######## block 1 ########
Fig. 1: block 1, M1 wires
Scale bar: 200 um.
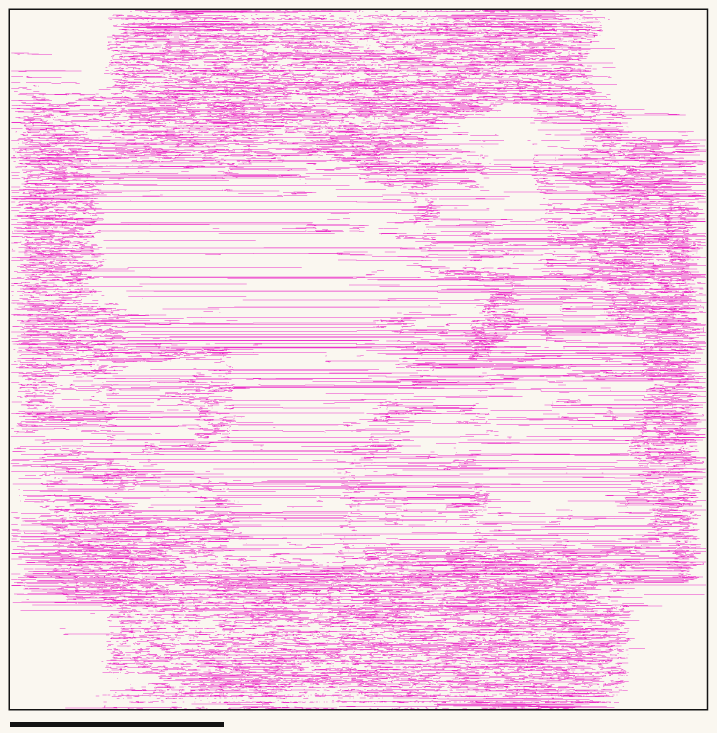

**config.mk**
```make
export PLATFORM = sky130hd
export DESIGN_NAME = shake_squeeze_flat
export DESIGN_NICKNAME = d
export VERILOG_FILES = /design/src/rtl/shake_pkg.sv /design/src/rtl/shake_squeeze_if.sv /design/src/rtl/shake_lane_sel.sv /design/src/rtl/shake_squeeze.sv /design/src/flat_wrapper.sv
export SDC_FILE = /design/constraint.sdc
export NUM_CORES = 2
export LEC_CHECK = 0
export ABC_CLOCK_PERIOD_IN_PS = 65200
export CAP_MARGIN = 30
export CORE_AREA = 3 3 649 651
export CTS_BUF_LIST = sky130_fd_sc_hd__clkbuf_8
export DETAILED_ROUTE_END_ITERATION = 7
export DIE_AREA = 0 0 652 654
export GPL_ROUTABILITY_DRIVEN = 0
export PLACE_DENSITY = 0.47
export SYNTH_ARGS = -nofsm -noshare
export SYNTH_HDL_FRONTEND = slang
export SYNTH_SLANG_ARGS = --single-unit
```
**constraint.sdc**
```tcl
create_clock -name clk -period 65.2 [get_ports clk]
set_clock_uncertainty 0.2 [all_clocks]
set_input_delay 16.3 -clock clk [delete_from_list [all_inputs] [get_ports clk]]
set_output_delay 16.3 -clock clk [all_outputs]
set_load 0.02 [all_outputs]
```
**src/rtl/shake_pkg.sv**
```systemverilog
// Shared types and constants for the SHAKE squeeze path.
package shake_pkg;

   localparam int unsigned LANE_W              = 64;
   localparam int unsigned NUM_LANES           = 25;
   localparam int unsigned SHAKE128_RATE_LANES = 21;
   localparam int unsigned SHAKE256_RATE_LANES = 17;

   typedef logic [LANE_W-1:0] lane_t;
   typedef lane_t [4:0][4:0]  state_t;

   typedef enum logic [2:0] {IDLE, WAIT, STREAM, PERM, DONE} sq_state_e;

endpackage

```
**src/rtl/shake_squeeze_if.sv**
```systemverilog
// Output word stream of the squeeze engine (valid/ready).
// SHAKE_SQUEEZE_LAST_EN adds the dout_last end-of-stream marker.
interface shake_squeeze_if;
   import shake_pkg::*;

   lane_t dout;
   logic  dout_valid;
   logic  dout_ready;
`ifdef SHAKE_SQUEEZE_LAST_EN
   logic  dout_last;

   modport master (output dout, output dout_valid, output dout_last, input dout_ready);
   modport slave  (input dout, input dout_valid, input dout_last, output dout_ready);
`else
   modport master (output dout, output dout_valid, input dout_ready);
   modport slave  (input dout, input dout_valid, output dout_ready);
`endif

endinterface

```
**src/rtl/shake_lane_sel.sv**
```systemverilog
// Maps a linear lane index n to snapshot[n%5][n/5]; indices past 24 yield zero.
module shake_lane_sel
   import shake_pkg::*;
(
   input  state_t     snapshot,
   input  logic [4:0] idx,
   output lane_t      lane_c
);

   logic [2:0] x_c;
   logic [2:0] y_c;

   always_comb begin
      x_c    = 3'(idx % 5'd5);
      y_c    = 3'(idx / 5'd5);
      lane_c = '0;
      if (idx < 5'(NUM_LANES)) lane_c = snapshot[x_c][y_c];
   end

endmodule

```
**src/rtl/shake_squeeze.sv**
```systemverilog
// Squeeze end of the SHAKE sponge: streams rate lanes of a permuted state, asks for more permutations.
// SHAKE_SQUEEZE_LAST_EN adds sq.dout_last, high with the final word.
module shake_squeeze
   import shake_pkg::*;
#(
   parameter int unsigned RATE_LANES = SHAKE128_RATE_LANES,
   parameter int unsigned LEN_W      = 16
)(
   input  logic             clk,
   input  logic             rst,
   input  logic             start,
   input  logic [LEN_W-1:0] out_len,
   input  state_t           state,
   input  logic             state_vld,
   output logic             perm_req,
   shake_squeeze_if.master  sq,
   output logic             busy,
   output logic             done
);

   localparam int unsigned CNT_W     = 5;
   localparam logic [CNT_W-1:0] LAST_LANE = CNT_W'(RATE_LANES - 1);

   sq_state_e        fsm;
   logic [CNT_W-1:0] lane_cnt;
   logic [LEN_W-1:0] remaining;
   state_t           snapshot;
   lane_t            nxt_lane_c;
   logic [CNT_W-1:0] nxt_idx_c;
   logic             xfer_c;

   assign xfer_c    = sq.dout_valid && sq.dout_ready;
   assign nxt_idx_c = lane_cnt + CNT_W'(1);

   // dout is preloaded with the following lane so each transfer can advance in one cycle
   shake_lane_sel u_lane_sel (
      .snapshot (snapshot),
      .idx      (nxt_idx_c),
      .lane_c   (nxt_lane_c)
   );

   always_ff @(posedge clk or posedge rst) begin
      if (rst) begin
         fsm           <= IDLE;
         lane_cnt      <= '0;
         remaining     <= '0;
         snapshot      <= '0;
         perm_req      <= 1'b0;
         busy          <= 1'b0;
         done          <= 1'b0;
         sq.dout       <= '0;
         sq.dout_valid <= 1'b0;
`ifdef SHAKE_SQUEEZE_LAST_EN
         sq.dout_last  <= 1'b0;
`endif
      end else begin
         perm_req <= 1'b0;
         done     <= 1'b0;
         unique case (fsm)
            IDLE: begin
               if (start) begin
                  busy      <= 1'b1;
                  remaining <= out_len;
                  if (out_len != '0) begin
                     fsm <= WAIT;
                  end else begin
                     fsm  <= DONE;
                     done <= 1'b1;
                  end
               end
            end
            WAIT: begin
               if (state_vld) begin
                  snapshot      <= state;
                  lane_cnt      <= '0;
                  sq.dout       <= state[0][0];
                  sq.dout_valid <= 1'b1;
`ifdef SHAKE_SQUEEZE_LAST_EN
                  sq.dout_last  <= (remaining == LEN_W'(1));
`endif
                  fsm           <= STREAM;
               end
            end
            STREAM: begin
               if (xfer_c) begin
                  remaining <= remaining - LEN_W'(1);
                  lane_cnt  <= nxt_idx_c;
                  if (remaining == LEN_W'(1)) begin
                     sq.dout_valid <= 1'b0;
`ifdef SHAKE_SQUEEZE_LAST_EN
                     sq.dout_last  <= 1'b0;
`endif
                     done          <= 1'b1;
                     fsm           <= DONE;
                  end else if (lane_cnt == LAST_LANE) begin
                     sq.dout_valid <= 1'b0;
                     perm_req      <= 1'b1;
                     fsm           <= PERM;
                  end else begin
                     sq.dout       <= nxt_lane_c;
`ifdef SHAKE_SQUEEZE_LAST_EN
                     sq.dout_last  <= (remaining == LEN_W'(2));
`endif
                  end
               end
            end
            PERM: fsm <= WAIT;
            DONE: begin
               busy <= 1'b0;
               fsm  <= IDLE;
            end
            default: fsm <= IDLE;
         endcase
      end
   end

endmodule
```
**src/flat_wrapper.sv**
```systemverilog
// flat-port wrapper written by rule: the top's interface ports become plain ports
module shake_squeeze_flat import shake_pkg::*;
#(
   parameter int unsigned RATE_LANES = SHAKE128_RATE_LANES,
   parameter int unsigned LEN_W      = 16
)
  (clk, rst, start, out_len, state, state_vld, perm_req, busy, done, sq_dout, sq_dout_valid, sq_dout_ready);
  shake_squeeze_if sq_i ();
  input  logic clk;
  input  logic rst;
  input  logic start;
  input  logic [LEN_W-1:0] out_len;
  input  state_t state;
  input  logic state_vld;
  output logic perm_req;
  output logic busy;
  output logic done;
  output wire logic [$bits(sq_i.dout)-1:0] sq_dout;
  output wire logic [$bits(sq_i.dout_valid)-1:0] sq_dout_valid;
  input wire logic [$bits(sq_i.dout_ready)-1:0] sq_dout_ready;
  assign sq_dout = sq_i.dout;
  assign sq_dout_valid = sq_i.dout_valid;
  assign sq_i.dout_ready = sq_dout_ready;
  shake_squeeze #(.RATE_LANES(RATE_LANES), .LEN_W(LEN_W)) u_core (.clk(clk), .rst(rst), .start(start), .out_len(out_len), .state(state), .state_vld(state_vld), .perm_req(perm_req), .sq(sq_i), .busy(busy), .done(done));
endmodule
```
######## block 2 ########
<file path="src/rtl/sapra_irq_pkg.sv">
// sapra_irq_pkg
// Shared definitions for the sapra interrupt controller:
//   - irq_state_e   : handshake FSM state (IDLE / REQ / SERV), 2 bits
//   - SIG_*_LSB     : bit positions of the fields inside the IRQ_SIG status word
//   - IRQ_NONE      : IRQ_NUM / in-service value meaning "no interrupt"
package sapra_irq_pkg;

    typedef enum logic [1:0] {
        ST_IDLE = 2'd0,
        ST_REQ  = 2'd1,
        ST_SERV = 2'd2
    } irq_state_e;

    localparam int SIG_PEND_LSB  = 0;
    localparam int SIG_MASK_LSB  = 4;
    localparam int SIG_INSVC_LSB = 8;
    localparam int SIG_STATE_LSB = 12;

    localparam logic [1:0] IRQ_NONE = 2'd0;

endpackage

</file>
<file path="src/rtl/sapra_irq_sync.sv">
// sapra_irq_sync
// One external interrupt line: two-flop synchroniser (s1, s2) followed by a
// delay flop (s3). edge_o is high for exactly one cycle after the line has
// been seen going from low to high.
// Ports:
//   clk    in  system clock
//   rst_n  in  asynchronous active-low reset
//   irq_in in  raw asynchronous interrupt line
//   edge_o out rising-edge pulse, driven only from flops
module sapra_irq_sync
    import sapra_irq_pkg::*;
(
    input  logic clk,
    input  logic rst_n,
    input  logic irq_in,
    output logic edge_o
);

    logic s1_q, s2_q, s3_q;
    logic s1_d, s2_d, s3_d;

    always_comb begin
        s1_d = irq_in;
        s2_d = s1_q;
        s3_d = s2_q;
    end

    always_ff @(posedge clk or negedge rst_n) begin
        if (!rst_n) begin
            s1_q <= 1'b0;
            s2_q <= 1'b0;
            s3_q <= 1'b0;
        end else begin
            s1_q <= s1_d;
            s2_q <= s2_d;
            s3_q <= s3_d;
        end
    end

    // s2 is the first metastability-safe copy; s3 is its previous value.
    assign edge_o = s2_q & ~s3_q;

endmodule

</file>
<file path="src/rtl/sapra_irq_ctrl.sv">
// sapra_irq_ctrl
// Fixed-priority interrupt controller feeding the sapra MIPS core.
// Ports:
//   CLOCK_50   in   system clock (rising edge)
//   KEY        in   asynchronous active-low reset
//   irq_in     in   raw interrupt lines, bit 0 = highest priority
//   mask_we    in   mask register write strobe
//   mask_wdata in   new mask value (1 = enabled)
//   irq_ack    in   core took the interrupt (one-cycle pulse)
//   irq_eoi    in   core finished the handler (one-cycle pulse)
//   irq_req    out  request to the core
//   IRQ_NUM    out  granted source index + 1, 0 = none
//   IRQ_ADDR   out  handler vector VEC_BASE + index (mod 16)
//   IRQ_SIG    out  status: pending, mask, in-service number, FSM state
module sapra_irq_ctrl
    import sapra_irq_pkg::*;
#(
    parameter int                 NUM_IRQ  = 3,
    parameter logic [3:0]         VEC_BASE = 4'h8,
    parameter logic [NUM_IRQ-1:0] MASK_RST = {NUM_IRQ{1'b1}}
) (
    input  logic               CLOCK_50,
    input  logic               KEY,
    input  logic [NUM_IRQ-1:0] irq_in,
    input  logic               mask_we,
    input  logic [NUM_IRQ-1:0] mask_wdata,
    input  logic               irq_ack,
    input  logic               irq_eoi,
    output logic               irq_req,
    output logic [1:0]         IRQ_NUM,
    output logic [3:0]         IRQ_ADDR,
    output logic [15:0]        IRQ_SIG
);

    // Handshake with the core: irq_req rises with IRQ_NUM/IRQ_ADDR already
    // valid and all three stay frozen until irq_ack is sampled in REQ; the
    // acknowledge retires the request. The grant then stays in service until
    // irq_eoi is sampled in SERV. Strobes seen in any other state are ignored.

    logic [NUM_IRQ-1:0] edge_det;

    for (genvar g = 0; g < NUM_IRQ; g++) begin : g_sync
        sapra_irq_sync u_sync (
            .clk    (CLOCK_50),
            .rst_n  (KEY),
            .irq_in (irq_in[g]),
            .edge_o (edge_det[g])
        );
    end

    irq_state_e         state_q, state_d;
    logic [NUM_IRQ-1:0] pend_q, pend_d;
    logic [NUM_IRQ-1:0] mask_q, mask_d;
    logic               irq_req_q, irq_req_d;
    logic [1:0]         irq_num_q, irq_num_d;
    logic [3:0]         irq_addr_q, irq_addr_d;
    logic [1:0]         in_svc_q, in_svc_d;

    // Priority encoder: scan downwards so the lowest set index wins.
    logic [NUM_IRQ-1:0] cand;
    logic               win_valid;
    logic [1:0]         win_idx;
    logic [1:0]         win_num;
    logic [3:0]         win_addr;

    always_comb begin
        cand      = pend_q & mask_q;
        win_valid = |cand;
        win_idx   = 2'd0;
        for (int i = NUM_IRQ - 1; i >= 0; i--) begin
            if (cand[i]) begin
                win_idx = 2'(i);
            end
        end
        win_num  = win_idx + 2'd1;
        win_addr = VEC_BASE + {2'b00, win_idx};
    end

    // One-hot of the source currently held in IRQ_NUM.
    logic [NUM_IRQ-1:0] grant_oh;

    always_comb begin
        grant_oh = '0;
        for (int i = 0; i < NUM_IRQ; i++) begin
            if (irq_num_q == 2'(i + 1)) begin
                grant_oh[i] = 1'b1;
            end
        end
    end

    logic [NUM_IRQ-1:0] pend_clr;

    always_comb begin
        state_d    = state_q;
        irq_req_d  = irq_req_q;
        irq_num_d  = irq_num_q;
        irq_addr_d = irq_addr_q;
        in_svc_d   = in_svc_q;
        pend_clr   = '0;

        case (state_q)
            ST_IDLE: begin
                if (win_valid) begin
                    irq_num_d  = win_num;
                    irq_addr_d = win_addr;
                    irq_req_d  = 1'b1;
                    state_d    = ST_REQ;
                end
            end
            ST_REQ: begin
                if (irq_ack) begin
                    pend_clr  = grant_oh;
                    irq_req_d = 1'b0;
                    in_svc_d  = irq_num_q;
                    state_d   = ST_SERV;
                end
            end
            ST_SERV: begin
                if (irq_eoi) begin
                    in_svc_d  = IRQ_NONE;
                    irq_num_d = IRQ_NONE;
                    state_d   = ST_IDLE;
                end
            end
            default: begin
                state_d = ST_IDLE;
            end
        endcase

        // A new edge beats the acknowledge clear so it is never lost.
        pend_d = (pend_q & ~pend_clr) | edge_det;
        // The new mask is only visible to arbitration from the next cycle.
        mask_d = mask_we ? mask_wdata : mask_q;
    end

    always_ff @(posedge CLOCK_50 or negedge KEY) begin
        if (!KEY) begin
            state_q    <= ST_IDLE;
            pend_q     <= '0;
            mask_q     <= MASK_RST;
            irq_req_q  <= 1'b0;
            irq_num_q  <= IRQ_NONE;
            irq_addr_q <= 4'h0;
            in_svc_q   <= IRQ_NONE;
        end else begin
            state_q    <= state_d;
            pend_q     <= pend_d;
            mask_q     <= mask_d;
            irq_req_q  <= irq_req_d;
            irq_num_q  <= irq_num_d;
            irq_addr_q <= irq_addr_d;
            in_svc_q   <= in_svc_d;
        end
    end

    assign irq_req  = irq_req_q;
    assign IRQ_NUM  = irq_num_q;
    assign IRQ_ADDR = irq_addr_q;

    always_comb begin
        IRQ_SIG = 16'h0000;
        IRQ_SIG[SIG_PEND_LSB  +: NUM_IRQ] = pend_q;
        IRQ_SIG[SIG_MASK_LSB  +: NUM_IRQ] = mask_q;
        IRQ_SIG[SIG_INSVC_LSB +: 2]       = in_svc_q;
        IRQ_SIG[SIG_STATE_LSB +: 2]       = state_q;
    end

endmodule
</file>
<file path="config.mk">
export PLATFORM = sky130hd
export DESIGN_NAME = sapra_irq_ctrl
export DESIGN_NICKNAME = d
export VERILOG_FILES = /design/src/rtl/sapra_irq_pkg.sv /design/src/rtl/sapra_irq_sync.sv /design/src/rtl/sapra_irq_ctrl.sv
export SDC_FILE = /design/constraint.sdc
export NUM_CORES = 1
export LEC_CHECK = 0
export CAP_MARGIN = 20
export CORE_MARGIN = 2
export CORE_UTILIZATION = 50
export CTS_BUF_LIST = sky130_fd_sc_hd__clkbuf_8
export CTS_CLUSTER_SIZE = 8
export DETAILED_ROUTE_END_ITERATION = 12
export DONT_BUFFER_PORTS = 1
export GPL_TIMING_DRIVEN = 0
export PLACE_DENSITY_LB_ADDON = 0.05
export SETUP_SLACK_MARGIN = 0.05
export SLEW_MARGIN = 15
export SYNTH_ARGS = -nofsm -noshare
export SYNTH_HDL_FRONTEND = slang
export SYNTH_HIERARCHICAL = 1
export SYNTH_SLANG_ARGS = --single-unit
</file>
<file path="constraint.sdc">
create_clock -name CLOCK_50 -period 3.1 [get_ports CLOCK_50]
set_clock_uncertainty 0.05 [all_clocks]
set_input_delay 0.62 -clock CLOCK_50 [delete_from_list [all_inputs] [get_ports CLOCK_50]]
set_output_delay 0.62 -clock CLOCK_50 [all_outputs]
set_load 0.02 [all_outputs]
</file>

==> layout pictures side by side <==
Ports around the boundary.
panel A
Scale bar: 200 um. Pins as bars across the die edge, other pins in gray.
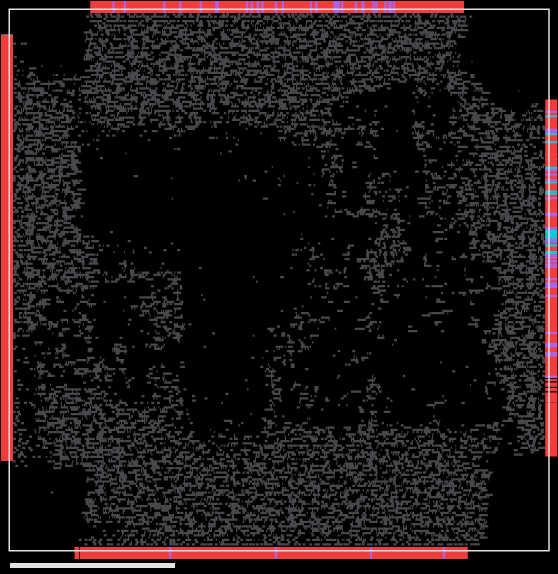
panel B
Scale bar: 10 um. Pins as bars across the die edge, other pins in gray.
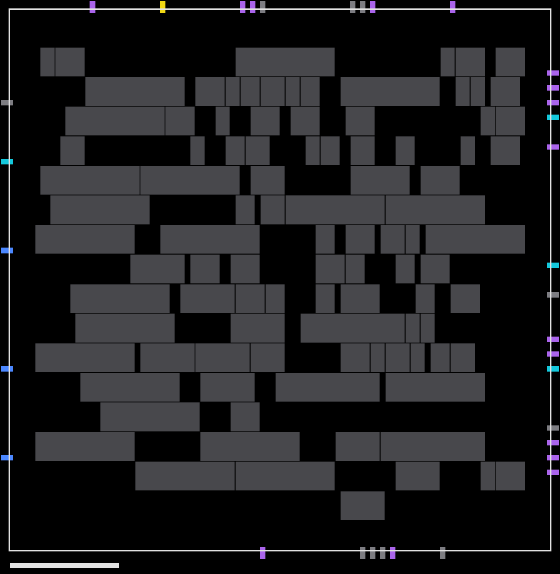
Panel A comes from block 1.
Panel B comes from block 2.

Fig. 2: block 1, layout detail
Scale bar: 20 um. Region (301, 433) to (351, 483) um. Cells in gray, sequential cells in the stronger gray; small squares are vias.
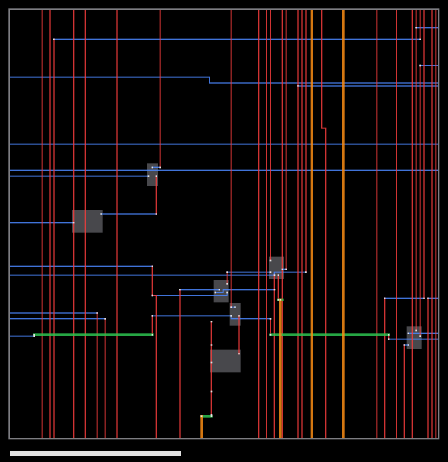
legend:
  met1:
    color: blue
  met4:
    color: orange
  met2:
    color: red
  met3:
    color: green
cells with their middle in the window: 7
sequential cells in the window: 0
most frequent: nand2_1 (2), a21oi_1 (2), clkdlybuf4s50_1 (2)

Notes on Fig. 1 above:
share of all routed wire: 39%
main direction: horizontal
longest straight run: 418 um
via count: 73400
WL final: 525000 um
GR Util met1: 27.8%

==> changes_impl.md, block 1 <==
### Metrics

- AND/OR/NAND/NOR Cells, Area Fraction: a little over a quarter
- Comb area leader: simple AND/OR/NAND/NOR gates
- CP max FO: between 90 and 100
- Synth area leader: dfrtp_1
- Hold EP: u_core.snapshot[660]
- Regs by FF count: u_core.snapshot x1600, u_core.sq.dout x64, u_core.remaining x16
- RSZ-0062 raised after global routing: no
- MUX share of area: ~7.7%
- Area grow syn2layout: 40.5%
- Chip area line of the yosys report: ~78000 um2
- Most flop-heavy register: u_core.snapshot
- Run status: finished clean
- Required time worst endpoint: ~66 ns
- CP delay by family, top: buffers and inverters
- Fa+ha+maj area frac: less than 1%
- Stages on worst setup path: 11
- Worst hold slack: 0.268 ns
- Register Area: approximately 42000 um2
- Drt pass-1 iters: 5
- Placement Setup Slack: 42.60 ns
- CP Data Arrival Time: 21.98 ns
- Fp util: about a fifth
- Pins over their slew limit: 0
- Grt met2 use: roughly 40%
- Hold WC Path Type: register to register
- Fin crit period: around 21 ns
- Flop share of the area: between 30% and 40%
- Setup violators final: 0
- Die W: ~650 um
- CP Class: input pin to register
- Asr flop ratio synth: 100%
- Multi-input combinational area share: between 30% and 40%
- Hold path startpoint: u_core.snapshot[660]
- Logic Gate Count: approximately 6500
- First-pass GRT wire length: 688000 um
- Sequential share of power: between 40% and 50%
- Clk Latency, worst-skew pair: roughly 1.1 ns
- Setup bufs post-CTS: 0
- Top-level I/O count: around 1700
- M3 GR Usage: 6.44%
- NetSw: around 600 uW
- Final Worst Setup Slack: roughly 44 ns
- Drt wl/cell: 32.0 um
- Worst R2R Setup Slack: approximately 56 ns
- Final cell count without fillers: between 15000 and 20000
- DRT iter0 DRCs: 6865
-- block 1: power groups by stage --
| stage | Clock, uW | Sequential [uW] | Combinational, uW |
|---|---|---|---|
| floorplan | 0 | 1070 | 16.3 |
| global placement | 0 | 1070 | 140 |
| detailed placement | 0 | 1070 | 140 |
| CTS | 1210 | 1050 | 141 |
| global route | 1260 | 1050 | 147 |
| finish | 1170 | 1050 | 139 |
-- block 1: synth_stat cells (3+ instances only) --
cell	count
a21oi_1	155
nor2_1	93
a311oi_1	21
o21ai_1	3
a221oi_1	54
mux4_2	233
a32oi_1	97
a22oi_1	5
nand2_1	5041
nor3_1	24
o21ai_0	130
nor2b_1	4
o211ai_1	89
dfrtp_1	1692
a2111oi_0	3
o21a_1	5
o31a_1	6
clkbuf_1	493
and2_1	8
o2111a_1	3
nand4_1	4
a31oi_1	18
o221ai_1	15
nand2b_1	7
buf_1	46
buf_2	69
a21boi_0	5
o211a_1	7
mux2i_1	65
a21o_1	30
a221o_1	58
nor4_1	7
and4_1	3
a32o_1	17
o22ai_1	60
inv_1	17
xnor2_1	6
nand3_1	96
ha_1	8
o31ai_1	12
a211oi_1	32
or3_1	3
and3_1	37
mux2_2	7
Fig. 3: block 2, routed metal per tile
Scale bar: 10 um. 10 x 10 tiles, from dark blue (low) to red (high), scaled to the fullest tile. Values are wire area over tile area, all layers added.
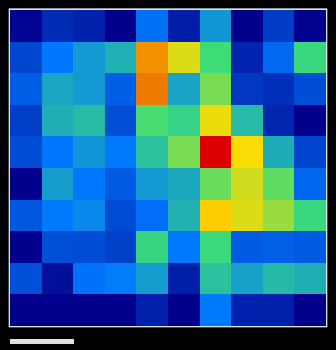
tiles over half the peak: 16%
nearly empty tiles: 13%
emptiest ninth of the die: south-west
fullest tile: 0.39
mean over tiles: 0.11
drt wl/cell: 13.4 um
WL final: 1680 um
via count: 659

==> changes_impl.md, block 2 <==
### Metrics

- Run status: finished clean
- Syn Inst Count: between 80 and 90
- CP Data Arrival Time: just over 0.9 ns
- Register Area: 629 um2
- First-pass GRT wire length: roughly 2900 um
- Final Worst Setup Slack: around 1.5 ns
- Crit. End Element: output port
- CTS tree: yes
- Tool warning count: 26
- YS warnings: 6
- Setup bufs post-CTS: 0
- GRT Overall Usage: around 15%
- Top power group: registers
- Int Pwr: between 600 and 700 uW
- Placement Setup Slack: around 1.6 ns
- Crit path launch type: register
- AND/OR/NAND/NOR Cells, Area Fraction: between 15 and 20%
- Synth Area per Inst: 12.1 um2
- Grt peak-use layer: met2
- Antenna Diode Count: 0
- Post-synth EDFFs: 0
- Synth Flop Type: dfrtp_1
- Synth area leader: dfrtp_1
- Share of cells above drive strength 1: about a quarter
- Post-CTS Resized: 0
- Largest net degree at the start of global routing: 23
- Die W: around 50 um
- DRC Markers: 0
- Leak: 0.000520 uW
- RSZ-0062 raised after global routing: no
- Grt met2 use: between 20% and 30%
- Seq group: ~610 uW
- H-tree depth: 1
- Max-area cell share: between 50% and 60%
- Comb area leader: simple AND/OR/NAND/NOR gates
- CP Class: register to output port
- Top-level I/O count: 34
- Top cells excl fill/tap: dfrtp_1, buf_4, conb_1, nand2_1
- Commonest cells post-synth: dfrtp_1, buf_4, nand2_1, a21oi_1, nand3b_1
- Pins over their slew limit: 0
- Yosys reg bits: 25
- Maximum clock rate: between 0.6 and 0.7 GHz
- HPWL after detailed placement: 1230 um
- Logic area: 373 um2
- Clk sinks: 25
- Power Dens Cells: 893 nW/um2
- Chip Height: a little under 50 um
- Combinational Power: ~250 uW
- Top area cell types: dfrtp_1, dfstp_2, buf_4
==> block 2: stage by stage <==
step | cell area, um2 | cells | hold slack, ns | power [uW]
after floorplan | 1060 | 92 | 0.274 | 798
after global placement | 1100 | 119 | 0.275 | 859
after detailed placement | 1100 | 119 | 0.275 | 866
after CTS | 1150 | 124 | 0.145 | 1050
after global routing | 1170 | 125 | 0.130 | 1120
final | 1170 | 125 | 0.152 | 1040
==> block 2: layout make-up <==
cell class	instances	area share [%]
timing repair buffer	2	2.14
tap	27	2.89
multi-input combinational	58	31.9
clock inverter	1	0.321
buffer	9	5.35
sequential	25	53.9
clock buffer	3	3.53
==> block 2: path summary, 6_finish.rpt <==
kind	slack, ns	startpoint	cells past startpoint	end
worst max register to register	1.53	pend_q[2]	3	IRQ_ADDR[3]
max in group asynchronous	1.99	KEY	2	pend_q[2]
worst min register to register	0.30	g_sync[1].u_sync/s1_q	0	g_sync[1].u_sync/s2_q
min in group CLOCK_50	0.30	g_sync[1].u_sync/s1_q	0	g_sync[1].u_sync/s2_q
worst min-delay path	0.15	KEY	0	mask_q[2]
worst max-delay path	1.52	mask_q[0]	0	IRQ_SIG[4]

######## block 3 ########
Fig. 4: block 3, clock nets
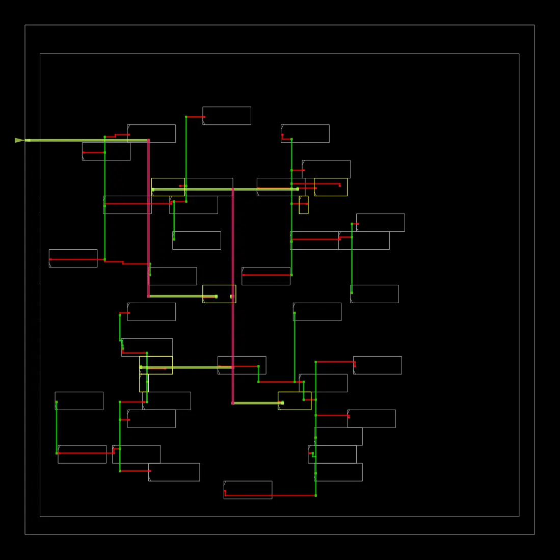

<file path="src/rtl/slc3_mem_pkg.sv">
// Shared types and constants for the SLC-3 memory-side bridge.
package slc3_mem_pkg;

  localparam logic [15:0] MMIO_SW_HEX_ADDR     = 16'hFFFF;
  localparam int          MEM_READ_LAT_DEFAULT = 2;

  // One read-pipeline stage: which address it tracks, whether the read is
  // still live, and (for the switch port) the data captured at issue time.
  typedef struct packed {
    logic [15:0] addr;
    logic        valid;
    logic        is_io;
    logic [15:0] io_data;
  } mem_pipe_t;

endpackage

</file>
<file path="src/rtl/sync_2ff.sv">
// Two-flop synchronizer for asynchronous board inputs (switches).
module sync_2ff #(
  parameter int W = 16
) (
  input  logic         clk,
  input  logic         reset,
  input  logic [W-1:0] d,
  output logic [W-1:0] q
);

  logic [W-1:0] meta;

  // Two back-to-back flops; the first may go metastable, the second settles.
  always_ff @(posedge clk) begin
    if (reset) begin
      meta <= '0;
      q    <= '0;
    end else begin
      meta <= d;
      q    <= meta;
    end
  end

endmodule

</file>
<file path="src/rtl/mem_io_bridge.sv">
// Memory-side bridge between SLC-3 control/datapath and a registered BRAM.
// Tracks read latency with a tagged address pipeline so mem_rdy only fires
// for data that belongs to the current MAR. Define MEM_IO_MMIO_EN to map
// switches (read) and the hex display register (write) at xFFFF.
module mem_io_bridge
  import slc3_mem_pkg::*;
#(
  parameter int READ_LAT = MEM_READ_LAT_DEFAULT,
  parameter int ADDR_W   = 16
) (
  input  logic              clk,
  input  logic              reset,
  input  logic              mem_mem_ena,
  input  logic              mem_wr_ena,
  input  logic [15:0]       mar,
  input  logic [15:0]       mdr,
  input  logic [15:0]       sw_i,
  output logic [ADDR_W-1:0] bram_addr,
  output logic [15:0]       bram_din,
  output logic              bram_we,
  input  logic [15:0]       bram_dout,
  output logic [15:0]       mem_rdata,
  output logic              mem_rdy,
  output logic [15:0]       hex_out
);

  logic        rd_req, wr_req, is_mmio;
  logic [15:0] sw_sync;
  mem_pipe_t   pipe [READ_LAT];
  mem_pipe_t   last;

  assign rd_req = mem_mem_ena & ~mem_wr_ena;
  assign wr_req = mem_mem_ena &  mem_wr_ena;

`ifdef MEM_IO_MMIO_EN
  assign is_mmio = (mar == MMIO_SW_HEX_ADDR);

  sync_2ff #(.W(16)) u_sw_sync (
    .clk   (clk),
    .reset (reset),
    .d     (sw_i),
    .q     (sw_sync)
  );

  // Hex display register; MMIO writes land here instead of the BRAM.
  always_ff @(posedge clk) begin
    if (reset)                 hex_out <= '0;
    else if (wr_req && is_mmio) hex_out <= mdr;
  end
`else
  logic unused_sw;
  assign unused_sw = ^sw_i;
  assign is_mmio   = 1'b0;
  assign sw_sync   = '0;
  assign hex_out   = '0;
`endif

  // Read tracking pipeline. A write invalidates any in-flight read of the
  // same address as it advances, so a later read waits a full READ_LAT and
  // never returns pre-write data. Stage 0 never loads valid on a write cycle.
  always_ff @(posedge clk) begin
    if (reset) begin
      for (int i = 0; i < READ_LAT; i++) pipe[i] <= '0;
    end else begin
      pipe[0].addr    <= mar;
      pipe[0].valid   <= rd_req;
      pipe[0].is_io   <= is_mmio;
      pipe[0].io_data <= sw_sync;
      for (int i = 1; i < READ_LAT; i++) begin
        pipe[i] <= pipe[i-1];
        if (wr_req && (pipe[i-1].addr == mar)) pipe[i].valid <= 1'b0;
      end
    end
  end

  assign last      = pipe[READ_LAT-1];
  assign bram_addr = mar[ADDR_W-1:0];
  assign bram_din  = mdr;
  assign bram_we   = ~reset & wr_req & ~is_mmio;
  assign mem_rdata = !last.valid ? 16'h0000 :
                     last.is_io  ? last.io_data : bram_dout;
  assign mem_rdy   = last.valid & (last.addr == mar) & mem_mem_ena;

endmodule

</file>
<file path="config.mk">
export PLATFORM = sky130hd
export DESIGN_NAME = mem_io_bridge
export DESIGN_NICKNAME = d
export VERILOG_FILES = /design/src/rtl/slc3_mem_pkg.sv /design/src/rtl/sync_2ff.sv /design/src/rtl/mem_io_bridge.sv
export SDC_FILE = /design/constraint.sdc
export NUM_CORES = 1
export LEC_CHECK = 0
export ABC_AREA = 1
export CORE_MARGIN = 2
export CORE_UTILIZATION = 35
export DETAILED_ROUTE_END_ITERATION = 8
export PLACE_DENSITY_LB_ADDON = 0.15
export SYNTH_ARGS = -nofsm -noshare
export SYNTH_HDL_FRONTEND = slang
export SYNTH_SLANG_ARGS = --single-unit
</file>
<file path="constraint.sdc">
create_clock -name clk -period 1.46 [get_ports clk]
set_input_delay 0.365 -clock clk [delete_from_list [all_inputs] [get_ports clk]]
set_output_delay 0.365 -clock clk [all_outputs]
set_load 0.01 [all_outputs]
</file>
######## block 4 ########
$ cat src/rtl/spi_slave_if.sv
// SPI slave front end for the command RAM: deserialises opcode+byte frames and serialises read bytes on MISO.
// Optional macro SPI_SLV_FRAME_ERR_EN adds a frame_err pulse for aborted frames and read-outs.
module spi_slave_if #(
  parameter int DATA_W = 8
) (
  input  logic              clk,
  input  logic              rst,
  input  logic              MOSI,
  input  logic              SS_n,
  output logic              MISO,
  output logic [DATA_W+1:0] rx_data,
  output logic              rx_valid,
  input  logic [DATA_W-1:0] tx_data,
  input  logic              tx_valid
`ifdef SPI_SLV_FRAME_ERR_EN
  ,
  output logic              frame_err
`endif
);

  localparam int FRAME_W  = DATA_W + 2;
  localparam int CNT_W    = $clog2(FRAME_W + 1);
  localparam int TX_CNT_W = $clog2(DATA_W + 2);

  localparam logic [CNT_W-1:0]    CNT_LAST = CNT_W'(FRAME_W - 1);
  localparam logic [CNT_W-1:0]    CNT_DONE = CNT_W'(FRAME_W);
  localparam logic [TX_CNT_W-1:0] TX_LAST  = TX_CNT_W'(DATA_W);
  localparam logic [TX_CNT_W-1:0] TX_DONE  = TX_CNT_W'(DATA_W + 1);

  localparam logic [2:0] IDLE      = 3'd0;
  localparam logic [2:0] CHK_CMD   = 3'd1;
  localparam logic [2:0] WRITE     = 3'd2;
  localparam logic [2:0] READ_ADD  = 3'd3;
  localparam logic [2:0] READ_DATA = 3'd4;

  logic [2:0]          state;
  logic [CNT_W-1:0]    bit_cnt;
  logic [FRAME_W-2:0]  rx_sr;
  logic                rd_addr_seen;
  logic [DATA_W-1:0]   tx_sr;
  // tx_cnt: 0 waiting for tx_valid, 1..DATA_W bit on MISO, DATA_W+1 read-out finished
  logic [TX_CNT_W-1:0] tx_cnt;

  logic abort;
  assign abort = (state != IDLE) && SS_n;

  // NOTE: every register here is written with <= so all state updates use pre-edge values.
  always_ff @(posedge clk) begin
    if (rst) begin
      state        <= IDLE;
      bit_cnt      <= '0;
      rx_sr        <= '0;
      rx_data      <= '0;
      rx_valid     <= 1'b0;
      rd_addr_seen <= 1'b0;
      tx_sr        <= '0;
      tx_cnt       <= '0;
      MISO         <= 1'b0;
    end else begin
      rx_valid <= 1'b0;
      if (abort) begin
        state   <= IDLE;
        bit_cnt <= '0;
        tx_cnt  <= '0;
        MISO    <= 1'b0;
      end else begin
        case (state)
          IDLE: begin
            MISO    <= 1'b0;
            bit_cnt <= '0;
            tx_cnt  <= '0;
            if (!SS_n) state <= CHK_CMD;
          end
          CHK_CMD: begin
            rx_sr   <= {rx_sr[FRAME_W-3:0], MOSI};
            bit_cnt <= CNT_W'(1);
            if (!MOSI)             state <= WRITE;
            else if (rd_addr_seen) state <= READ_DATA;
            else                   state <= READ_ADD;
          end
          WRITE, READ_ADD, READ_DATA: begin
            if (bit_cnt != CNT_DONE) begin
              rx_sr   <= {rx_sr[FRAME_W-3:0], MOSI};
              bit_cnt <= bit_cnt + 1'b1;
              if (bit_cnt == CNT_LAST) begin
                rx_data  <= {rx_sr, MOSI};
                rx_valid <= 1'b1;
                if (state == READ_ADD)  rd_addr_seen <= 1'b1;
                if (state == READ_DATA) rd_addr_seen <= 1'b0;
              end
            end else if (state == READ_DATA) begin
              if (tx_cnt == '0) begin
                if (tx_valid) begin
                  MISO   <= tx_data[DATA_W-1];
                  tx_sr  <= {tx_data[DATA_W-2:0], 1'b0};
                  tx_cnt <= TX_CNT_W'(1);
                end
              end else if (tx_cnt < TX_LAST) begin
                MISO   <= tx_sr[DATA_W-1];
                tx_sr  <= {tx_sr[DATA_W-2:0], 1'b0};
                tx_cnt <= tx_cnt + 1'b1;
              end else begin
                MISO   <= 1'b0;
                tx_cnt <= TX_DONE;
              end
            end
          end
          default: state <= IDLE;
        endcase
      end
    end
  end

`ifdef SPI_SLV_FRAME_ERR_EN
  logic frame_partial;
  logic readout_cut;
  assign frame_partial = (bit_cnt != '0) && (bit_cnt != CNT_DONE);
  assign readout_cut   = (state == READ_DATA) && (bit_cnt == CNT_DONE) && (tx_cnt < TX_LAST);

  always_ff @(posedge clk) begin
    if (rst) frame_err <= 1'b0;
    else     frame_err <= abort && (frame_partial || readout_cut);
  end
`endif

endmodule

$ cat config.mk
export PLATFORM = sky130hd
export DESIGN_NAME = spi_slave_if
export DESIGN_NICKNAME = d
export VERILOG_FILES = /design/src/rtl/spi_slave_if.sv
export SDC_FILE = /design/constraint.sdc
export NUM_CORES = 1
export LEC_CHECK = 0
export ABC_AREA = 0
export CORE_MARGIN = 5
export CORE_UTILIZATION = 40
export CTS_BUF_LIST = sky130_fd_sc_hd__clkbuf_8 sky130_fd_sc_hd__clkbuf_16
export CTS_CLUSTER_DIAMETER = 120
export DETAILED_ROUTE_END_ITERATION = 10
export GPL_TIMING_DRIVEN = 0
export HOLD_SLACK_MARGIN = 0.1
export SYNTH_ARGS = -nofsm -noshare
export SYNTH_HDL_FRONTEND = slang
export SYNTH_SLANG_ARGS = --single-unit
$ cat constraint.sdc
create_clock -name clk -period 1.9 [get_ports clk]
set_input_delay 0.38 -clock clk [delete_from_list [all_inputs] [get_ports clk]]
set_output_delay 0.38 -clock clk [all_outputs]
set_load 0.01 [all_outputs]
######## block 5 ########
<file path="config.mk">
export PLATFORM = sky130hd
export DESIGN_NAME = bram_rd_ctrl
export DESIGN_NICKNAME = d
export VERILOG_FILES = /design/src/rtl/bram_rd_ctrl_pkg.sv /design/src/rtl/bram_rd_ctrl_lat_pipe.sv /design/src/rtl/bram_rd_ctrl.sv
export SDC_FILE = /design/constraint.sdc
export NUM_CORES = 1
export LEC_CHECK = 0
export ABC_AREA = 1
export CAP_MARGIN = 20
export CORE_MARGIN = 3
export CORE_UTILIZATION = 35
export DETAILED_ROUTE_END_ITERATION = 8
export SLEW_MARGIN = 0
export SYNTH_ARGS = -nofsm -noshare
export SYNTH_HDL_FRONTEND = slang
export SYNTH_HIERARCHICAL = 1
export SYNTH_SLANG_ARGS = --single-unit
</file>
<file path="constraint.sdc">
create_clock -name i_clk -period 4.32 [get_ports i_clk]
set_input_delay 0.648 -clock i_clk [delete_from_list [all_inputs] [get_ports i_clk]]
set_output_delay 0.648 -clock i_clk [all_outputs]
set_load 0.01 [all_outputs]
</file>
<file path="src/rtl/bram_rd_ctrl_pkg.sv">
// Shared types and constants for the BRAM read controller: FSM encoding,
// access-type codes and the tag carried alongside in-flight reads.
package bram_rd_ctrl_pkg;

   localparam int   AW_DEFAULT = 13;
   localparam int   N_WORDS    = 16;
   localparam int   IDX_W      = 4;

   localparam logic ACC_512 = 1'b0;
   localparam logic ACC_32  = 1'b1;

   typedef enum logic [1:0] {
      ST_IDLE  = 2'd0,
      ST_ISSUE = 2'd1,
      ST_DRAIN = 2'd2,
      ST_HOLD  = 2'd3
   } state_e;

   typedef struct packed {
      logic             vld;
      logic [IDX_W-1:0] idx;
      logic             port;
   } lat_tag_t;

endpackage

</file>
<file path="src/rtl/bram_rd_ctrl_lat_pipe.sv">
// Delay line matching the BRAM read latency; tags each returning word with
// its slot index and requesting port.
module rd_lat_pipe
   import bram_rd_ctrl_pkg::*;
#(
   parameter int RD_LAT = 2
) (
   input  logic     i_clk,
   input  logic     i_rstn,
   input  lat_tag_t tag_i,
   output lat_tag_t tag_o
);

   lat_tag_t stage_q [RD_LAT];

   always_ff @(posedge i_clk or negedge i_rstn) begin
      if (!i_rstn) begin
         for (int i = 0; i < RD_LAT; i++) begin
            stage_q[i] <= '0;
         end
      end else begin
         stage_q[0] <= tag_i;
         for (int i = 1; i < RD_LAT; i++) begin
            stage_q[i] <= stage_q[i-1];
         end
      end
   end

   assign tag_o = stage_q[RD_LAT-1];

endmodule

</file>
<file path="src/rtl/bram_rd_ctrl.sv">
// Arbitrates a 32b single-word and a 512b 16-word requester onto one BRAM
// read port, assembles the returned data and holds it until released.
module bram_rd_ctrl
   import bram_rd_ctrl_pkg::*;
#(
   parameter int RD_LAT = 2,
   parameter int AW     = AW_DEFAULT
) (
   input  logic          i_clk,
   input  logic          i_rstn,
   input  logic          i_s_access_type,
   input  logic [AW-1:0] i_s_rd_addr,
   input  logic          i_s_rd_addr_ready,
   output logic          o_s_data_valid,
   output logic [31:0]   o_s_data,
   input  logic [AW-1:0] i_w_rd_addr,
   input  logic          i_w_rd_addr_ready,
   output logic          o_w_data_valid,
   output logic [511:0]  o_w_data,
   output logic          o_bram_en,
   output logic [AW-1:0] o_bram_addr,
   input  logic [31:0]   i_bram_dout
);

   state_e                    state_q, state_d;
   logic                      port_q;
   logic                      last_grant_q;
   logic                      abort_q;
   logic [IDX_W-1:0]          cnt_q;
   logic [AW-1:0]             addr_q;
   logic [31:0]               s_data_q;
   logic [N_WORDS-1:0][31:0]  w_data_q;

   logic     s_req, w_req, grant_s, grant_w, grant_any;
   logic     granted_ready, last_issue, last_cap;
   lat_tag_t issue_tag, ret_tag;
   logic     unused_w_lsb;

   // Low nibble of the wide address is forced to zero by design.
   assign unused_w_lsb = ^i_w_rd_addr[IDX_W-1:0];

   assign s_req     = i_s_rd_addr_ready && (i_s_access_type == ACC_32);
   assign w_req     = i_w_rd_addr_ready;
   assign grant_s   = s_req && (!w_req || (last_grant_q == ACC_512));
   assign grant_w   = w_req && (!s_req || (last_grant_q == ACC_32));
   assign grant_any = grant_s || grant_w;

   assign granted_ready = (port_q == ACC_32) ? i_s_rd_addr_ready : i_w_rd_addr_ready;
   assign last_issue    = (port_q == ACC_32) || (cnt_q == IDX_W'(N_WORDS - 1));
   assign last_cap      = ret_tag.vld &&
                          ((ret_tag.port == ACC_32) || (ret_tag.idx == IDX_W'(N_WORDS - 1)));

   assign issue_tag.vld  = (state_q == ST_ISSUE);
   assign issue_tag.idx  = cnt_q;
   assign issue_tag.port = port_q;

   rd_lat_pipe #(
      .RD_LAT (RD_LAT)
   ) u_lat_pipe (
      .i_clk  (i_clk),
      .i_rstn (i_rstn),
      .tag_i  (issue_tag),
      .tag_o  (ret_tag)
   );

   always_ff @(posedge i_clk or negedge i_rstn) begin
      if (!i_rstn) begin
         state_q <= ST_IDLE;
      end else begin
         state_q <= state_d;
      end
   end

   always_comb begin
      state_d = state_q;
      unique case (state_q)
         ST_IDLE:  if (grant_any)      state_d = ST_ISSUE;
         ST_ISSUE: if (last_issue)     state_d = ST_DRAIN;
         ST_DRAIN: if (last_cap)       state_d = (abort_q || !granted_ready) ? ST_IDLE : ST_HOLD;
         ST_HOLD:  if (!granted_ready) state_d = ST_IDLE;
         default:                      state_d = ST_IDLE;
      endcase
   end

   always_comb begin
      o_bram_en      = 1'b0;
      o_bram_addr    = '0;
      o_s_data_valid = 1'b0;
      o_w_data_valid = 1'b0;
      if (state_q == ST_ISSUE) begin
         o_bram_en   = 1'b1;
         o_bram_addr = (port_q == ACC_32) ? addr_q : {addr_q[AW-1:IDX_W], cnt_q};
      end
      if (state_q == ST_HOLD) begin
         o_s_data_valid = (port_q == ACC_32);
         o_w_data_valid = (port_q == ACC_512);
      end
   end

   assign o_s_data = s_data_q;
   assign o_w_data = w_data_q;

   // Data keeps landing after an abandoned request so the delay line drains cleanly.
   always_ff @(posedge i_clk or negedge i_rstn) begin
      if (!i_rstn) begin
         port_q       <= ACC_512;
         last_grant_q <= ACC_512;
         abort_q      <= 1'b0;
         cnt_q        <= '0;
         addr_q       <= '0;
         s_data_q     <= '0;
         w_data_q     <= '0;
      end else begin
         if ((state_q == ST_IDLE) && grant_any) begin
            port_q       <= grant_s ? ACC_32 : ACC_512;
            last_grant_q <= grant_s ? ACC_32 : ACC_512;
            abort_q      <= 1'b0;
            cnt_q        <= '0;
            addr_q       <= grant_s ? i_s_rd_addr : {i_w_rd_addr[AW-1:IDX_W], IDX_W'(0)};
         end
         if (state_q == ST_ISSUE) begin
            cnt_q <= cnt_q + IDX_W'(1);
         end
         if (((state_q == ST_ISSUE) || (state_q == ST_DRAIN)) && !granted_ready) begin
            abort_q <= 1'b1;
         end
         if (ret_tag.vld) begin
            if (ret_tag.port == ACC_32) begin
               s_data_q <= i_bram_dout;
            end else begin
               w_data_q[ret_tag.idx] <= i_bram_dout;
            end
         end
      end
   end

endmodule

</file>
######## block 6 ########
===== config.mk =====
export PLATFORM = sky130hd
export DESIGN_NAME = bambu_tx_arbiter
export DESIGN_NICKNAME = d
export VERILOG_FILES = /design/src/rtl/bambu_tx_arbiter.sv
export SDC_FILE = /design/constraint.sdc
export NUM_CORES = 1
export LEC_CHECK = 0
export CORE_UTILIZATION = 40
export DETAILED_ROUTE_END_ITERATION = 8
export PLACE_DENSITY = 0.75
export SLEW_MARGIN = 20
export SYNTH_ARGS = -nofsm -noshare
export SYNTH_HDL_FRONTEND = slang
export SYNTH_SLANG_ARGS = --single-unit

===== constraint.sdc =====
create_clock -name clock -period 3.55 [get_ports clock]
set_input_delay 0.5325 -clock clock [delete_from_list [all_inputs] [get_ports clock]]
set_output_delay 0.5325 -clock clock [all_outputs]
set_load 0.005 [all_outputs]

===== src/rtl/bambu_tx_arbiter.sv =====
// bambu_tx_arbiter: round-robin per-byte arbiter sharing one UART TX port among NUM_REQ requesters.
// Define BAMBU_TX_ARB_LINE_LOCK_EN to keep a requester's line together until 8'h0A or an idle timeout.
module bambu_tx_arbiter #(
  parameter int NUM_REQ      = 4,
  parameter int LOCK_TIMEOUT = 255
) (
  input  logic                 clock,
  input  logic                 reset_n,
  input  logic [8*NUM_REQ-1:0] req_data,
  input  logic [NUM_REQ-1:0]   req_valid,
  output logic [NUM_REQ-1:0]   req_ready,
  output logic [7:0]           TX_DATA,
  output logic                 TX_ENABLE,
  input  logic                 TX_READY,
  output logic                 busy
);
  localparam int PW = $clog2(NUM_REQ);
  typedef enum logic [1:0] {IDLE, SEND, GAP} state_e;
  if (NUM_REQ < 2 || NUM_REQ > 8 || LOCK_TIMEOUT < 1 || LOCK_TIMEOUT > 65535) begin : g_bad_param
    $error("bambu_tx_arbiter: parameter out of range");
  end
  state_e             state_q, state_d;
  logic [PW-1:0]      ptr_q, ptr_d, win;
  logic [NUM_REQ-1:0] elig, hi, req_ready_q, req_ready_d;
  logic [7:0]         tx_data_q, tx_data_d, win_data;
  logic               tx_enable_q, tx_enable_d, busy_q, busy_d, found, grant, lock_d;
  // Lowest eligible bit at or above ptr wins; otherwise lowest eligible bit overall (wrap).
  always_comb begin
    hi       = elig & ~((NUM_REQ'(1) << ptr_q) - NUM_REQ'(1));
    found    = |elig;
    win      = '0;
    win_data = 8'h00;
    for (int i = NUM_REQ - 1; i >= 0; i--)
      if (elig[i]) begin
        win      = PW'(i);
        win_data = req_data[8*i +: 8];
      end
    for (int i = NUM_REQ - 1; i >= 0; i--)
      if (hi[i]) begin
        win      = PW'(i);
        win_data = req_data[8*i +: 8];
      end
  end
  assign grant = state_q == IDLE && TX_READY && found;
  always_comb begin
    state_d     = state_q;
    ptr_d       = ptr_q;
    tx_data_d   = tx_data_q;
    tx_enable_d = 1'b0;
    req_ready_d = '0;
    if (grant) begin
      state_d     = SEND;
      ptr_d       = (win == PW'(NUM_REQ - 1)) ? '0 : win + PW'(1);
      tx_data_d   = win_data;
      tx_enable_d = 1'b1;
      req_ready_d = NUM_REQ'(1) << win;
    end else if (state_q == SEND) begin
      state_d = GAP;
    end else if (state_q == GAP) begin
      state_d = IDLE;
    end
    busy_d = state_d != IDLE || lock_d;
  end
  always_ff @(posedge clock or negedge reset_n) begin
    if (!reset_n) begin
      state_q     <= IDLE;
      ptr_q       <= '0;
      tx_data_q   <= 8'h00;
      tx_enable_q <= 1'b0;
      req_ready_q <= '0;
      busy_q      <= 1'b0;
    end else begin
      state_q     <= state_d;
      ptr_q       <= ptr_d;
      tx_data_q   <= tx_data_d;
      tx_enable_q <= tx_enable_d;
      req_ready_q <= req_ready_d;
      busy_q      <= busy_d;
    end
  end
`ifdef BAMBU_TX_ARB_LINE_LOCK_EN
  logic          lock_q;
  logic [PW-1:0] owner_q, owner_d;
  logic [15:0]   cnt_q, cnt_d;
  assign elig = lock_q ? req_valid & (NUM_REQ'(1) << owner_q) : req_valid;
  // Idle counter runs only while the owner has nothing pending; a grant restarts it.
  always_comb begin
    lock_d  = lock_q;
    owner_d = owner_q;
    cnt_d   = cnt_q;
    if (grant) begin
      cnt_d   = '0;
      lock_d  = 1'b1;
      owner_d = lock_q ? owner_q : win;
    end else if (lock_q && state_q == SEND && tx_data_q == 8'h0A) begin
      lock_d = 1'b0;
    end else if (lock_q && state_q == IDLE && !req_valid[owner_q]) begin
      cnt_d  = cnt_q + 16'd1;
      lock_d = cnt_d != 16'(LOCK_TIMEOUT);
      cnt_d  = lock_d ? cnt_d : '0;
    end
  end
  always_ff @(posedge clock or negedge reset_n) begin
    if (!reset_n) begin
      lock_q  <= 1'b0;
      owner_q <= '0;
      cnt_q   <= '0;
    end else begin
      lock_q  <= lock_d;
      owner_q <= owner_d;
      cnt_q   <= cnt_d;
    end
  end
`else
  assign elig   = req_valid;
  assign lock_d = 1'b0;
`endif
  assign TX_DATA   = tx_data_q;
  assign TX_ENABLE = tx_enable_q;
  assign req_ready = req_ready_q;
  assign busy      = busy_q;
endmodule



==> notes/layouts.md <==
Pictures saved along the way, in no particular order.

Sequential cells grouped by signal name.
shot_01.png
Scale bar: 20 um. Other sequential cells in the stronger gray, the rest of the logic in the fainter gray.
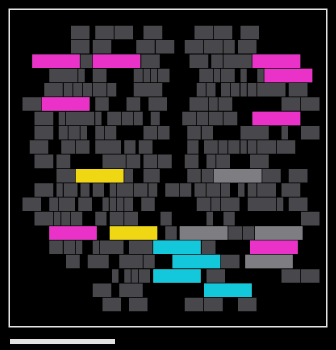
shot_02.png
Scale bar: 100 um. Other sequential cells in the stronger gray, the rest of the logic in the fainter gray.
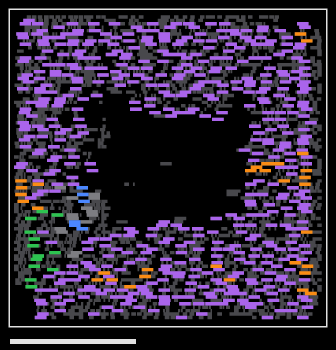
shot_03.png
Scale bar: 20 um. Other sequential cells in the stronger gray, the rest of the logic in the fainter gray.
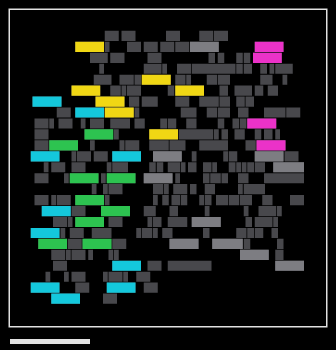
shot_03.png comes from block 4.
shot_02.png comes from block 5.
shot_01.png comes from block 6.

Key to shot_01.png:
legend:
  `ptr_q`:
    color: yellow
    sequential_cells: 2
  `TX_DATA`:
    color: magenta
    sequential_cells: 8
  `req_ready`:
    color: cyan
    sequential_cells: 4
    where: south
not colored: 4

Fig. 5: block 6, routed metal per tile
Scale bar: 20 um. 12 x 12 tiles, from dark blue (low) to red (high), scaled to the fullest tile. Values are wire area over tile area, all layers added.
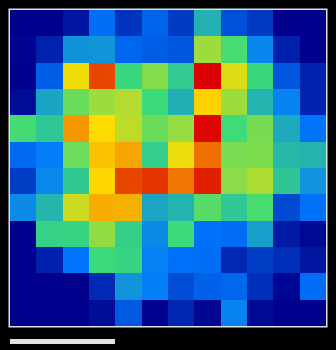
emptiest ninth of the die: south-east
densest ninth of the die: center
tiles over half the peak: 28%
via count: 1413
WL final: 3790 um
GRT Overall Usage: 22.5%
drt wl/cell: 15.3 um

==> changes_impl.md, block 6 <==
### Metrics

- Run status: finished clean
- Yosys reg bits: 18
- Worst-path clk slew: approximately 0.12 ns
- Area grow syn2layout: 42.3%
- Nets: ~250
- Switching part of the total power: between 30% and 40%
- Number of max-cap violations: 0
- Registers: 18
- Hold Path Depth: 0
- M3 GR Usage: 3.90%
- FP Rows: 20
- AND/OR/NAND/NOR Cells, Area Fraction: 24.4%
- Dominant kind of cell by area: multi-input combinational cells
- Logic inverters: 3
- Fp util: 43.1%
- MUX share of area: less than 1%
- Num CTS Buffers: 3
- DRT iter0 DRCs: approximately 74
- Final cell count without fillers: 247
[block 6: cell usage in the layout (no fill, tap or decap), types with 3 or more instances in the layout]
master and instances:
buf_4 4, nand3b_1 7, dfrtp_1 18, inv_1 3
nand2_1 4, nand2b_1 3, a21o_1 3, ha_1 4
a21oi_1 9, a221oi_2 7, and2_1 5, nor2b_1 7
o21ai_0 17, clkbuf_4 3, a211oi_1 15, or3_1 7
nor2_1 19, clkdlybuf4s50_1 52
[block 6: critical path: stages]
cell and delay, ns:
clkdlybuf4s50_1 0.77, nand2b_1 0.31, a311oi_1 0.63, inv_1 0.15
ha_1 0.31, mux2_2 0.27
[block 6: cells by family after synthesis]
group           Yosys count
fa+ha+maj                 4
flops                    18
simple gates             59
compound gates           58
mux                       1
buf+inv                  17
[block 6: cell usage after synthesis (2+ instances only)]
master / n
buf_2: 3
inv_1: 3
a21o_1: 3
a211oi_1: 15
dfrtp_1: 18
nand2b_1: 3
buf_6: 2
nand3b_1: 7
and2_1: 5
a221oi_2: 7
nor2_1: 19
a21oi_1: 9
o21ai_0: 17
or3_1: 7
nor2b_1: 7
ha_1: 4
nand2_1: 4
clkbuf_1: 8
Fig. 6: block 5, M1 wires
Scale bar: 100 um.
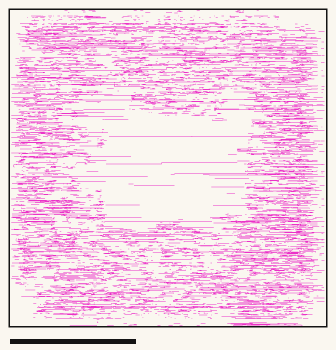
share of all routed wire: 40%
longest straight run: 97.5 um
main direction: horizontal
WL final: 71800 um
via count: 16700
GR Util met1: 27.6%

Fig. 7: block 5, layout detail
Scale bar: 20 um. Region (101, 151) to (151, 201) um. Cells in gray, sequential cells in the stronger gray; small squares are vias.
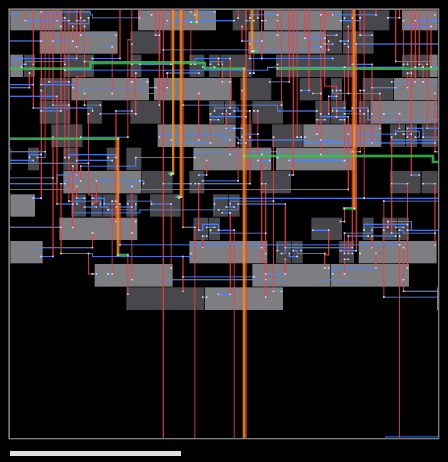
legend:
  met2:
    color: red
  met1:
    color: blue
  met3:
    color: green
  met4:
    color: orange
cells with their middle in the window: 85
sequential cells in the window: 21
netlist names of flops here include: `o_w_data` (21)
most frequent: nand2_1 (21), dfrtp_1 (21), clkdlybuf4s50_1 (20)

==> changes_impl.md, block 5 <==
### Metrics

- Final period util: slightly below 80%
- FP Rows: about 89
- Final TNS setup: 0 ns
- Clk buf depth: 3
- Worst-path clk slew: 0.06 ns
- Slew headroom: 27.4%
- Fp util: roughly 36%
- Run status: finished clean
- Most numerous logic cell after layout: clkdlybuf4s50_1
- Drt wl/cell: 21.1 um
- Worst R2R Setup Slack: approximately 2.2 ns
- Grt peak-use layer: met2
- Largest net degree at the start of global routing: 125
- Top area cell types: dfrtp_1, nand2_1, o21ai_0
- Area grow syn2layout: 41.7%
-- block 5: cells by family (layout without fill, tap and decap cells) --
group / count (synthesis) / in the layout / share of synthesized area [%]
DFF: 577 / 577 / 68.3
other: 0 / 2 / 0
AOI/OAI and AO/OA: 584 / 584 / 14.6
and+or+nand+nor: 647 / 647 / 12.1
adders and majority gates: 5 / 5 / 0.296
buffers and inverters: 212 / 825 / 4.70
-- block 5: area by class of cell --
| class | instances | share of cell area (%) |
|---|---|---|
| sequential | 577 | 48.2 |
| timing repair buffer | 652 | 22.0 |
| multi-input combinational | 1236 | 19.1 |
| clock buffer | 92 | 5.96 |
| tap | 773 | 3.23 |
| inverter | 66 | 0.828 |
| clock inverter | 15 | 0.660 |
| antenna | 2 | 0.0167 |
-- block 5: registers in the layout, indices dropped and copies added, names as in the netlist --
register            flops
o_w_data              512
addr_q                 13
last_grant_q            1
cnt_q                   4
u_lat_pipe/stage_q      6
u_lat_pipe/tag_o        6
state_q                 2
o_s_data               32
abort_q                 1
-- block 5: power breakdown --
part	switching [uW]	internal [uW]
clock network	2110	3060
registers	1210	7440
logic	3880	4250
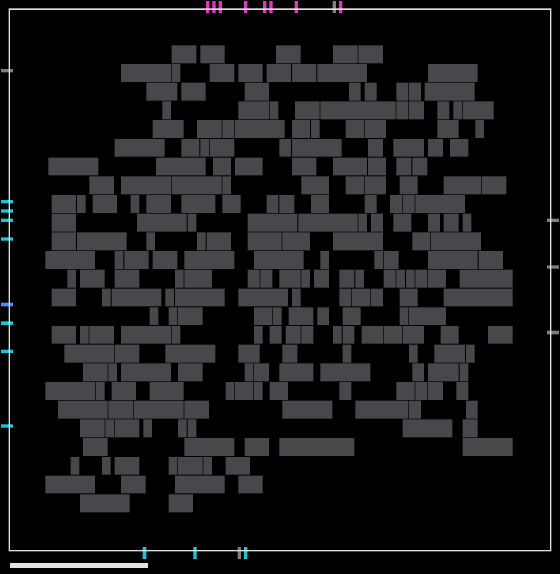
Fig. 8. Ports around the boundary (block 4).
Scale bar: 20 um. Pins as bars across the die edge, other pins in gray.
legend:
  `tx_data`:
    color: magenta
    pins: 8
    direction: input
    edge: north
  `rx_data`:
    color: cyan
    pins: 10
    direction: output
    edge: 7 west, 3 south
  `rst`:
    color: blue
    pins: 1
    direction: input
    edge: west
Chip Height: 78.5 um
Buffers on Ports: 24

==> changes_impl.md, block 4 <==
### Metrics

- Compound Share, Synth: 15.9%
- H-tree depth: 2
- MUX share of area: about 14%
- Syn Inst Count: roughly 200
- Max VDD drop: ~500 uV
- Grt peak-use layer: met2
- Clk. pwr: around 810 uW
- Synth Area per Inst: 9.30 um2
- Post-synth EDFFs: 0
- Leak: roughly 0.00086 uW
- Clock Skew: 0.00478 ns
- Pins over their slew limit: 0
- Nets: approximately 260
- Logic area: around 1000 um2
- Run status: finished clean
- Combinational Power Share: 7.9%
- Met2 wire len: between 1500 and 2000 um
- NetSw: between 300 and 400 uW
- Chip area line of the yosys report: around 1900 um2
- DRT iter0 DRCs: between 40 and 50
block 4: area by class of cell:
type	count	share of cell area, %
buffer	13	3.23
clock buffer	5	2.87
clock inverter	2	2.50
inverter	9	1.41
multi-input combinational	140	41.8
sequential	40	33.5
tap	54	2.82
timing repair buffer	30	11.9
block 4: timing repair:
item,4_1_cts,5_1_grt
pin swaps,1,2
gates cloned,1,1
setup endpoints to repair,20,25
resized,7,8
setup buffers,4,0
block 4: registers in the layout (all words and copies together) (netlist names):
register / cells
rx_sr: 9
tx_cnt: 4
rx_valid: 1
tx_sr: 7
bit_cnt: 4
rd_addr_seen: 1
state: 3
rx_data: 10
MISO: 1
block 4: worst paths after layout:
path / end / slack (ns) / start / cells after the start
max: tx_sr[7] / 0.1 / bit_cnt[0] / 8
min: tx_sr[1] / 0.47 / tx_sr[1] / 2
max reg2reg: tx_sr[7] / 0.1 / bit_cnt[0] / 8
min reg2reg: tx_sr[1] / 0.47 / tx_sr[1] / 2
block 4: worst max-delay path: stages, from the launching register on:
cell      delay (ns)
dfxtp_2         0.34
inv_1           0.11
ha_2            0.21
nand3b_1        0.09
buf_4           0.18
nor4b_4         0.40
buf_4           0.18
nor2_1          0.03
a211oi_1        0.18
Fig. 9: block 3, M1 wires
Scale bar: 20 um.
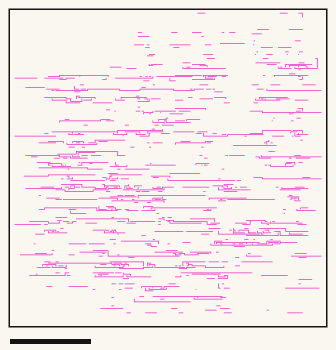
nets with wire on the layer: 346
longest straight run: 17.5 um
main direction: horizontal
via count: 1735
WL final: 4340 um
GR Util met1: 18.2%

## Picture notes: Fig. 4
registers: 34
Clk Latency, worst-skew pair: 0.28 ns

==> changes_impl.md, block 3 <==
### Metrics

- Run status: finished with violations
- Failing checks: setup timing
- CP Data Arrival Time: between 1 and 1.5 ns
- Logic inverters: between 50 and 60
- Filler cells: ~560
- CLK BUF: 7
- Seq group: 991 uW
- Syn Inst Count: roughly 290
- Nonclk buf count: approximately 100
- First-pass GRT wire length: around 7200 um
- Distinct lib cells used: 20
- # hold bufs at CTS: 0
- Final Worst Setup Slack: -0.250 ns
- Combinational Power Share: ~20%
- WL met1: between 1500 and 2000 um
- CP Class: input pin to output port
- Chip Height: between 70 and 80 um
- Critical-path cell list: dlygate4sd2_1, buf_4, nand2_1, nand4_1, nor2_1, nand3_1, nor2_1, buf_2
- Number of max-cap violations: 0
- Synth Area per Inst: 6.48 um2
- Int Pwr: between 1000 and 1500 uW
- Setup violators final: 1
- Max FFs per register: 34
- Hold EP: pipe[0][18]
- Hold WC Path Type: input pin to register
- Clk sinks: 34
- Hold path startpoint: mar[0]
- Crit. End Element: output port
- Worst hold slack: 0.327 ns
- Crit path launch type: input pin
- Critical Path Slowest Stage Cell: dlygate4sd2_1
- FP Rows: 26
- DRT iter0 DRCs: about 60
block 3: metrics by stage:
step	setup WS, ns	total power (uW)	TNS [ns]	cells	utilization [%]
finish	-0.250	2010	-0.250	432	49.4
global route	-0.400	2140	-0.400	432	49.4
CTS	-0.323	2050	-0.323	431	49.0
detailed placement	-1.00	1440	-14.22	422	49.6
global placement	-1.00	1440	-14.18	422	49.6
floorplan	0.107	1290	0	309	-
block 3: kinds of logic (layout without fill, tap and decap cells):
family          count (synthesis)  after routing  share of synthesized area, %
compound gates                 11             11                          3.09
xor+xnor                        3              3                          1.38
simple gates                  135            135                          28.3
buf+inv                       110            163                          31.3
flops                          34             34                          35.7
other cells                     1             16                         0.197
block 3: cell usage after synthesis (all sizes together):
cell type / n / area (um2)
o21ai: 6 / 30.0
dfxtp: 34 / 681
xor2: 3 / 26.3
nor3: 1 / 10.0
clkbuf: 3 / 11.3
or2: 3 / 18.8
nor3b: 1 / 7.51
nand3: 6 / 30.0
inv: 56 / 210
buf: 51 / 375
o22ai: 3 / 18.8
nor2: 48 / 180
a21oi: 2 / 10.0
nand4: 3 / 18.8
nand2: 73 / 274
conb: 1 / 3.75

######## block 7 ########
Fig. 10: block 7, clock nets
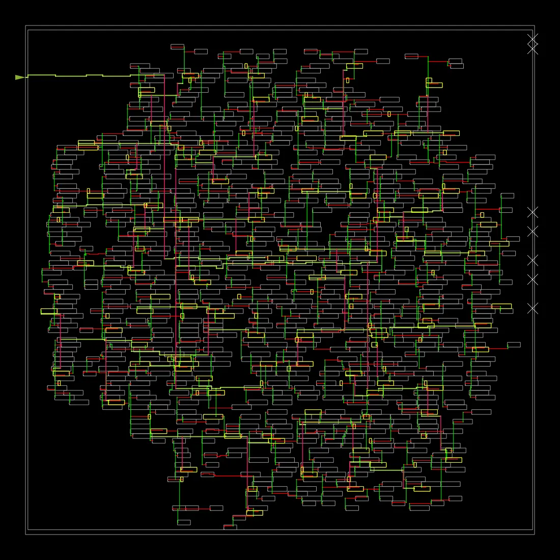

### config.mk
export PLATFORM = sky130hd
export DESIGN_NAME = npu_acc_fifo_flat
export DESIGN_NICKNAME = d
export VERILOG_FILES = /design/src/rtl/npu_acc_fifo_if.sv /design/src/rtl/npu_acc_fifo.sv /design/src/flat_wrapper.sv
export SDC_FILE = /design/constraint.sdc
export NUM_CORES = 1
export LEC_CHECK = 0
export ABC_AREA = 0
export CAP_MARGIN = 20
export CORE_UTILIZATION = 40
export CTS_CLUSTER_DIAMETER = 120
export DETAILED_ROUTE_END_ITERATION = 10
export HOLD_SLACK_MARGIN = 0.05
export SLEW_MARGIN = 20
export SYNTH_ARGS = -nofsm -noshare
export SYNTH_HDL_FRONTEND = slang
export SYNTH_SLANG_ARGS = --single-unit
### constraint.sdc
create_clock -name CLK -period 10.07 [get_ports CLK]
set_input_delay 2.014 -clock CLK [delete_from_list [all_inputs] [get_ports CLK]]
set_output_delay 2.014 -clock CLK [all_outputs]
set_load 0.02 [all_outputs]
### src/rtl/npu_acc_fifo_if.sv
// Accumulator FIFO bus: push from the last PE, pop/offset read toward the first PE,
// plus occupancy and sticky error status.
interface npu_acc_fifo_if #(
  parameter int ADDR_W = 4
);
  logic              npu_acc_wr_en;
  logic [47:0]       npu_acc_wr_data;
  logic              npu_acc_rd_en;
  logic              npu_acc_first_pass;
  logic [47:0]       npu_acc_offset_in;
  logic              npu_acc_err_clr;
  logic [47:0]       npu_acc_out;
  logic              npu_acc_out_vld;
  logic              npu_acc_full;
  logic              npu_acc_empty;
  logic [ADDR_W:0]   npu_acc_count;
  logic              npu_acc_ovf;
  logic              npu_acc_unf;

  modport master (
    output npu_acc_wr_en, npu_acc_wr_data, npu_acc_rd_en, npu_acc_first_pass,
           npu_acc_offset_in, npu_acc_err_clr,
    input  npu_acc_out, npu_acc_out_vld, npu_acc_full, npu_acc_empty,
           npu_acc_count, npu_acc_ovf, npu_acc_unf
  );

  modport slave (
    input  npu_acc_wr_en, npu_acc_wr_data, npu_acc_rd_en, npu_acc_first_pass,
           npu_acc_offset_in, npu_acc_err_clr,
    output npu_acc_out, npu_acc_out_vld, npu_acc_full, npu_acc_empty,
           npu_acc_count, npu_acc_ovf, npu_acc_unf
  );
endinterface

### src/rtl/npu_acc_fifo.sv
// Partial-sum FIFO between the last and first PE of the chain, with a bias-offset
// bypass for the first pass and sticky overflow/underflow flags.
module npu_acc_fifo #(
  parameter int DEPTH  = 16,
  parameter int ADDR_W = 4
) (
  input  logic           CLK,
  input  logic           npu_rst,
  npu_acc_fifo_if.slave  bus
);

  localparam logic [ADDR_W:0]   DEPTH_C  = (ADDR_W+1)'(DEPTH);
  localparam logic [ADDR_W:0]   CNT_ONE  = {{ADDR_W{1'b0}}, 1'b1};
  localparam logic [ADDR_W-1:0] PTR_ONE  = {{(ADDR_W-1){1'b0}}, 1'b1};

  logic [47:0]       mem [DEPTH];
  logic [ADDR_W-1:0] wr_ptr;
  logic [ADDR_W-1:0] rd_ptr;
  logic [ADDR_W:0]   count;
  logic [ADDR_W:0]   count_nxt;

  logic pop_ok;
  logic push_ok;
  logic offset_rd;
  logic ovf_evt;
  logic unf_evt;

  // Pop never falls through an empty FIFO; a full FIFO still takes a push if it pops.
  always_comb begin
    pop_ok    = bus.npu_acc_rd_en & ~bus.npu_acc_first_pass & ~bus.npu_acc_empty;
    push_ok   = bus.npu_acc_wr_en & (~bus.npu_acc_full | pop_ok);
    offset_rd = bus.npu_acc_rd_en & bus.npu_acc_first_pass;
    ovf_evt   = bus.npu_acc_wr_en & bus.npu_acc_full & ~pop_ok;
    unf_evt   = bus.npu_acc_rd_en & ~bus.npu_acc_first_pass & bus.npu_acc_empty;
    count_nxt = count;
    if (push_ok && !pop_ok) begin
      count_nxt = count + CNT_ONE;
    end else if (pop_ok && !push_ok) begin
      count_nxt = count - CNT_ONE;
    end
  end

  always_ff @(posedge CLK) begin
    if (push_ok) begin
      mem[wr_ptr] <= bus.npu_acc_wr_data;
    end
  end

  always_ff @(posedge CLK) begin
    if (npu_rst) begin
      wr_ptr              <= '0;
      rd_ptr              <= '0;
      count               <= '0;
      bus.npu_acc_full    <= 1'b0;
      bus.npu_acc_empty   <= 1'b1;
      bus.npu_acc_out     <= '0;
      bus.npu_acc_out_vld <= 1'b0;
      bus.npu_acc_ovf     <= 1'b0;
      bus.npu_acc_unf     <= 1'b0;
    end else begin
      if (push_ok) begin
        wr_ptr <= wr_ptr + PTR_ONE;
      end
      if (pop_ok) begin
        rd_ptr <= rd_ptr + PTR_ONE;
      end
      count             <= count_nxt;
      bus.npu_acc_full  <= (count_nxt == DEPTH_C);
      bus.npu_acc_empty <= (count_nxt == '0);

      if (pop_ok) begin
        bus.npu_acc_out     <= mem[rd_ptr];
        bus.npu_acc_out_vld <= 1'b1;
      end else if (offset_rd) begin
        bus.npu_acc_out     <= bus.npu_acc_offset_in;
        bus.npu_acc_out_vld <= 1'b1;
      end else begin
        bus.npu_acc_out_vld <= 1'b0;
      end

      // A new error in the clearing cycle wins over the clear.
      bus.npu_acc_ovf <= ovf_evt | (bus.npu_acc_ovf & ~bus.npu_acc_err_clr);
      bus.npu_acc_unf <= unf_evt | (bus.npu_acc_unf & ~bus.npu_acc_err_clr);
    end
  end

  assign bus.npu_acc_count = count;

endmodule
### src/flat_wrapper.sv
// flat-port wrapper written by rule: the top's interface ports become plain ports
module npu_acc_fifo_flat 
#(
  parameter int DEPTH  = 16,
  parameter int ADDR_W = 4
)
  (CLK, npu_rst, bus_npu_acc_wr_en, bus_npu_acc_wr_data, bus_npu_acc_rd_en, bus_npu_acc_first_pass, bus_npu_acc_offset_in, bus_npu_acc_err_clr, bus_npu_acc_out, bus_npu_acc_out_vld, bus_npu_acc_full, bus_npu_acc_empty, bus_npu_acc_count, bus_npu_acc_ovf, bus_npu_acc_unf);
  npu_acc_fifo_if #(.ADDR_W(ADDR_W)) bus_i ();
  input  logic CLK;
  input  logic npu_rst;
  input wire logic [$bits(bus_i.npu_acc_wr_en)-1:0] bus_npu_acc_wr_en;
  input wire logic [$bits(bus_i.npu_acc_wr_data)-1:0] bus_npu_acc_wr_data;
  input wire logic [$bits(bus_i.npu_acc_rd_en)-1:0] bus_npu_acc_rd_en;
  input wire logic [$bits(bus_i.npu_acc_first_pass)-1:0] bus_npu_acc_first_pass;
  input wire logic [$bits(bus_i.npu_acc_offset_in)-1:0] bus_npu_acc_offset_in;
  input wire logic [$bits(bus_i.npu_acc_err_clr)-1:0] bus_npu_acc_err_clr;
  output wire logic [$bits(bus_i.npu_acc_out)-1:0] bus_npu_acc_out;
  output wire logic [$bits(bus_i.npu_acc_out_vld)-1:0] bus_npu_acc_out_vld;
  output wire logic [$bits(bus_i.npu_acc_full)-1:0] bus_npu_acc_full;
  output wire logic [$bits(bus_i.npu_acc_empty)-1:0] bus_npu_acc_empty;
  output wire logic [$bits(bus_i.npu_acc_count)-1:0] bus_npu_acc_count;
  output wire logic [$bits(bus_i.npu_acc_ovf)-1:0] bus_npu_acc_ovf;
  output wire logic [$bits(bus_i.npu_acc_unf)-1:0] bus_npu_acc_unf;
  assign bus_i.npu_acc_wr_en = bus_npu_acc_wr_en;
  assign bus_i.npu_acc_wr_data = bus_npu_acc_wr_data;
  assign bus_i.npu_acc_rd_en = bus_npu_acc_rd_en;
  assign bus_i.npu_acc_first_pass = bus_npu_acc_first_pass;
  assign bus_i.npu_acc_offset_in = bus_npu_acc_offset_in;
  assign bus_i.npu_acc_err_clr = bus_npu_acc_err_clr;
  assign bus_npu_acc_out = bus_i.npu_acc_out;
  assign bus_npu_acc_out_vld = bus_i.npu_acc_out_vld;
  assign bus_npu_acc_full = bus_i.npu_acc_full;
  assign bus_npu_acc_empty = bus_i.npu_acc_empty;
  assign bus_npu_acc_count = bus_i.npu_acc_count;
  assign bus_npu_acc_ovf = bus_i.npu_acc_ovf;
  assign bus_npu_acc_unf = bus_i.npu_acc_unf;
  npu_acc_fifo #(.DEPTH(DEPTH), .ADDR_W(ADDR_W)) u_core (.CLK(CLK), .npu_rst(npu_rst), .bus(bus_i));
endmodule
######## block 8 ########
--- src/rtl/keypad_pkg.sv ---
// Shared constants and helpers for the 4x4 CHIP-8 keypad scanner.
// Optional build macro KEYPAD_GHOST_REJECT_EN uses is_ghost() below.
package keypad_pkg;

  localparam int NUM_ROWS = 4;

  // Physical position (row*4 + col) -> CHIP-8 key number
  localparam logic [3:0] KEYMAP [16] = '{
    4'h1, 4'h2, 4'h3, 4'hC,
    4'h4, 4'h5, 4'h6, 4'hD,
    4'h7, 4'h8, 4'h9, 4'hE,
    4'hA, 4'h0, 4'hB, 4'hF
  };

  // Bit 2 marks an active row; bits [1:0] are the row index.
  typedef enum logic [2:0] {
    ST_IDLE = 3'b000,
    ST_ROW0 = 3'b100,
    ST_ROW1 = 3'b101,
    ST_ROW2 = 3'b110,
    ST_ROW3 = 3'b111
  } row_state_e;

  function automatic logic [3:0] row_cols(input logic [15:0] keys, input int r);
    logic [3:0] cols;
    for (int c = 0; c < 4; c++) cols[c] = keys[KEYMAP[r*4+c]];
    return cols;
  endfunction

  // Two rows sharing two pressed columns make the fourth corner ambiguous
  function automatic logic is_ghost(input logic [15:0] keys);
    logic ghost;
    ghost = 1'b0;
    for (int a = 0; a < NUM_ROWS - 1; a++)
      for (int b = a + 1; b < NUM_ROWS; b++)
        if ($countones(row_cols(keys, a) & row_cols(keys, b)) >= 2) ghost = 1'b1;
    return ghost;
  endfunction

  function automatic logic [3:0] lowest_set(input logic [15:0] v);
    logic [3:0] idx;
    idx = '0;
    for (int i = 15; i >= 0; i--) if (v[i]) idx = 4'(i);
    return idx;
  endfunction

endpackage

--- src/rtl/keypad_debounce.sv ---
// Scan-level debouncer: matrix follows raw after DEBOUNCE_SCANS identical scans.
// With KEYPAD_GHOST_REJECT_EN defined, ghost-ambiguous scans are discarded.
module keypad_debounce
  import keypad_pkg::*;
#(
  parameter int DEBOUNCE_SCANS = 4
) (
  input  logic        clk,
  input  logic        reset,
  input  logic [15:0] raw_i,
  input  logic        done_i,
  output logic [15:0] matrix_o,
  output logic        key_event_o,
  output logic [3:0]  key_code_o
);

  localparam int SW = $clog2(DEBOUNCE_SCANS + 1);
  localparam logic [SW-1:0] SAT = SW'(DEBOUNCE_SCANS);

  logic [15:0]   prev_q, prev_d, matrix_q, matrix_d, new_bits;
  logic [SW-1:0] stable_q, stable_d;
  logic          event_q, event_d, accept;
  logic [3:0]    code_q, code_d;

`ifdef KEYPAD_GHOST_REJECT_EN
  assign accept = !is_ghost(raw_i);
`else
  assign accept = 1'b1;
`endif

  assign new_bits = raw_i & ~matrix_q;

  always_comb begin
    prev_d   = prev_q;
    stable_d = stable_q;
    matrix_d = matrix_q;
    event_d  = 1'b0;
    code_d   = code_q;
    if (done_i) begin
      if (!accept) begin
        stable_d = '0;
      end else begin
        prev_d = raw_i;
        if (raw_i != prev_q)    stable_d = SW'(1);
        else if (stable_q < SAT) stable_d = stable_q + 1'b1;
        if (stable_d == SAT && raw_i != matrix_q) begin
          matrix_d = raw_i;
          // Pure releases update the matrix silently
          if (|new_bits) begin
            event_d = 1'b1;
            code_d  = lowest_set(new_bits);
          end
        end
      end
    end
  end

  always_ff @(posedge clk) begin
    if (!reset) begin
      prev_q   <= '0;
      stable_q <= '0;
      matrix_q <= '0;
      event_q  <= 1'b0;
      code_q   <= '0;
    end else begin
      prev_q   <= prev_d;
      stable_q <= stable_d;
      matrix_q <= matrix_d;
      event_q  <= event_d;
      code_q   <= code_d;
    end
  end

  assign matrix_o    = matrix_q;
  assign key_event_o = event_q;
  assign key_code_o  = code_q;

endmodule

--- src/rtl/keypad_scanner.sv ---
// 4x4 CHIP-8 keypad scanner: row drive, column synchronizer, sampling, debounce.
// Build macro KEYPAD_GHOST_REJECT_EN (in keypad_debounce) discards ghost-ambiguous scans.
module keypad_scanner
  import keypad_pkg::*;
#(
  parameter int SCAN_DIV       = 1024,
  parameter int DEBOUNCE_SCANS = 4
) (
  input  logic        clk,
  input  logic        reset,
  output logic [3:0]  row_n,
  input  logic [3:0]  col_n,
  output logic [15:0] matrix,
  output logic        key_event,
  output logic [3:0]  key_code
);

  localparam int CW = $clog2(SCAN_DIV);
  localparam logic [CW-1:0] CNT_LAST = CW'(SCAN_DIV - 1);

  row_state_e    state_q, state_d;
  logic [CW-1:0] cnt_q, cnt_d;
  logic [3:0]    sync1_q, sync2_q;
  logic [15:0]   raw_q, raw_d;
  logic [1:0]    row_idx;
  logic          done;

  assign row_idx = state_q[1:0];

  always_comb begin
    state_d = state_q;
    cnt_d   = cnt_q;
    raw_d   = raw_q;
    done    = 1'b0;
    row_n   = 4'hF;
    case (state_q)
      ST_IDLE: state_d = ST_ROW0;
      default: begin
        row_n = ~(4'b0001 << row_idx);
        cnt_d = cnt_q + 1'b1;
        if (cnt_q == CNT_LAST) begin
          cnt_d = '0;
          // raw_d carries the completed scan straight into the debouncer
          for (int c = 0; c < 4; c++) raw_d[KEYMAP[{row_idx, 2'(c)}]] = ~sync2_q[c];
          done    = (state_q == ST_ROW3);
          state_d = row_state_e'({1'b1, row_idx + 2'd1});
        end
      end
    endcase
  end

  always_ff @(posedge clk) begin
    if (!reset) begin
      state_q <= ST_IDLE;
      cnt_q   <= '0;
      sync1_q <= 4'hF;
      sync2_q <= 4'hF;
      raw_q   <= '0;
    end else begin
      state_q <= state_d;
      cnt_q   <= cnt_d;
      sync1_q <= col_n;
      sync2_q <= sync1_q;
      raw_q   <= raw_d;
    end
  end

  keypad_debounce #(.DEBOUNCE_SCANS(DEBOUNCE_SCANS)) u_debounce (
    .clk        (clk),
    .reset      (reset),
    .raw_i      (raw_d),
    .done_i     (done),
    .matrix_o   (matrix),
    .key_event_o(key_event),
    .key_code_o (key_code)
  );

endmodule

--- config.mk ---
export PLATFORM = sky130hd
export DESIGN_NAME = keypad_scanner
export DESIGN_NICKNAME = d
export VERILOG_FILES = /design/src/rtl/keypad_pkg.sv /design/src/rtl/keypad_debounce.sv /design/src/rtl/keypad_scanner.sv
export SDC_FILE = /design/constraint.sdc
export NUM_CORES = 1
export LEC_CHECK = 0
export ABC_CLOCK_PERIOD_IN_PS = 8900
export CORE_ASPECT_RATIO = 0.9
export CORE_UTILIZATION = 30
export CTS_BUF_LIST = sky130_fd_sc_hd__clkbuf_4 sky130_fd_sc_hd__clkbuf_8 sky130_fd_sc_hd__clkbuf_16
export CTS_CLUSTER_DIAMETER = 200
export DETAILED_ROUTE_END_ITERATION = 8
export SETUP_SLACK_MARGIN = 0.1
export SLEW_MARGIN = 20
export SYNTH_ARGS = -nofsm -noshare
export SYNTH_HDL_FRONTEND = slang
export SYNTH_SLANG_ARGS = --single-unit
--- constraint.sdc ---
create_clock -name clk -period 8.9 [get_ports clk]
set_input_delay 2.225 -clock clk [delete_from_list [all_inputs] [get_ports clk]]
set_output_delay 2.225 -clock clk [all_outputs]
set_load 0.03 [all_outputs]
######## block 9 ########
[config.mk]
export PLATFORM = sky130hd
export DESIGN_NAME = iq_frame_fifo
export DESIGN_NICKNAME = d
export VERILOG_FILES = /design/src/rtl/iq_frame_fifo.sv
export SDC_FILE = /design/constraint.sdc
export NUM_CORES = 1
export LEC_CHECK = 0
export ABC_AREA = 1
export CORE_ASPECT_RATIO = 1.5
export CORE_MARGIN = 3
export CORE_UTILIZATION = 45
export CTS_CLUSTER_SIZE = 14
export DETAILED_ROUTE_END_ITERATION = 10
export PLACE_DENSITY = 0.67
export SYNTH_ARGS = -nofsm -noshare
export SYNTH_HDL_FRONTEND = slang
export SYNTH_SLANG_ARGS = --single-unit
[constraint.sdc]
create_clock -name i_lvds_dclk -period 4.3 [get_ports i_lvds_dclk]
set_input_delay 1.29 -clock i_lvds_dclk [delete_from_list [all_inputs] [get_ports i_lvds_dclk]]
set_output_delay 1.29 -clock i_lvds_dclk [all_outputs]
set_load 0.05 [all_outputs]
[src/rtl/iq_frame_fifo.sv]
// rtl/iq_frame_fifo.sv - LVDS frame capture, two's complement {I,R} packing, FWFT FIFO with drop stats.
// Optional build macro IQ_FIFO_TESTPAT_EN replaces captured samples with a frame counter pattern.
module iq_frame_fifo #(
  parameter int WORDWIDTH  = 12,
  parameter int DEPTH_LOG2 = 4,
  parameter int OFFSET_BIN = 1
) (
  input  logic                    i_lvds_dclk,
  input  logic                    i_rst,
  input  logic                    i_parFrameRdy,
  input  logic [WORDWIDTH-1:0]    i_dataIn_I,
  input  logic [WORDWIDTH-1:0]    i_dataIn_R,
  input  logic                    i_enable,
  input  logic                    i_clr_stats,
  input  logic                    i_rd_ready,
  output logic                    o_valid,
  output logic [2*WORDWIDTH-1:0]  o_data,
  output logic [DEPTH_LOG2:0]     o_level,
  output logic                    o_overflow,
  output logic [15:0]             o_drop_count
);

  localparam int DEPTH = 1 << DEPTH_LOG2;
  localparam int DW    = 2 * WORDWIDTH;
  localparam logic [DEPTH_LOG2:0]   FULL_LEVEL = (DEPTH_LOG2+1)'(DEPTH);
  localparam logic [DEPTH_LOG2:0]   LEVEL_ONE  = (DEPTH_LOG2+1)'(1);
  localparam logic [DEPTH_LOG2-1:0] PTR_ONE    = DEPTH_LOG2'(1);
  localparam logic [WORDWIDTH-1:0]  MSB_MASK   =
    (OFFSET_BIN != 0) ? {1'b1, {(WORDWIDTH-1){1'b0}}} : '0;

  typedef enum logic [1:0] {
    ST_IDLE = 2'd0,
    ST_ARM  = 2'd1,
    ST_RUN  = 2'd2
  } state_t;

  state_t                 state_q, state_d;
  logic                   r_frm_q, r_frm_d_q;
  logic                   cap_pend_q, cap_pend_d;
  logic [DW-1:0]          cap_word_q, cap_word_d;
  logic [DEPTH_LOG2-1:0]  wr_ptr_q, wr_ptr_d;
  logic [DEPTH_LOG2-1:0]  rd_ptr_q, rd_ptr_d;
  logic [DEPTH_LOG2:0]    level_q, level_d;
  logic                   overflow_q, overflow_d;
  logic [15:0]            drop_cnt_q, drop_cnt_d;
  logic [DW-1:0]          mem_q [DEPTH];

  logic strobe;
  logic capture_en;
  logic write_req;
  logic full;
  logic pop;
  logic wr_accept;
  logic drop;

  assign strobe = r_frm_q & ~r_frm_d_q;

  always_comb begin
    state_d    = state_q;
    capture_en = 1'b0;
    write_req  = 1'b0;
    unique case (state_q)
      ST_IDLE: if (i_enable) state_d = ST_ARM;
      // Entering mid-pulse would capture a frame whose start was missed.
      ST_ARM:  if (!r_frm_q) state_d = ST_RUN;
      ST_RUN: begin
        capture_en = strobe;
        write_req  = cap_pend_q;
      end
      default: state_d = ST_IDLE;
    endcase
    if (!i_enable) begin
      state_d    = ST_IDLE;
      capture_en = 1'b0;
      write_req  = 1'b0;
    end
  end

  assign cap_pend_d = capture_en;

`ifdef IQ_FIFO_TESTPAT_EN
  logic [WORDWIDTH-1:0] pat_cnt_q, pat_cnt_d;

  always_comb begin
    pat_cnt_d  = pat_cnt_q;
    cap_word_d = cap_word_q;
    if (capture_en) begin
      cap_word_d = {pat_cnt_q, ~pat_cnt_q};
      pat_cnt_d  = pat_cnt_q + WORDWIDTH'(1);
    end
  end

  always_ff @(posedge i_lvds_dclk or posedge i_rst) begin
    if (i_rst) pat_cnt_q <= '0;
    else       pat_cnt_q <= pat_cnt_d;
  end
`else
  always_comb begin
    cap_word_d = cap_word_q;
    if (capture_en) cap_word_d = {i_dataIn_I ^ MSB_MASK, i_dataIn_R ^ MSB_MASK};
  end
`endif

  assign full      = (level_q == FULL_LEVEL);
  assign o_valid   = (level_q != '0);
  assign pop       = o_valid & i_rd_ready;
  assign wr_accept = write_req & (~full | pop);
  assign drop      = write_req & full & ~pop;

  always_comb begin
    wr_ptr_d   = wr_ptr_q;
    rd_ptr_d   = rd_ptr_q;
    level_d    = level_q;
    overflow_d = overflow_q;
    drop_cnt_d = drop_cnt_q;
    if (wr_accept) wr_ptr_d = wr_ptr_q + PTR_ONE;
    if (pop)       rd_ptr_d = rd_ptr_q + PTR_ONE;
    if (wr_accept && !pop)      level_d = level_q + LEVEL_ONE;
    else if (!wr_accept && pop) level_d = level_q - LEVEL_ONE;
    if (i_clr_stats) begin
      overflow_d = 1'b0;
      drop_cnt_d = '0;
    end
    // A drop on the clearing edge is still reported.
    if (drop) begin
      overflow_d = 1'b1;
      if (i_clr_stats)                drop_cnt_d = 16'd1;
      else if (drop_cnt_q != 16'hFFFF) drop_cnt_d = drop_cnt_q + 16'd1;
    end
  end

  always_ff @(posedge i_lvds_dclk or posedge i_rst) begin
    if (i_rst) begin
      state_q    <= ST_IDLE;
      r_frm_q    <= 1'b0;
      r_frm_d_q  <= 1'b0;
      cap_pend_q <= 1'b0;
      cap_word_q <= '0;
      wr_ptr_q   <= '0;
      rd_ptr_q   <= '0;
      level_q    <= '0;
      overflow_q <= 1'b0;
      drop_cnt_q <= '0;
    end else begin
      state_q    <= state_d;
      r_frm_q    <= i_parFrameRdy;
      r_frm_d_q  <= r_frm_q;
      cap_pend_q <= cap_pend_d;
      cap_word_q <= cap_word_d;
      wr_ptr_q   <= wr_ptr_d;
      rd_ptr_q   <= rd_ptr_d;
      level_q    <= level_d;
      overflow_q <= overflow_d;
      drop_cnt_q <= drop_cnt_d;
    end
  end

  always_ff @(posedge i_lvds_dclk) begin
    if (wr_accept) mem_q[wr_ptr_q] <= cap_word_q;
  end

  assign o_data       = o_valid ? mem_q[rd_ptr_q] : '0;
  assign o_level      = level_q;
  assign o_overflow   = overflow_q;
  assign o_drop_count = drop_cnt_q;

endmodule


==> layout pictures side by side <==
M1 wires.
(a)
Scale bar: 100 um.
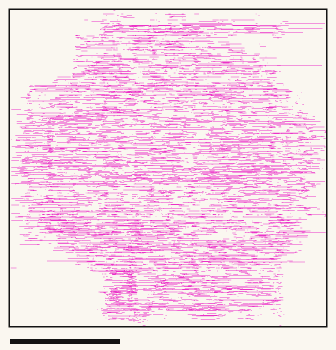
(b)
Scale bar: 50 um.
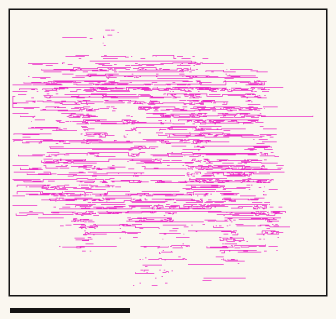
(c)
Scale bar: 50 um.
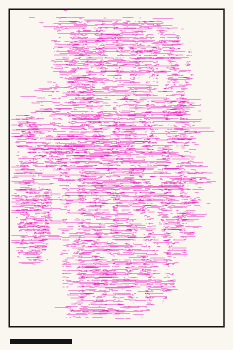
block 8 -> (b)
block 9 -> (c)
block 7 -> (a)

Key to (a):
longest straight run: 115 um
main direction: horizontal
wire length on this layer: 30.9 mm
nets with wire on the layer: 1760
share of all routed wire: 43%

Fig. 11: block 7, layout detail
Scale bar: 20 um. Region (119, 177) to (169, 227) um. Cells in gray, sequential cells in the stronger gray; small squares are vias.
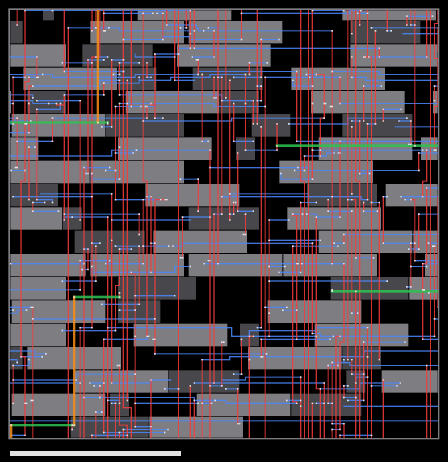
legend:
  met4:
    color: orange
  met2:
    color: red
  met1:
    color: blue
  met3:
    color: green
netlist names of flops here include: `u_core.mem` (38)
cells with their middle in the window: 63
sequential cells in the window: 38
most frequent: edfxtp_1 (38), mux4_2 (10)

Fig. 12: block 7, sequential cells grouped by signal name
Scale bar: 100 um. Other sequential cells in the stronger gray, the rest of the logic in the fainter gray.
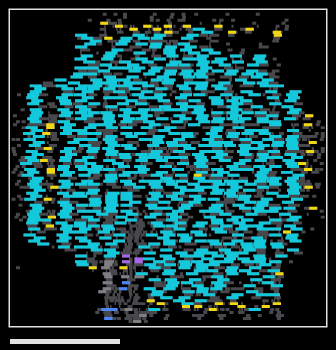
legend:
  `u_core.mem`:
    color: cyan
    sequential_cells: 768
  `u_core.wr_ptr`:
    color: purple
    sequential_cells: 4
    where: south
  `u_core.bus.npu_acc_count`:
    color: blue
    sequential_cells: 5
  `u_core.bus.npu_acc_out`:
    color: yellow
    sequential_cells: 48
    where: all over the die
flop share of the area: 63.8%
Seq group: 3910 uW
Register Area: 24500 um2

About Fig. 10:
Clock Skew: 0.0202 ns
CLK BUF: 119

==> changes_impl.md, block 7 <==
### Metrics

- Run status: finished with violations
- Failing checks: DRC
- Critical Path Start: bus_npu_acc_rd_en
- Top cells excl fill/tap: edfxtp_1, mux4_2, clkdlybuf4s50_1, nor2b_1, clkbuf_16
- CTS tree: yes
- GRT Overall Usage: between 10% and 20%
- Distinct lib cells used: 46
- Synth Net Count: between 1500 and 2000
- Required time worst endpoint: a little over 10 ns
- Pins over their slew limit: 0
- Number of max-cap violations: 0
- Top power group: registers
- Synth Area per Inst: 20.7 um2
- Crit path launch type: input pin
- RSZ-0062 raised after global routing: no
- Final period util: just over 50%
- Yosys reg bits: ~840
- GR Util met1: 23.8%
- Combinational Power: between 400 and 500 uW
- Setup crit end: u_core.mem[9][28]
- Largest net degree at the start of global routing: around 73
- Max Used Layer: met5
- Die area: slightly above 80000 um2
- Synth Seq Share: between 70% and 80%
- DRC Markers: 7
- Top area cell types: edfxtp_1, mux4_2, dfxtp_1
- Buffers on Ports: 159
- Synth Flop Type: edfxtp_1
- Setup violators final: 0
- Hold Path Depth: 2
- Most common cell in the netlist: edfxtp_1
- Final Hold Fails: 0
- Top-level I/O count: around 160
- Fp util: 40.5%
## block 7: through the flow
stage | util [%] | instance area [um2] | worst slack (ns) | std cells | power (uW)
2_1_floorplan | - | 32800 | 3.10 | 1584 | 4200
3_3_place_gp | 44.0 | 35500 | 4.31 | 2735 | 4400
3_5_place_dp | 44.0 | 35500 | 4.16 | 2735 | 4420
4_1_cts | 47.5 | 38400 | 4.82 | 2895 | 7590
5_1_grt | 47.5 | 38400 | 4.61 | 2896 | 7750
6_report | 47.5 | 38400 | 4.88 | 2896 | 7510
## block 7: final cells by class
class                   instances  area [um2]
fillers                      6656       42400
clock buffers                 119        2350
flip-flops and latches        838       24500
multi-input cells             636        7860
repair buffers                193        1850
inverters                       8        30.0
diodes                          1        2.50
clock inverters                41         499
well taps                    1060        1330
## block 7: flip-flops by register name, indices dropped and copies added (netlist names), 4 cells and up, named ones only
name                      cells
u_core.wr_ptr                 4
u_core.bus.npu_acc_count      5
u_core.mem                  768
u_core.bus.npu_acc_out       48
u_core.rd_ptr                 4
## block 7: worst max-delay path, stage by stage
cell and delay, ns:
clkdlybuf4s50_1 0.65, or3b_1 0.55, a21boi_1 0.50, nand2_1 0.34
nor2_4 0.86, buf_4 0.50
Fig. 13: block 8, clock nets
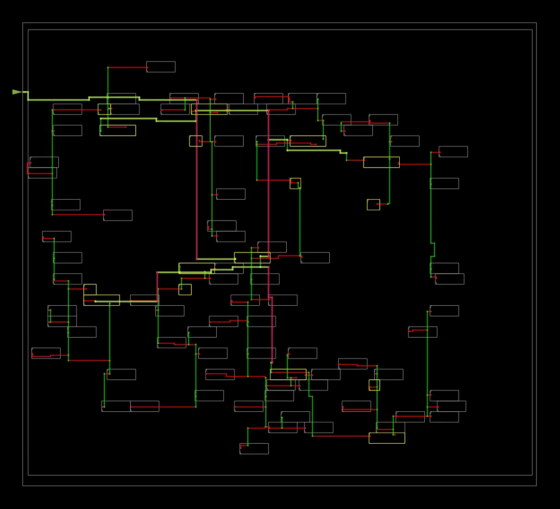
Clock Skew: 0.00810 ns
registers: 77
Clk Latency, worst-skew pair: 0.35 ns
Clk. pwr: 350 uW
CLK BUF: 9

Fig. 14: block 8, ports around the boundary
Scale bar: 50 um. Pins as bars across the die edge, other pins in gray.
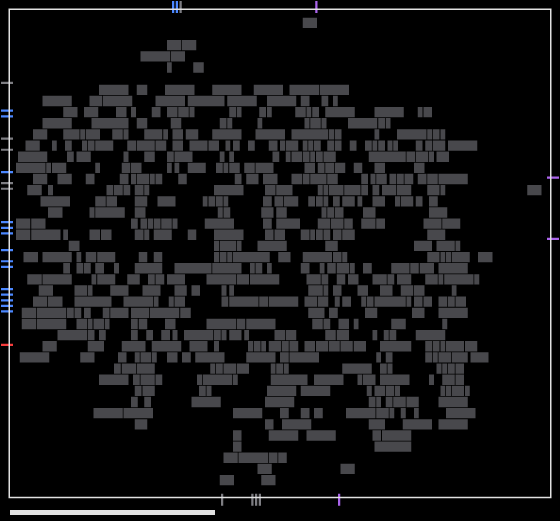
legend:
  `matrix`:
    color: blue
    pins: 16
    direction: output
    edge: 14 west, 2 north
  `key_event`:
    color: red
    pins: 1
    direction: output
    edge: west
  `row_n`:
    color: purple
    pins: 4
    direction: output
    edge: 2 east, 1 south, 1 north
Chip Height: 119 um
Die W: 132 um
Buffers on Ports: 30

==> changes_impl.md, block 8 <==
### Metrics

- Crit path top cell by count: ha_1
- Slew headroom: 41.9%
- Flop share of the area: about 29%
- Max-area cell share: between 30% and 40%
- Final period util: a little under three fifths
- Via count: 4111
- Synth Net Count: a little under 600
- Num CTS Buffers: 9
- Setup violators final: 0
- Register Area: between 1500 and 2000 um2
- Tapcell Cnt: 198
- Worst hold slack: between 0.4 and 0.5 ns
- Root buffer cell: clkbuf_16
- Required time worst endpoint: between 9 and 10 ns
- Top area cell types: dfxtp_1, ha_1, nand2_1
- Run status: finished clean
- Fp util: between 30% and 40%
- Fin crit period: slightly below 5 ns
- Nets: approximately 590
- Max Used Layer: met4
- Setup crit end: u_debounce.key_code_o[2]
- Synth Seq Share: roughly 34%
- Clk buf depth: 2
- Via density: 5.37
- H-tree depth: 3
- Yosys cell count: about 550
- Grt met2 use: 25.8%
- Worst R2R Setup Slack: 3.95 ns
- Clk sinks: slightly below 80
- Max VDD drop: roughly 88 uV
- CP Data Arrival Time: between 5 and 6 ns
- Die area: between 15000 and 20000 um2
- Syn Inst Count: between 500 and 600
- Post-synth EDFFs: 0
- Crit. End Element: register
- M3 GR Usage: under 10%
- CP max FO: 24
- GP Congestion: approximately 0.95
- Synth Cell Area: roughly 4500 um2
- CP delay by family, top: simple AND/OR/NAND/NOR gates
- Post-CTS Resized: 0
- Reg2reg end: u_debounce.key_code_o[2]
- Initial antenna violation count: 0
- Distinct lib cells used: 71
- Chip area line of the yosys report: roughly 4500 um2
- WL final: approximately 13000 um
- CTS tree: yes
- GRT Overall Usage: 17.4%
- Nonclk buf count: 34
- Clock power frac: a little under half
-- block 8: metrics by stage --
stage               total power, uW  setup slack [ns]  util (%)  std cells
floorplan                       386              5.33         -        552
global placement                398              3.72      33.6        749
detailed placement              398              3.82      33.6        749
CTS                             753              3.78      35.6        765
global route                    777              3.56      35.6        765
finish                          741              3.95      35.6        765
-- block 8: cells in the final DEF (no fill, tap or decap), types with 18 or more instances in the layout --
cell type and count:
dfxtp_1 77, nand2_1 55, nor2_1 37, a21oi_1 36, inv_1 33, clkdlybuf4s50_1 30
ha_1 26, nor3_1 20, nand3_1 19, and2_1 18, a211oi_1 18
-- block 8: cell families after synthesis --
logic type | count (synthesis) | synth area share (%)
AND-OR/OR-AND | 133 | 20.5
XOR/XNOR | 15 | 2.89
adder cells (fa/ha/maj) | 26 | 7.16
buffers and inverters | 68 | 6.42
flip-flops | 77 | 33.9
multiplexers | 10 | 2.29
AND/OR/NAND/NOR | 223 | 26.8
-- block 8: state kept, by name, summed over array words and instances (netlist names), 4 cells and up --
register and count:
cnt_q 10, raw_q 16, sync1_q 4, sync2_q 4
u_debounce.key_code_o 4, u_debounce.matrix_o 16, u_debounce.prev_q 16
Fig. 15: block 9, layout detail
Scale bar: 20 um. Region (61, 154) to (111, 204) um. Cells in gray, sequential cells in the stronger gray; small squares are vias.
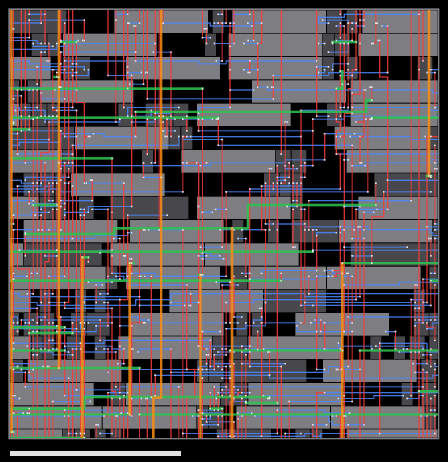
legend:
  met4:
    color: orange
  met3:
    color: green
  met1:
    color: blue
  met2:
    color: red
most frequent: nand2_1 (45), edfxtp_1 (43), nand3_1 (33)
cells with their middle in the window: 134
sequential cells in the window: 44
netlist names of flops here include: `mem_q` (43), `cap_word_q` (1)

==> changes_impl.md, block 9 <==
### Metrics

- H-tree depth: 2
- CP Data Arrival Time: about 2.8 ns
- Clk sinks: about 440
- Placed instance area: 20400 um2
- Max FFs per register: between 300 and 400
- Asr flop ratio synth: about an eighth
- Run status: finished clean
- CP delay by family, top: buffers and inverters
- DRC Markers: 0
- Area of the core: 40500 um2
- Chip Height: 255 um
- Fp util: 45.9%
- Syn Inst Count: approximately 1600
- Area grow syn2layout: 17.0%
- Max Used Layer: met4
- Final TNS setup: 0 ns
- WL met1: approximately 17000 um
- Post-synth EDFFs: ~380
- Max VDD drop: 518 uV
- GP Congestion: approximately 0.86
- Most common cell in the netlist: nand2_1
- Least-Margin Pin Slew: 0.729 ns
- Final Worst Setup Slack: about 0.18 ns
- Logic inverters: 46
- Buffering overhead: around 7.1%
- CP max FO: about 42
- Synth Seq Share: ~70%
- Most flop-heavy register: mem_q
- Nets: approximately 1800
- Crit. End Element: output port
- Logic area: between 5000 and 6000 um2
- Grt met2 use: between 30% and 40%
- Dominant kind of cell by area: flip-flops and latches
- Number of global-route vias before repair: 12400
- Clk buf depth: 3
- FP Rows: approximately 90
- First-pass GRT wire length: 68600 um
- Number of max-cap violations: 0
- WL final: ~44000 um
- Slew headroom: around 51%
- Leak: 0.00828 uW
- Grt peak-use layer: met2
- Crit path launch type: register
- Max-area cell share: about three fifths
- Hold WC Path Type: register to register
- Buffers on Ports: ~76
- Required time worst endpoint: around 3.0 ns
- Critical Path Slowest Stage Cell: dfrtp_4
- Buf+Inv Stages, Crit Path: 4
- Synth area leader: edfxtp_1
- RSZ-0062 raised after global routing: no
- Filler cells: approximately 3300
- Maximum clock rate: between 0.2 and 0.25 GHz
- Root buffer cell: clkbuf_16
- Tool warning count: 32
- M3 GR Usage: between 3 and 4%
- Die W: 172 um
- Register Area: between 10000 and 15000 um2
- Synth Cell Area: 18600 um2
- Chip area line of the yosys report: 18600 um2
block 9: final timing paths:
check	start	to	slack [ns]	cells after the start
worst max-delay path	rd_ptr_q[0]	o_data[10]	0.18	10
worst min-delay path	r_frm_q	r_frm_d_q	0.41	0
worst max register to register	o_level[1]	o_level[4]	1.65	13
min in group asynchronous	i_rst	cap_word_q[14]	1.16	2
worst min register to register	r_frm_q	r_frm_d_q	0.41	0
max in group asynchronous	i_rst	cap_pend_q	2.37	3
block 9: cell families (layout without fill, tap and decap cells):
logic type               after synthesis  after routing  share of synthesized area, %
XOR/XNOR                              11             11                         0.517
multiplexers                          22             22                          1.63
adder cells (fa/ha/maj)               12             12                         0.847
flip-flops                           443            443                          69.9
buffers and inverters                134            255                          3.72
AND-OR/OR-AND                         49             49                          1.37
AND/OR/NAND/NOR                      961            961                          22.1
block 9: power breakdown:
part / leakage, uW / internal [uW] / total, uW / switching [uW]
Combinational: 0.00331 / 2170 / 5880 / 3710
Clock: 0.000686 / 2190 / 3730 / 1540
Sequential: 0.00428 / 4970 / 5260 / 293
Total: 0.00828 / 9320 / 14900 / 5540

######## block 10 ########
Fig. 16: block 10, clock nets
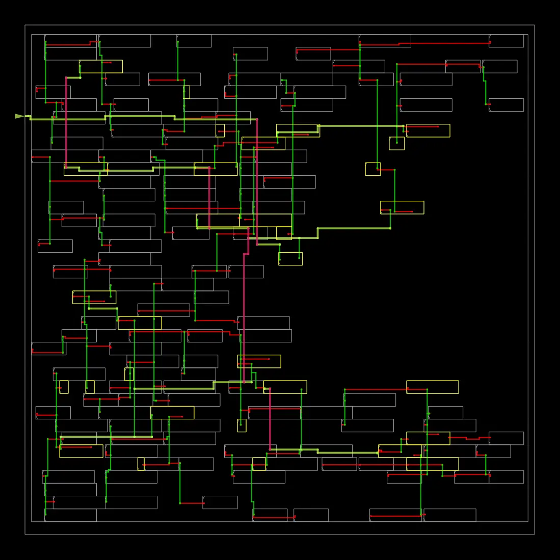

--- src/rtl/wb_arbiter_pkg.sv ---
// wb_arbiter_pkg -- shared register-file writeback types and constants (rev 1.0)
`default_nettype none

package wb_arbiter_pkg;
  localparam int XLEN       = 32;
  localparam int REG_ADDR_W = 5;
  localparam int NUM_REGS   = 32;
  localparam logic [REG_ADDR_W-1:0] REG_ZERO = 5'd0;

  typedef struct packed {
    logic [REG_ADDR_W-1:0] rd;
    logic [XLEN-1:0]       data;
  } wb_entry;
endpackage

`default_nettype wire

--- src/rtl/wb_fifo.sv ---
// wb_fifo -- memory-result FIFO with per-entry destination visibility (rev 1.0)
`default_nettype none

module wb_fifo
  import wb_arbiter_pkg::*;
#(
  parameter int DEPTH = 2,
  parameter int XLEN  = 32
) (
  input  logic                  clk,
  input  logic                  reset,
  input  logic                  push,
  input  logic [REG_ADDR_W-1:0] push_rd,
  input  logic [XLEN-1:0]       push_data,
  input  logic                  pop,
  output logic                  full,
  output logic                  empty,
  output logic [REG_ADDR_W-1:0] head_rd,
  output logic [XLEN-1:0]       head_data,
  output logic [NUM_REGS-1:0]   pend_mask
);
  localparam int AW = $clog2(DEPTH);

  logic [AW:0]             wptr, rptr;
  logic [REG_ADDR_W-1:0]   rd_mem   [DEPTH];
  logic [XLEN-1:0]         data_mem [DEPTH];
  logic [DEPTH-1:0]        valid;
  logic                    do_push, do_pop;

  // Extra pointer MSB separates full (MSBs differ) from empty (pointers equal).
  assign empty     = (wptr == rptr);
  assign full      = (wptr[AW] != rptr[AW]) && (wptr[AW-1:0] == rptr[AW-1:0]);
  assign do_push   = push && !full;
  assign do_pop    = pop && !empty;
  assign head_rd   = rd_mem[rptr[AW-1:0]];
  assign head_data = data_mem[rptr[AW-1:0]];

  always_ff @(posedge clk) begin
    if (reset) begin
      wptr  <= '0;
      rptr  <= '0;
      valid <= '0;
    end else begin
      if (do_push) begin
        valid[wptr[AW-1:0]] <= 1'b1;
        wptr                <= wptr + 1'b1;
      end
      if (do_pop) begin
        valid[rptr[AW-1:0]] <= 1'b0;
        rptr                <= rptr + 1'b1;
      end
    end
  end

  always_ff @(posedge clk) begin
    if (do_push) begin
      rd_mem[wptr[AW-1:0]]   <= push_rd;
      data_mem[wptr[AW-1:0]] <= push_data;
    end
  end

  always_comb begin
    pend_mask = '0;
    for (int i = 0; i < DEPTH; i++) begin
      if (valid[i]) pend_mask[rd_mem[i]] = 1'b1;
    end
  end
endmodule

`default_nettype wire

--- src/rtl/wb_arbiter.sv ---
// wb_arbiter -- merges ALU and buffered memory results onto the register-file write port (rev 1.0)
// Optional macro WB_BYPASS_EN adds same-cycle write-to-read forwarding ports.
`default_nettype none

module wb_arbiter
  import wb_arbiter_pkg::*;
#(
  parameter int DEPTH      = 2,
  parameter int STARVE_MAX = 4,
  parameter int XLEN       = 32
) (
  input  logic                  clk,
  input  logic                  reset,
  input  logic                  alu_valid,
  input  logic [REG_ADDR_W-1:0] alu_rd,
  input  logic [XLEN-1:0]       alu_data,
  output logic                  alu_stall,
  input  logic                  mem_valid,
  output logic                  mem_ready,
  input  logic [REG_ADDR_W-1:0] mem_rd,
  input  logic [XLEN-1:0]       mem_data,
  output logic [REG_ADDR_W-1:0] rd,
  output logic [XLEN-1:0]       writeData,
  output logic                  regWrite,
  output logic [NUM_REGS-1:0]   pend_mask
`ifdef WB_BYPASS_EN
  ,
  input  logic [REG_ADDR_W-1:0] rs1,
  input  logic [REG_ADDR_W-1:0] rs2,
  input  logic [XLEN-1:0]       rf_data1,
  input  logic [XLEN-1:0]       rf_data2,
  output logic [XLEN-1:0]       fwd_data1,
  output logic [XLEN-1:0]       fwd_data2
`endif
);
  localparam int CW = $clog2(STARVE_MAX + 1);

  logic                  full, empty, push, pop, starve, alu_issue;
  logic [REG_ADDR_W-1:0] head_rd;
  logic [XLEN-1:0]       head_data;
  logic [CW-1:0]         cnt;

  // Writes to x0 are swallowed at intake so they never occupy a slot.
  assign mem_ready = !full;
  assign push      = mem_valid && mem_ready && (mem_rd != REG_ZERO);
  assign starve    = (cnt == CW'(STARVE_MAX));
  assign alu_stall = alu_valid && (alu_rd != REG_ZERO) && (pend_mask[alu_rd] || starve);
  assign alu_issue = alu_valid && (alu_rd != REG_ZERO) && !alu_stall;
  assign pop       = !alu_issue && !empty;

  wb_fifo #(.DEPTH(DEPTH), .XLEN(XLEN)) u_fifo (
    .clk       (clk),
    .reset     (reset),
    .push      (push),
    .push_rd   (mem_rd),
    .push_data (mem_data),
    .pop       (pop),
    .full      (full),
    .empty     (empty),
    .head_rd   (head_rd),
    .head_data (head_data),
    .pend_mask (pend_mask)
  );

  always_ff @(posedge clk) begin
    if (reset) begin
      regWrite  <= 1'b0;
      rd        <= REG_ZERO;
      writeData <= '0;
      cnt       <= '0;
    end else begin
      regWrite <= alu_issue || pop;
      if (alu_issue) begin
        rd        <= alu_rd;
        writeData <= alu_data;
      end else if (pop) begin
        rd        <= head_rd;
        writeData <= head_data;
      end
      if (empty || pop)
        cnt <= '0;
      else if (alu_issue && !starve)
        cnt <= cnt + 1'b1;
    end
  end

`ifdef WB_BYPASS_EN
  assign fwd_data1 = (regWrite && rd == rs1 && rs1 != REG_ZERO) ? writeData : rf_data1;
  assign fwd_data2 = (regWrite && rd == rs2 && rs2 != REG_ZERO) ? writeData : rf_data2;
`endif
endmodule

`default_nettype wire

--- config.mk ---
export PLATFORM = sky130hd
export DESIGN_NAME = wb_arbiter
export DESIGN_NICKNAME = d
export VERILOG_FILES = /design/src/rtl/wb_arbiter_pkg.sv /design/src/rtl/wb_fifo.sv /design/src/rtl/wb_arbiter.sv
export SDC_FILE = /design/constraint.sdc
export NUM_CORES = 1
export LEC_CHECK = 0
export CAP_MARGIN = 15
export CORE_UTILIZATION = 50
export CTS_CLUSTER_DIAMETER = 150
export DETAILED_ROUTE_END_ITERATION = 8
export PLACE_DENSITY = 0.78
export SLEW_MARGIN = 40
export SYNTH_ARGS = -nofsm -noshare
export SYNTH_HDL_FRONTEND = slang
export SYNTH_SLANG_ARGS = --single-unit
--- constraint.sdc ---
create_clock -name clk -period 9.15 [get_ports clk]
set_input_delay 1.83 -clock clk [delete_from_list [all_inputs] [get_ports clk]]
set_output_delay 1.83 -clock clk [all_outputs]
set_load 0.02 [all_outputs]
######## block 11 ########
[config.mk]
export PLATFORM = sky130hd
export DESIGN_NAME = mem_arbiter
export DESIGN_NICKNAME = d
export VERILOG_FILES = /design/src/rtl/mem_arb_pkg.sv /design/src/rtl/mem_arbiter_rr_pick.sv /design/src/rtl/mem_arbiter.sv
export SDC_FILE = /design/constraint.sdc
export NUM_CORES = 1
export LEC_CHECK = 0
export ABC_CLOCK_PERIOD_IN_PS = 3000
export CAP_MARGIN = 20
export CORE_ASPECT_RATIO = 0.75
export CORE_MARGIN = 1
export CORE_UTILIZATION = 53
export DETAILED_ROUTE_END_ITERATION = 10
export GPL_ROUTABILITY_DRIVEN = 0
export PLACE_DENSITY = 0.95
export SYNTH_ARGS = -nofsm -noshare
export SYNTH_HDL_FRONTEND = slang
export SYNTH_HIERARCHICAL = 1
export SYNTH_SLANG_ARGS = --single-unit
[constraint.sdc]
create_clock -name clk -period 3 [get_ports clk]
set_clock_uncertainty 0.2 [all_clocks]
set_input_delay 0.9 -clock clk [delete_from_list [all_inputs] [get_ports clk]]
set_output_delay 0.9 -clock clk [all_outputs]
set_load 0.01 [all_outputs]
[src/rtl/mem_arb_pkg.sv]
`timescale 1ns/1ps
`default_nettype none
// ============================================================================
//  Module      : mem_arb_pkg
//  Description : Shared types and constants for the N-channel memory arbiter.
//  Revision    : 1.0 - initial release
// ============================================================================
package mem_arb_pkg;

    localparam int RD_OP_W     = 3;
    localparam int WR_OP_W     = 2;
    localparam int DEF_TIMEOUT = 255;

    typedef enum logic [1:0] {
        ST_IDLE  = 2'd0,
        ST_ISSUE = 2'd1,
        ST_WAIT  = 2'd2,
        ST_RESP  = 2'd3
    } arb_state_e;

    // Width of a channel index; a single channel still needs a 1-bit pointer.
    function automatic int ptr_width(input int n);
        return (n > 1) ? $clog2(n) : 1;
    endfunction

endpackage : mem_arb_pkg
`default_nettype wire

[src/rtl/mem_arbiter_rr_pick.sv]
`timescale 1ns/1ps
`default_nettype none
// ============================================================================
//  Module      : rr_pick
//  Description : Combinational round-robin picker. Searches the request
//                vector upward from ptr_i (wrapping) and returns the first
//                requester as one-hot grant and as an index.
//  Revision    : 1.0 - initial release
// ============================================================================
module rr_pick
    import mem_arb_pkg::*;
#(
    parameter int N  = 2,
    parameter int IW = ptr_width(N)
) (
    input  logic [N-1:0]  req_i,
    input  logic [IW-1:0] ptr_i,
    output logic [N-1:0]  gnt_o,
    output logic [IW-1:0] idx_o,
    output logic          valid_o
);

    logic [N-1:0] w_upper;
    logic [N-1:0] w_pool;

    // Prefer requesters at or above the pointer; wrap to the full set otherwise.
    always_comb begin
        w_upper = '0;
        for (int i = 0; i < N; i++) begin
            if (i >= int'(ptr_i)) begin
                w_upper[i] = req_i[i];
            end
        end
        w_pool  = (|w_upper) ? w_upper : req_i;
        gnt_o   = '0;
        idx_o   = '0;
        // Walk downward so the lowest set bit of the pool is the one that sticks.
        for (int i = N - 1; i >= 0; i--) begin
            if (w_pool[i]) begin
                gnt_o    = '0;
                gnt_o[i] = 1'b1;
                idx_o    = IW'(i);
            end
        end
        valid_o = |req_i;
    end

endmodule : rr_pick
`default_nettype wire

[src/rtl/mem_arbiter.sv]
`timescale 1ns/1ps
`default_nettype none
// ============================================================================
//  Module      : mem_arbiter
//  Description : N-channel arbiter sharing one strobe/ready memory port.
//                One buffered request per channel, round-robin grant, one
//                outstanding downstream transaction.
//                Optional watchdog: define MEM_ARB_TIMEOUT_EN to abort a
//                transaction after TIMEOUT cycles without mem_ready.
//  Revision    : 1.0 - initial release
// ============================================================================
module mem_arbiter
    import mem_arb_pkg::*;
#(
    parameter int NUM_CH     = 2,
    parameter int ADDR_WIDTH = 32,
    parameter int DATA_WIDTH = 32,
    parameter int TIMEOUT    = DEF_TIMEOUT
) (
    input  logic                           clk,
    input  logic                           reset,
    input  logic [NUM_CH-1:0]              ch_init,
    input  logic [NUM_CH*RD_OP_W-1:0]      ch_read_op,
    input  logic [NUM_CH*WR_OP_W-1:0]      ch_write_op,
    input  logic [NUM_CH*ADDR_WIDTH-1:0]   ch_addr,
    input  logic [NUM_CH*DATA_WIDTH-1:0]   ch_wdata,
    output logic [NUM_CH-1:0]              ch_ready,
    output logic [NUM_CH-1:0]              ch_err,
    output logic [DATA_WIDTH-1:0]          ch_rdata,
    output logic                           mem_init,
    output logic [RD_OP_W-1:0]             mem_read_op,
    output logic [WR_OP_W-1:0]             mem_write_op,
    output logic [ADDR_WIDTH-1:0]          mem_addr,
    output logic [DATA_WIDTH-1:0]          mem_wdata,
    input  logic                           mem_ready,
    input  logic [DATA_WIDTH-1:0]          mem_rdata
);

    localparam int IW = ptr_width(NUM_CH);

    arb_state_e              state_q, state_d;
    logic [IW-1:0]           ptr_q;
    logic [NUM_CH-1:0]       gnt_q;
    logic [NUM_CH-1:0]       busy_q, busy_d;
    logic [NUM_CH-1:0]       pend_q, pend_d;
    logic [RD_OP_W-1:0]      slot_rop_q  [NUM_CH];
    logic [WR_OP_W-1:0]      slot_wop_q  [NUM_CH];
    logic [ADDR_WIDTH-1:0]   slot_addr_q [NUM_CH];
    logic [DATA_WIDTH-1:0]   slot_wd_q   [NUM_CH];
    logic [RD_OP_W-1:0]      mem_rop_q;
    logic [WR_OP_W-1:0]      mem_wop_q;
    logic [ADDR_WIDTH-1:0]   mem_addr_q;
    logic [DATA_WIDTH-1:0]   mem_wd_q;
    logic [DATA_WIDTH-1:0]   rdata_q, rdata_d;

    logic [NUM_CH-1:0]       w_accept;
    logic [NUM_CH-1:0]       w_release;
    logic [NUM_CH-1:0]       w_grant;
    logic [NUM_CH-1:0]       w_pick_gnt;
    logic [IW-1:0]           w_pick_idx;
    logic                    w_any;
    logic                    w_do_grant;
    logic                    w_timeout;

    rr_pick #(
        .N  (NUM_CH),
        .IW (IW)
    ) u_pick (
        .req_i   (pend_q),
        .ptr_i   (ptr_q),
        .gnt_o   (w_pick_gnt),
        .idx_o   (w_pick_idx),
        .valid_o (w_any)
    );

`ifdef MEM_ARB_TIMEOUT_EN
    localparam int CW = $clog2(TIMEOUT + 1);

    logic [CW-1:0] cnt_q, cnt_d;
    logic [CW-1:0] w_absent;
    logic          err_q, err_d;

    // Cycles without mem_ready so far, counting the ISSUE cycle as the first.
    assign w_absent  = (state_q == ST_ISSUE) ? CW'(1) : cnt_q + CW'(1);
    assign w_timeout = ~mem_ready & (w_absent == CW'(TIMEOUT));

    // Watchdog counter and error flag of the outstanding transaction.
    always_ff @(posedge clk or negedge reset) begin
        if (!reset) begin
            cnt_q <= '0;
            err_q <= 1'b0;
        end else begin
            cnt_q <= cnt_d;
            err_q <= err_d;
        end
    end

    assign ch_err = (state_q == ST_RESP && err_q) ? gnt_q : '0;
`else
    assign w_timeout = 1'b0;
    assign ch_err    = '0;
`endif

    // Slot bookkeeping: a slot frees in RESP, so the granted channel may
    // re-request in that very cycle.
    always_comb begin
        w_release = (state_q == ST_RESP) ? gnt_q : '0;
        w_accept  = ch_init & (~busy_q | w_release);
        w_grant   = w_do_grant ? w_pick_gnt : '0;
        busy_d    = (busy_q & ~w_release) | w_accept;
        pend_d    = (pend_q & ~w_grant) | w_accept;
    end

    // Capture request fields and slot flags.
    always_ff @(posedge clk or negedge reset) begin
        if (!reset) begin
            busy_q <= '0;
            pend_q <= '0;
            for (int i = 0; i < NUM_CH; i++) begin
                slot_rop_q[i]  <= '0;
                slot_wop_q[i]  <= '0;
                slot_addr_q[i] <= '0;
                slot_wd_q[i]   <= '0;
            end
        end else begin
            busy_q <= busy_d;
            pend_q <= pend_d;
            for (int i = 0; i < NUM_CH; i++) begin
                if (w_accept[i]) begin
                    slot_rop_q[i]  <= ch_read_op[RD_OP_W*i +: RD_OP_W];
                    slot_wop_q[i]  <= ch_write_op[WR_OP_W*i +: WR_OP_W];
                    slot_addr_q[i] <= ch_addr[ADDR_WIDTH*i +: ADDR_WIDTH];
                    slot_wd_q[i]   <= ch_wdata[DATA_WIDTH*i +: DATA_WIDTH];
                end
            end
        end
    end

    // Next-state logic; mem_ready is only meaningful in ISSUE and WAIT.
    always_comb begin
        state_d    = state_q;
        w_do_grant = 1'b0;
        rdata_d    = rdata_q;
`ifdef MEM_ARB_TIMEOUT_EN
        err_d      = err_q;
        cnt_d      = cnt_q;
`endif
        case (state_q)
            ST_IDLE: begin
                if (w_any) begin
                    w_do_grant = 1'b1;
                    state_d    = ST_ISSUE;
                end
            end
            ST_ISSUE, ST_WAIT: begin
`ifdef MEM_ARB_TIMEOUT_EN
                cnt_d = w_absent;
`endif
                if (mem_ready) begin
                    rdata_d = mem_rdata;
                    state_d = ST_RESP;
`ifdef MEM_ARB_TIMEOUT_EN
                    err_d   = 1'b0;
`endif
                end else if (w_timeout) begin
                    rdata_d = '0;
                    state_d = ST_RESP;
`ifdef MEM_ARB_TIMEOUT_EN
                    err_d   = 1'b1;
`endif
                end else begin
                    state_d = ST_WAIT;
                end
            end
            ST_RESP: begin
                if (w_any) begin
                    w_do_grant = 1'b1;
                    state_d    = ST_ISSUE;
                end else begin
                    state_d    = ST_IDLE;
                end
            end
            default: state_d = ST_IDLE;
        endcase
    end

    // State and response data registers.
    always_ff @(posedge clk or negedge reset) begin
        if (!reset) begin
            state_q <= ST_IDLE;
            rdata_q <= '0;
        end else begin
            state_q <= state_d;
            rdata_q <= rdata_d;
        end
    end

    // On grant: load the downstream port, remember the winner, advance ptr.
    always_ff @(posedge clk or negedge reset) begin
        if (!reset) begin
            ptr_q      <= '0;
            gnt_q      <= '0;
            mem_rop_q  <= '0;
            mem_wop_q  <= '0;
            mem_addr_q <= '0;
            mem_wd_q   <= '0;
        end else if (w_do_grant) begin
            ptr_q      <= (w_pick_idx == IW'(NUM_CH - 1)) ? '0 : w_pick_idx + IW'(1);
            gnt_q      <= w_pick_gnt;
            mem_rop_q  <= slot_rop_q[w_pick_idx];
            mem_wop_q  <= slot_wop_q[w_pick_idx];
            mem_addr_q <= slot_addr_q[w_pick_idx];
            mem_wd_q   <= slot_wd_q[w_pick_idx];
        end
    end

    assign mem_init     = (state_q == ST_ISSUE);
    assign mem_read_op  = mem_rop_q;
    assign mem_write_op = mem_wop_q;
    assign mem_addr     = mem_addr_q;
    assign mem_wdata    = mem_wd_q;
    assign ch_ready     = (state_q == ST_RESP) ? gnt_q : '0;
    assign ch_rdata     = (state_q == ST_RESP) ? rdata_q : '0;

endmodule : mem_arbiter
`default_nettype wire

######## block 12 ########
==> src/rtl/vend_controller.sv <==
// ---------------------------------------------------------------------------
// vend_controller
// Sequencing FSM for the vending machine. It accumulates coin credit, looks up
// the selected item's price through an external combinational table, checks
// the credit against that price, then dispenses the item and returns change.
// All pulse and data outputs are registered.
//
// Ports
//   clk, rst_n      clock, asynchronous active-low reset
//   coin_valid      one-cycle pulse: coin inserted, coin_type 0=5c 1=10c 2=25c 3=100c
//   item_sel, buy   purchase request (item_sel sampled with buy)
//   cancel          one-cycle pulse: refund all credit
//   cost_sel        item index driven to the price table
//   cost_in         price in cents returned by the table in the same cycle
//   credit          current credit in cents
//   coin_reject     one-cycle pulse: coin refused
//   insufficient    one-cycle pulse: buy refused because credit < price
//   dispense        one-cycle pulse with dispense_item: release item
//   change_valid    one-cycle pulse with change_amt: return change/refund
//   busy            high while a purchase or refund is in progress
// ---------------------------------------------------------------------------
module vend_controller #(
    parameter int CREDIT_W    = 10,
    parameter int MAX_CREDIT  = 500,
    parameter int TIMEOUT_CYC = 1000
) (
    input  logic                clk,
    input  logic                rst_n,
    input  logic                coin_valid,
    input  logic [1:0]          coin_type,
    input  logic [2:0]          item_sel,
    input  logic                buy,
    input  logic                cancel,
    output logic [2:0]          cost_sel,
    input  logic [8:0]          cost_in,
    output logic [CREDIT_W-1:0] credit,
    output logic                coin_reject,
    output logic                insufficient,
    output logic                dispense,
    output logic [2:0]          dispense_item,
    output logic                change_valid,
    output logic [CREDIT_W-1:0] change_amt,
    output logic                busy
);

    localparam int IDLE_W = $clog2(TIMEOUT_CYC);
    localparam logic [IDLE_W-1:0]   IDLE_LAST = IDLE_W'(TIMEOUT_CYC - 1);
    localparam logic [CREDIT_W:0]   MAX_SUM   = (CREDIT_W + 1)'(MAX_CREDIT);

    typedef enum logic [2:0] {
        IDLE     = 3'd0,
        CREDIT   = 3'd1,
        LOOKUP   = 3'd2,
        CHECK    = 3'd3,
        DISPENSE = 3'd4,
        CHANGE   = 3'd5
    } state_t;

    state_t               state_r, state_s;
    logic [CREDIT_W-1:0]  credit_r, credit_s;
    logic [2:0]           sel_r, sel_s;
    logic [8:0]           cost_r, cost_s;
    logic [IDLE_W-1:0]    idle_cnt_r, idle_cnt_s;
    logic                 coin_reject_r, coin_reject_s;
    logic                 insufficient_r, insufficient_s;
    logic                 dispense_r, dispense_s;
    logic [2:0]           dispense_item_r, dispense_item_s;
    logic                 change_valid_r, change_valid_s;
    logic [CREDIT_W-1:0]  change_amt_r, change_amt_s;
    logic                 busy_r, busy_s;
    logic [CREDIT_W:0]    coin_sum_s;
    logic [CREDIT_W-1:0]  cost_ext_s;

    // Face value of a coin in cents.
    function automatic logic [CREDIT_W-1:0] coin_value(input logic [1:0] kind);
        case (kind)
            2'd0:    return CREDIT_W'(5);
            2'd1:    return CREDIT_W'(10);
            2'd2:    return CREDIT_W'(25);
            2'd3:    return CREDIT_W'(100);
            default: return '0;
        endcase
    endfunction

    // One extra bit so the ceiling compare cannot wrap.
    assign coin_sum_s = {1'b0, credit_r} + {1'b0, coin_value(coin_type)};
    assign cost_ext_s = {{(CREDIT_W - 9){1'b0}}, cost_r};

    // Next-state and next-output logic; every output is computed here and registered below.
    always_comb begin
        state_s         = state_r;
        credit_s        = credit_r;
        sel_s           = sel_r;
        cost_s          = cost_r;
        idle_cnt_s      = '0;
        coin_reject_s   = 1'b0;
        insufficient_s  = 1'b0;
        dispense_s      = 1'b0;
        dispense_item_s = 3'd0;
        change_valid_s  = 1'b0;
        change_amt_s    = '0;

        case (state_r)
            IDLE, CREDIT: begin
                // Priority cancel > buy > coin; a coin losing to cancel/buy is refused.
                if (cancel && (state_r == CREDIT)) begin
                    state_s        = CHANGE;
                    change_valid_s = 1'b1;
                    change_amt_s   = credit_r;
                    credit_s       = '0;
                    coin_reject_s  = coin_valid;
                end else if (buy) begin
                    sel_s         = item_sel;
                    state_s       = LOOKUP;
                    coin_reject_s = coin_valid;
                end else if (coin_valid) begin
                    if (coin_sum_s <= MAX_SUM) begin
                        credit_s = coin_sum_s[CREDIT_W-1:0];
                        state_s  = CREDIT;
                    end else begin
                        coin_reject_s = 1'b1;
                    end
                end else if (state_r == CREDIT) begin
                    // Quiet cycle holding credit: count towards the auto refund.
                    if (idle_cnt_r == IDLE_LAST) begin
                        state_s        = CHANGE;
                        change_valid_s = 1'b1;
                        change_amt_s   = credit_r;
                        credit_s       = '0;
                    end else begin
                        idle_cnt_s = idle_cnt_r + IDLE_W'(1);
                    end
                end else begin
                    state_s = IDLE;
                end
            end
            LOOKUP: begin
                cost_s        = cost_in;
                state_s       = CHECK;
                coin_reject_s = coin_valid;
            end
            CHECK: begin
                coin_reject_s = coin_valid;
                if (credit_r >= cost_ext_s) begin
                    credit_s        = credit_r - cost_ext_s;
                    state_s         = DISPENSE;
                    dispense_s      = 1'b1;
                    dispense_item_s = sel_r;
                end else begin
                    insufficient_s = 1'b1;
                    state_s        = (credit_r == '0) ? IDLE : CREDIT;
                end
            end
            DISPENSE: begin
                coin_reject_s = coin_valid;
                if (credit_r != '0) begin
                    state_s        = CHANGE;
                    change_valid_s = 1'b1;
                    change_amt_s   = credit_r;
                    credit_s       = '0;
                end else begin
                    state_s = IDLE;
                end
            end
            CHANGE: begin
                coin_reject_s = coin_valid;
                state_s       = IDLE;
            end
            default: begin
                state_s  = IDLE;
                credit_s = '0;
            end
        endcase

        busy_s = (state_s == LOOKUP) || (state_s == CHECK) ||
                 (state_s == DISPENSE) || (state_s == CHANGE);
    end

    // State and output registers.
    always_ff @(posedge clk or negedge rst_n) begin
        if (!rst_n) begin
            state_r         <= IDLE;
            credit_r        <= '0;
            sel_r           <= 3'd0;
            cost_r          <= 9'd0;
            idle_cnt_r      <= '0;
            coin_reject_r   <= 1'b0;
            insufficient_r  <= 1'b0;
            dispense_r      <= 1'b0;
            dispense_item_r <= 3'd0;
            change_valid_r  <= 1'b0;
            change_amt_r    <= '0;
            busy_r          <= 1'b0;
        end else begin
            state_r         <= state_s;
            credit_r        <= credit_s;
            sel_r           <= sel_s;
            cost_r          <= cost_s;
            idle_cnt_r      <= idle_cnt_s;
            coin_reject_r   <= coin_reject_s;
            insufficient_r  <= insufficient_s;
            dispense_r      <= dispense_s;
            dispense_item_r <= dispense_item_s;
            change_valid_r  <= change_valid_s;
            change_amt_r    <= change_amt_s;
            busy_r          <= busy_s;
        end
    end

    assign cost_sel      = sel_r;
    assign credit        = credit_r;
    assign coin_reject   = coin_reject_r;
    assign insufficient  = insufficient_r;
    assign dispense      = dispense_r;
    assign dispense_item = dispense_item_r;
    assign change_valid  = change_valid_r;
    assign change_amt    = change_amt_r;
    assign busy          = busy_r;

endmodule

==> config.mk <==
export PLATFORM = sky130hd
export DESIGN_NAME = vend_controller
export DESIGN_NICKNAME = d
export VERILOG_FILES = /design/src/rtl/vend_controller.sv
export SDC_FILE = /design/constraint.sdc
export NUM_CORES = 1
export LEC_CHECK = 0
export ABC_AREA = 1
export CELL_PAD_IN_SITES_DETAIL_PLACEMENT = 2
export CELL_PAD_IN_SITES_GLOBAL_PLACEMENT = 2
export CORE_MARGIN = 2
export CORE_UTILIZATION = 31
export DETAILED_ROUTE_END_ITERATION = 10
export MAX_ROUTING_LAYER = met4
export PLACE_DENSITY = 0.79
export SLEW_MARGIN = 20
export SYNTH_ARGS = -nofsm -noshare
export SYNTH_HDL_FRONTEND = slang
export SYNTH_SLANG_ARGS = --single-unit
==> constraint.sdc <==
create_clock -name clk -period 3.2 [get_ports clk]
set_clock_uncertainty 0.2 [all_clocks]
set_input_delay 0.64 -clock clk [delete_from_list [all_inputs] [get_ports clk]]
set_output_delay 0.64 -clock clk [all_outputs]
set_load 0.1 [all_outputs]
Fig. 17: block 10, layout detail
Scale bar: 20 um. Region (29, 51) to (79, 101) um. Cells in gray, sequential cells in the stronger gray; small squares are vias.
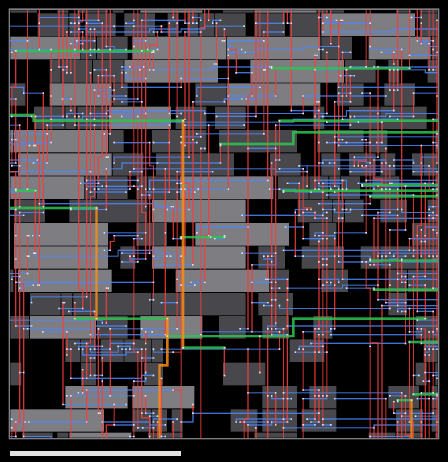
legend:
  met4:
    color: orange
  met1:
    color: blue
  met3:
    color: green
  met2:
    color: red
most frequent: edfxtp_1 (19), mux2i_1 (18), clkdlybuf4s50_1 (13)
cells with their middle in the window: 133
netlist names of flops here include: `u_fifo.data_mem` (11), `u_fifo.rd_mem` (8), `u_fifo.valid` (2)
sequential cells in the window: 26

Notes on Fig. 16 above:
CLK BUF: 18
clk sinks: 122
registers: 122
Num CTS Buffers: 17

==> changes_impl.md, block 10 <==
### Metrics

- HPWL after detailed placement: about 10000 um
- Setup crit end: alu_stall
- Run status: finished clean
- Die area: 11700 um2
- Comb area leader: multiplexers
- Fp util: a little over 50%
- FP Rows: 38
- Top area cell types: edfxtp_1, dfxtp_1, mux2i_1
- Stages on worst setup path: 10
- Area of the core: 10900 um2
- CP Class: input pin to output port
- Crit. End Element: output port
- Placed instance area: 7250 um2
- Final ANT Viol Nets: 0
- Yosys cell count: roughly 500
- First-pass GRT wire length: 23300 um
- Grt peak-use layer: met2
- Top cells excl fill/tap: clkdlybuf4s50_1, nor2_1, mux2i_1, edfxtp_1, dfxtp_1
- Most common cell in the netlist: nor2_1
block 10: flip-flops by register name (all words and copies together) (netlist names), named ones only:
name / flops
u_fifo.data_mem: 64
u_fifo.rptr: 2
u_fifo.valid: 2
u_fifo.wptr: 2
regWrite: 1
writeData: 32
cnt: 3
u_fifo.rd_mem: 10
rd: 5
block 10: layout make-up:
type / instances / area share [%]
Tap cell: 140 / 2.24
Timing Repair Buffer: 156 / 20.3
Clock inverter: 13 / 1.95
Inverter: 10 / 0.480
Clock buffer: 18 / 5.34
Multi-Input combinational cell: 330 / 28.9
Sequential cell: 122 / 40.7
block 10: through the flow:
step	setup slack [ns]	total power (uW)	instances	util [%]	hold WS, ns
floorplan	3.88	1440	499	-	0.417
global placement	2.47	1740	755	65.9	0.431
detailed placement	2.53	1790	758	66.6	0.438
CTS	2.52	2450	789	71.8	0.458
global route	2.36	2570	789	71.8	0.479
finish	2.48	2430	789	71.8	0.452
block 10: power groups by stage:
stage / Combinational (uW) / Sequential (uW) / Clock [uW]
3_5_place_dp: 957 / 829 / 0
3_3_place_gp: 914 / 823 / 0
2_1_floorplan: 550 / 891 / 0
5_1_grt: 1050 / 835 / 683
6_report: 964 / 820 / 647
4_1_cts: 969 / 820 / 658
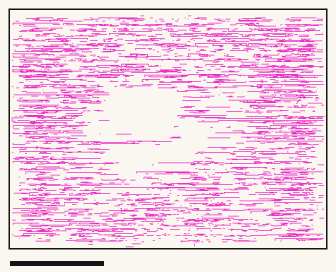
Fig. 18. M1 wires (block 11).
Scale bar: 50 um.
longest straight run: 55.9 um
share of all routed wire: 42%
main direction: horizontal
WL final: 26100 um
via count: 6914
GR Util met1: 32.3%

Fig. 19: block 11, layout detail
Scale bar: 20 um. Region (59, 63) to (109, 113) um. Cells in gray, sequential cells in the stronger gray; small squares are vias.
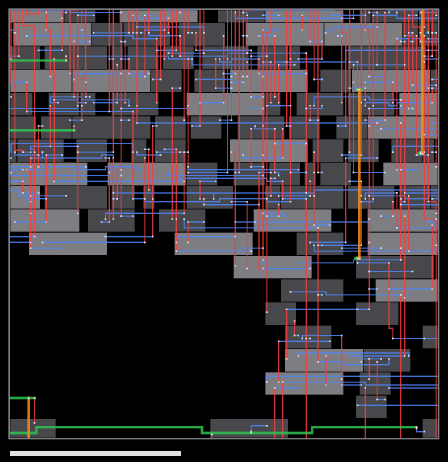
legend:
  met2:
    color: red
  met3:
    color: green
  met1:
    color: blue
  met4:
    color: orange
sequential cells in the window: 26
most frequent: dfrtp_1 (26), clkdlybuf4s50_1 (20), mux2_4 (17)
netlist names of flops here include: `slot_wd_q` (14), `mem_wdata` (6), `slot_addr_q` (4)
cells with their middle in the window: 97

==> changes_impl.md, block 11 <==
### Metrics

- Run status: finished clean
- WL met1: ~11000 um
- Setup bufs post-CTS: 3
- Synth Seq Share: between 50% and 60%
- Critical Path Start: state_q[0]
- YS warnings: 6
- Fa+ha+maj area frac: less than 1%
- Post-CTS Resized: 31
- Num CTS Buffers: 24
- NetSw: around 5400 uW
- Number of max-cap violations: 0
- Seq group: around 6100 uW
- Clk. pwr: roughly 3000 uW
- Grt met2 use: 43.7%
- Crit. End Element: output port
- Share of cells above drive strength 1: 23.5%
- Least-Margin Pin Slew: about 0.55 ns
- Clock power frac: approximately 18%
- DRC Markers: 0
- Reg2reg end: mem_addr[8]
- Top cells excl fill/tap: dfrtp_1, clkdlybuf4s50_1, mux2_4, nand2_1, o21ai_0
- Area of the core: between 15000 and 20000 um2
- Drt pass-1 iters: 6
- Maximum clock rate: about 0.34 GHz
- Asr flop ratio synth: 100%
- Max-area cell share: 57.1%
- AND/OR/NAND/NOR Cells, Area Fraction: roughly 5.3%
- Switching part of the total power: 33.0%
- Crit path launch type: register
- Grt total ovfl: 0
- M3 GR Usage: 6.51%
- Max VDD drop: 664 uV
- Distinct lib cells used: 27
- CP Data Arrival Time: ~1.9 ns
- Met2 wire len: ~13000 um
- DRT iter0 DRCs: 426
- CP peak stage delay: ~0.60 ns
- Fp util: about 55%
- CP delay by family, top: buffers and inverters
- Metal3 WL: 1840 um
block 11: through the flow:
| stage | power, uW | utilization, % | TNS, ns | instance area (um2) |
|---|---|---|---|---|
| after floorplan | 10800 | - | 0 | 10900 |
| after global placement | 12900 | 70.2 | 0 | 13800 |
| after detailed placement | 13400 | 70.2 | 0 | 13800 |
| after CTS | 16500 | 74.3 | 0 | 14600 |
| after global routing | 17300 | 74.4 | -0.000296 | 14700 |
| final | 16400 | 74.4 | 0 | 14700 |
block 11: worst min-delay path by stage:
stage,to,slack [ns],cells after the start
floorplan,rdata_q[2],0.27,1
global placement,mem_wdata[18],0.26,2
detailed placement,mem_read_op[0],0.27,2
CTS,rdata_q[29],0.16,1
global route,slot_addr_q[53],0.18,1
finish,slot_addr_q[53],0.15,1
block 11: area by class of cell:
cell class                 instances  area (um2)  share of cell area [%]
clock buffer                      35         723                    4.93
clock inverter                     8        71.3                   0.486
inverter                           6        22.5                   0.154
multi-input combinational        445        4240                    28.9
sequential                       248        6210                    42.3
tap                              253         317                    2.16
timing repair buffer             303        3090                    21.1
block 11: logic make-up after synthesis:
logic type      count (synthesis)
compound gates                 82
flops                         248
simple gates                  118
other cells                     1
buf+inv                        54
fa+ha+maj                       4
mux                           239
Fig. 20: block 12, ports around the boundary
Scale bar: 20 um. Pins as bars across the die edge, other pins in gray.
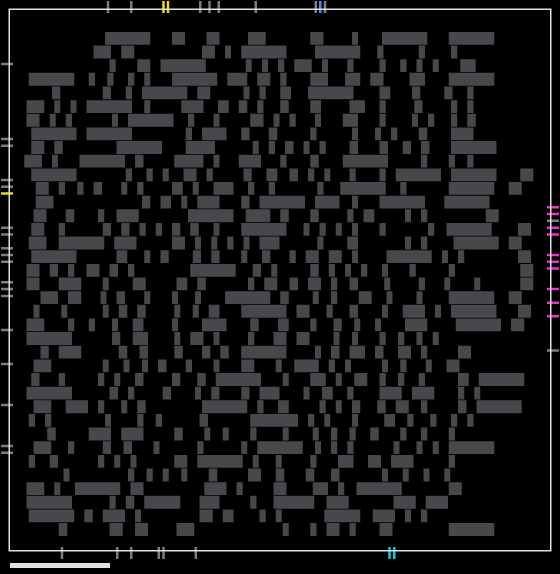
legend:
  `change_amt`:
    color: magenta
    pins: 10
    direction: output
    edge: east
  `cancel`:
    color: blue
    pins: 1
    direction: input
    edge: north
  `dispense_item`:
    color: yellow
    pins: 3
    direction: output
    edge: 2 north, 1 west
  `coin_type`:
    color: cyan
    pins: 2
    direction: input
    edge: south
Die W: 108 um
Buffers on Ports: 49
Chip Height: 108 um

==> changes_impl.md, block 12 <==
### Metrics

- Run status: finished clean
- Via density: roughly 4.9
- Required time worst endpoint: 3.20 ns
- Top-level I/O count: around 50
- Initial antenna violation count: 0
- Final Hold Fails: 0
- Most common cell in the netlist: nand2_1
- Registers: between 50 and 60
- NetSw: 2230 uW
- Dominant kind of cell by area: multi-input combinational cells
- Post-CTS Resized: 10
- Area of the core: 10400 um2
- GRT Overall Usage: around a fifth
- Largest net degree at the start of global routing: 29
- M3 GR Usage: approximately 2.7%
- YS warnings: 0
- Clk. pwr: 394 uW
- Least-Margin Pin Slew: roughly 0.66 ns
- Setup bufs post-CTS: 1
- Clk buf depth: 2
- Synth area leader: dfrtp_1
- Critical Path Slowest Stage Cell: dfrtp_1
- Power Dens Cells: 939 nW/um2
- Hold WC Path Type: input pin to async pin
- Int Pwr: ~1700 uW
- Setup violators final: 0
- Worst hold slack: 0.135 ns
- Top area cell types: dfrtp_1, nand2_1, ha_1
- Placed instance area: 4060 um2
- DRC Markers: 0
- Nonclk buf count: roughly 72
- Antenna Diode Count: 0
- Filler cells: about 1200
- Worst-path clk slew: 0.11 ns
- H-tree depth: 2
- Fin crit period: about 2.9 ns
- Number of max-cap violations: 0
- Metal3 WL: roughly 270 um
- Layout Utilization: 40.7%
- WL met1: 4870 um
- Combinational Power Share: between 60 and 70%
==> block 12: cell families (layout without fill, tap and decap cells) <==
logic type,Yosys count,in the layout,synth area share (%)
AND/OR/NAND/NOR,241,241,31.5
buffers and inverters,81,157,9.50
flip-flops,53,53,39.8
AND-OR/OR-AND,46,46,7.78
adder cells (fa/ha/maj),24,24,9.47
XOR/XNOR,6,6,1.58
multiplexers,1,1,0.338
==> block 12: worst paths after layout <==
path,start,end,slack (ns)
min reg2reg,cost_r[6],cost_r[6],0.33
max reg2reg,credit[1],credit[9],0.34
max,credit[1],credit[9],0.34
min,rst_n,cost_r[1],0.14
min in group clk,cost_r[6],cost_r[6],0.33
max in group asynchronous,rst_n,change_amt[5],2.07
==> block 12: layout by cell type (no fill, tap or decap), types with 3 or more instances in the layout <==
master           count
nand2_1            123
inv_1               71
buf_4               53
dfrtp_1             52
nor2_1              46
nand3_1             40
a21oi_1             23
ha_1                19
clkdlybuf4s50_1     15
o21ai_0             11
nor3_1               8
nand4_1              7
inv_2                6
nand2_2              5
xor2_1               5
clkbuf_8             5
nand2_4              3
o22ai_1              3
ha_4                 3

## Gallery

Sequential cells grouped by signal name.
image #1
Scale bar: 50 um. Other sequential cells in the stronger gray, the rest of the logic in the fainter gray.
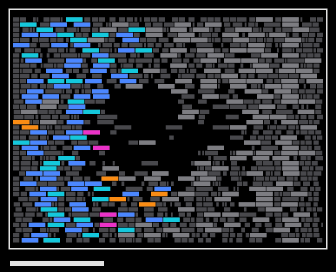
image #2
Scale bar: 20 um. Other sequential cells in the stronger gray, the rest of the logic in the fainter gray.
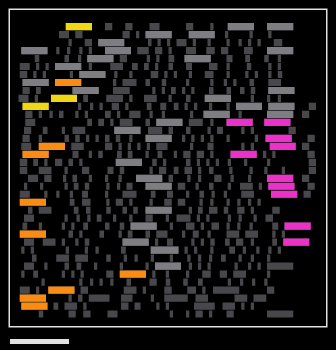
image #3
Scale bar: 20 um. Other sequential cells in the stronger gray, the rest of the logic in the fainter gray.
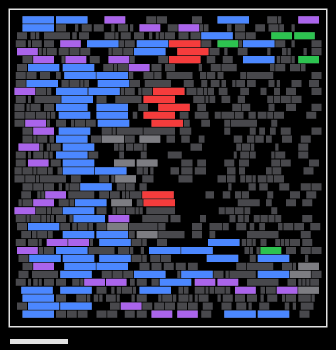
The one with the fewest sequential cells is image #2.
The one with the largest die is image #1.
image #2: block 12
image #1: block 11
image #3: block 10

Key to image #2:
legend:
  `change_amt`:
    color: magenta
    sequential_cells: 10
    where: east
  `cost_r`:
    color: orange
    sequential_cells: 9
  `dispense_item`:
    color: yellow
    sequential_cells: 3
not colored: 31


######## block 13 ########
File: src/rtl/display_scan_mux.sv
// ---------------------------------------------------------------------------
// display_scan_mux
// Four-digit time-multiplexed scan driver for a seven-segment decoder.
// A 16-bit hex value is held in a display register and one nibble per scan
// slot is presented on digit_data with the matching active-low digit enable.
// New values are captured into a pending buffer and only committed at a frame
// boundary (slot 3 -> slot 0), so a frame never mixes two values.
// Optional leading-zero blanking disables digits 3..1 while they and all
// higher digits are zero.
//
// Ports:
//   clk        in   1   system clock, rising edge
//   rst_n      in   1   asynchronous active-low reset
//   load       in   1   strobe: capture value_in into the pending buffer
//   value_in   in  16   hex value, nibble k drives digit k
//   blank_lz   in   1   1 = blank leading zero digits 3..1 (sampled at tick)
//   digit_data out  4   nibble of the current digit (to decoder data_in)
//   digit_sel  out  4   active-low digit enables, at most one bit low
//   load_ack   out  1   one-cycle pulse when pending is committed
// ---------------------------------------------------------------------------
module display_scan_mux #(
    parameter int CLK_DIV = 50000
) (
    input  logic        clk,
    input  logic        rst_n,
    input  logic        load,
    input  logic [15:0] value_in,
    input  logic        blank_lz,
    output logic [3:0]  digit_data,
    output logic [3:0]  digit_sel,
    output logic        load_ack
);

    // A single-cycle slot still needs a one-bit prescaler to exist.
    localparam int PW = (CLK_DIV > 1) ? $clog2(CLK_DIV) : 1;
    localparam logic [PW-1:0] LP_LAST = PW'(CLK_DIV - 1);

    logic [PW-1:0] r_presc;
    logic [1:0]    r_idx;
    logic [15:0]   r_disp;
    logic [15:0]   r_pending;
    logic          r_pending_valid;
    logic [3:0]    r_digit_data;
    logic [3:0]    r_digit_sel;
    logic          r_load_ack;

    logic          w_tick;
    logic          w_commit;
    logic [1:0]    w_idx_next;
    logic [15:0]   w_disp_next;
    logic [3:0]    w_nibble;
    logic [3:0]    w_sel_next;

    // Nibble n of a 16-bit value.
    function automatic logic [3:0] nibble_of(input logic [15:0] value, input logic [1:0] n);
        logic [3:0] nib;
        case (n)
            2'd0:    nib = value[3:0];
            2'd1:    nib = value[7:4];
            2'd2:    nib = value[11:8];
            2'd3:    nib = value[15:12];
            default: nib = 4'h0;
        endcase
        return nib;
    endfunction

    // Digit n is a leading zero when it and every higher nibble are zero;
    // digit 0 always stays visible so a zero value still shows "0".
    function automatic logic is_leading_zero(input logic [15:0] value, input logic [1:0] n);
        logic lz;
        case (n)
            2'd1:    lz = (value[15:4]  == 12'h000);
            2'd2:    lz = (value[15:8]  == 8'h00);
            2'd3:    lz = (value[15:12] == 4'h0);
            default: lz = 1'b0;
        endcase
        return lz;
    endfunction

    // Slot tick, frame-boundary commit and next-slot output values.
    always_comb begin
        w_tick      = (r_presc == LP_LAST);
        w_idx_next  = r_idx + 2'd1;
        // Boundary is the tick that wraps idx from 3 back to 0.
        w_commit    = w_tick && (r_idx == 2'd3) && r_pending_valid;
        if (w_commit) begin
            w_disp_next = r_pending;
        end else begin
            w_disp_next = r_disp;
        end
        w_nibble = nibble_of(w_disp_next, w_idx_next);
        if (blank_lz && is_leading_zero(w_disp_next, w_idx_next)) begin
            w_sel_next = 4'b1111;
        end else begin
            w_sel_next = ~(4'b0001 << w_idx_next);
        end
    end

    // Prescaler and scan index.
    always_ff @(posedge clk or negedge rst_n) begin
        if (!rst_n) begin
            r_presc <= '0;
            r_idx   <= 2'd3;
        end else if (w_tick) begin
            r_presc <= '0;
            r_idx   <= w_idx_next;
        end else begin
            r_presc <= r_presc + PW'(1);
        end
    end

    // Pending buffer and display register; a load on the commit edge
    // becomes the new pending value while the old one is committed.
    always_ff @(posedge clk or negedge rst_n) begin
        if (!rst_n) begin
            r_pending       <= 16'h0000;
            r_pending_valid <= 1'b0;
            r_disp          <= 16'h0000;
        end else begin
            r_disp <= w_disp_next;
            if (load) begin
                r_pending       <= value_in;
                r_pending_valid <= 1'b1;
            end else if (w_commit) begin
                r_pending_valid <= 1'b0;
            end
        end
    end

    // Registered outputs: digit data/enable change only on tick, ack pulses on commit.
    always_ff @(posedge clk or negedge rst_n) begin
        if (!rst_n) begin
            r_digit_data <= 4'h0;
            r_digit_sel  <= 4'b1111;
            r_load_ack   <= 1'b0;
        end else begin
            r_load_ack <= w_commit;
            if (w_tick) begin
                r_digit_data <= w_nibble;
                r_digit_sel  <= w_sel_next;
            end
        end
    end

    assign digit_data = r_digit_data;
    assign digit_sel  = r_digit_sel;
    assign load_ack   = r_load_ack;

endmodule
File: config.mk
export PLATFORM = sky130hd
export DESIGN_NAME = display_scan_mux
export DESIGN_NICKNAME = d
export VERILOG_FILES = /design/src/rtl/display_scan_mux.sv
export SDC_FILE = /design/constraint.sdc
export NUM_CORES = 1
export LEC_CHECK = 0
export CAP_MARGIN = 20
export CORE_MARGIN = 2
export CORE_UTILIZATION = 51
export DETAILED_ROUTE_END_ITERATION = 8
export PLACE_DENSITY_LB_ADDON = 0.12
export SKIP_CTS_REPAIR_TIMING = 1
export SLEW_MARGIN = 10
export SYNTH_ARGS = -nofsm -noshare
export SYNTH_HDL_FRONTEND = slang
export SYNTH_SLANG_ARGS = --single-unit
File: constraint.sdc
create_clock -name clk -period 2 [get_ports clk]
set_clock_uncertainty 0.2 [all_clocks]
set_input_delay 0.2 -clock clk [delete_from_list [all_inputs] [get_ports clk]]
set_output_delay 0.2 -clock clk [all_outputs]
set_load 0.01 [all_outputs]
######## block 14 ########
==> src/rtl/ifmap_spad_ctrl.sv <==
// Ifmap scratchpad controller: fills a 16x8 window from upstream, then
// replays it to the MAC a configurable number of passes.
module ifmap_spad_ctrl (
    input  logic       clk,
    input  logic       rst,
    input  logic [4:0] cfg_len,
    input  logic [3:0] cfg_reps,
    input  logic       load_start,
    input  logic       in_valid,
    input  logic [7:0] in_data,
    output logic       in_ready,
    input  logic       stream_start,
    output logic       spad_wr,
    output logic       spad_rd,
    output logic [3:0] spad_addr,
    output logic [7:0] spad_wdata,
    input  logic [7:0] spad_rdata,
    output logic       out_valid,
    output logic [7:0] out_data,
    output logic       out_last,
    output logic       busy,
    output logic       done
);

    typedef enum logic [1:0] {
        IDLE,
        FILL,
        LOADED,
        STREAM
    } state_t;

    state_t     state;
    state_t     state_nx;
    logic [4:0] len_q;
    logic [3:0] reps_q;
    logic [3:0] wr_ptr;
    logic [3:0] rd_ptr;
    logic [3:0] pass_cnt;
    logic       cfg_ok;
    logic       load_go;
    logic       stream_go;
    logic       wr_last;
    logic       rd_last;
    logic       rd_wrap;

    assign cfg_ok   = (cfg_len != 5'd0) && (cfg_len <= 5'd16);
    assign rd_wrap  = ({1'b0, rd_ptr} == len_q - 5'd1);
    assign out_data = spad_rdata;

    always_ff @(posedge clk) begin
        if (rst) begin
            state <= IDLE;
        end else begin
            state <= state_nx;
        end
    end

    always_comb begin
        state_nx   = state;
        in_ready   = 1'b0;
        spad_wr    = 1'b0;
        spad_rd    = 1'b0;
        spad_addr  = 4'd0;
        spad_wdata = 8'd0;
        busy       = 1'b0;
        load_go    = 1'b0;
        stream_go  = 1'b0;
        wr_last    = 1'b0;
        rd_last    = 1'b0;
        unique case (state)
            IDLE: begin
                if (load_start && cfg_ok) begin
                    load_go  = 1'b1;
                    state_nx = FILL;
                end
            end
            FILL: begin
                busy     = 1'b1;
                in_ready = 1'b1;
                if (in_valid) begin
                    spad_wr    = 1'b1;
                    spad_addr  = wr_ptr;
                    spad_wdata = in_data;
                    if ({1'b0, wr_ptr} == len_q - 5'd1) begin
                        wr_last  = 1'b1;
                        state_nx = LOADED;
                    end
                end
            end
            LOADED: begin
                // a new fill takes precedence over a replay request
                if (load_start && cfg_ok) begin
                    load_go  = 1'b1;
                    state_nx = FILL;
                end else if (stream_start) begin
                    stream_go = 1'b1;
                    state_nx  = STREAM;
                end
            end
            STREAM: begin
                busy      = 1'b1;
                spad_rd   = 1'b1;
                spad_addr = rd_ptr;
                if (rd_wrap && (pass_cnt == reps_q)) begin
                    rd_last  = 1'b1;
                    state_nx = LOADED;
                end
            end
            default: begin
                state_nx = IDLE;
            end
        endcase
    end

    always_ff @(posedge clk) begin
        if (rst) begin
            len_q     <= 5'd0;
            reps_q    <= 4'd0;
            wr_ptr    <= 4'd0;
            rd_ptr    <= 4'd0;
            pass_cnt  <= 4'd0;
            out_valid <= 1'b0;
            out_last  <= 1'b0;
            done      <= 1'b0;
        end else begin
            out_valid <= spad_rd;
            out_last  <= rd_last;
            done      <= wr_last | rd_last;
            if (load_go) begin
                len_q  <= cfg_len;
                wr_ptr <= 4'd0;
            end else if (spad_wr) begin
                wr_ptr <= wr_ptr + 4'd1;
            end
            if (stream_go) begin
                reps_q   <= cfg_reps;
                rd_ptr   <= 4'd0;
                pass_cnt <= 4'd0;
            end else if (spad_rd) begin
                if (rd_wrap) begin
                    rd_ptr   <= 4'd0;
                    pass_cnt <= pass_cnt + 4'd1;
                end else begin
                    rd_ptr <= rd_ptr + 4'd1;
                end
            end
        end
    end

endmodule

==> config.mk <==
export PLATFORM = sky130hd
export DESIGN_NAME = ifmap_spad_ctrl
export DESIGN_NICKNAME = d
export VERILOG_FILES = /design/src/rtl/ifmap_spad_ctrl.sv
export SDC_FILE = /design/constraint.sdc
export NUM_CORES = 1
export LEC_CHECK = 0
export CORE_MARGIN = 2
export CORE_UTILIZATION = 47
export CTS_CLUSTER_DIAMETER = 30
export CTS_CLUSTER_SIZE = 10
export DETAILED_ROUTE_END_ITERATION = 7
export GPL_TIMING_DRIVEN = 0
export PLACE_DENSITY = 0.81
export RECOVER_POWER = 25
export SKIP_CTS_REPAIR_TIMING = 1
export SLEW_MARGIN = 40
export SYNTH_ARGS = -nofsm -noshare
export SYNTH_HDL_FRONTEND = slang
export SYNTH_SLANG_ARGS = --single-unit
==> constraint.sdc <==
create_clock -name clk -period 4.9 [get_ports clk]
set_input_delay 0.98 -clock clk [delete_from_list [all_inputs] [get_ports clk]]
set_output_delay 0.98 -clock clk [all_outputs]
set_load 0.02 [all_outputs]
Fig. 21: block 14, M1 wires
Scale bar: 20 um.
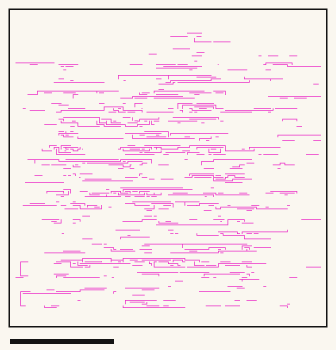
share of all routed wire: 41%
main direction: horizontal
wire length on this layer: 1420 um
via count: 1364
WL final: 3500 um
GR Util met1: 20.0%

Fig. 22: block 14, clock nets
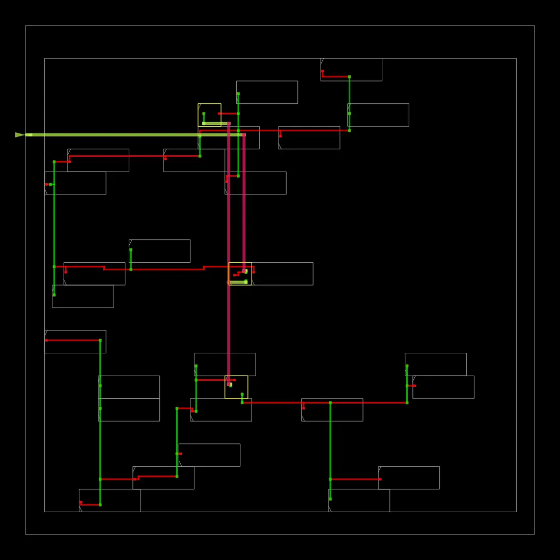
Clk. pwr: 90.3 uW
registers: 26

==> changes_impl.md, block 14 <==
### Metrics

- Share of cells above drive strength 1: a little under an eighth
- Required time worst endpoint: 3.92 ns
- Synth Area per Inst: about 9 um2
- Top-level I/O count: approximately 57
- Num CTS Buffers: 3
- Chip Height: 61.1 um
- Die W: 61.1 um
- Max FFs per register: 5
- RSZ-0062 raised after global routing: no
- Placed instance area: 2060 um2
- Max VDD drop: around 170 uV
- CLK BUF: 3
- Top cells excl fill/tap: clkdlybuf4s50_1, dfxtp_1, nor2_1, mux2i_1
- Nonclk buf count: 65
- Nets: 254
- Area grow syn2layout: 35.3%
- Run status: finished clean
- Synth area leader: dfxtp_1
- Buf+Inv Stages, Crit Path: 3
[block 14: kinds of logic (layout without fill, tap and decap cells)]
| logic type | after synthesis | after routing | synth area share, % |
|---|---|---|---|
| muxes | 11 | 11 | 7.28 |
| and+or+nand+nor | 63 | 63 | 23.5 |
| DFF | 26 | 26 | 34.0 |
| AOI/OAI and AO/OA | 23 | 23 | 11.5 |
| buffers and inverters | 22 | 72 | 8.99 |
| xor gates and xnor gates | 19 | 19 | 11.4 |
| adders and majority gates | 4 | 4 | 3.27 |
[block 14: worst paths after layout]
| path | start | to | slack, ns | cells past startpoint |
|---|---|---|---|---|
| setup / recovery | in_valid | spad_wdata[7] | 0.70 | 6 |
| hold / removal | pass_cnt[2] | pass_cnt[2] | 0.52 | 2 |
| setup reg to reg | len_q[0] | pass_cnt[3] | 2.59 | 8 |
| hold reg to reg | pass_cnt[2] | pass_cnt[2] | 0.52 | 2 |
[block 14: through the flow]
stage               hold WS [ns]  total power (uW)
floorplan                  0.473               283
global placement           0.488               319
detailed placement         0.497               322
CTS                        0.517               412
global route               0.551               421
finish                     0.519               406
Fig. 23: block 13, layout detail
Scale bar: 20 um. Region (15, 30) to (65, 80) um. Cells in gray, sequential cells in the stronger gray; small squares are vias.
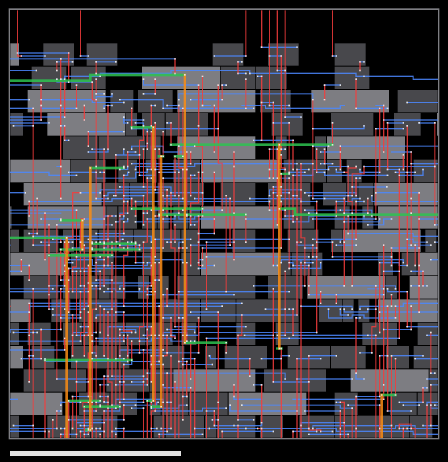
legend:
  met2:
    color: red
  met4:
    color: orange
  met3:
    color: green
  met1:
    color: blue
cells with their middle in the window: 162
most frequent: dfrtp_1 (22), nand2_1 (20), a31oi_1 (11)
netlist names of flops here include: `r_disp` (11), `digit_data` (4), `r_pending` (3)
sequential cells in the window: 23

==> changes_impl.md, block 13 <==
### Metrics

- YS warnings: 0
- Clock-cell share: under 10%
- Logic inverters: 3
- Critical Path Slowest Stage Cell: dfrtp_1
- Synth Net Count: around 290
- Max-area cell share: about 46%
- Pins over their slew limit: 0
- WL final: 6330 um
- DRT iter0 DRCs: approximately 83
- Grt met2 use: about 33%
- Final period util: 100%
- Chip Height: ~80 um
- Registers: roughly 60
- Fp util: a little over half
- Top-level I/O count: 29
- Nets: approximately 350
- Logic Gate Count: 181
- Hold WC Path Type: input pin to async pin
- Filler cells: slightly above 400
- Post-synth EDFFs: 0
- Regs by FF count: r_disp x16, r_pending x16, r_presc x16
- Root buffer cell: clkbuf_8
- Final Worst Setup Slack: -0.00579 ns
- GR Util met1: 27.7%
- Layout Utilization: ~70%
- Number of global-route vias before repair: between 2000 and 2500
- Num CTS Buffers: 9
- Yosys cell count: approximately 260
- Clk sinks: 60
- Most numerous logic cell after layout: dfrtp_1
- Crit path launch type: register
- Multi-input combinational area share: between 30% and 40%
- Antenna Diode Count: 0
- Tapcell Cnt: 72
- CP delay by family, top: simple AND/OR/NAND/NOR gates
- Via density: roughly 5.6
- Logic area: roughly 1400 um2
- Synth area leader: dfrtp_1
- Slew headroom: between 60% and 70%
- GRT Overall Usage: 21.7%
- First-pass GRT wire length: between 10000 and 15000 um
- Top area cell types: dfrtp_1, mux2_2, dfstp_2
- Number of max-cap violations: 0
- Flop share of the area: 38.7%
- Initial antenna violation count: 0
- Chip area line of the yosys report: 2970 um2
- CP max FO: 17
- Crit. End Element: register
- Synth Flop Type: dfrtp_1
- Final Hold Fails: 0
- Setup violators final: 1
- Met2 wire len: ~3000 um
- Run status: finished with violations
- Failing checks: setup timing
- Worst-path clk slew: about 0.070 ns
block 13: through the flow:
stage | std cells | hold WS [ns] | TNS [ns] | cell area [um2] | total power [uW]
global placement | 378 | -0.0856 | -0.0759 | 3520 | 1430
global route | 402 | 0.0986 | -0.883 | 3900 | 2700
detailed placement | 378 | -0.0803 | -0.538 | 3520 | 1430
floorplan | 260 | -0.296 | -0.00109 | 2970 | 1340
CTS | 394 | -0.458 | -0.862 | 3730 | 2630
finish | 402 | 0.0732 | -0.00579 | 3900 | 2610
block 13: worst reg2reg max path: cells and delay by family, from the launching register on:
kind | cells | cell delay (ns)
buf+inv | 2 | 0.29
flops | 1 | 0.38
simple gates | 3 | 0.67
mux | 1 | 0.35
block 13: worst paths after layout:
path,from,to,slack (ns),depth (start not counted)
max reg2reg,r_presc[4],r_disp[14],-0.006,6
min reg2reg,r_disp[3],r_disp[3],0.28,2
min in group clk,value_in[13],r_pending[13],0.25,2
min,rst_n,r_presc[1],0.07,2
max in group asynchronous,rst_n,digit_sel[0],0.98,3
max,r_presc[4],r_disp[14],-0.006,6
block 13: where the power goes:
part           switching (uW)  leakage (uW)  internal [uW]
sequential               31.2      0.000761           1250
combinational            52.3      0.000895           77.1
clock                     499      0.000102            701

######## block 15 ########
Fig. 24: block 15, layout detail
Scale bar: 20 um. Region (19, 36) to (69, 86) um. Cells in gray, sequential cells in the stronger gray; small squares are vias.
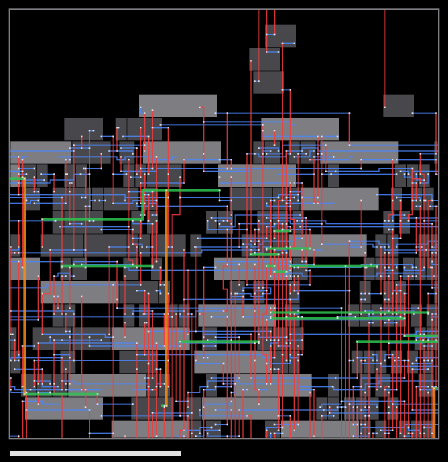

**src/rtl/regfile_pkg.sv**
```systemverilog
`default_nettype none
// regfile_pkg: shared register-file constants for the scoreboard slice.
package regfile_pkg;
  localparam int ADDR_W_DEFAULT = 5;
  localparam int R0             = 0;
endpackage
`default_nettype wire

```
**src/rtl/eq_nbits.sv**
```systemverilog
`default_nettype none
// eq_nbits: W-bit equality comparator.
module eq_nbits #(
  parameter int W = 1
) (
  input  logic [W-1:0] a,
  input  logic [W-1:0] b,
  output logic         eq
);
  assign eq = (a == b);
endmodule
`default_nettype wire

```
**src/rtl/reg_scoreboard.sv**
```systemverilog
`default_nettype none
// reg_scoreboard: circular FIFO of pending register writes with
// zero-latency source-operand hazard lookup.
module reg_scoreboard
  import regfile_pkg::*;
#(
  parameter int ADDR_W  = ADDR_W_DEFAULT,
  parameter int DEPTH   = 4,
  parameter int NUM_SRC = 2
) (
  input  logic                        clock,
  input  logic                        reset,
  input  logic                        issue_valid,
  input  logic [ADDR_W-1:0]           issue_dest,
  output logic                        issue_ready,
  input  logic                        retire_valid,
  output logic [ADDR_W-1:0]           retire_dest,
  input  logic                        flush,
  input  logic [NUM_SRC*ADDR_W-1:0]   src_addr,
  output logic [NUM_SRC-1:0]          src_hazard,
  output logic [$clog2(DEPTH+1)-1:0]  count,
  output logic                        empty,
  output logic                        full
);
  localparam int PTR_W = $clog2(DEPTH);
  localparam int CNT_W = $clog2(DEPTH+1);

  logic [ADDR_W-1:0] dest_q [DEPTH];
  logic [DEPTH-1:0]  valid_q;
  logic [PTR_W-1:0]  wr_ptr;
  logic [PTR_W-1:0]  rd_ptr;
  logic [CNT_W-1:0]  count_q;
  logic              do_issue;
  logic              do_retire;

  assign empty       = (count_q == '0);
  assign full        = (count_q == CNT_W'(DEPTH));
  assign count       = count_q;
  assign issue_ready = !full;
  assign retire_dest = empty ? '0 : dest_q[rd_ptr];

  // Register 0 is hardwired, so writes to it never create a hazard.
  assign do_issue  = issue_valid && issue_ready && (issue_dest != ADDR_W'(R0));
  assign do_retire = retire_valid && !empty;

  // Issue and retire never touch the same slot: that needs wr==rd, i.e.
  // empty (retire blocked) or full (issue blocked).
  always_ff @(posedge clock or posedge reset) begin
    if (reset) begin
      wr_ptr  <= '0;
      rd_ptr  <= '0;
      count_q <= '0;
      valid_q <= '0;
      for (int i = 0; i < DEPTH; i++) begin
        dest_q[i] <= '0;
      end
    end else if (flush) begin
      wr_ptr  <= '0;
      rd_ptr  <= '0;
      count_q <= '0;
      valid_q <= '0;
    end else begin
      if (do_issue) begin
        dest_q[wr_ptr]  <= issue_dest;
        valid_q[wr_ptr] <= 1'b1;
        wr_ptr          <= wr_ptr + PTR_W'(1);
      end
      if (do_retire) begin
        valid_q[rd_ptr] <= 1'b0;
        rd_ptr          <= rd_ptr + PTR_W'(1);
      end
      if (do_issue && !do_retire) begin
        count_q <= count_q + CNT_W'(1);
      end else if (!do_issue && do_retire) begin
        count_q <= count_q - CNT_W'(1);
      end
    end
  end

  for (genvar k = 0; k < NUM_SRC; k++) begin : g_src
    logic [ADDR_W-1:0] src_k;
    logic [DEPTH-1:0]  hit;
    assign src_k = src_addr[k*ADDR_W +: ADDR_W];

    for (genvar e = 0; e < DEPTH; e++) begin : g_ent
      logic match;
      eq_nbits #(.W(ADDR_W)) u_eq (
        .a  (dest_q[e]),
        .b  (src_k),
        .eq (match)
      );
      assign hit[e] = valid_q[e] & match;
    end

    assign src_hazard[k] = (src_k != ADDR_W'(R0)) && (|hit);
  end
endmodule
`default_nettype wire

```
**config.mk**
```make
export PLATFORM = sky130hd
export DESIGN_NAME = reg_scoreboard
export DESIGN_NICKNAME = d
export VERILOG_FILES = /design/src/rtl/regfile_pkg.sv /design/src/rtl/eq_nbits.sv /design/src/rtl/reg_scoreboard.sv
export SDC_FILE = /design/constraint.sdc
export NUM_CORES = 1
export LEC_CHECK = 0
export ABC_AREA = 1
export CAP_MARGIN = 20
export CORE_MARGIN = 2
export CORE_UTILIZATION = 33
export CTS_CLUSTER_SIZE = 12
export DETAILED_ROUTE_END_ITERATION = 6
export PLACE_DENSITY = 0.65
export SLEW_MARGIN = 20
export SYNTH_ARGS = -nofsm -noshare
export SYNTH_HDL_FRONTEND = slang
export SYNTH_SLANG_ARGS = --single-unit
```
**constraint.sdc**
```tcl
create_clock -name clock -period 2.82 [get_ports clock]
set_input_delay 0.282 -clock clock [delete_from_list [all_inputs] [get_ports clock]]
set_output_delay 0.282 -clock clock [all_outputs]
set_load 0.01 [all_outputs]
```
######## block 16 ########
`src/rtl/commit_monitor.sv`:
```
// Retirement observer: counts cycles and retired instructions, detects the completion marker,
// then reports done after a settle window or timeout when the watchdog expires first.
module commit_monitor #(
  parameter int unsigned COMMIT_WIDTH  = 2,
  parameter logic [4:0]  MARKER_REG    = 5'd31,
  parameter logic [31:0] MARKER_VAL    = 32'hFF,
  parameter int unsigned SETTLE_CYCLES = 10,
  parameter int unsigned MAX_CYCLES    = 10000,
  localparam int unsigned CntW         = $clog2(COMMIT_WIDTH + 1)
) (
  input  logic                      clk,
  input  logic                      rst,
  input  logic                      run_en,
  input  logic [COMMIT_WIDTH-1:0]   commit_we,
  input  logic [5*COMMIT_WIDTH-1:0] commit_rd,
  input  logic [32*COMMIT_WIDTH-1:0] commit_data,
  input  logic [CntW-1:0]           commit_cnt,
  output logic [63:0]               cycle_cnt,
  output logic [63:0]               instret_cnt,
  output logic [1:0]                state_o,
  output logic                      done,
  output logic                      timeout
);

  localparam int unsigned SettleW = (SETTLE_CYCLES > 2) ? $clog2(SETTLE_CYCLES) : 1;
  localparam logic [SettleW-1:0] SettleLoad =
      SettleW'((SETTLE_CYCLES == 0) ? 0 : SETTLE_CYCLES - 1);

  typedef enum logic [1:0] {
    StIdle   = 2'd0,
    StRun    = 2'd1,
    StSettle = 2'd2,
    StFinal  = 2'd3
  } state_e;

  state_e              state_q, state_d;
  logic [63:0]         cycle_q, cycle_d, instret_q, instret_d;
  logic [SettleW-1:0]  settle_q, settle_d;
  logic                done_q, done_d, timeout_q, timeout_d;

  logic                hit;
  logic [31:0]         hit_data;
  logic                match;
  logic                wd_hit;
  logic [63:0]         cycle_inc, instret_inc;

  // Later slots are younger, so the last hit in the scan is the architectural winner.
  always_comb begin
    hit      = 1'b0;
    hit_data = '0;
    for (int i = 0; i < COMMIT_WIDTH; i++) begin
      if (commit_we[i] && (commit_rd[5*i +: 5] == MARKER_REG)) begin
        hit      = 1'b1;
        hit_data = commit_data[32*i +: 32];
      end
    end
    match = hit && (hit_data == MARKER_VAL) && (MARKER_REG != 5'd0);
  end

  assign cycle_inc   = cycle_q + 64'd1;
  assign instret_inc = instret_q + 64'(commit_cnt);
  assign wd_hit      = (MAX_CYCLES != 0) && (cycle_inc == 64'(MAX_CYCLES));

  always_comb begin
    state_d   = state_q;
    cycle_d   = cycle_q;
    instret_d = instret_q;
    settle_d  = settle_q;
    done_d    = done_q;
    timeout_d = timeout_q;
    unique case (state_q)
      StIdle: begin
        if (run_en) state_d = StRun;
      end
      StRun: begin
        cycle_d   = cycle_inc;
        instret_d = instret_inc;
        // A match in the watchdog cycle still wins.
        if (match) begin
          if (SETTLE_CYCLES == 0) begin
            state_d = StFinal;
            done_d  = 1'b1;
          end else begin
            state_d  = StSettle;
            settle_d = SettleLoad;
          end
        end else if (wd_hit) begin
          state_d   = StFinal;
          timeout_d = 1'b1;
        end
      end
      StSettle: begin
        cycle_d   = cycle_inc;
        instret_d = instret_inc;
        if (settle_q == '0) begin
          state_d = StFinal;
          done_d  = 1'b1;
        end else begin
          settle_d = settle_q - 1'b1;
        end
      end
      StFinal: ;
      default: ;
    endcase
  end

  always_ff @(posedge clk) begin
    if (rst) begin
      state_q   <= StIdle;
      cycle_q   <= '0;
      instret_q <= '0;
      settle_q  <= '0;
      done_q    <= 1'b0;
      timeout_q <= 1'b0;
    end else begin
      state_q   <= state_d;
      cycle_q   <= cycle_d;
      instret_q <= instret_d;
      settle_q  <= settle_d;
      done_q    <= done_d;
      timeout_q <= timeout_d;
    end
  end

  assign cycle_cnt   = cycle_q;
  assign instret_cnt = instret_q;
  assign state_o     = state_q;
  assign done        = done_q;
  assign timeout     = timeout_q;

endmodule
```
`config.mk`:
```
export PLATFORM = sky130hd
export DESIGN_NAME = commit_monitor
export DESIGN_NICKNAME = d
export VERILOG_FILES = /design/src/rtl/commit_monitor.sv
export SDC_FILE = /design/constraint.sdc
export NUM_CORES = 1
export LEC_CHECK = 0
export CAP_MARGIN = 20
export CORE_MARGIN = 2
export CORE_UTILIZATION = 25
export CTS_CLUSTER_SIZE = 10
export DETAILED_ROUTE_END_ITERATION = 16
export DONT_BUFFER_PORTS = 1
export GPL_ROUTABILITY_DRIVEN = 1
export GPL_TIMING_DRIVEN = 0
export PLACE_DENSITY = 0.47
export SETUP_SLACK_MARGIN = 0.5
export SLEW_MARGIN = 20
export SYNTH_ARGS = -nofsm -noshare
export SYNTH_HDL_FRONTEND = slang
export SYNTH_SLANG_ARGS = --single-unit
```
`constraint.sdc`:
```
create_clock -name clk -period 3.7 [get_ports clk]
set_input_delay 0.37 -clock clk [delete_from_list [all_inputs] [get_ports clk]]
set_output_delay 0.37 -clock clk [all_outputs]
set_load 0.01 [all_outputs]
```
Fig. 25: block 15, clock nets
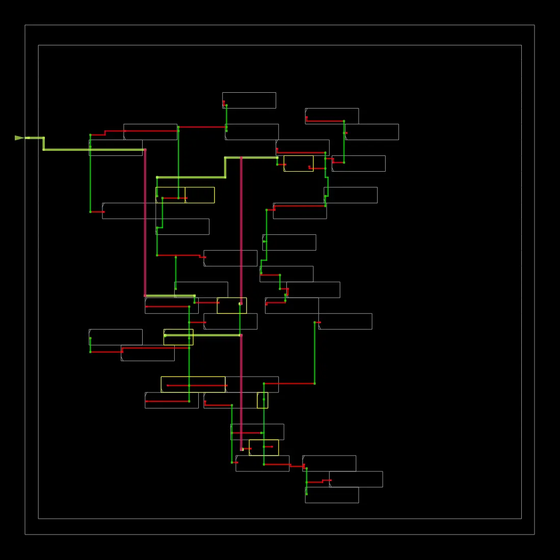
Clk. pwr: 461 uW
registers: 31
Clk Latency, worst-skew pair: 0.29 ns
CLK BUF: 6

Fig. 26: block 15, M1 wires
Scale bar: 20 um.
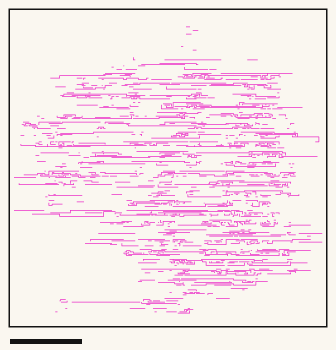
share of all routed wire: 43%
main direction: horizontal
wire length on this layer: 2990 um
longest straight run: 22.5 um
nets with wire on the layer: 388
via count: 2485
GR Util met1: 24.7%
WL final: 6920 um

Notes on Fig. 24 above:
legend:
  met2:
    color: red
  met3:
    color: green
  met4:
    color: orange
  met1:
    color: blue
cells with their middle in the window: 158
sequential cells in the window: 19
netlist names of flops here include: `dest_q` (12), `valid_q` (4), `rd_ptr` (2)
most frequent: nand2_1 (51), inv_1 (22), dfrtp_1 (19)

==> changes_impl.md, block 15 <==
### Metrics

- Run status: finished clean
- Critical-path cell list: inv_1, a21oi_1, o21ai_0, a21oi_1, clkdlybuf4s50_1
- MUX share of area: 0%
- Logic inverters: around 51
- Clk buf depth: 2
- Synth Seq Share: about 33%
- YS warnings: 0
- FP Rows: 30
- Most flop-heavy register: dest_q
- Nonclk buf count: 33
- CP peak stage delay: about 0.6 ns
- Number of global-route vias before repair: roughly 2300
- Crit. End Element: output port
- Pins over their slew limit: 0
- Maximum clock rate: 0.390 GHz
- Hold WC Path Type: input pin to async pin
- Final Hold Fails: 0
- Fp util: 34.1%
- Synth Net Count: a little over 400
- Worst R2R Setup Slack: 0.89 ns
- Layout Utilization: between 40 and 50%
- DP Cell Count: 502
- Final cell count without fillers: between 500 and 600
- Yosys cell count: 377
- Dominant kind of cell by area: multi-input combinational cells
- Synth Cell Area: 2320 um2
- Placement Setup Slack: ~0.39 ns
- Slew headroom: 66.9%
- Max Used Layer: met4
- Most numerous logic cell after layout: nand2_1
- Stages on worst setup path: 5
- Number of max-cap violations: 0
- Filler cells: 709
- Clock-cell share: between 4 and 5%
- Drt pass-1 iters: 5
- Setup bufs post-CTS: 0
- Final Worst Setup Slack: around 0.26 ns
- Clock power frac: a little under a fifth
- WL met1: 2990 um
- Chip Height: ~90 um
- First-pass GRT wire length: approximately 11000 um
- Reg2reg end: count[2]
- Required time worst endpoint: between 2 and 3 ns
- Die area: slightly below 8000 um2
- Syn Inst Count: 377
- HPWL after detailed placement: around 5300 um
- Worst-path clk slew: roughly 0.07 ns
- Logic area: roughly 1300 um2
- Final ANT Viol Nets: 0
[block 15: power by group through the flow]
| stage | sequential [uW] | combinational [uW] | clock, uW |
|---|---|---|---|
| finish | 823 | 1200 | 461 |
| global route | 847 | 1360 | 489 |
| CTS | 816 | 1200 | 470 |
| detailed placement | 823 | 1190 | 0 |
| global placement | 817 | 1180 | 0 |
| floorplan | 756 | 771 | 0 |
[block 15: synthesized netlist by cell type]
library cell / number / area share [%]
nand3_4: 1 / 0.76
nor3_1: 3 / 0.65
fa_1: 1 / 0.86
o21ai_0: 34 / 7.3
nand4_1: 3 / 0.81
nand3_1: 17 / 3.7
inv_1: 51 / 8.3
xnor2_1: 1 / 0.38
nand2_1: 152 / 25
nor2_1: 44 / 7.1
ha_1: 8 / 4.3
o21ai_1: 3 / 0.65
dfrtp_1: 31 / 33
a21oi_1: 19 / 4.1
nor2_4: 4 / 1.9
a21oi_2: 1 / 0.38
clkbuf_1: 4 / 0.65
[block 15: worst register-to-register path: stages, from the launching register on]
cell	delay [ns]
dfrtp_1	0.42
nor2_1	0.23
a21oi_2	0.13
nand3_1	0.20
inv_1	0.08
fa_1	0.38
xnor2_1	0.18
nand2_1	0.08
nand3_1	0.08
nand2_1	0.05
Fig. 27: block 16, clock nets
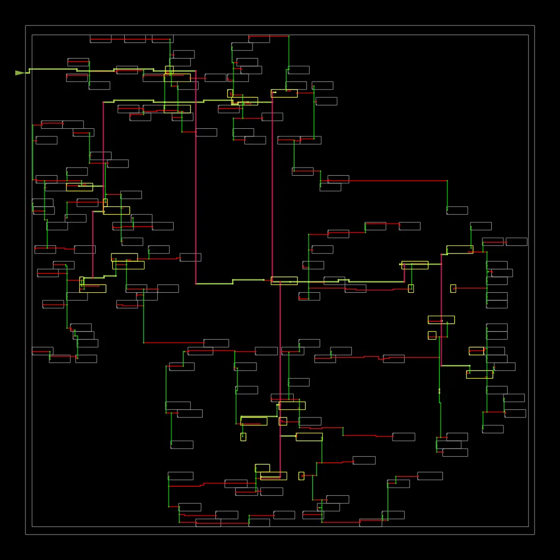
Clk. pwr: 1600 uW
CLK BUF: 21
Clk Latency, worst-skew pair: 0.44 ns
clk sinks: 136
registers: 136

==> changes_impl.md, block 16 <==
### Metrics

- Seq group: 1610 uW
- Share of cells above drive strength 1: between 10% and 20%
- Yosys cell count: 952
- Run status: finished clean
- CP delay by family, top: simple AND/OR/NAND/NOR gates
- Final cell count without fillers: between 1000 and 1500
- Setup violators final: 0
- Drt wl/cell: 17.5 um
- Post-synth EDFFs: 0
- Slew headroom: roughly 48%
- Synth Area per Inst: between 7 and 8 um2
- FP Rows: 63
- Fp util: between 20% and 30%
- Max Used Layer: met4
- Final TNS setup: 0 ns
- Required time worst endpoint: roughly 4.1 ns
- Dominant kind of cell by area: multi-input combinational cells
- Logic area: 4760 um2
- GR Util met1: 19.7%
- Flop share of the area: about 30%
- Switching part of the total power: a little under a third
- First-pass GRT wire length: roughly 38000 um
- Root buffer cell: clkbuf_16
- Grt met2 use: approximately 24%
- Power Dens Cells: around 420 nW/um2
- Final period util: 89.2%
- Hold Path Depth: 3
- Multi-input combinational area share: around 52%
- Die area: 31500 um2
- CP peak stage delay: between 0.5 and 0.6 ns
- WL met1: roughly 11000 um
- Logic Gate Count: between 700 and 800
- Max VDD drop: 311 uV
- # hold bufs at CTS: 0
- Nets: approximately 1100
- Buffers on Ports: 0
- Placement Setup Slack: -0.510 ns
- WL final: approximately 25000 um
- Hold EP: instret_cnt[0]
- Nonclk buf count: around 80
- CP max FO: 8
- M3 GR Usage: under 10%
- Filler cells: 3241
- Worst-path clk slew: roughly 0.060 ns
- Synth area leader: dfxtp_1
- Via count: around 7000
- Combinational Power: about 620 uW
- Top power group: registers
- Initial antenna violation count: 0
- Drt pass-1 iters: 5
- CTS tree: yes
- Antenna Diode Count: 0
- Buffering overhead: around 6%
block 16: registers in the layout, summed over array words and instances (netlist names):
register / cells
instret_cnt: 64
state_o: 2
cycle_cnt: 64
done: 1
settle_q: 4
timeout: 1
block 16: worst reg2reg max path, delay by kind of cell (launching register included):
family / cells / cell delay (ns)
buf+inv: 2 / 0.23
compound gates: 3 / 0.76
simple gates: 6 / 1.67
flops: 1 / 0.56
block 16: cell families (layout without fill, tap and decap cells):
kind of cell	count (synthesis)	after routing	share of synthesized area, %
flops	136	136	36.2
compound gates	83	83	7.04
buf+inv	71	137	3.95
simple gates	507	507	34.0
xor+xnor	141	141	16.4
mux	4	4	0.533
fa+ha+maj	10	10	1.77
block 16: layout by cell type (no fill, tap or decap), types with 22 or more instances in the layout:
cell and instances:
nand4_1 53, xnor2_1 56, nand2_1 81, inv_1 24, o21ai_0 24, dfxtp_1 106
nor2_1 153, and3_1 26, nand3_1 54, buf_4 35, a21oi_1 22, clkbuf_1 23
nor3_1 29, xor2_1 84
block 16: repair_timing:
item | in CTS | in global routing
gates resized | 109 | 13
setup endpoints to repair | 30 | 14
buffers inserted | 32 | 4
pin swaps | 21 | 3

==> screenshots <==
Ports around the boundary.
picture 1
Scale bar: 20 um. Pins as bars across the die edge, other pins in gray.
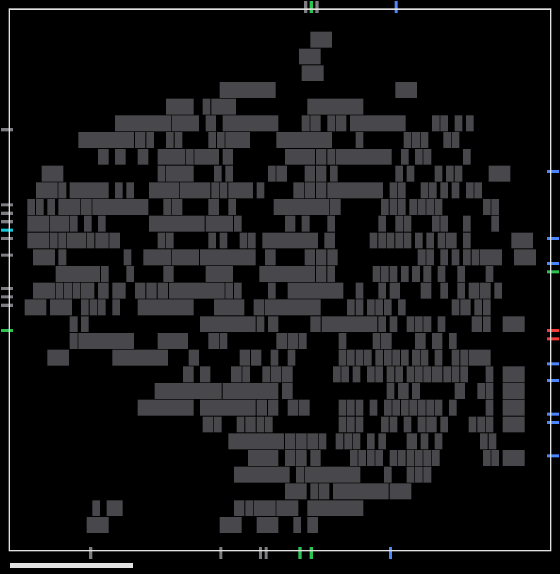
picture 2
Scale bar: 50 um. Pins as bars across the die edge, other pins in gray.
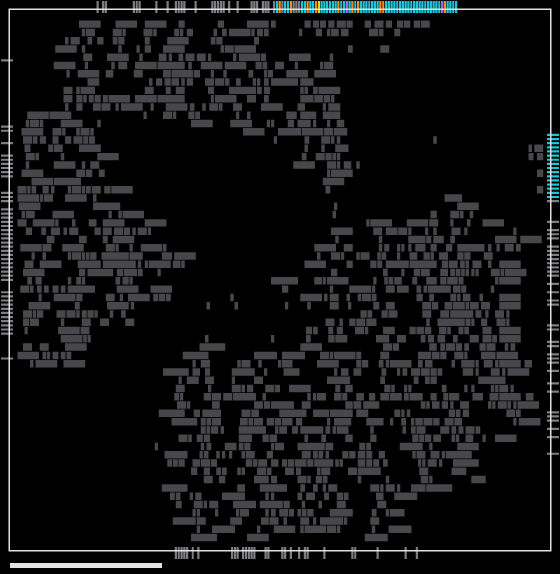
The one with the most pins is picture 2.
The one with the largest die is picture 2.
- block 16 = picture 2
- block 15 = picture 1


######## block 17 ########
Fig. 28: block 17, M1 wires
Scale bar: 50 um.
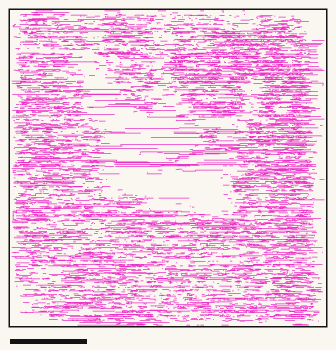

==> config.mk <==
export PLATFORM = sky130hd
export DESIGN_NAME = snow64_icache_line_fill_responder_flat
export DESIGN_NICKNAME = d
export VERILOG_FILES = /design/src/rtl/snow64_icache_line_fill_responder_if.sv /design/src/rtl/snow64_icache_line_fill_responder.sv /design/src/flat_wrapper.sv
export SDC_FILE = /design/constraint.sdc
export NUM_CORES = 1
export LEC_CHECK = 0
export CAP_MARGIN = 20
export CORE_MARGIN = 2
export CORE_UTILIZATION = 55
export DETAILED_ROUTE_END_ITERATION = 12
export PLACE_DENSITY = 0.85
export RECOVER_POWER = 100
export SLEW_MARGIN = 10
export SYNTH_ARGS = -nofsm -noshare
export SYNTH_HDL_FRONTEND = slang
export SYNTH_SLANG_ARGS = --single-unit
export TNS_END_PERCENT = 20
==> constraint.sdc <==
create_clock -name clk -period 39.5 [get_ports clk]
set_clock_uncertainty 0.05 [all_clocks]
set_input_delay 11.85 -clock clk [delete_from_list [all_inputs] [get_ports clk]]
set_output_delay 11.85 -clock clk [all_outputs]
set_load 0.05 [all_outputs]
==> src/rtl/snow64_icache_line_fill_responder_if.sv <==
// Bundles the cache-side request/response and memory-side beat signals of the
// instruction-cache line-fill responder.
interface snow64_icache_line_fill_responder_if #(
    parameter int unsigned WIDTH__ADDR     = 64,
    parameter int unsigned WIDTH__LINE     = 256,
    parameter int unsigned WIDTH__MEM_DATA = 64
);
    // Cache side
    logic                       in_req;
    logic [WIDTH__ADDR-1:0]     in_addr;
    logic                       out_valid;
    logic [WIDTH__LINE-1:0]     out_data;
    logic                       out_busy;
    logic                       out_err_overlap;
    // Memory side
    logic                       out_mem_req;
    logic [WIDTH__ADDR-1:0]     out_mem_addr;
    logic                       in_mem_valid;
    logic [WIDTH__MEM_DATA-1:0] in_mem_data;

    // Responder view
    modport slave (
        input  in_req,
        input  in_addr,
        input  in_mem_valid,
        input  in_mem_data,
        output out_valid,
        output out_data,
        output out_busy,
        output out_err_overlap,
        output out_mem_req,
        output out_mem_addr
    );

    // Environment view: cache plus memory
    modport master (
        output in_req,
        output in_addr,
        output in_mem_valid,
        output in_mem_data,
        input  out_valid,
        input  out_data,
        input  out_busy,
        input  out_err_overlap,
        input  out_mem_req,
        input  out_mem_addr
    );
endinterface

==> src/rtl/snow64_icache_line_fill_responder.sv <==
// Instruction-cache line-fill responder: accepts a line request, reads the line
// from memory as NUM_BEATS narrow beats and returns the assembled line with a
// one-cycle valid pulse.
module snow64_icache_line_fill_responder #(
    parameter int unsigned WIDTH__ADDR     = 64,
    parameter int unsigned WIDTH__LINE     = 256,
    parameter int unsigned WIDTH__MEM_DATA = 64
) (
    input logic clk,
    input logic rst,
    snow64_icache_line_fill_responder_if.slave bus
);
    localparam int unsigned NUM_BEATS   = WIDTH__LINE / WIDTH__MEM_DATA;
    localparam int unsigned BEAT_BYTES  = WIDTH__MEM_DATA / 8;
    localparam int unsigned OFFSET_BITS = $clog2(WIDTH__LINE / 8);
    localparam int unsigned BEAT_W      = (NUM_BEATS > 1) ? $clog2(NUM_BEATS) : 1;

    localparam logic [WIDTH__ADDR-1:0] OFFSET_MASK =
        {{(WIDTH__ADDR - OFFSET_BITS){1'b0}}, {OFFSET_BITS{1'b1}}};
    localparam logic [BEAT_W-1:0] LAST_BEAT = BEAT_W'(NUM_BEATS - 1);

    typedef enum logic [0:0] {StIdle, StWaitBeat} state_e;

    state_e                 state_q, state_d;
    logic [BEAT_W-1:0]      beat_q, beat_d;
    logic [WIDTH__LINE-1:0] line_buf_q, line_buf_d;
    logic [WIDTH__LINE-1:0] out_data_q, out_data_d;
    logic                   out_valid_q, out_valid_d;
    logic                   mem_req_q, mem_req_d;
    logic [WIDTH__ADDR-1:0] mem_addr_q, mem_addr_d;
    logic                   err_q, err_d;

    // Next-state: request accept, beat capture/re-issue and line completion
    always_comb begin
        state_d     = state_q;
        beat_d      = beat_q;
        line_buf_d  = line_buf_q;
        out_data_d  = out_data_q;
        out_valid_d = 1'b0;
        mem_req_d   = 1'b0;
        mem_addr_d  = mem_addr_q;
        err_d       = err_q;

        unique case (state_q)
            StIdle: begin
                // Beat data arriving while idle is stale and dropped
                if (bus.in_req) begin
                    mem_req_d  = 1'b1;
                    mem_addr_d = bus.in_addr & ~OFFSET_MASK;
                    beat_d     = '0;
                    state_d    = StWaitBeat;
                end
            end
            StWaitBeat: begin
                // A second request mid-fill is dropped but remembered
                if (bus.in_req) begin
                    err_d = 1'b1;
                end
                if (bus.in_mem_valid) begin
                    for (int k = 0; k < NUM_BEATS; k++) begin
                        if (beat_q == BEAT_W'(k)) begin
                            line_buf_d[k*WIDTH__MEM_DATA +: WIDTH__MEM_DATA] = bus.in_mem_data;
                        end
                    end
                    if (beat_q == LAST_BEAT) begin
                        out_data_d  = line_buf_d;
                        out_valid_d = 1'b1;
                        state_d     = StIdle;
                    end else begin
                        beat_d     = beat_q + 1'b1;
                        mem_req_d  = 1'b1;
                        // Stays inside the line, so the offset field never carries out
                        mem_addr_d = mem_addr_q + WIDTH__ADDR'(BEAT_BYTES);
                    end
                end
            end
            default: state_d = StIdle;
        endcase
    end

    // State and registered outputs; reset discards any partial line
    always_ff @(posedge clk or posedge rst) begin
        if (rst) begin
            state_q     <= StIdle;
            beat_q      <= '0;
            line_buf_q  <= '0;
            out_data_q  <= '0;
            out_valid_q <= 1'b0;
            mem_req_q   <= 1'b0;
            mem_addr_q  <= '0;
            err_q       <= 1'b0;
        end else begin
            state_q     <= state_d;
            beat_q      <= beat_d;
            line_buf_q  <= line_buf_d;
            out_data_q  <= out_data_d;
            out_valid_q <= out_valid_d;
            mem_req_q   <= mem_req_d;
            mem_addr_q  <= mem_addr_d;
            err_q       <= err_d;
        end
    end

    assign bus.out_valid       = out_valid_q;
    assign bus.out_data        = out_data_q;
    assign bus.out_busy        = (state_q != StIdle);
    assign bus.out_err_overlap = err_q;
    assign bus.out_mem_req     = mem_req_q;
    assign bus.out_mem_addr    = mem_addr_q;
endmodule
==> src/flat_wrapper.sv <==
// flat-port wrapper written by rule: the top's interface ports become plain ports
module snow64_icache_line_fill_responder_flat 
#(
    parameter int unsigned WIDTH__ADDR     = 64,
    parameter int unsigned WIDTH__LINE     = 256,
    parameter int unsigned WIDTH__MEM_DATA = 64
)
  (clk, rst, bus_in_req, bus_in_addr, bus_in_mem_valid, bus_in_mem_data, bus_out_valid, bus_out_data, bus_out_busy, bus_out_err_overlap, bus_out_mem_req, bus_out_mem_addr);
  snow64_icache_line_fill_responder_if #(.WIDTH__ADDR(WIDTH__ADDR), .WIDTH__LINE(WIDTH__LINE), .WIDTH__MEM_DATA(WIDTH__MEM_DATA)) bus_i ();
  input logic clk;
  input logic rst;
  input wire logic [$bits(bus_i.in_req)-1:0] bus_in_req;
  input wire logic [$bits(bus_i.in_addr)-1:0] bus_in_addr;
  input wire logic [$bits(bus_i.in_mem_valid)-1:0] bus_in_mem_valid;
  input wire logic [$bits(bus_i.in_mem_data)-1:0] bus_in_mem_data;
  output wire logic [$bits(bus_i.out_valid)-1:0] bus_out_valid;
  output wire logic [$bits(bus_i.out_data)-1:0] bus_out_data;
  output wire logic [$bits(bus_i.out_busy)-1:0] bus_out_busy;
  output wire logic [$bits(bus_i.out_err_overlap)-1:0] bus_out_err_overlap;
  output wire logic [$bits(bus_i.out_mem_req)-1:0] bus_out_mem_req;
  output wire logic [$bits(bus_i.out_mem_addr)-1:0] bus_out_mem_addr;
  assign bus_i.in_req = bus_in_req;
  assign bus_i.in_addr = bus_in_addr;
  assign bus_i.in_mem_valid = bus_in_mem_valid;
  assign bus_i.in_mem_data = bus_in_mem_data;
  assign bus_out_valid = bus_i.out_valid;
  assign bus_out_data = bus_i.out_data;
  assign bus_out_busy = bus_i.out_busy;
  assign bus_out_err_overlap = bus_i.out_err_overlap;
  assign bus_out_mem_req = bus_i.out_mem_req;
  assign bus_out_mem_addr = bus_i.out_mem_addr;
  snow64_icache_line_fill_responder #(.WIDTH__ADDR(WIDTH__ADDR), .WIDTH__LINE(WIDTH__LINE), .WIDTH__MEM_DATA(WIDTH__MEM_DATA)) u_core (.clk(clk), .rst(rst), .bus(bus_i));
endmodule
######## block 18 ########
$ cat src/rtl/dmem_arbiter.sv
// Two-port round-robin arbiter in front of a single-ported data memory.
// Each access occupies the memory for one ACCESS cycle; reads add a RESP cycle.
module dmem_arbiter #(
    parameter int ADDR_W = 6,
    parameter int DATA_W = 32
) (
    input  logic              clk,
    input  logic              rst,
    input  logic              req_0,
    input  logic              we_0,
    input  logic [ADDR_W-1:0] addr_0,
    input  logic [DATA_W-1:0] wdata_0,
    output logic              gnt_0,
    output logic              rvalid_0,
    output logic [DATA_W-1:0] rdata_0,
    input  logic              req_1,
    input  logic              we_1,
    input  logic [ADDR_W-1:0] addr_1,
    input  logic [DATA_W-1:0] wdata_1,
    output logic              gnt_1,
    output logic              rvalid_1,
    output logic [DATA_W-1:0] rdata_1,
    output logic              mem_read,
    output logic              mem_write,
    output logic [ADDR_W-1:0] mem_addr,
    output logic [DATA_W-1:0] mem_wdata,
    input  logic [DATA_W-1:0] mem_rdata,
    output logic              busy
);

    typedef enum logic [1:0] {IDLE, ACCESS, RESP} state_t;

    state_t state_q, state_d;
    logic   winner;
    logic   last_winner;
    logic   we_lat;
    logic   pick_1;
    logic   any_req;

    assign any_req = req_0 | req_1;

    // On a tie the requester that did not win last time goes first.
    assign pick_1 = (req_0 && req_1) ? ~last_winner : req_1;

    always_ff @(posedge clk or posedge rst) begin
        if (rst) begin
            state_q <= IDLE;
        end else begin
            state_q <= state_d;
        end
    end

    always_comb begin
        state_d = state_q;
        case (state_q)
            IDLE:    if (any_req) state_d = ACCESS;
            ACCESS:  state_d = we_lat ? IDLE : RESP;
            RESP:    state_d = IDLE;
            default: state_d = IDLE;
        endcase
    end

    always_ff @(posedge clk or posedge rst) begin
        if (rst) begin
            winner      <= 1'b0;
            last_winner <= 1'b1;
            we_lat      <= 1'b0;
            mem_addr    <= '0;
            mem_wdata   <= '0;
            rdata_0     <= '0;
            rdata_1     <= '0;
        end else begin
            if (state_q == IDLE && any_req) begin
                winner      <= pick_1;
                last_winner <= pick_1;
                we_lat      <= pick_1 ? we_1    : we_0;
                mem_addr    <= pick_1 ? addr_1  : addr_0;
                mem_wdata   <= pick_1 ? wdata_1 : wdata_0;
            end
            // Read data is captured at the edge that ends ACCESS.
            if (state_q == ACCESS && !we_lat) begin
                if (winner) begin
                    rdata_1 <= mem_rdata;
                end else begin
                    rdata_0 <= mem_rdata;
                end
            end
        end
    end

    always_comb begin
        gnt_0     = 1'b0;
        gnt_1     = 1'b0;
        rvalid_0  = 1'b0;
        rvalid_1  = 1'b0;
        mem_read  = 1'b0;
        mem_write = 1'b0;
        busy      = (state_q != IDLE);
        case (state_q)
            ACCESS: begin
                gnt_0     = ~winner;
                gnt_1     = winner;
                mem_read  = ~we_lat;
                mem_write = we_lat;
            end
            RESP: begin
                rvalid_0 = ~winner;
                rvalid_1 = winner;
            end
            default: ;
        endcase
    end

endmodule

$ cat config.mk
export PLATFORM = sky130hd
export DESIGN_NAME = dmem_arbiter
export DESIGN_NICKNAME = d
export VERILOG_FILES = /design/src/rtl/dmem_arbiter.sv
export SDC_FILE = /design/constraint.sdc
export NUM_CORES = 1
export LEC_CHECK = 0
export CAP_MARGIN = 20
export CORE_MARGIN = 5
export CORE_UTILIZATION = 38
export CTS_CLUSTER_DIAMETER = 50
export CTS_CLUSTER_SIZE = 14
export DETAILED_ROUTE_END_ITERATION = 7
export GPL_TIMING_DRIVEN = 0
export PLACE_DENSITY = 0.77
export RECOVER_POWER = 100
export SYNTH_ARGS = -nofsm -noshare
export SYNTH_HDL_FRONTEND = slang
export SYNTH_SLANG_ARGS = --single-unit
$ cat constraint.sdc
create_clock -name clk -period 3.7 [get_ports clk]
set_input_delay 0.74 -clock clk [delete_from_list [all_inputs] [get_ports clk]]
set_output_delay 0.74 -clock clk [all_outputs]
set_load 0.01 [all_outputs]
Fig. 29: block 17, layout detail
Scale bar: 20 um. Region (78, 119) to (128, 169) um. Cells in gray, sequential cells in the stronger gray; small squares are vias.
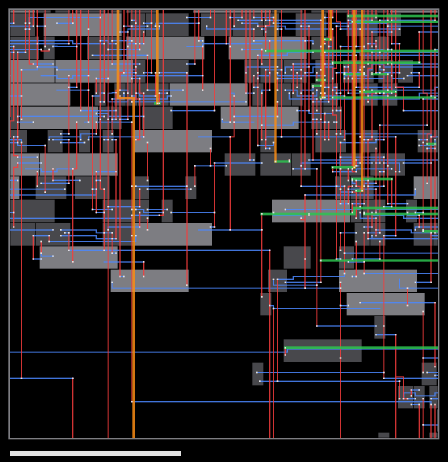
legend:
  met4:
    color: orange
  met1:
    color: blue
  met2:
    color: red
  met3:
    color: green
cells with their middle in the window: 100
netlist names of flops here include: `u_core.bus.out_data` (8), `u_core.bus.out_mem_addr` (4), `u_core.line_buf_q` (4)
most frequent: nand2_1 (18), dfrtp_1 (17), o21ai_0 (12)
sequential cells in the window: 17

Notes on Fig. 28 above:
longest straight run: 77.3 um
main direction: horizontal
share of all routed wire: 39%
wire length on this layer: 25.0 mm
via count: 17900
WL final: 64300 um
GR Util met1: 37.4%

==> changes_impl.md, block 17 <==
### Metrics

- Antenna Diode Count: 0
- Reg-to-Reg Start: u_core.bus.out_busy
- Fp util: a little under three fifths
- Top cells excl fill/tap: dfrtp_1, nand2_1, dlygate4sd3_1, o21ai_0, mux2i_1
- CP delay by family, top: buffers and inverters
- Synth Cell Area: ~23000 um2
- YS warnings: 0
- Failing checks: capacitance limit, slew limit
- Final period util: 55.9%
- XOR Share, Synth: 0%
- Final Hold Fails: 0
- CP Data Arrival Time: ~22 ns
- Initial antenna violation count: 2
- Number of global-route vias before repair: between 15000 and 20000
- Post-CTS Resized: 0
- CP max FO: roughly 140
- Number of max-cap violations: 18
- DRC Markers: 0
- AND/OR/NAND/NOR Cells, Area Fraction: around an eighth
- Pins over their slew limit: roughly 1300
- DRT iter0 DRCs: approximately 1500
- Run status: finished with violations
block 17: sequential cells by signal, summed over array words and instances (netlist names):
signal,count
u_core.beat_q,2
u_core.bus.out_busy,1
u_core.bus.out_data,256
u_core.bus.out_err_overlap,1
u_core.bus.out_mem_addr,61
u_core.bus.out_mem_req,1
u_core.bus.out_valid,1
u_core.line_buf_q,192
block 17: power by group:
part	switching (uW)	internal [uW]	total [uW]	leakage, uW
Sequential	173	777	950	0.00628
Clock	209	318	527	0.000909
Combinational	936	480	1420	0.00592
block 17: through the flow:
step                instance area [um2]  instances  hold slack, ns
finish                            29100       3027           0.399
floorplan                         22500       2071           0.429
CTS                               29200       3025           0.408
global placement                  27400       2931           0.391
detailed placement                27400       2931           0.394
global route                      29100       3027           0.423
block 17: per-layer routing:
metal / up-vias / global-route usage [%] / wire length, um
li1: 8017 / - / -
met1: 8893 / 37.4 / 25000
met2: 744 / 48.1 / 31000
met3: 196 / 7.46 / 5240
met4: 4 / 14.9 / 3030
met5: - / 0 / 30
Fig. 30: block 18, ports around the boundary
Scale bar: 20 um. Pins as bars across the die edge, other pins in gray.
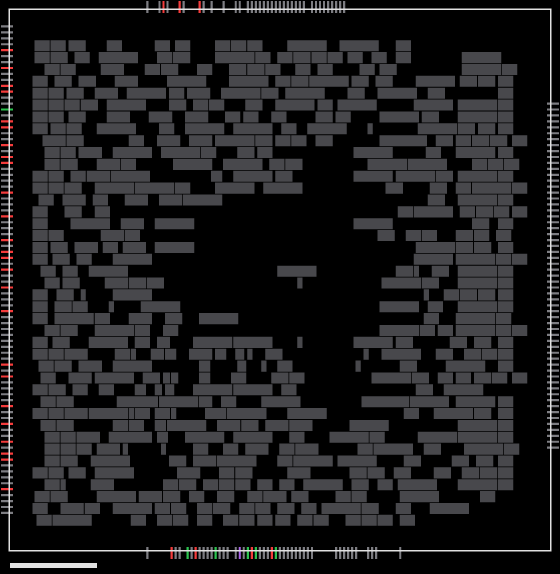
legend:
  `wdata_1`:
    color: red
    pins: 32
    direction: input
    edge: 25 west, 4 south, 3 north
  `addr_1`:
    color: green
    pins: 6
    direction: input
    edge: 5 south, 1 west
  `mem_read`:
    color: purple
    pins: 1
    direction: output
    edge: south
Die W: 124 um
Buffers on Ports: 222
Chip Height: 124 um

==> changes_impl.md, block 18 <==
### Metrics

- Clk. pwr: between 1000 and 1500 uW
- H-tree depth: 3
- Asr flop ratio synth: 100%
- Critical Path Start: req_1
- Hold path startpoint: rdata_0[19]
- Failing checks: capacitance limit, slew limit
- Synth Seq Share: between 50% and 60%
- CTS tree: yes
- Run status: finished with violations
- Layout Utilization: around 60%
- Synth area leader: dfrtp_1
- First-pass GRT wire length: 18000 um
- Fa+ha+maj area frac: 0%
- Clock power frac: about 17%
- Root buffer cell: clkbuf_16
- Final cell count without fillers: roughly 700
- Top power group: combinational logic
- Share of cells above drive strength 1: between 10% and 20%
- Chip area line of the yosys report: 4920 um2
- Final period util: roughly 73%
- Pins over their slew limit: between 50 and 60
- Register Area: around 2700 um2
- Nets: roughly 630
- Via count: approximately 3200
- Compound Share, Synth: less than 1%
- Clk Latency, worst-skew pair: around 0.33 ns
- Yosys cell count: roughly 290
- Commonest cells post-synth: dfrtp_1, mux2_4, mux2_2, mux2_1, buf_6
- M3 GR Usage: under 10%
- NetSw: 1830 uW
- Fin crit period: approximately 2.7 ns
- Number of max-cap violations: 1
- Placement Setup Slack: 1.27 ns
- Least-Margin Pin Slew: approximately 2 ns
==> block 18: final timing paths <==
check / endpoint / slack [ns] / depth (start not counted)
setup reg to reg: rdata_0[21] / 1.46 / 5
max in group asynchronous: rdata_0[24] / 1.15 / 2
hold reg to reg: rdata_0[19] / 0.48 / 1
min in group asynchronous: mem_wdata[19] / 1.38 / 2
hold / removal: rdata_0[19] / 0.48 / 1
setup / recovery: mem_wdata[1] / 1.01 / 6
==> block 18: worst register-to-register path: stages, from the launching register on <==
cell and delay (ns):
dfrtp_1 0.45, nor3b_1 0.30, nor2b_1 0.17, clkbuf_1 0.26
clkbuf_1 0.55, mux2_2 0.41
==> block 18: final cells by class <==
cell class,instances,area share (%)
buffer,18,1.23
multi-input combinational,159,25.3
clock buffer,11,3.26
timing repair buffer,223,30.3
inverter,1,0.0505
tap,172,2.89
sequential,107,36.0
clock inverter,4,1.01
==> block 18: state kept, by name, summed over array words and instances, names as in the netlist <==
name and count:
rdata_0 32, winner 1, mem_wdata 32, mem_addr 6
rdata_1 32, last_winner 1, state_q 2, we_lat 1

######## block 19 ########
Fig. 31: block 19, ports around the boundary
Scale bar: 50 um. Pins as bars across the die edge, other pins in gray.
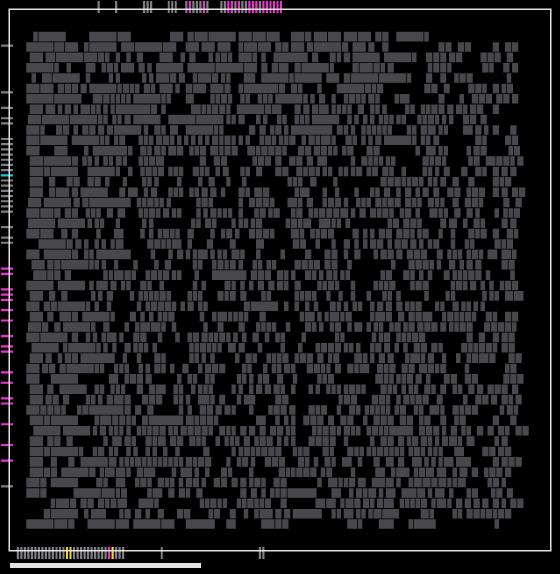

### config.mk
export PLATFORM = sky130hd
export DESIGN_NAME = shift_rotate_stage
export DESIGN_NICKNAME = d
export VERILOG_FILES = /design/src/rtl/cpu_pkg.sv /design/src/rtl/shift_core.sv /design/src/rtl/shift_rotate_stage.sv
export SDC_FILE = /design/constraint.sdc
export NUM_CORES = 1
export LEC_CHECK = 0
export ABC_AREA = 1
export CAP_MARGIN = 20
export CORE_MARGIN = 4
export CORE_UTILIZATION = 57
export CTS_CLUSTER_DIAMETER = 120
export DETAILED_ROUTE_END_ITERATION = 6
export PLACE_DENSITY_LB_ADDON = 0.15
export SLEW_MARGIN = 20
export SYNTH_ARGS = -nofsm -noshare
export SYNTH_HDL_FRONTEND = slang
export SYNTH_SLANG_ARGS = --single-unit
### constraint.sdc
create_clock -name clock -period 3.85 [get_ports clock]
set_input_delay 0.385 -clock clock [delete_from_list [all_inputs] [get_ports clock]]
set_output_delay 0.385 -clock clock [all_outputs]
set_load 0.01 [all_outputs]
### src/rtl/cpu_pkg.sv
// Shared datapath definitions: shift/rotate op encodings and word geometry.
package cpu_pkg;

  localparam int unsigned WORD_WIDTH = 32;
  localparam int unsigned SHAMT_BITS = 5;

  typedef logic [2:0] shift_op_t;

  localparam shift_op_t SH_SHR  = 3'b000;
  localparam shift_op_t SH_SHRA = 3'b001;
  localparam shift_op_t SH_SHL  = 3'b010;
  localparam shift_op_t SH_ROR  = 3'b011;
  localparam shift_op_t SH_ROL  = 3'b100;

  function automatic logic op_is_legal(input shift_op_t op);
    return op <= SH_ROL;
  endfunction

endpackage

### src/rtl/shift_core.sv
// Combinational barrel shifter/rotator; carry output exists only with SHIFT_ROTATE_CARRY_EN.
module shift_core
  import cpu_pkg::*;
#(
  parameter int unsigned WIDTH    = WORD_WIDTH,
  parameter int unsigned AMT_BITS = SHAMT_BITS
) (
  input  shift_op_t           op,
  input  logic [WIDTH-1:0]    operand,
  input  logic [AMT_BITS-1:0] n,
  output logic [WIDTH-1:0]    result,
  output logic                illegal
`ifdef SHIFT_ROTATE_CARRY_EN
  ,
  output logic                carry
`endif
);

  logic [AMT_BITS-1:0] neg_n;
  logic [AMT_BITS-1:0] rot_r;
  logic [AMT_BITS-1:0] rot_l;

  // ROL is a right rotate by (WIDTH - n) mod WIDTH; n = 0 yields shifts by 0 on both sides.
  always_comb begin
    neg_n   = -n;
    rot_r   = (op == SH_ROL) ? neg_n : n;
    rot_l   = -rot_r;
    illegal = !op_is_legal(op);
    case (op)
      SH_SHR:         result = operand >> n;
      SH_SHRA:        result = $signed(operand) >>> n;
      SH_SHL:         result = operand << n;
      SH_ROR, SH_ROL: result = (operand >> rot_r) | (operand << rot_l);
      default:        result = operand;
    endcase
  end

`ifdef SHIFT_ROTATE_CARRY_EN
  always_comb begin
    carry = 1'b0;
    if (n != '0) begin
      case (op)
        SH_SHR, SH_SHRA: carry = operand[n - AMT_BITS'(1)];
        SH_SHL:          carry = operand[neg_n];
        SH_ROR:          carry = result[WIDTH-1];
        SH_ROL:          carry = result[0];
        default:         carry = 1'b0;
      endcase
    end
  end
`endif

endmodule

### src/rtl/shift_rotate_stage.sv
// Two-stage pipelined shift/rotate unit with valid/ready on both sides.
// Optional carry output enabled by defining SHIFT_ROTATE_CARRY_EN.
module shift_rotate_stage
  import cpu_pkg::*;
#(
  parameter int unsigned WIDTH    = WORD_WIDTH,
  parameter int unsigned AMT_BITS = SHAMT_BITS
) (
  input  logic             clock,
  input  logic             clear,
  input  logic             in_valid,
  output logic             in_ready,
  input  logic [2:0]       op,
  input  logic [WIDTH-1:0] operand,
  input  logic [WIDTH-1:0] amount,
  output logic             out_valid,
  input  logic             out_ready,
  output logic [WIDTH-1:0] result,
  output logic             zero,
  output logic             negative,
  output logic             illegal
`ifdef SHIFT_ROTATE_CARRY_EN
  ,
  output logic             carry
`endif
);

  logic                s1_valid;
  shift_op_t           s1_op;
  logic [WIDTH-1:0]    s1_operand;
  logic [AMT_BITS-1:0] s1_n;
  logic                s2_valid;

  logic                s2_free;
  logic                accept;
  logic                move;
  logic [WIDTH-1:0]    core_result;
  logic                core_illegal;
  logic                unused_amount_hi;
`ifdef SHIFT_ROTATE_CARRY_EN
  logic                core_carry;
`endif

  assign unused_amount_hi = ^amount[WIDTH-1:AMT_BITS];

  assign s2_free   = !s2_valid || out_ready;
  assign in_ready  = !s1_valid || s2_free;
  assign accept    = in_valid && in_ready;
  assign move      = s1_valid && s2_free;
  assign out_valid = s2_valid;

  shift_core #(
    .WIDTH   (WIDTH),
    .AMT_BITS(AMT_BITS)
  ) u_core (
    .op     (s1_op),
    .operand(s1_operand),
    .n      (s1_n),
    .result (core_result),
    .illegal(core_illegal)
`ifdef SHIFT_ROTATE_CARRY_EN
    ,
    .carry  (core_carry)
`endif
  );

  always_ff @(posedge clock) begin
    if (clear) begin
      s1_valid   <= 1'b0;
      s1_op      <= '0;
      s1_operand <= '0;
      s1_n       <= '0;
      s2_valid   <= 1'b0;
      result     <= '0;
      zero       <= 1'b0;
      negative   <= 1'b0;
      illegal    <= 1'b0;
`ifdef SHIFT_ROTATE_CARRY_EN
      carry      <= 1'b0;
`endif
    end else begin
      // A new accept refills S1 in the same edge that its old contents move to S2.
      if (accept) begin
        s1_valid   <= 1'b1;
        s1_op      <= op;
        s1_operand <= operand;
        s1_n       <= amount[AMT_BITS-1:0];
      end else if (move) begin
        s1_valid <= 1'b0;
      end

      if (move) begin
        s2_valid <= 1'b1;
        result   <= core_result;
        zero     <= (core_result == '0);
        negative <= core_result[WIDTH-1];
        illegal  <= core_illegal;
`ifdef SHIFT_ROTATE_CARRY_EN
        carry    <= core_carry;
`endif
      end else if (out_ready) begin
        s2_valid <= 1'b0;
      end
    end
  end

endmodule

######## block 20 ########
## src/rtl/snn_pkg.sv

```systemverilog
// Shared types, defaults and arithmetic helpers for the LIF spiking layer.
package snn_pkg;

    localparam int unsigned DEF_N_IN      = 16;
    localparam int unsigned DEF_N_OUT     = 8;
    localparam int unsigned DEF_POT_W     = 8;
    localparam int unsigned DEF_THRESHOLD = 4;
    localparam int unsigned DEF_LEAK      = 1;

    // Helpers work on a wide container so any POT_W up to 32 bits can reuse them.
    localparam int unsigned CALC_W = 32;

    typedef logic [DEF_POT_W-1:0] potential_t;

    typedef enum logic [1:0] {
        IDLE = 2'd0,
        SCAN = 2'd1,
        FIRE = 2'd2,
        HOLD = 2'd3
    } lif_state_e;

    // Increment by one, clamping at vmax instead of wrapping.
    function automatic logic [CALC_W-1:0] sat_inc(input logic [CALC_W-1:0] v,
                                                  input logic [CALC_W-1:0] vmax);
        return (v >= vmax) ? vmax : v + CALC_W'(1);
    endfunction

    // Subtract d, flooring at zero.
    function automatic logic [CALC_W-1:0] floor_sub(input logic [CALC_W-1:0] v,
                                                    input logic [CALC_W-1:0] d);
        return (v >= d) ? v - d : '0;
    endfunction

endpackage

```

## src/rtl/lif_neuron.sv

```systemverilog
// One leaky integrate-and-fire neuron: saturating integration, leak, threshold and fire-reset.
module lif_neuron
    import snn_pkg::*;
#(
    parameter int unsigned POT_W     = DEF_POT_W,
    parameter int unsigned THRESHOLD = DEF_THRESHOLD,
    parameter int unsigned LEAK      = DEF_LEAK
) (
    input  logic             clock,
    input  logic             reset_n,
    input  logic             inc,
    input  logic             leak_fire,
    input  logic             clear,
    output logic             spike,
    output logic [POT_W-1:0] v
);

    localparam logic [POT_W-1:0] V_MAX = '1;

    logic [POT_W-1:0] r_v;
    logic [POT_W-1:0] w_inc_v;
    logic [POT_W-1:0] w_leak_v;

    assign w_inc_v  = POT_W'(sat_inc(CALC_W'(r_v), CALC_W'(V_MAX)));
    assign w_leak_v = POT_W'(floor_sub(CALC_W'(r_v), CALC_W'(LEAK)));

    // Fire decision is taken on the post-leak potential; only sampled during FIRE.
    assign spike = (CALC_W'(w_leak_v) >= CALC_W'(THRESHOLD));
    assign v     = r_v;

    // Potential register: clear beats fire/leak, which beats integration.
    always_ff @(posedge clock or negedge reset_n) begin
        if (!reset_n) begin
            r_v <= '0;
        end else if (clear) begin
            r_v <= '0;
        end else if (leak_fire) begin
            r_v <= spike ? '0 : w_leak_v;
        end else if (inc) begin
            r_v <= w_inc_v;
        end
    end

endmodule

```

## src/rtl/lif_layer.sv

```systemverilog
// Fully connected LIF layer: scans the 1-bit weight memory row by row per timestep.
module lif_layer
    import snn_pkg::*;
#(
    parameter int unsigned N_IN      = DEF_N_IN,
    parameter int unsigned N_OUT     = DEF_N_OUT,
    parameter int unsigned POT_W     = DEF_POT_W,
    parameter int unsigned THRESHOLD = DEF_THRESHOLD,
    parameter int unsigned LEAK      = DEF_LEAK
) (
    input  logic                    clock,
    input  logic                    reset_n,
    input  logic                    in_valid,
    output logic                    in_ready,
    input  logic [N_IN-1:0]         in_spikes,
    output logic [$clog2(N_IN)-1:0] w_raddr,
    input  logic [N_OUT-1:0]        w_rdata,
    output logic                    out_valid,
    input  logic                    out_ready,
    output logic [N_OUT-1:0]        out_spikes,
    output logic                    busy,
    input  logic                    clear
);

    localparam int unsigned      IDX_W    = $clog2(N_IN);
    localparam logic [IDX_W-1:0] LAST_IDX = IDX_W'(N_IN - 1);

    lif_state_e r_state, w_nxt_state;
    logic [IDX_W-1:0] r_idx, w_nxt_idx;
    logic [N_IN-1:0]  r_spk_q, w_nxt_spk_q;
    logic [N_OUT-1:0] r_out_spikes, w_nxt_out_spikes;
    logic             r_out_valid, w_nxt_out_valid;
    logic             w_scan, w_fire, w_clear;
    logic             w_row_active;
    logic [N_OUT-1:0] w_spike;
    logic [N_OUT-1:0][POT_W-1:0] w_pot_unused;

    assign in_ready     = (r_state == IDLE);
    assign busy         = (r_state != IDLE);
    assign w_raddr      = w_scan ? r_idx : '0;
    assign out_valid    = r_out_valid;
    assign out_spikes   = r_out_spikes;
    assign w_row_active = w_scan & r_spk_q[r_idx];

    // Neuron array; row j of the current weight word feeds neuron j.
    for (genvar j = 0; j < int'(N_OUT); j++) begin : g_neuron
        lif_neuron #(
            .POT_W     (POT_W),
            .THRESHOLD (THRESHOLD),
            .LEAK      (LEAK)
        ) u_neuron (
            .clock     (clock),
            .reset_n   (reset_n),
            .inc       (w_row_active & w_rdata[j]),
            .leak_fire (w_fire),
            .clear     (w_clear),
            .spike     (w_spike[j]),
            .v         (w_pot_unused[j])
        );
    end

    // Next-state and control decode for IDLE -> SCAN -> FIRE -> HOLD.
    always_comb begin
        w_nxt_state      = r_state;
        w_nxt_idx        = r_idx;
        w_nxt_spk_q      = r_spk_q;
        w_nxt_out_spikes = r_out_spikes;
        w_nxt_out_valid  = r_out_valid;
        w_scan           = 1'b0;
        w_fire           = 1'b0;
        w_clear          = 1'b0;
        case (r_state)
            IDLE: begin
                w_clear = clear;
                if (in_valid) begin
                    w_nxt_spk_q = in_spikes;
                    w_nxt_idx   = '0;
                    w_nxt_state = SCAN;
                end
            end
            SCAN: begin
                w_scan = 1'b1;
                if (r_idx == LAST_IDX) begin
                    w_nxt_idx   = '0;
                    w_nxt_state = FIRE;
                end else begin
                    w_nxt_idx = r_idx + IDX_W'(1);
                end
            end
            FIRE: begin
                w_fire           = 1'b1;
                w_nxt_out_spikes = w_spike;
                w_nxt_out_valid  = 1'b1;
                w_nxt_state      = HOLD;
            end
            HOLD: begin
                if (out_ready) begin
                    w_nxt_out_valid = 1'b0;
                    w_nxt_state     = IDLE;
                end
            end
            default: w_nxt_state = IDLE;
        endcase
    end

    // State, scan index, latched input vector and output register.
    always_ff @(posedge clock or negedge reset_n) begin
        if (!reset_n) begin
            r_state      <= IDLE;
            r_idx        <= '0;
            r_spk_q      <= '0;
            r_out_spikes <= '0;
            r_out_valid  <= 1'b0;
        end else begin
            r_state      <= w_nxt_state;
            r_idx        <= w_nxt_idx;
            r_spk_q      <= w_nxt_spk_q;
            r_out_spikes <= w_nxt_out_spikes;
            r_out_valid  <= w_nxt_out_valid;
        end
    end

endmodule

```

## config.mk

```make
export PLATFORM = sky130hd
export DESIGN_NAME = lif_layer
export DESIGN_NICKNAME = d
export VERILOG_FILES = /design/src/rtl/snn_pkg.sv /design/src/rtl/lif_neuron.sv /design/src/rtl/lif_layer.sv
export SDC_FILE = /design/constraint.sdc
export NUM_CORES = 1
export LEC_CHECK = 0
export ABC_AREA = 1
export CORE_MARGIN = 5
export CORE_UTILIZATION = 50
export CTS_BUF_LIST = sky130_fd_sc_hd__clkbuf_4 sky130_fd_sc_hd__clkbuf_8
export DETAILED_ROUTE_END_ITERATION = 8
export PLACE_DENSITY_LB_ADDON = 0.15
export SETUP_SLACK_MARGIN = 0.4
export SYNTH_ARGS = -nofsm -noshare
export SYNTH_HDL_FRONTEND = slang
export SYNTH_HIERARCHICAL = 1
export SYNTH_SLANG_ARGS = --single-unit
```

## constraint.sdc

```tcl
create_clock -name clock -period 2 [get_ports clock]
set_input_delay 0.4 -clock clock [delete_from_list [all_inputs] [get_ports clock]]
set_output_delay 0.4 -clock clock [all_outputs]
set_load 0.01 [all_outputs]
```

######## block 21 ########
<file path="src/rtl/load_store_unit.sv">
// Load/store adapter between the MEM stage and a word-only data memory:
// lane extraction with sign/zero extension, read-modify-write for sub-word stores.
module load_store_unit #(
   parameter logic [31:0] ADDR_LIMIT = 32'h0000_0400
) (
   input  logic        clk,
   input  logic        rst_n,
   input  logic        req_valid,
   output logic        req_ready,
   input  logic        req_we,
   input  logic [1:0]  req_size,
   input  logic        req_unsigned,
   input  logic [31:0] req_addr,
   input  logic [31:0] req_wdata,
   output logic        resp_valid,
   output logic [31:0] resp_rdata,
   output logic        resp_err,
   output logic [31:0] mem_addr,
   output logic [31:0] mem_wd,
   output logic        mem_we,
   input  logic [31:0] mem_rd
);

   typedef enum logic [2:0] {IDLE, ACCESS, RMW_RD, RMW_WR, ERR} state_t;

   state_t      state_q, state_d;
   logic        we_q, we_d;
   logic [1:0]  size_q, size_d;
   logic        uns_q, uns_d;
   logic [31:0] wdata_q, wdata_d;
   logic [31:0] addr_q, addr_d;
   logic [1:0]  lane_q, lane_d;
   logic [31:0] merge_q, merge_d;
   logic        resp_valid_q, resp_valid_d;
   logic        resp_err_q, resp_err_d;
   logic [31:0] resp_rdata_q, resp_rdata_d;
   logic        mem_we_q, mem_we_d;
   logic [31:0] mem_wd_q, mem_wd_d;

   logic [31:0] aligned;
   logic        req_err;
   logic [4:0]  byte_sh, half_sh;
   logic [31:0] byte_rd, half_rd, load_data, merged, lane_mask, lane_data;

   assign aligned = {req_addr[31:2], 2'b00};
   assign req_err = (req_size == 2'b11)
                  || (req_size == 2'b01 && req_addr[0])
                  || (req_size == 2'b10 && req_addr[1:0] != 2'b00)
                  || (aligned >= ADDR_LIMIT);

   assign byte_sh = {lane_q, 3'b000};
   assign half_sh = {lane_q[1], 4'b0000};
   assign byte_rd = mem_rd >> byte_sh;
   assign half_rd = mem_rd >> half_sh;

   always_comb begin
      load_data = mem_rd;
      lane_mask = 32'h0000_FFFF << half_sh;
      lane_data = {16'h0000, wdata_q[15:0]} << half_sh;
      case (size_q)
         2'b00:   load_data = uns_q ? {24'h0, byte_rd[7:0]} : {{24{byte_rd[7]}}, byte_rd[7:0]};
         2'b01:   load_data = uns_q ? {16'h0, half_rd[15:0]} : {{16{half_rd[15]}}, half_rd[15:0]};
         default: load_data = mem_rd;
      endcase
      if (size_q == 2'b00) begin
         lane_mask = 32'h0000_00FF << byte_sh;
         lane_data = {24'h0, wdata_q[7:0]} << byte_sh;
      end
      merged = (mem_rd & ~lane_mask) | lane_data;
   end

   always_comb begin
      state_d      = state_q;
      we_d         = we_q;
      size_d       = size_q;
      uns_d        = uns_q;
      wdata_d      = wdata_q;
      addr_d       = addr_q;
      lane_d       = lane_q;
      merge_d      = merge_q;
      resp_valid_d = 1'b0;
      resp_err_d   = 1'b0;
      resp_rdata_d = '0;
      mem_we_d     = 1'b0;
      mem_wd_d     = '0;
      case (state_q)
         IDLE: if (req_valid) begin
            we_d    = req_we;
            size_d  = req_size;
            uns_d   = req_unsigned;
            wdata_d = req_wdata;
            addr_d  = aligned;
            lane_d  = req_addr[1:0];
            if (req_err) begin
               state_d = ERR;
            end else if (req_we && req_size != 2'b10) begin
               state_d = RMW_RD;
            end else begin
               state_d = ACCESS;
               // Write strobe is registered, so it is raised here to cover the ACCESS cycle.
               if (req_we) begin
                  mem_we_d = 1'b1;
                  mem_wd_d = req_wdata;
               end
            end
         end
         ACCESS: begin
            state_d      = IDLE;
            resp_valid_d = 1'b1;
            if (!we_q) resp_rdata_d = load_data;
         end
         RMW_RD: begin
            state_d  = RMW_WR;
            merge_d  = merged;
            mem_we_d = 1'b1;
            mem_wd_d = merged;
         end
         RMW_WR: begin
            state_d      = IDLE;
            resp_valid_d = 1'b1;
         end
         ERR: begin
            state_d      = IDLE;
            resp_valid_d = 1'b1;
            resp_err_d   = 1'b1;
         end
         default: state_d = IDLE;
      endcase
   end

   always_ff @(posedge clk or negedge rst_n) begin
      if (!rst_n) begin
         state_q      <= IDLE;
         we_q         <= 1'b0;
         size_q       <= 2'b00;
         uns_q        <= 1'b0;
         wdata_q      <= '0;
         addr_q       <= '0;
         lane_q       <= 2'b00;
         merge_q      <= '0;
         resp_valid_q <= 1'b0;
         resp_err_q   <= 1'b0;
         resp_rdata_q <= '0;
         mem_we_q     <= 1'b0;
         mem_wd_q     <= '0;
      end else begin
         state_q      <= state_d;
         we_q         <= we_d;
         size_q       <= size_d;
         uns_q        <= uns_d;
         wdata_q      <= wdata_d;
         addr_q       <= addr_d;
         lane_q       <= lane_d;
         merge_q      <= merge_d;
         resp_valid_q <= resp_valid_d;
         resp_err_q   <= resp_err_d;
         resp_rdata_q <= resp_rdata_d;
         mem_we_q     <= mem_we_d;
         mem_wd_q     <= mem_wd_d;
      end
   end

   assign req_ready  = (state_q == IDLE);
   assign resp_valid = resp_valid_q;
   assign resp_err   = resp_err_q;
   assign resp_rdata = resp_rdata_q;
   assign mem_addr   = addr_q;
   assign mem_we     = mem_we_q;
   assign mem_wd     = mem_wd_q;

endmodule

</file>
<file path="config.mk">
export PLATFORM = sky130hd
export DESIGN_NAME = load_store_unit
export DESIGN_NICKNAME = d
export VERILOG_FILES = /design/src/rtl/load_store_unit.sv
export SDC_FILE = /design/constraint.sdc
export NUM_CORES = 1
export LEC_CHECK = 0
export CAP_MARGIN = 15
export CORE_MARGIN = 2
export CORE_UTILIZATION = 44
export CTS_CLUSTER_SIZE = 24
export DETAILED_ROUTE_END_ITERATION = 8
export PLACE_DENSITY = 0.8
export SLEW_MARGIN = 20
export SYNTH_ARGS = -nofsm -noshare
export SYNTH_HDL_FRONTEND = slang
export SYNTH_SLANG_ARGS = --single-unit
</file>
<file path="constraint.sdc">
create_clock -name clk -period 2.4 [get_ports clk]
set_input_delay 0.6 -clock clk [delete_from_list [all_inputs] [get_ports clk]]
set_output_delay 0.6 -clock clk [all_outputs]
set_load 0.01 [all_outputs]
</file>
Fig. 32: block 20, M1 wires
Scale bar: 50 um.
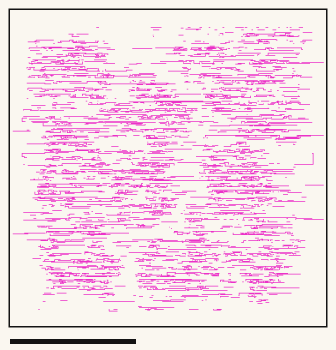
main direction: horizontal
share of all routed wire: 47%
longest straight run: 29.4 um
wire length on this layer: 7290 um
nets with wire on the layer: 1074
GR Util met1: 26.1%
WL final: 15500 um

Fig. 33: block 20, layout detail
Scale bar: 20 um. Region (38, 63) to (88, 113) um. Cells in gray, sequential cells in the stronger gray; small squares are vias.
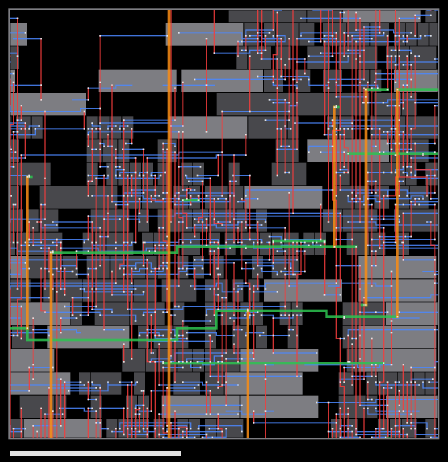
legend:
  met2:
    color: red
  met1:
    color: blue
  met3:
    color: green
  met4:
    color: orange
cells with their middle in the window: 222
sequential cells in the window: 25
most frequent: nand2_1 (50), inv_1 (27), dfrtp_1 (21)
netlist names of flops here include: `g_neuron.u_neuron/v` (16), `r_idx` (4), `r_spk_q` (2)

==> changes_impl.md, block 20 <==
### Metrics

- Initial antenna violation count: 0
- Grt peak-use layer: met2
- Critical-path cell list: clkbuf_16, nand2_2, nand3_1, nand3_1, nand3_2, nand2_4, nand2_8, nor2_4, nor2_4, inv_2, nand3_2, a21oi_2
- Num CTS Buffers: 9
- Via density: roughly 5
- Final Hold Fails: 0
- Metal3 WL: 598 um
- Setup crit end: g_neuron[3].u_neuron/v[6]
- Pins over their slew limit: 0
- Synth Cell Area: between 6000 and 7000 um2
- Yosys cell count: roughly 1000
- Run status: finished clean
- Area grow syn2layout: 28.5%
- Reg-to-Reg Start: r_idx[0]
- Combinational Power: 6640 uW
- Yosys reg bits: ~95
- Clock Skew: between 0.009 and 0.01 ns
- Clock power frac: around an eighth
block 20: cell families (layout without fill, tap and decap cells):
logic type               count (synthesis)  count (layout)  share of synthesized area (%)
buffers and inverters                  191             304                           11.0
flip-flops                              95              95                           35.7
adder cells (fa/ha/maj)                 29              29                           5.45
AND/OR/NAND/NOR                        550             550                           35.5
XOR/XNOR                                 9               9                           1.18
multiplexers                             8               8                           1.35
AND-OR/OR-AND                          114             114                           9.82
block 20: Yosys cell counts (9+ instances only):
cell type	count	area share, %
a21oi_1	18	1.4
xor2_1	9	1.2
nor2_1	97	5.5
inv_1	184	10
ha_1	29	5.5
dfrtp_1	95	36
nand3_1	86	6.5
nand2_2	18	1.7
o21ai_0	78	5.9
nand2_1	314	18
block 20: sequential cells by signal (all words and copies together), names as in the netlist:
signal               cells
g_neuron.u_neuron/v     64
out_spikes               8
r_spk_q                 16
r_idx                    4
out_valid                1
r_state                  2
block 20: repair_timing:
action | 4_1_cts | 5_1_grt
cloned | 0 | 1
gates resized | 91 | 145
setup buffers | 19 | 29
hold endpoints to repair | 0 | 0
pin swaps | 17 | 48
endpoints found under the setup margin | 86 | 106
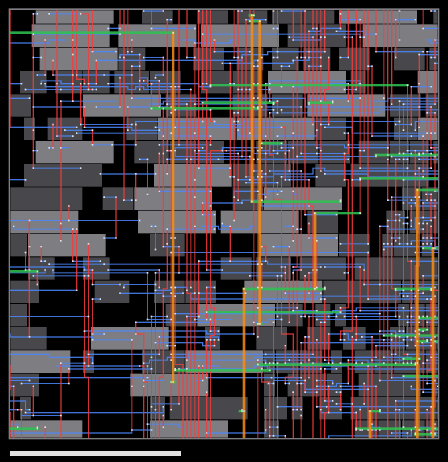
Fig. 34. Layout detail (block 21).
Scale bar: 20 um. Region (32, 55) to (82, 105) um. Cells in gray, sequential cells in the stronger gray; small squares are vias.
legend:
  met3:
    color: green
  met2:
    color: red
  met4:
    color: orange
  met1:
    color: blue
cells with their middle in the window: 146
sequential cells in the window: 29
netlist names of flops here include: `mem_wd` (16), `wdata_q` (8), `lane_q` (2)
most frequent: dfrtp_1 (29), clkdlybuf4s50_1 (21)

Fig. 35: block 21, M1 wires
Scale bar: 20 um.
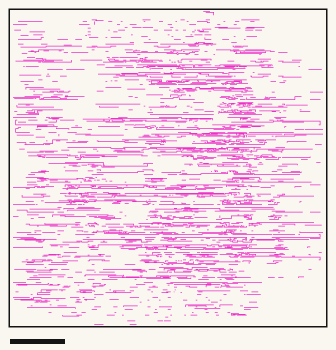
wire length on this layer: 6360 um
nets with wire on the layer: 675
main direction: horizontal
longest straight run: 35.9 um
WL final: 16300 um
via count: 4662
GR Util met1: 30.2%

==> changes_impl.md, block 21 <==
### Metrics

- Crit path launch type: register
- Leak: 0.00373 uW
- Layout Utilization: between 70% and 80%
- Max Used Layer: met4
- CP peak stage delay: between 0.5 and 0.6 ns
- Clock power frac: approximately 45%
- Area of the core: about 12000 um2
- Reg2reg end: mem_wd[21]
- Register Area: 3050 um2
- Num CTS Buffers: 17
- Required time worst endpoint: 2.69 ns
- Commonest cells post-synth: dfrtp_1, mux2_2, nand2_1, o2bb2ai_1
- Grt peak-use layer: met2
- Tapcell Cnt: about 150
- Multi-input combinational area share: roughly 26%
- WL met1: about 6400 um
- Share of cells above drive strength 1: a little under a fifth
- Final ANT Viol Nets: 0
- HPWL after detailed placement: 12300 um
- Root buffer cell: clkbuf_16
- Clk buf depth: 2
- Least-Margin Pin Slew: 0.872 ns
- Int Pwr: about 4700 uW
- Logic area: 2140 um2
- XOR Share, Synth: 0%
- Area grow syn2layout: 55.8%
- Hold WC Path Type: input pin to async pin
- Run status: finished clean
block 21: power by group through the flow:
| stage | Clock [uW] | Sequential [uW] | Combinational, uW |
|---|---|---|---|
| global placement | 0 | 2320 | 1090 |
| finish | 2810 | 2300 | 1130 |
| CTS | 2860 | 2300 | 1130 |
| floorplan | 0 | 2330 | 503 |
| global route | 2950 | 2310 | 1210 |
| detailed placement | 0 | 2330 | 1120 |
block 21: through the flow:
stage	instance area (um2)	setup TNS (ns)	setup slack (ns)	power, uW	hold slack (ns)
after CTS	8360	0	0.00271	6290	0.166
after floorplan	5380	0	0.494	2840	0.304
after detailed placement	7700	-5.60	-0.247	3450	0.495
after global routing	8380	0	0.144	6480	0.200
after global placement	7700	-2.65	-0.145	3410	0.486
final	8380	0	0.233	6240	0.160
block 21: worst max-delay path: cells and delay by family, from the launching register on:
kind | cells | cell delay, ns
buf+inv | 1 | 0.20
compound gates | 1 | 0.11
simple gates | 2 | 0.98
flops | 1 | 0.41
mux | 1 | 0.34
block 21: what timing repair did:
| action | CTS | global route |
|---|---|---|
| setup buffers | 0 | 1 |
| gates resized | 0 | 1 |
| setup endpoints to repair | 0 | 17 |
Fig. 36: block 19, M1 wires
Scale bar: 50 um.
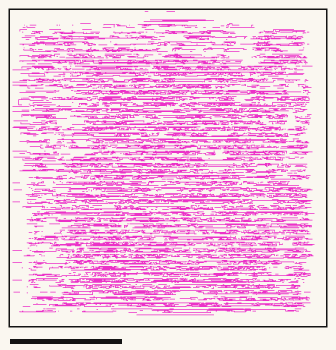
longest straight run: 59.3 um
share of all routed wire: 37%
wire length on this layer: 16600 um
GR Util met1: 57.8%
via count: 14400
WL final: 44900 um

Fig. 37: block 19, layout detail
Scale bar: 20 um. Region (46, 74) to (96, 124) um. Cells in gray, sequential cells in the stronger gray; small squares are vias.
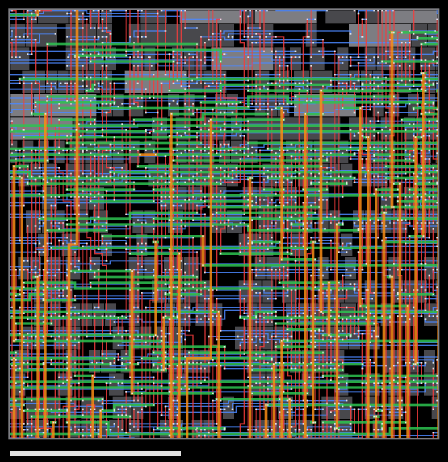
legend:
  met3:
    color: green
  met4:
    color: orange
  met1:
    color: blue
  met2:
    color: red
cells with their middle in the window: 324
sequential cells in the window: 9
most frequent: nand2_1 (134), nand3_1 (63), o21ai_0 (31)
netlist names of flops here include: `s1_operand` (7), `result` (2)

About Fig. 31:
legend:
  `negative`:
    color: cyan
    pins: 1
    direction: output
    edge: west
  `operand`:
    color: magenta
    pins: 32
    direction: input
    edge: 17 west, 14 north, 1 south
  `op`:
    color: yellow
    pins: 3
    direction: input
    edge: south
all pins by edge: 41 west, 34 south, 33 north
Buffers on Ports: 80
Die W: 142 um
Chip Height: 142 um

==> changes_impl.md, block 19 <==
### Metrics

- Run status: finished with violations
- Failing checks: DRC
- Root buffer cell: clkbuf_16
- Share of cells above drive strength 1: roughly 4.8%
- Worst hold slack: between 0.4 and 0.5 ns
- Number of max-cap violations: 0
- Leak: 0.00552 uW
- Top area cell types: nand2_1, nand3_1, dfxtp_1
- Dominant kind of cell by area: multi-input combinational cells
- Clock-cell share: under 10%
- Final Hold Fails: 0
- Final period util: between 90% and 100%
- Antenna Diode Count: 0
- Switching part of the total power: between 50% and 60%
- Syn Inst Count: 2003
- Critical Path Slowest Stage Cell: o21ai_0
- CLK BUF: 9
- Final ANT Viol Nets: 0
- DP Cell Count: 2214
- Final TNS setup: 0 ns
- Clk. pwr: 973 uW
- Maximum clock rate: around 0.28 GHz
- Max VDD drop: between 300 and 400 uV
- Most common cell in the netlist: nand2_1
- Tool warning count: ~53
- Worst-path clk slew: approximately 0.070 ns
- Pins over their slew limit: 0
- Num CTS Buffers: 9
- Clk sinks: ~76
- DRC Markers: 15
- CP max FO: between 40 and 50
- Top power group: combinational logic
- Logic area: 7510 um2
- Die area: approximately 20000 um2
- Asr flop ratio synth: 0%
- Clock power frac: between 20% and 30%
- Synth Net Count: 2075
- CTS tree: yes
- Logic Gate Count: ~1700
- Clock Skew: between 0.01 and 0.015 ns
- NetSw: approximately 2200 uW
- Least-Margin Pin Slew: 0.935 ns
- CP peak stage delay: 0.60 ns
- Yosys cell count: 2003
- Commonest cells post-synth: nand2_1, nand3_1, o21ai_0, nor2_1, inv_1
- Placement Setup Slack: roughly 0.53 ns
- Clk buf depth: 2
- Top-level I/O count: around 110
-- block 19: cell families (layout without fill, tap and decap cells) --
group | count (synthesis) | after routing | share of synthesized area, %
simple gates | 1396 | 1396 | 59.6
buf+inv | 261 | 264 | 11.3
fa+ha+maj | 1 | 1 | 0.123
flops | 76 | 76 | 15.0
compound gates | 269 | 269 | 14.0
-- block 19: worst paths after layout --
path,start,to,slack [ns],depth (start not counted)
worst max-delay path,s1_n[0],zero,0.29,18
worst min-delay path,zero,zero,0.48,2
worst min register to register,zero,zero,0.48,2
worst max register to register,s1_n[0],zero,0.29,18
-- block 19: registers in the layout (all words and copies together) (netlist names) --
register,flops
illegal,1
out_valid,1
result,32
s1_n,5
s1_op,3
s1_operand,32
s1_valid,1
zero,1
-- block 19: worst max-delay path: cells and delay by family (launching register included) --
family	cells	cell delay (ns)
flip-flops	1	0.35
buffers and inverters	2	0.60
AND-OR/OR-AND	3	0.91
AND/OR/NAND/NOR	13	1.55
-- block 19: layer usage --
layer	up-vias	part of all wire [%]	GRT usage, %	wire length (um)
met2	1233	40	62.8	17900
li1	6649	-	-	-
met3	243	17	14.8	7530
met5	-	0	0	0
met1	6307	37	57.8	16600
met4	0	6.5	21.2	2940

######## block 22 ########
Fig. 38: block 22, clock nets
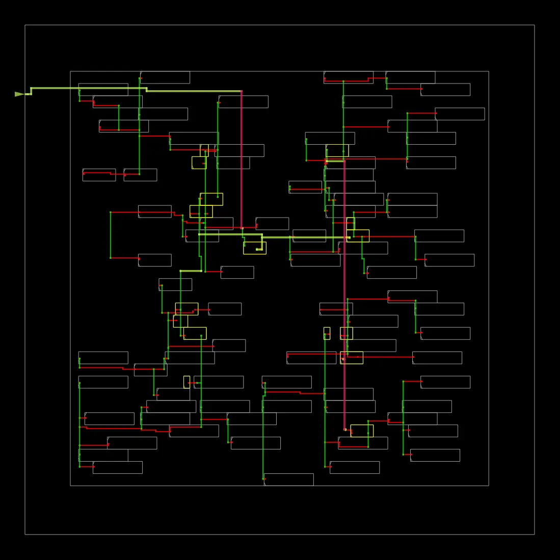

===== src/rtl/ca_isa_pkg.sv =====
`default_nettype none
// ============================================================================
// Module      : ca_isa_pkg
// Description : Shared ISA definitions for the instruction fetch path.
//               - instruction and fetch address widths
//               - major opcodes used by fetch pre-decode
//               - fetch_entry_t, the record carried from fetch to decode
//               - is_uncond_jmp(), which recognises the jump fetch follows
// Revision    : 1.0 - initial release
// ============================================================================
package ca_isa_pkg;

    localparam int INS_W  = 19;
    localparam int ADDR_W = 12;

    // Major opcode lives in ins[18:16]
    localparam logic [2:0] OP_LDST = 3'b100;
    localparam logic [2:0] OP_JMP  = 3'b101;

    typedef struct packed {
        logic [ADDR_W-1:0] pc;
        logic [INS_W-1:0]  ins;
    } fetch_entry_t;

    // Only the unconditional form (condition field ins[15:14] == 0) can be
    // followed at fetch time; conditional forms are resolved by execute.
    function automatic logic is_uncond_jmp(input logic [INS_W-1:0] ins);
        return (ins[INS_W-1 -: 3] == OP_JMP) && (ins[INS_W-4 -: 2] == 2'b00);
    endfunction

endpackage : ca_isa_pkg
`default_nettype wire


===== src/rtl/fetch_queue.sv =====
`default_nettype none
// ============================================================================
// Module      : fetch_queue
// Description : Synchronous FIFO of fetch_entry_t between fetch and decode.
//               Supports push and pop in the same cycle even when full, and a
//               flush that empties the queue in one cycle.
// Ports       : clk        in   clock
//               rst        in   synchronous active-high reset
//               flush      in   discard all entries (dominates push/pop)
//               push       in   write push_data at tail
//               push_data  in   entry to write
//               pop        in   advance head
//               head_data  out  entry at head
//               empty      out  no entries held
//               full       out  DEPTH entries held
// Revision    : 1.0 - initial release
// ============================================================================
module fetch_queue
    import ca_isa_pkg::*;
#(
    parameter int DEPTH = 2
) (
    input  logic         clk,
    input  logic         rst,
    input  logic         flush,
    input  logic         push,
    input  fetch_entry_t push_data,
    input  logic         pop,
    output fetch_entry_t head_data,
    output logic         empty,
    output logic         full
);

    localparam int c_PTR_W = (DEPTH > 1) ? $clog2(DEPTH) : 1;
    localparam int c_CNT_W = $clog2(DEPTH + 1);

    fetch_entry_t         r_mem [DEPTH];
    logic [c_PTR_W-1:0]   r_head;
    logic [c_PTR_W-1:0]   r_tail;
    logic [c_CNT_W-1:0]   r_count;

    // Storage is cleared on reset so the head presents zeros until the first
    // instruction arrives.
    always_ff @(posedge clk) begin
        if (rst) begin
            r_head  <= '0;
            r_tail  <= '0;
            r_count <= '0;
            for (int i = 0; i < DEPTH; i++) begin
                r_mem[i] <= '0;
            end
        end else if (flush) begin
            r_head  <= '0;
            r_tail  <= '0;
            r_count <= '0;
        end else begin
            if (push) begin
                r_mem[r_tail] <= push_data;
                // DEPTH is a power of two, so pointers wrap naturally
                r_tail        <= r_tail + c_PTR_W'(1);
            end
            if (pop) begin
                r_head <= r_head + c_PTR_W'(1);
            end
            case ({push, pop})
                2'b10:   r_count <= r_count + c_CNT_W'(1);
                2'b01:   r_count <= r_count - c_CNT_W'(1);
                default: r_count <= r_count;
            endcase
        end
    end

    assign head_data = r_mem[r_head];
    assign empty     = (r_count == '0);
    assign full      = (r_count == c_CNT_W'(DEPTH));

endmodule : fetch_queue
`default_nettype wire


===== src/rtl/instruction_fetch_unit.sv =====
`default_nettype none
// ============================================================================
// Module      : instruction_fetch_unit
// Description : Requester side of the instruction-memory port. Owns the PC,
//               captures the same-cycle instruction with its PC into a small
//               queue toward decode, follows unconditional jumps at fetch and
//               accepts redirects from execute.
// Ports       : clk             in   clock
//               rst             in   synchronous active-high reset
//               imem_addr       out  fetch address (the PC register)
//               imem_ins        in   instruction at imem_addr, same cycle
//               redirect_valid  in   execute requests a PC change
//               redirect_pc     in   new fetch address
//               deq_valid       out  head instruction available to decode
//               deq_ready       in   decode accepts head
//               deq_ins         out  head instruction
//               deq_pc          out  PC of head instruction
// Revision    : 1.0 - initial release
// ============================================================================
module instruction_fetch_unit #(
    parameter int                             ADDR_W   = ca_isa_pkg::ADDR_W,
    parameter int                             INS_W    = ca_isa_pkg::INS_W,
    parameter int                             DEPTH    = 2,
    parameter logic [ca_isa_pkg::ADDR_W-1:0]  RESET_PC = 12'd0
) (
    input  logic              clk,
    input  logic              rst,
    output logic [ADDR_W-1:0] imem_addr,
    input  logic [INS_W-1:0]  imem_ins,
    input  logic              redirect_valid,
    input  logic [ADDR_W-1:0] redirect_pc,
    output logic              deq_valid,
    input  logic              deq_ready,
    output logic [INS_W-1:0]  deq_ins,
    output logic [ADDR_W-1:0] deq_pc
);

    import ca_isa_pkg::*;

    logic [ADDR_W-1:0] r_pc;
    logic              w_empty;
    logic              w_full;
    logic              w_pop;
    logic              w_enq;
    logic              w_is_jmp;
    fetch_entry_t      w_entry;
    fetch_entry_t      w_head;

    // A redirect hides the head so decode never consumes a wrong-path entry
    // in the same cycle the queue is flushed.
    assign deq_valid = !w_empty && !redirect_valid;
    assign w_pop     = deq_valid && deq_ready;

    // A full queue may still accept when the head leaves this cycle.
    assign w_enq     = !redirect_valid && (!w_full || w_pop);

    assign w_is_jmp  = is_uncond_jmp(imem_ins);

    assign w_entry.pc  = imem_addr;
    assign w_entry.ins = imem_ins;

    always_ff @(posedge clk) begin
        if (rst) begin
            r_pc <= RESET_PC;
        end else if (redirect_valid) begin
            r_pc <= redirect_pc;
        end else if (w_enq) begin
            // The jump itself is still queued; only the next fetch address
            // changes.
            if (w_is_jmp) begin
                r_pc <= imem_ins[ADDR_W-1:0];
            end else begin
                r_pc <= r_pc + ADDR_W'(1);
            end
        end
    end

    assign imem_addr = r_pc;

    fetch_queue #(
        .DEPTH (DEPTH)
    ) u_fetch_queue (
        .clk       (clk),
        .rst       (rst),
        .flush     (redirect_valid),
        .push      (w_enq),
        .push_data (w_entry),
        .pop       (w_pop),
        .head_data (w_head),
        .empty     (w_empty),
        .full      (w_full)
    );

    assign deq_ins = w_head.ins;
    assign deq_pc  = w_head.pc;

endmodule : instruction_fetch_unit
`default_nettype wire

===== config.mk =====
export PLATFORM = sky130hd
export DESIGN_NAME = instruction_fetch_unit
export DESIGN_NICKNAME = d
export VERILOG_FILES = /design/src/rtl/ca_isa_pkg.sv /design/src/rtl/fetch_queue.sv /design/src/rtl/instruction_fetch_unit.sv
export SDC_FILE = /design/constraint.sdc
export NUM_CORES = 1
export LEC_CHECK = 0
export CAP_MARGIN = 25
export CELL_PAD_IN_SITES_DETAIL_PLACEMENT = 1
export CELL_PAD_IN_SITES_GLOBAL_PLACEMENT = 1
export CORE_MARGIN = 10
export CORE_UTILIZATION = 44
export DETAILED_ROUTE_END_ITERATION = 10
export MAX_ROUTING_LAYER = met4
export PLACE_DENSITY_LB_ADDON = 0.08
export SLEW_MARGIN = 15
export SYNTH_ARGS = -nofsm -noshare
export SYNTH_HDL_FRONTEND = slang
export SYNTH_SLANG_ARGS = --single-unit

===== constraint.sdc =====
create_clock -name clk -period 5.25 [get_ports clk]
set_input_delay 1.05 -clock clk [delete_from_list [all_inputs] [get_ports clk]]
set_output_delay 1.05 -clock clk [all_outputs]
set_load 0.1 [all_outputs]

######## block 23 ########
### src/rtl/dr_memory.sv
// dr_memory: dual-rail (10 = 1, 01 = 0, 00 = spacer, 11 = illegal) single-port
// memory with four-phase handshakes on reads and writes.
//   clk, rst_n         : clock, asynchronous active-low reset
//   addr, read_Nwrite,
//   data_in            : dual-rail request inputs, sampled into S1 then S2
//   ack_in_read        : consumer acknowledge of read data
//   data_out, ack_read : registered dual-rail read data and read acknowledge
//   ack_write          : registered write acknowledge
//   error              : sticky flag, set when an illegal codeword settles
module dr_memory #(
  parameter int DATA_W = 8,
  parameter int ADDR_W = 4
) (
  input  logic                  clk,
  input  logic                  rst_n,
  input  logic [2*ADDR_W-1:0]   addr,
  input  logic [1:0]            read_Nwrite,
  input  logic [2*DATA_W-1:0]   data_in,
  input  logic                  ack_in_read,
  output logic [2*DATA_W-1:0]   data_out,
  output logic                  ack_read,
  output logic                  ack_write,
  output logic                  error
);
  localparam int DEPTH = 2**ADDR_W;
  localparam int IN_W  = 2*ADDR_W + 2 + 2*DATA_W;

  typedef enum logic [2:0] {IDLE, RD_ACK, RD_RTZ, WR_ACK, ERR} state_t;

  state_t state_q, state_d;
  logic [IN_W-1:0]     s1_q, s1_d, s2_q, s2_d;
  logic [2*DATA_W-1:0] data_out_q, data_out_d;
  logic                ack_read_q, ack_read_d;
  logic                ack_write_q, ack_write_d;
  logic                error_q, error_d;
  logic [DATA_W-1:0]   mem_q [DEPTH];
  logic                mem_we;

  // Unpacked views of the two sample stages
  logic [2*ADDR_W-1:0] s1_addr, s2_addr;
  logic [1:0]          s1_rnw, s2_rnw;
  logic [2*DATA_W-1:0] s1_data, s2_data;

  assign s1_addr = s1_q[IN_W-1 -: 2*ADDR_W];
  assign s2_addr = s2_q[IN_W-1 -: 2*ADDR_W];
  assign s1_rnw  = s1_q[2*DATA_W +: 2];
  assign s2_rnw  = s2_q[2*DATA_W +: 2];
  assign s1_data = s1_q[2*DATA_W-1:0];
  assign s2_data = s2_q[2*DATA_W-1:0];

  assign s1_d = {addr, read_Nwrite, data_in};
  assign s2_d = s1_q;

  // Per-pair classification of S1; spacer checks require both stages
  logic              addr_cmpl, addr_ill, addr_sp;
  logic              data_cmpl, data_ill, data_sp;
  logic [ADDR_W-1:0] addr_val;
  logic [DATA_W-1:0] data_val;

  always_comb begin
    addr_cmpl = 1'b1;
    addr_ill  = 1'b0;
    addr_sp   = 1'b1;
    addr_val  = '0;
    for (int i = 0; i < ADDR_W; i++) begin
      addr_cmpl   &= (s1_addr[2*i +: 2] == 2'b01) || (s1_addr[2*i +: 2] == 2'b10);
      addr_ill    |= (s1_addr[2*i +: 2] == 2'b11);
      addr_sp     &= (s1_addr[2*i +: 2] == 2'b00) && (s2_addr[2*i +: 2] == 2'b00);
      addr_val[i]  = s1_addr[2*i+1];
    end
    data_cmpl = 1'b1;
    data_ill  = 1'b0;
    data_sp   = 1'b1;
    data_val  = '0;
    for (int i = 0; i < DATA_W; i++) begin
      data_cmpl   &= (s1_data[2*i +: 2] == 2'b01) || (s1_data[2*i +: 2] == 2'b10);
      data_ill    |= (s1_data[2*i +: 2] == 2'b11);
      data_sp     &= (s1_data[2*i +: 2] == 2'b00) && (s2_data[2*i +: 2] == 2'b00);
      data_val[i]  = s1_data[2*i+1];
    end
  end

  logic stable, rnw_sp, is_rd, is_wr, go_err, go_rd, go_wr;
  assign stable = (s1_q == s2_q);
  assign rnw_sp = (s1_rnw == 2'b00) && (s2_rnw == 2'b00);
  assign is_rd  = (s1_rnw == 2'b10);
  assign is_wr  = (s1_rnw == 2'b01);
  // data_in only matters for legality when the operation is a write
  assign go_err = stable && (addr_ill || (s1_rnw == 2'b11) || (is_wr && data_ill));
  assign go_rd  = stable && !go_err && addr_cmpl && is_rd;
  assign go_wr  = stable && !go_err && addr_cmpl && is_wr && data_cmpl;

  // Dual-rail encoding of the addressed word
  logic [DATA_W-1:0]   rd_word;
  logic [2*DATA_W-1:0] rd_enc;
  assign rd_word = mem_q[addr_val];
  always_comb begin
    rd_enc = '0;
    for (int i = 0; i < DATA_W; i++) rd_enc[2*i +: 2] = rd_word[i] ? 2'b10 : 2'b01;
  end

  // State and output registers
  always_ff @(posedge clk or negedge rst_n) begin
    if (!rst_n) begin
      state_q     <= IDLE;
      s1_q        <= '0;
      s2_q        <= '0;
      data_out_q  <= '0;
      ack_read_q  <= 1'b0;
      ack_write_q <= 1'b0;
      error_q     <= 1'b0;
    end else begin
      state_q     <= state_d;
      s1_q        <= s1_d;
      s2_q        <= s2_d;
      data_out_q  <= data_out_d;
      ack_read_q  <= ack_read_d;
      ack_write_q <= ack_write_d;
      error_q     <= error_d;
    end
  end

  always_ff @(posedge clk or negedge rst_n) begin
    if (!rst_n) begin
      for (int i = 0; i < DEPTH; i++) mem_q[i] <= '0;
    end else if (mem_we) begin
      mem_q[addr_val] <= data_val;
    end
  end

  // Next-state logic
  always_comb begin
    state_d = state_q;
    case (state_q)
      IDLE: begin
        if (go_err)     state_d = ERR;
        else if (go_rd) state_d = RD_ACK;
        else if (go_wr) state_d = WR_ACK;
      end
      RD_ACK: if (ack_in_read) state_d = RD_RTZ;
      RD_RTZ: if (!ack_in_read && addr_sp && rnw_sp) state_d = IDLE;
      WR_ACK: if (addr_sp && rnw_sp && data_sp) state_d = IDLE;
      ERR:    if (addr_sp && rnw_sp && data_sp) state_d = IDLE;
      default: state_d = IDLE;
    endcase
  end

  // Output logic; the write fires only on the IDLE->WR_ACK transition, so a
  // held codeword is written exactly once.
  always_comb begin
    data_out_d  = data_out_q;
    ack_read_d  = ack_read_q;
    ack_write_d = ack_write_q;
    error_d     = error_q;
    mem_we      = 1'b0;
    case (state_q)
      IDLE: begin
        if (go_err) begin
          error_d = 1'b1;
        end else if (go_rd) begin
          data_out_d = rd_enc;
          ack_read_d = 1'b1;
        end else if (go_wr) begin
          mem_we      = 1'b1;
          ack_write_d = 1'b1;
        end
      end
      RD_ACK: if (ack_in_read) data_out_d = '0;
      RD_RTZ: if (!ack_in_read && addr_sp && rnw_sp) ack_read_d = 1'b0;
      WR_ACK: if (addr_sp && rnw_sp && data_sp) ack_write_d = 1'b0;
      ERR: begin
        data_out_d  = '0;
        ack_read_d  = 1'b0;
        ack_write_d = 1'b0;
      end
      default: ;
    endcase
  end

  assign data_out  = data_out_q;
  assign ack_read  = ack_read_q;
  assign ack_write = ack_write_q;
  assign error     = error_q;
endmodule

### config.mk
export PLATFORM = sky130hd
export DESIGN_NAME = dr_memory
export DESIGN_NICKNAME = d
export VERILOG_FILES = /design/src/rtl/dr_memory.sv
export SDC_FILE = /design/constraint.sdc
export NUM_CORES = 1
export LEC_CHECK = 0
export CAP_MARGIN = 20
export CELL_PAD_IN_SITES_DETAIL_PLACEMENT = 2
export CELL_PAD_IN_SITES_GLOBAL_PLACEMENT = 2
export CORE_UTILIZATION = 44
export DETAILED_ROUTE_END_ITERATION = 8
export GPL_ROUTABILITY_DRIVEN = 0
export GPL_TIMING_DRIVEN = 0
export PLACE_DENSITY_LB_ADDON = 0.1
export SYNTH_ARGS = -nofsm -noshare
export SYNTH_HDL_FRONTEND = slang
export SYNTH_SLANG_ARGS = --single-unit
### constraint.sdc
create_clock -name clk -period 3.3 [get_ports clk]
set_input_delay 0.99 -clock clk [delete_from_list [all_inputs] [get_ports clk]]
set_output_delay 0.99 -clock clk [all_outputs]
set_load 0.03 [all_outputs]
Fig. 39: block 22, ports around the boundary
Scale bar: 20 um. Pins as bars across the die edge, other pins in gray.
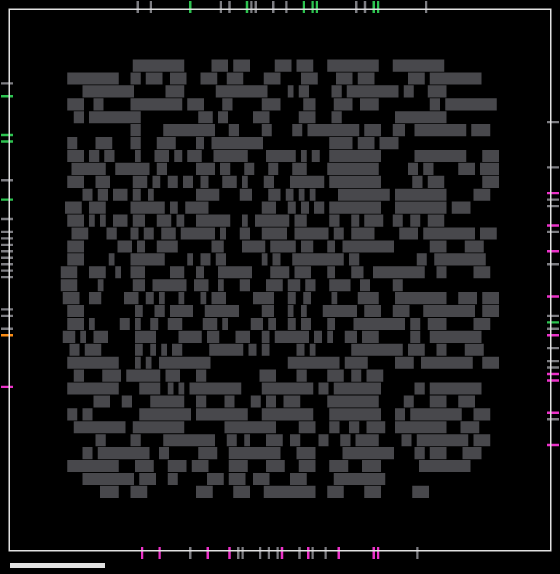
legend:
  `deq_ins`:
    color: magenta
    pins: 19
    direction: output
    edge: 9 south, 9 east, 1 west
  `deq_ready`:
    color: orange
    pins: 1
    direction: input
    edge: west
  `imem_addr`:
    color: green
    pins: 12
    direction: output
    edge: 7 north, 4 west, 1 east
all pins by edge: 22 east, 20 west, 19 south, 18 north
Die W: 114 um
Buffers on Ports: 78

About Fig. 38:
CLK BUF: 11
registers: 79
Num CTS Buffers: 9
Clock Skew: 0.00841 ns
clk sinks: 79

==> changes_impl.md, block 22 <==
### Metrics

- Most numerous logic cell after layout: clkdlybuf4s50_1
- Pins over their slew limit: 0
- Post-CTS Resized: 0
- Synth Flop Type: edfxtp_1
- CTS tree: yes
- Run status: finished clean
- Fin crit period: slightly below 4 ns
- # hold bufs at CTS: 0
- GRT Overall Usage: 16.7%
- Required time worst endpoint: approximately 4.2 ns
- Root buffer cell: clkbuf_8
- Post-synth EDFFs: around 62
- Reg-to-Reg Start: u_fetch_queue.r_count[0]
- DRT iter0 DRCs: between 100 and 150
- Die area: approximately 13000 um2
==> block 22: cell type report <==
class,count,area (um2),area share (%)
flip-flops and latches,79,2200,44.7
clock buffers,11,131,2.67
clock inverters,5,35.0,0.711
inverters,10,37.5,0.762
multi-input cells,213,1560,31.7
well taps,108,135,2.74
repair buffers,83,823,16.7
==> block 22: logic make-up after synthesis <==
group                      synth area share (%)
AOI/OAI and AO/OA                          9.20
xor gates and xnor gates                  0.680
adders and majority gates                 0.972
buffers and inverters                      2.69
DFF                                        57.0
muxes                                      9.03
and+or+nand+nor                            20.4
==> block 22: critical path, stage by stage, from the launching register on <==
cell and delay [ns]:
dfxtp_1 0.67, buf_4 0.40, mux2_2 0.22, clkdlybuf4s50_1 1.14
==> block 22: metrics by stage <==
step / setup slack, ns / total power (uW) / instances / instance area [um2] / util (%)
floorplan: 1.51 / 1060 / 316 / 3860 / -
global placement: 1.60 / 1170 / 492 / 4740 / 54.9
detailed placement: 1.59 / 1180 / 492 / 4740 / 54.9
CTS: 1.31 / 1570 / 508 / 4910 / 56.9
global route: 1.27 / 1610 / 509 / 4930 / 57.0
finish: 1.40 / 1560 / 509 / 4930 / 57.0
Fig. 40: block 23, clock nets
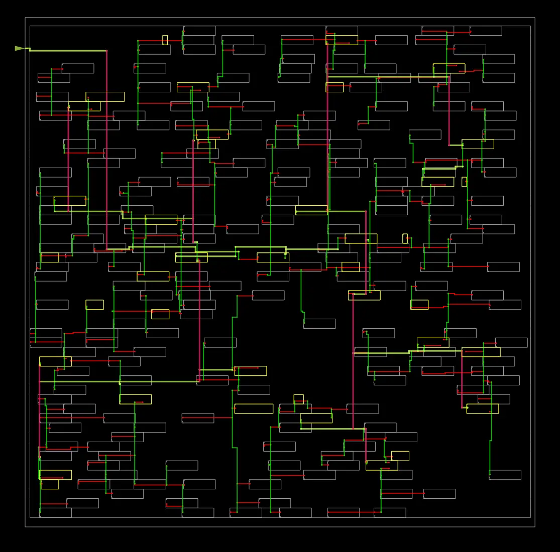
CLK BUF: 35
Clk. pwr: 2680 uW
registers: 202

Fig. 41: block 23, layout detail
Scale bar: 20 um. Region (48, 78) to (98, 128) um. Cells in gray, sequential cells in the stronger gray; small squares are vias.
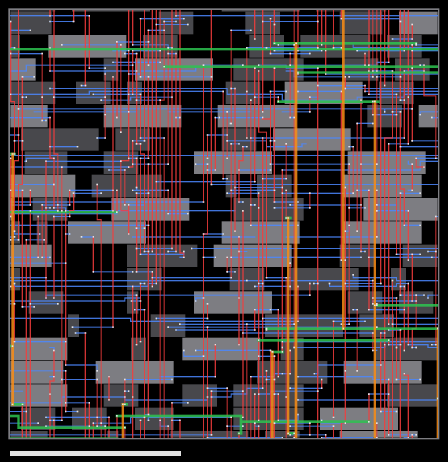
legend:
  met1:
    color: blue
  met2:
    color: red
  met3:
    color: green
  met4:
    color: orange
cells with their middle in the window: 82
most frequent: mux2_2 (29), dfrtp_1 (26), mux4_2 (11)
netlist names of flops here include: `mem_q` (26)
sequential cells in the window: 26

==> changes_impl.md, block 23 <==
### Metrics

- DRT iter0 DRCs: ~230
- Required time worst endpoint: 3.69 ns
- Drt pass-1 iters: 4
- Hold Path Depth: 0
- FP Rows: around 52
- H-tree depth: 1
- Met2 wire len: 12500 um
- Synth Net Count: about 660
- Synth Flop Type: dfrtp_1
- Multi-input combinational area share: around 36%
- Power Dens Cells: roughly 520 nW/um2
- Reg2reg path depth: 10
- Register Area: between 5000 and 6000 um2
- Clk Latency, worst-skew pair: 0.50 ns
- Setup bufs post-CTS: 0
- Run status: finished clean
- Tapcell Cnt: roughly 270
- Logic Gate Count: ~340
- Fin crit period: about 3.2 ns
- Die area: around 21000 um2
- Placed instance area: 10000 um2
- Max FFs per register: 128
- Die W: about 150 um
- Synth Seq Share: between 50 and 60%
- AND/OR/NAND/NOR Cells, Area Fraction: between 7 and 8%
-- block 23: power breakdown --
part / switching [uW] / internal [uW]
registers: 44.6 / 2520
logic: 316 / 157
clock network: 978 / 1700
-- block 23: cells in the mapped netlist, types with 2 or more instances --
| library cell | count |
|---|---|
| nand4_4 | 8 |
| o21a_1 | 2 |
| or3_1 | 2 |
| buf_2 | 10 |
| o2bb2ai_1 | 8 |
| o31ai_1 | 2 |
| a211oi_1 | 2 |
| nand4_1 | 13 |
| inv_1 | 29 |
| a21oi_1 | 4 |
| mux4_2 | 40 |
| mux2_2 | 127 |
| a22o_1 | 8 |
| xnor2_1 | 26 |
| nor2_1 | 16 |
| clkbuf_1 | 21 |
| nand2b_1 | 3 |
| buf_6 | 2 |
| nor4_1 | 8 |
| nand4_2 | 8 |
| nand2_1 | 5 |
| dfrtp_1 | 202 |
| nor4bb_1 | 4 |
| nor3_1 | 7 |
| ha_1 | 24 |
| nand3_1 | 2 |
-- block 23: critical path, cell delays in order (launching register included) --
cell and delay (ns):
dfrtp_1 0.41, buf_6 0.21, buf_4 0.24, inv_1 0.11, ha_1 0.29, nand4_1 0.24
nor3_2 0.37, nand4_1 0.20, a221o_1 0.50, buf_2 0.25, a22o_1 0.25


==> gallery <==
M1 wires.
Plate I
Scale bar: 10 um.
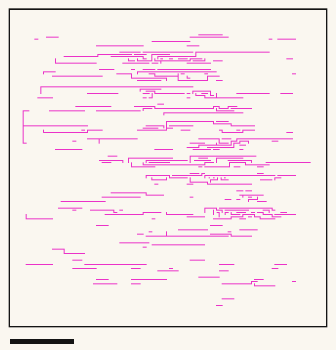
Plate II
Scale bar: 20 um.
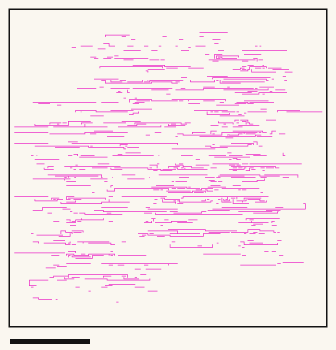
Plate III
Scale bar: 20 um.
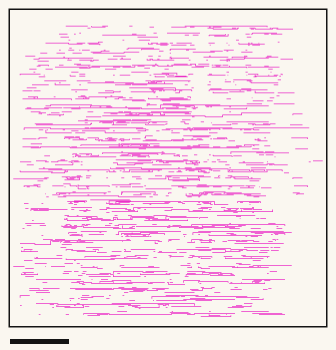
Plate IV
Scale bar: 50 um.
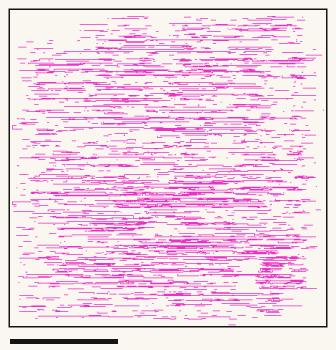
Plate V
Scale bar: 20 um.
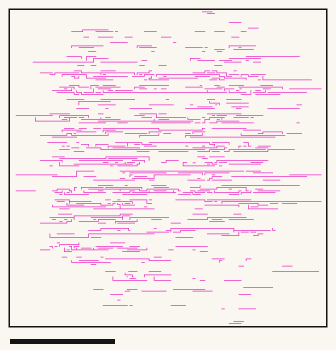
Plate VI
Scale bar: 20 um.
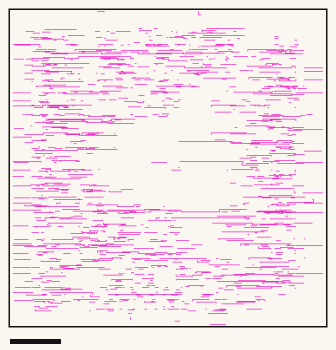
Of these, smallest die: Plate I
Plate VI -> block 18
Plate I -> block 2
Plate V -> block 6
Plate III -> block 12
Plate II -> block 4
Plate IV -> block 23

Key to Plate VI:
longest straight run: 30.4 um
wire length on this layer: 4720 um
main direction: horizontal


## Gallery

Sequential cells grouped by signal name.
(a)
Scale bar: 50 um. Other sequential cells in the stronger gray, the rest of the logic in the fainter gray.
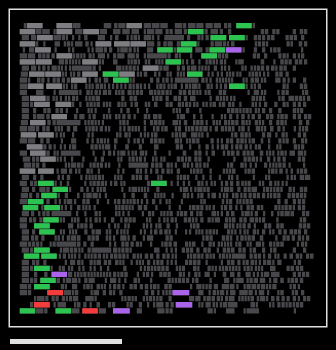
(b)
Scale bar: 20 um. Other sequential cells in the stronger gray, the rest of the logic in the fainter gray.
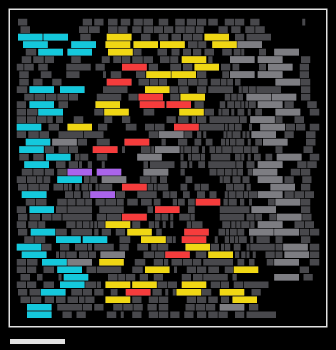
(c)
Scale bar: 200 um. Other sequential cells in the stronger gray, the rest of the logic in the fainter gray.
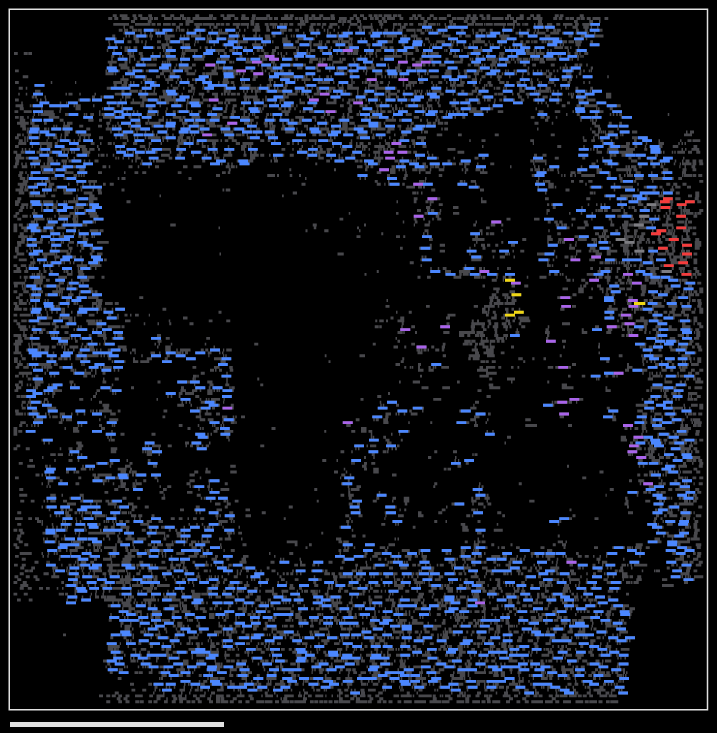
(d)
Scale bar: 50 um. Other sequential cells in the stronger gray, the rest of the logic in the fainter gray.
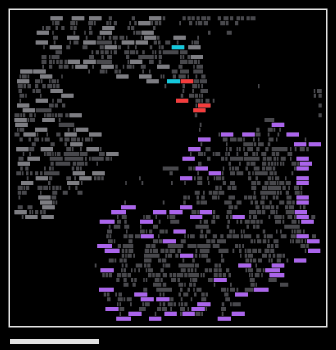
(e)
Scale bar: 50 um. Other sequential cells in the stronger gray, the rest of the logic in the fainter gray.
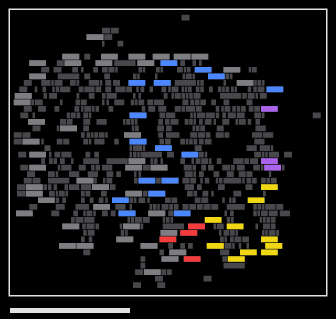
(f)
Scale bar: 20 um. Other sequential cells in the stronger gray, the rest of the logic in the fainter gray.
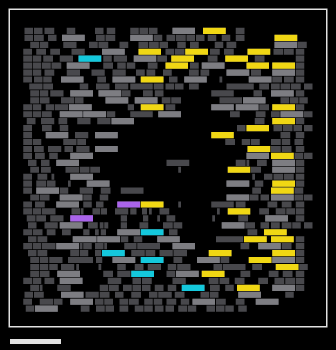
- most cells: (c)
- largest die: (c)
- block 19 = (a)
- block 21 = (b)
- block 1 = (c)
- block 18 = (f)
- block 16 = (d)
- block 8 = (e)

Key to (c):
legend:
  `u_core.lane_cnt`:
    color: yellow
    sequential_cells: 5
    where: east
  `u_core.sq.dout`:
    color: purple
    sequential_cells: 64
  `u_core.remaining`:
    color: red
    sequential_cells: 16
  `u_core.snapshot`:
    color: blue
    sequential_cells: 1600
    where: all over the die

No activity file was given, so power comes from the tool's default toggle rates.
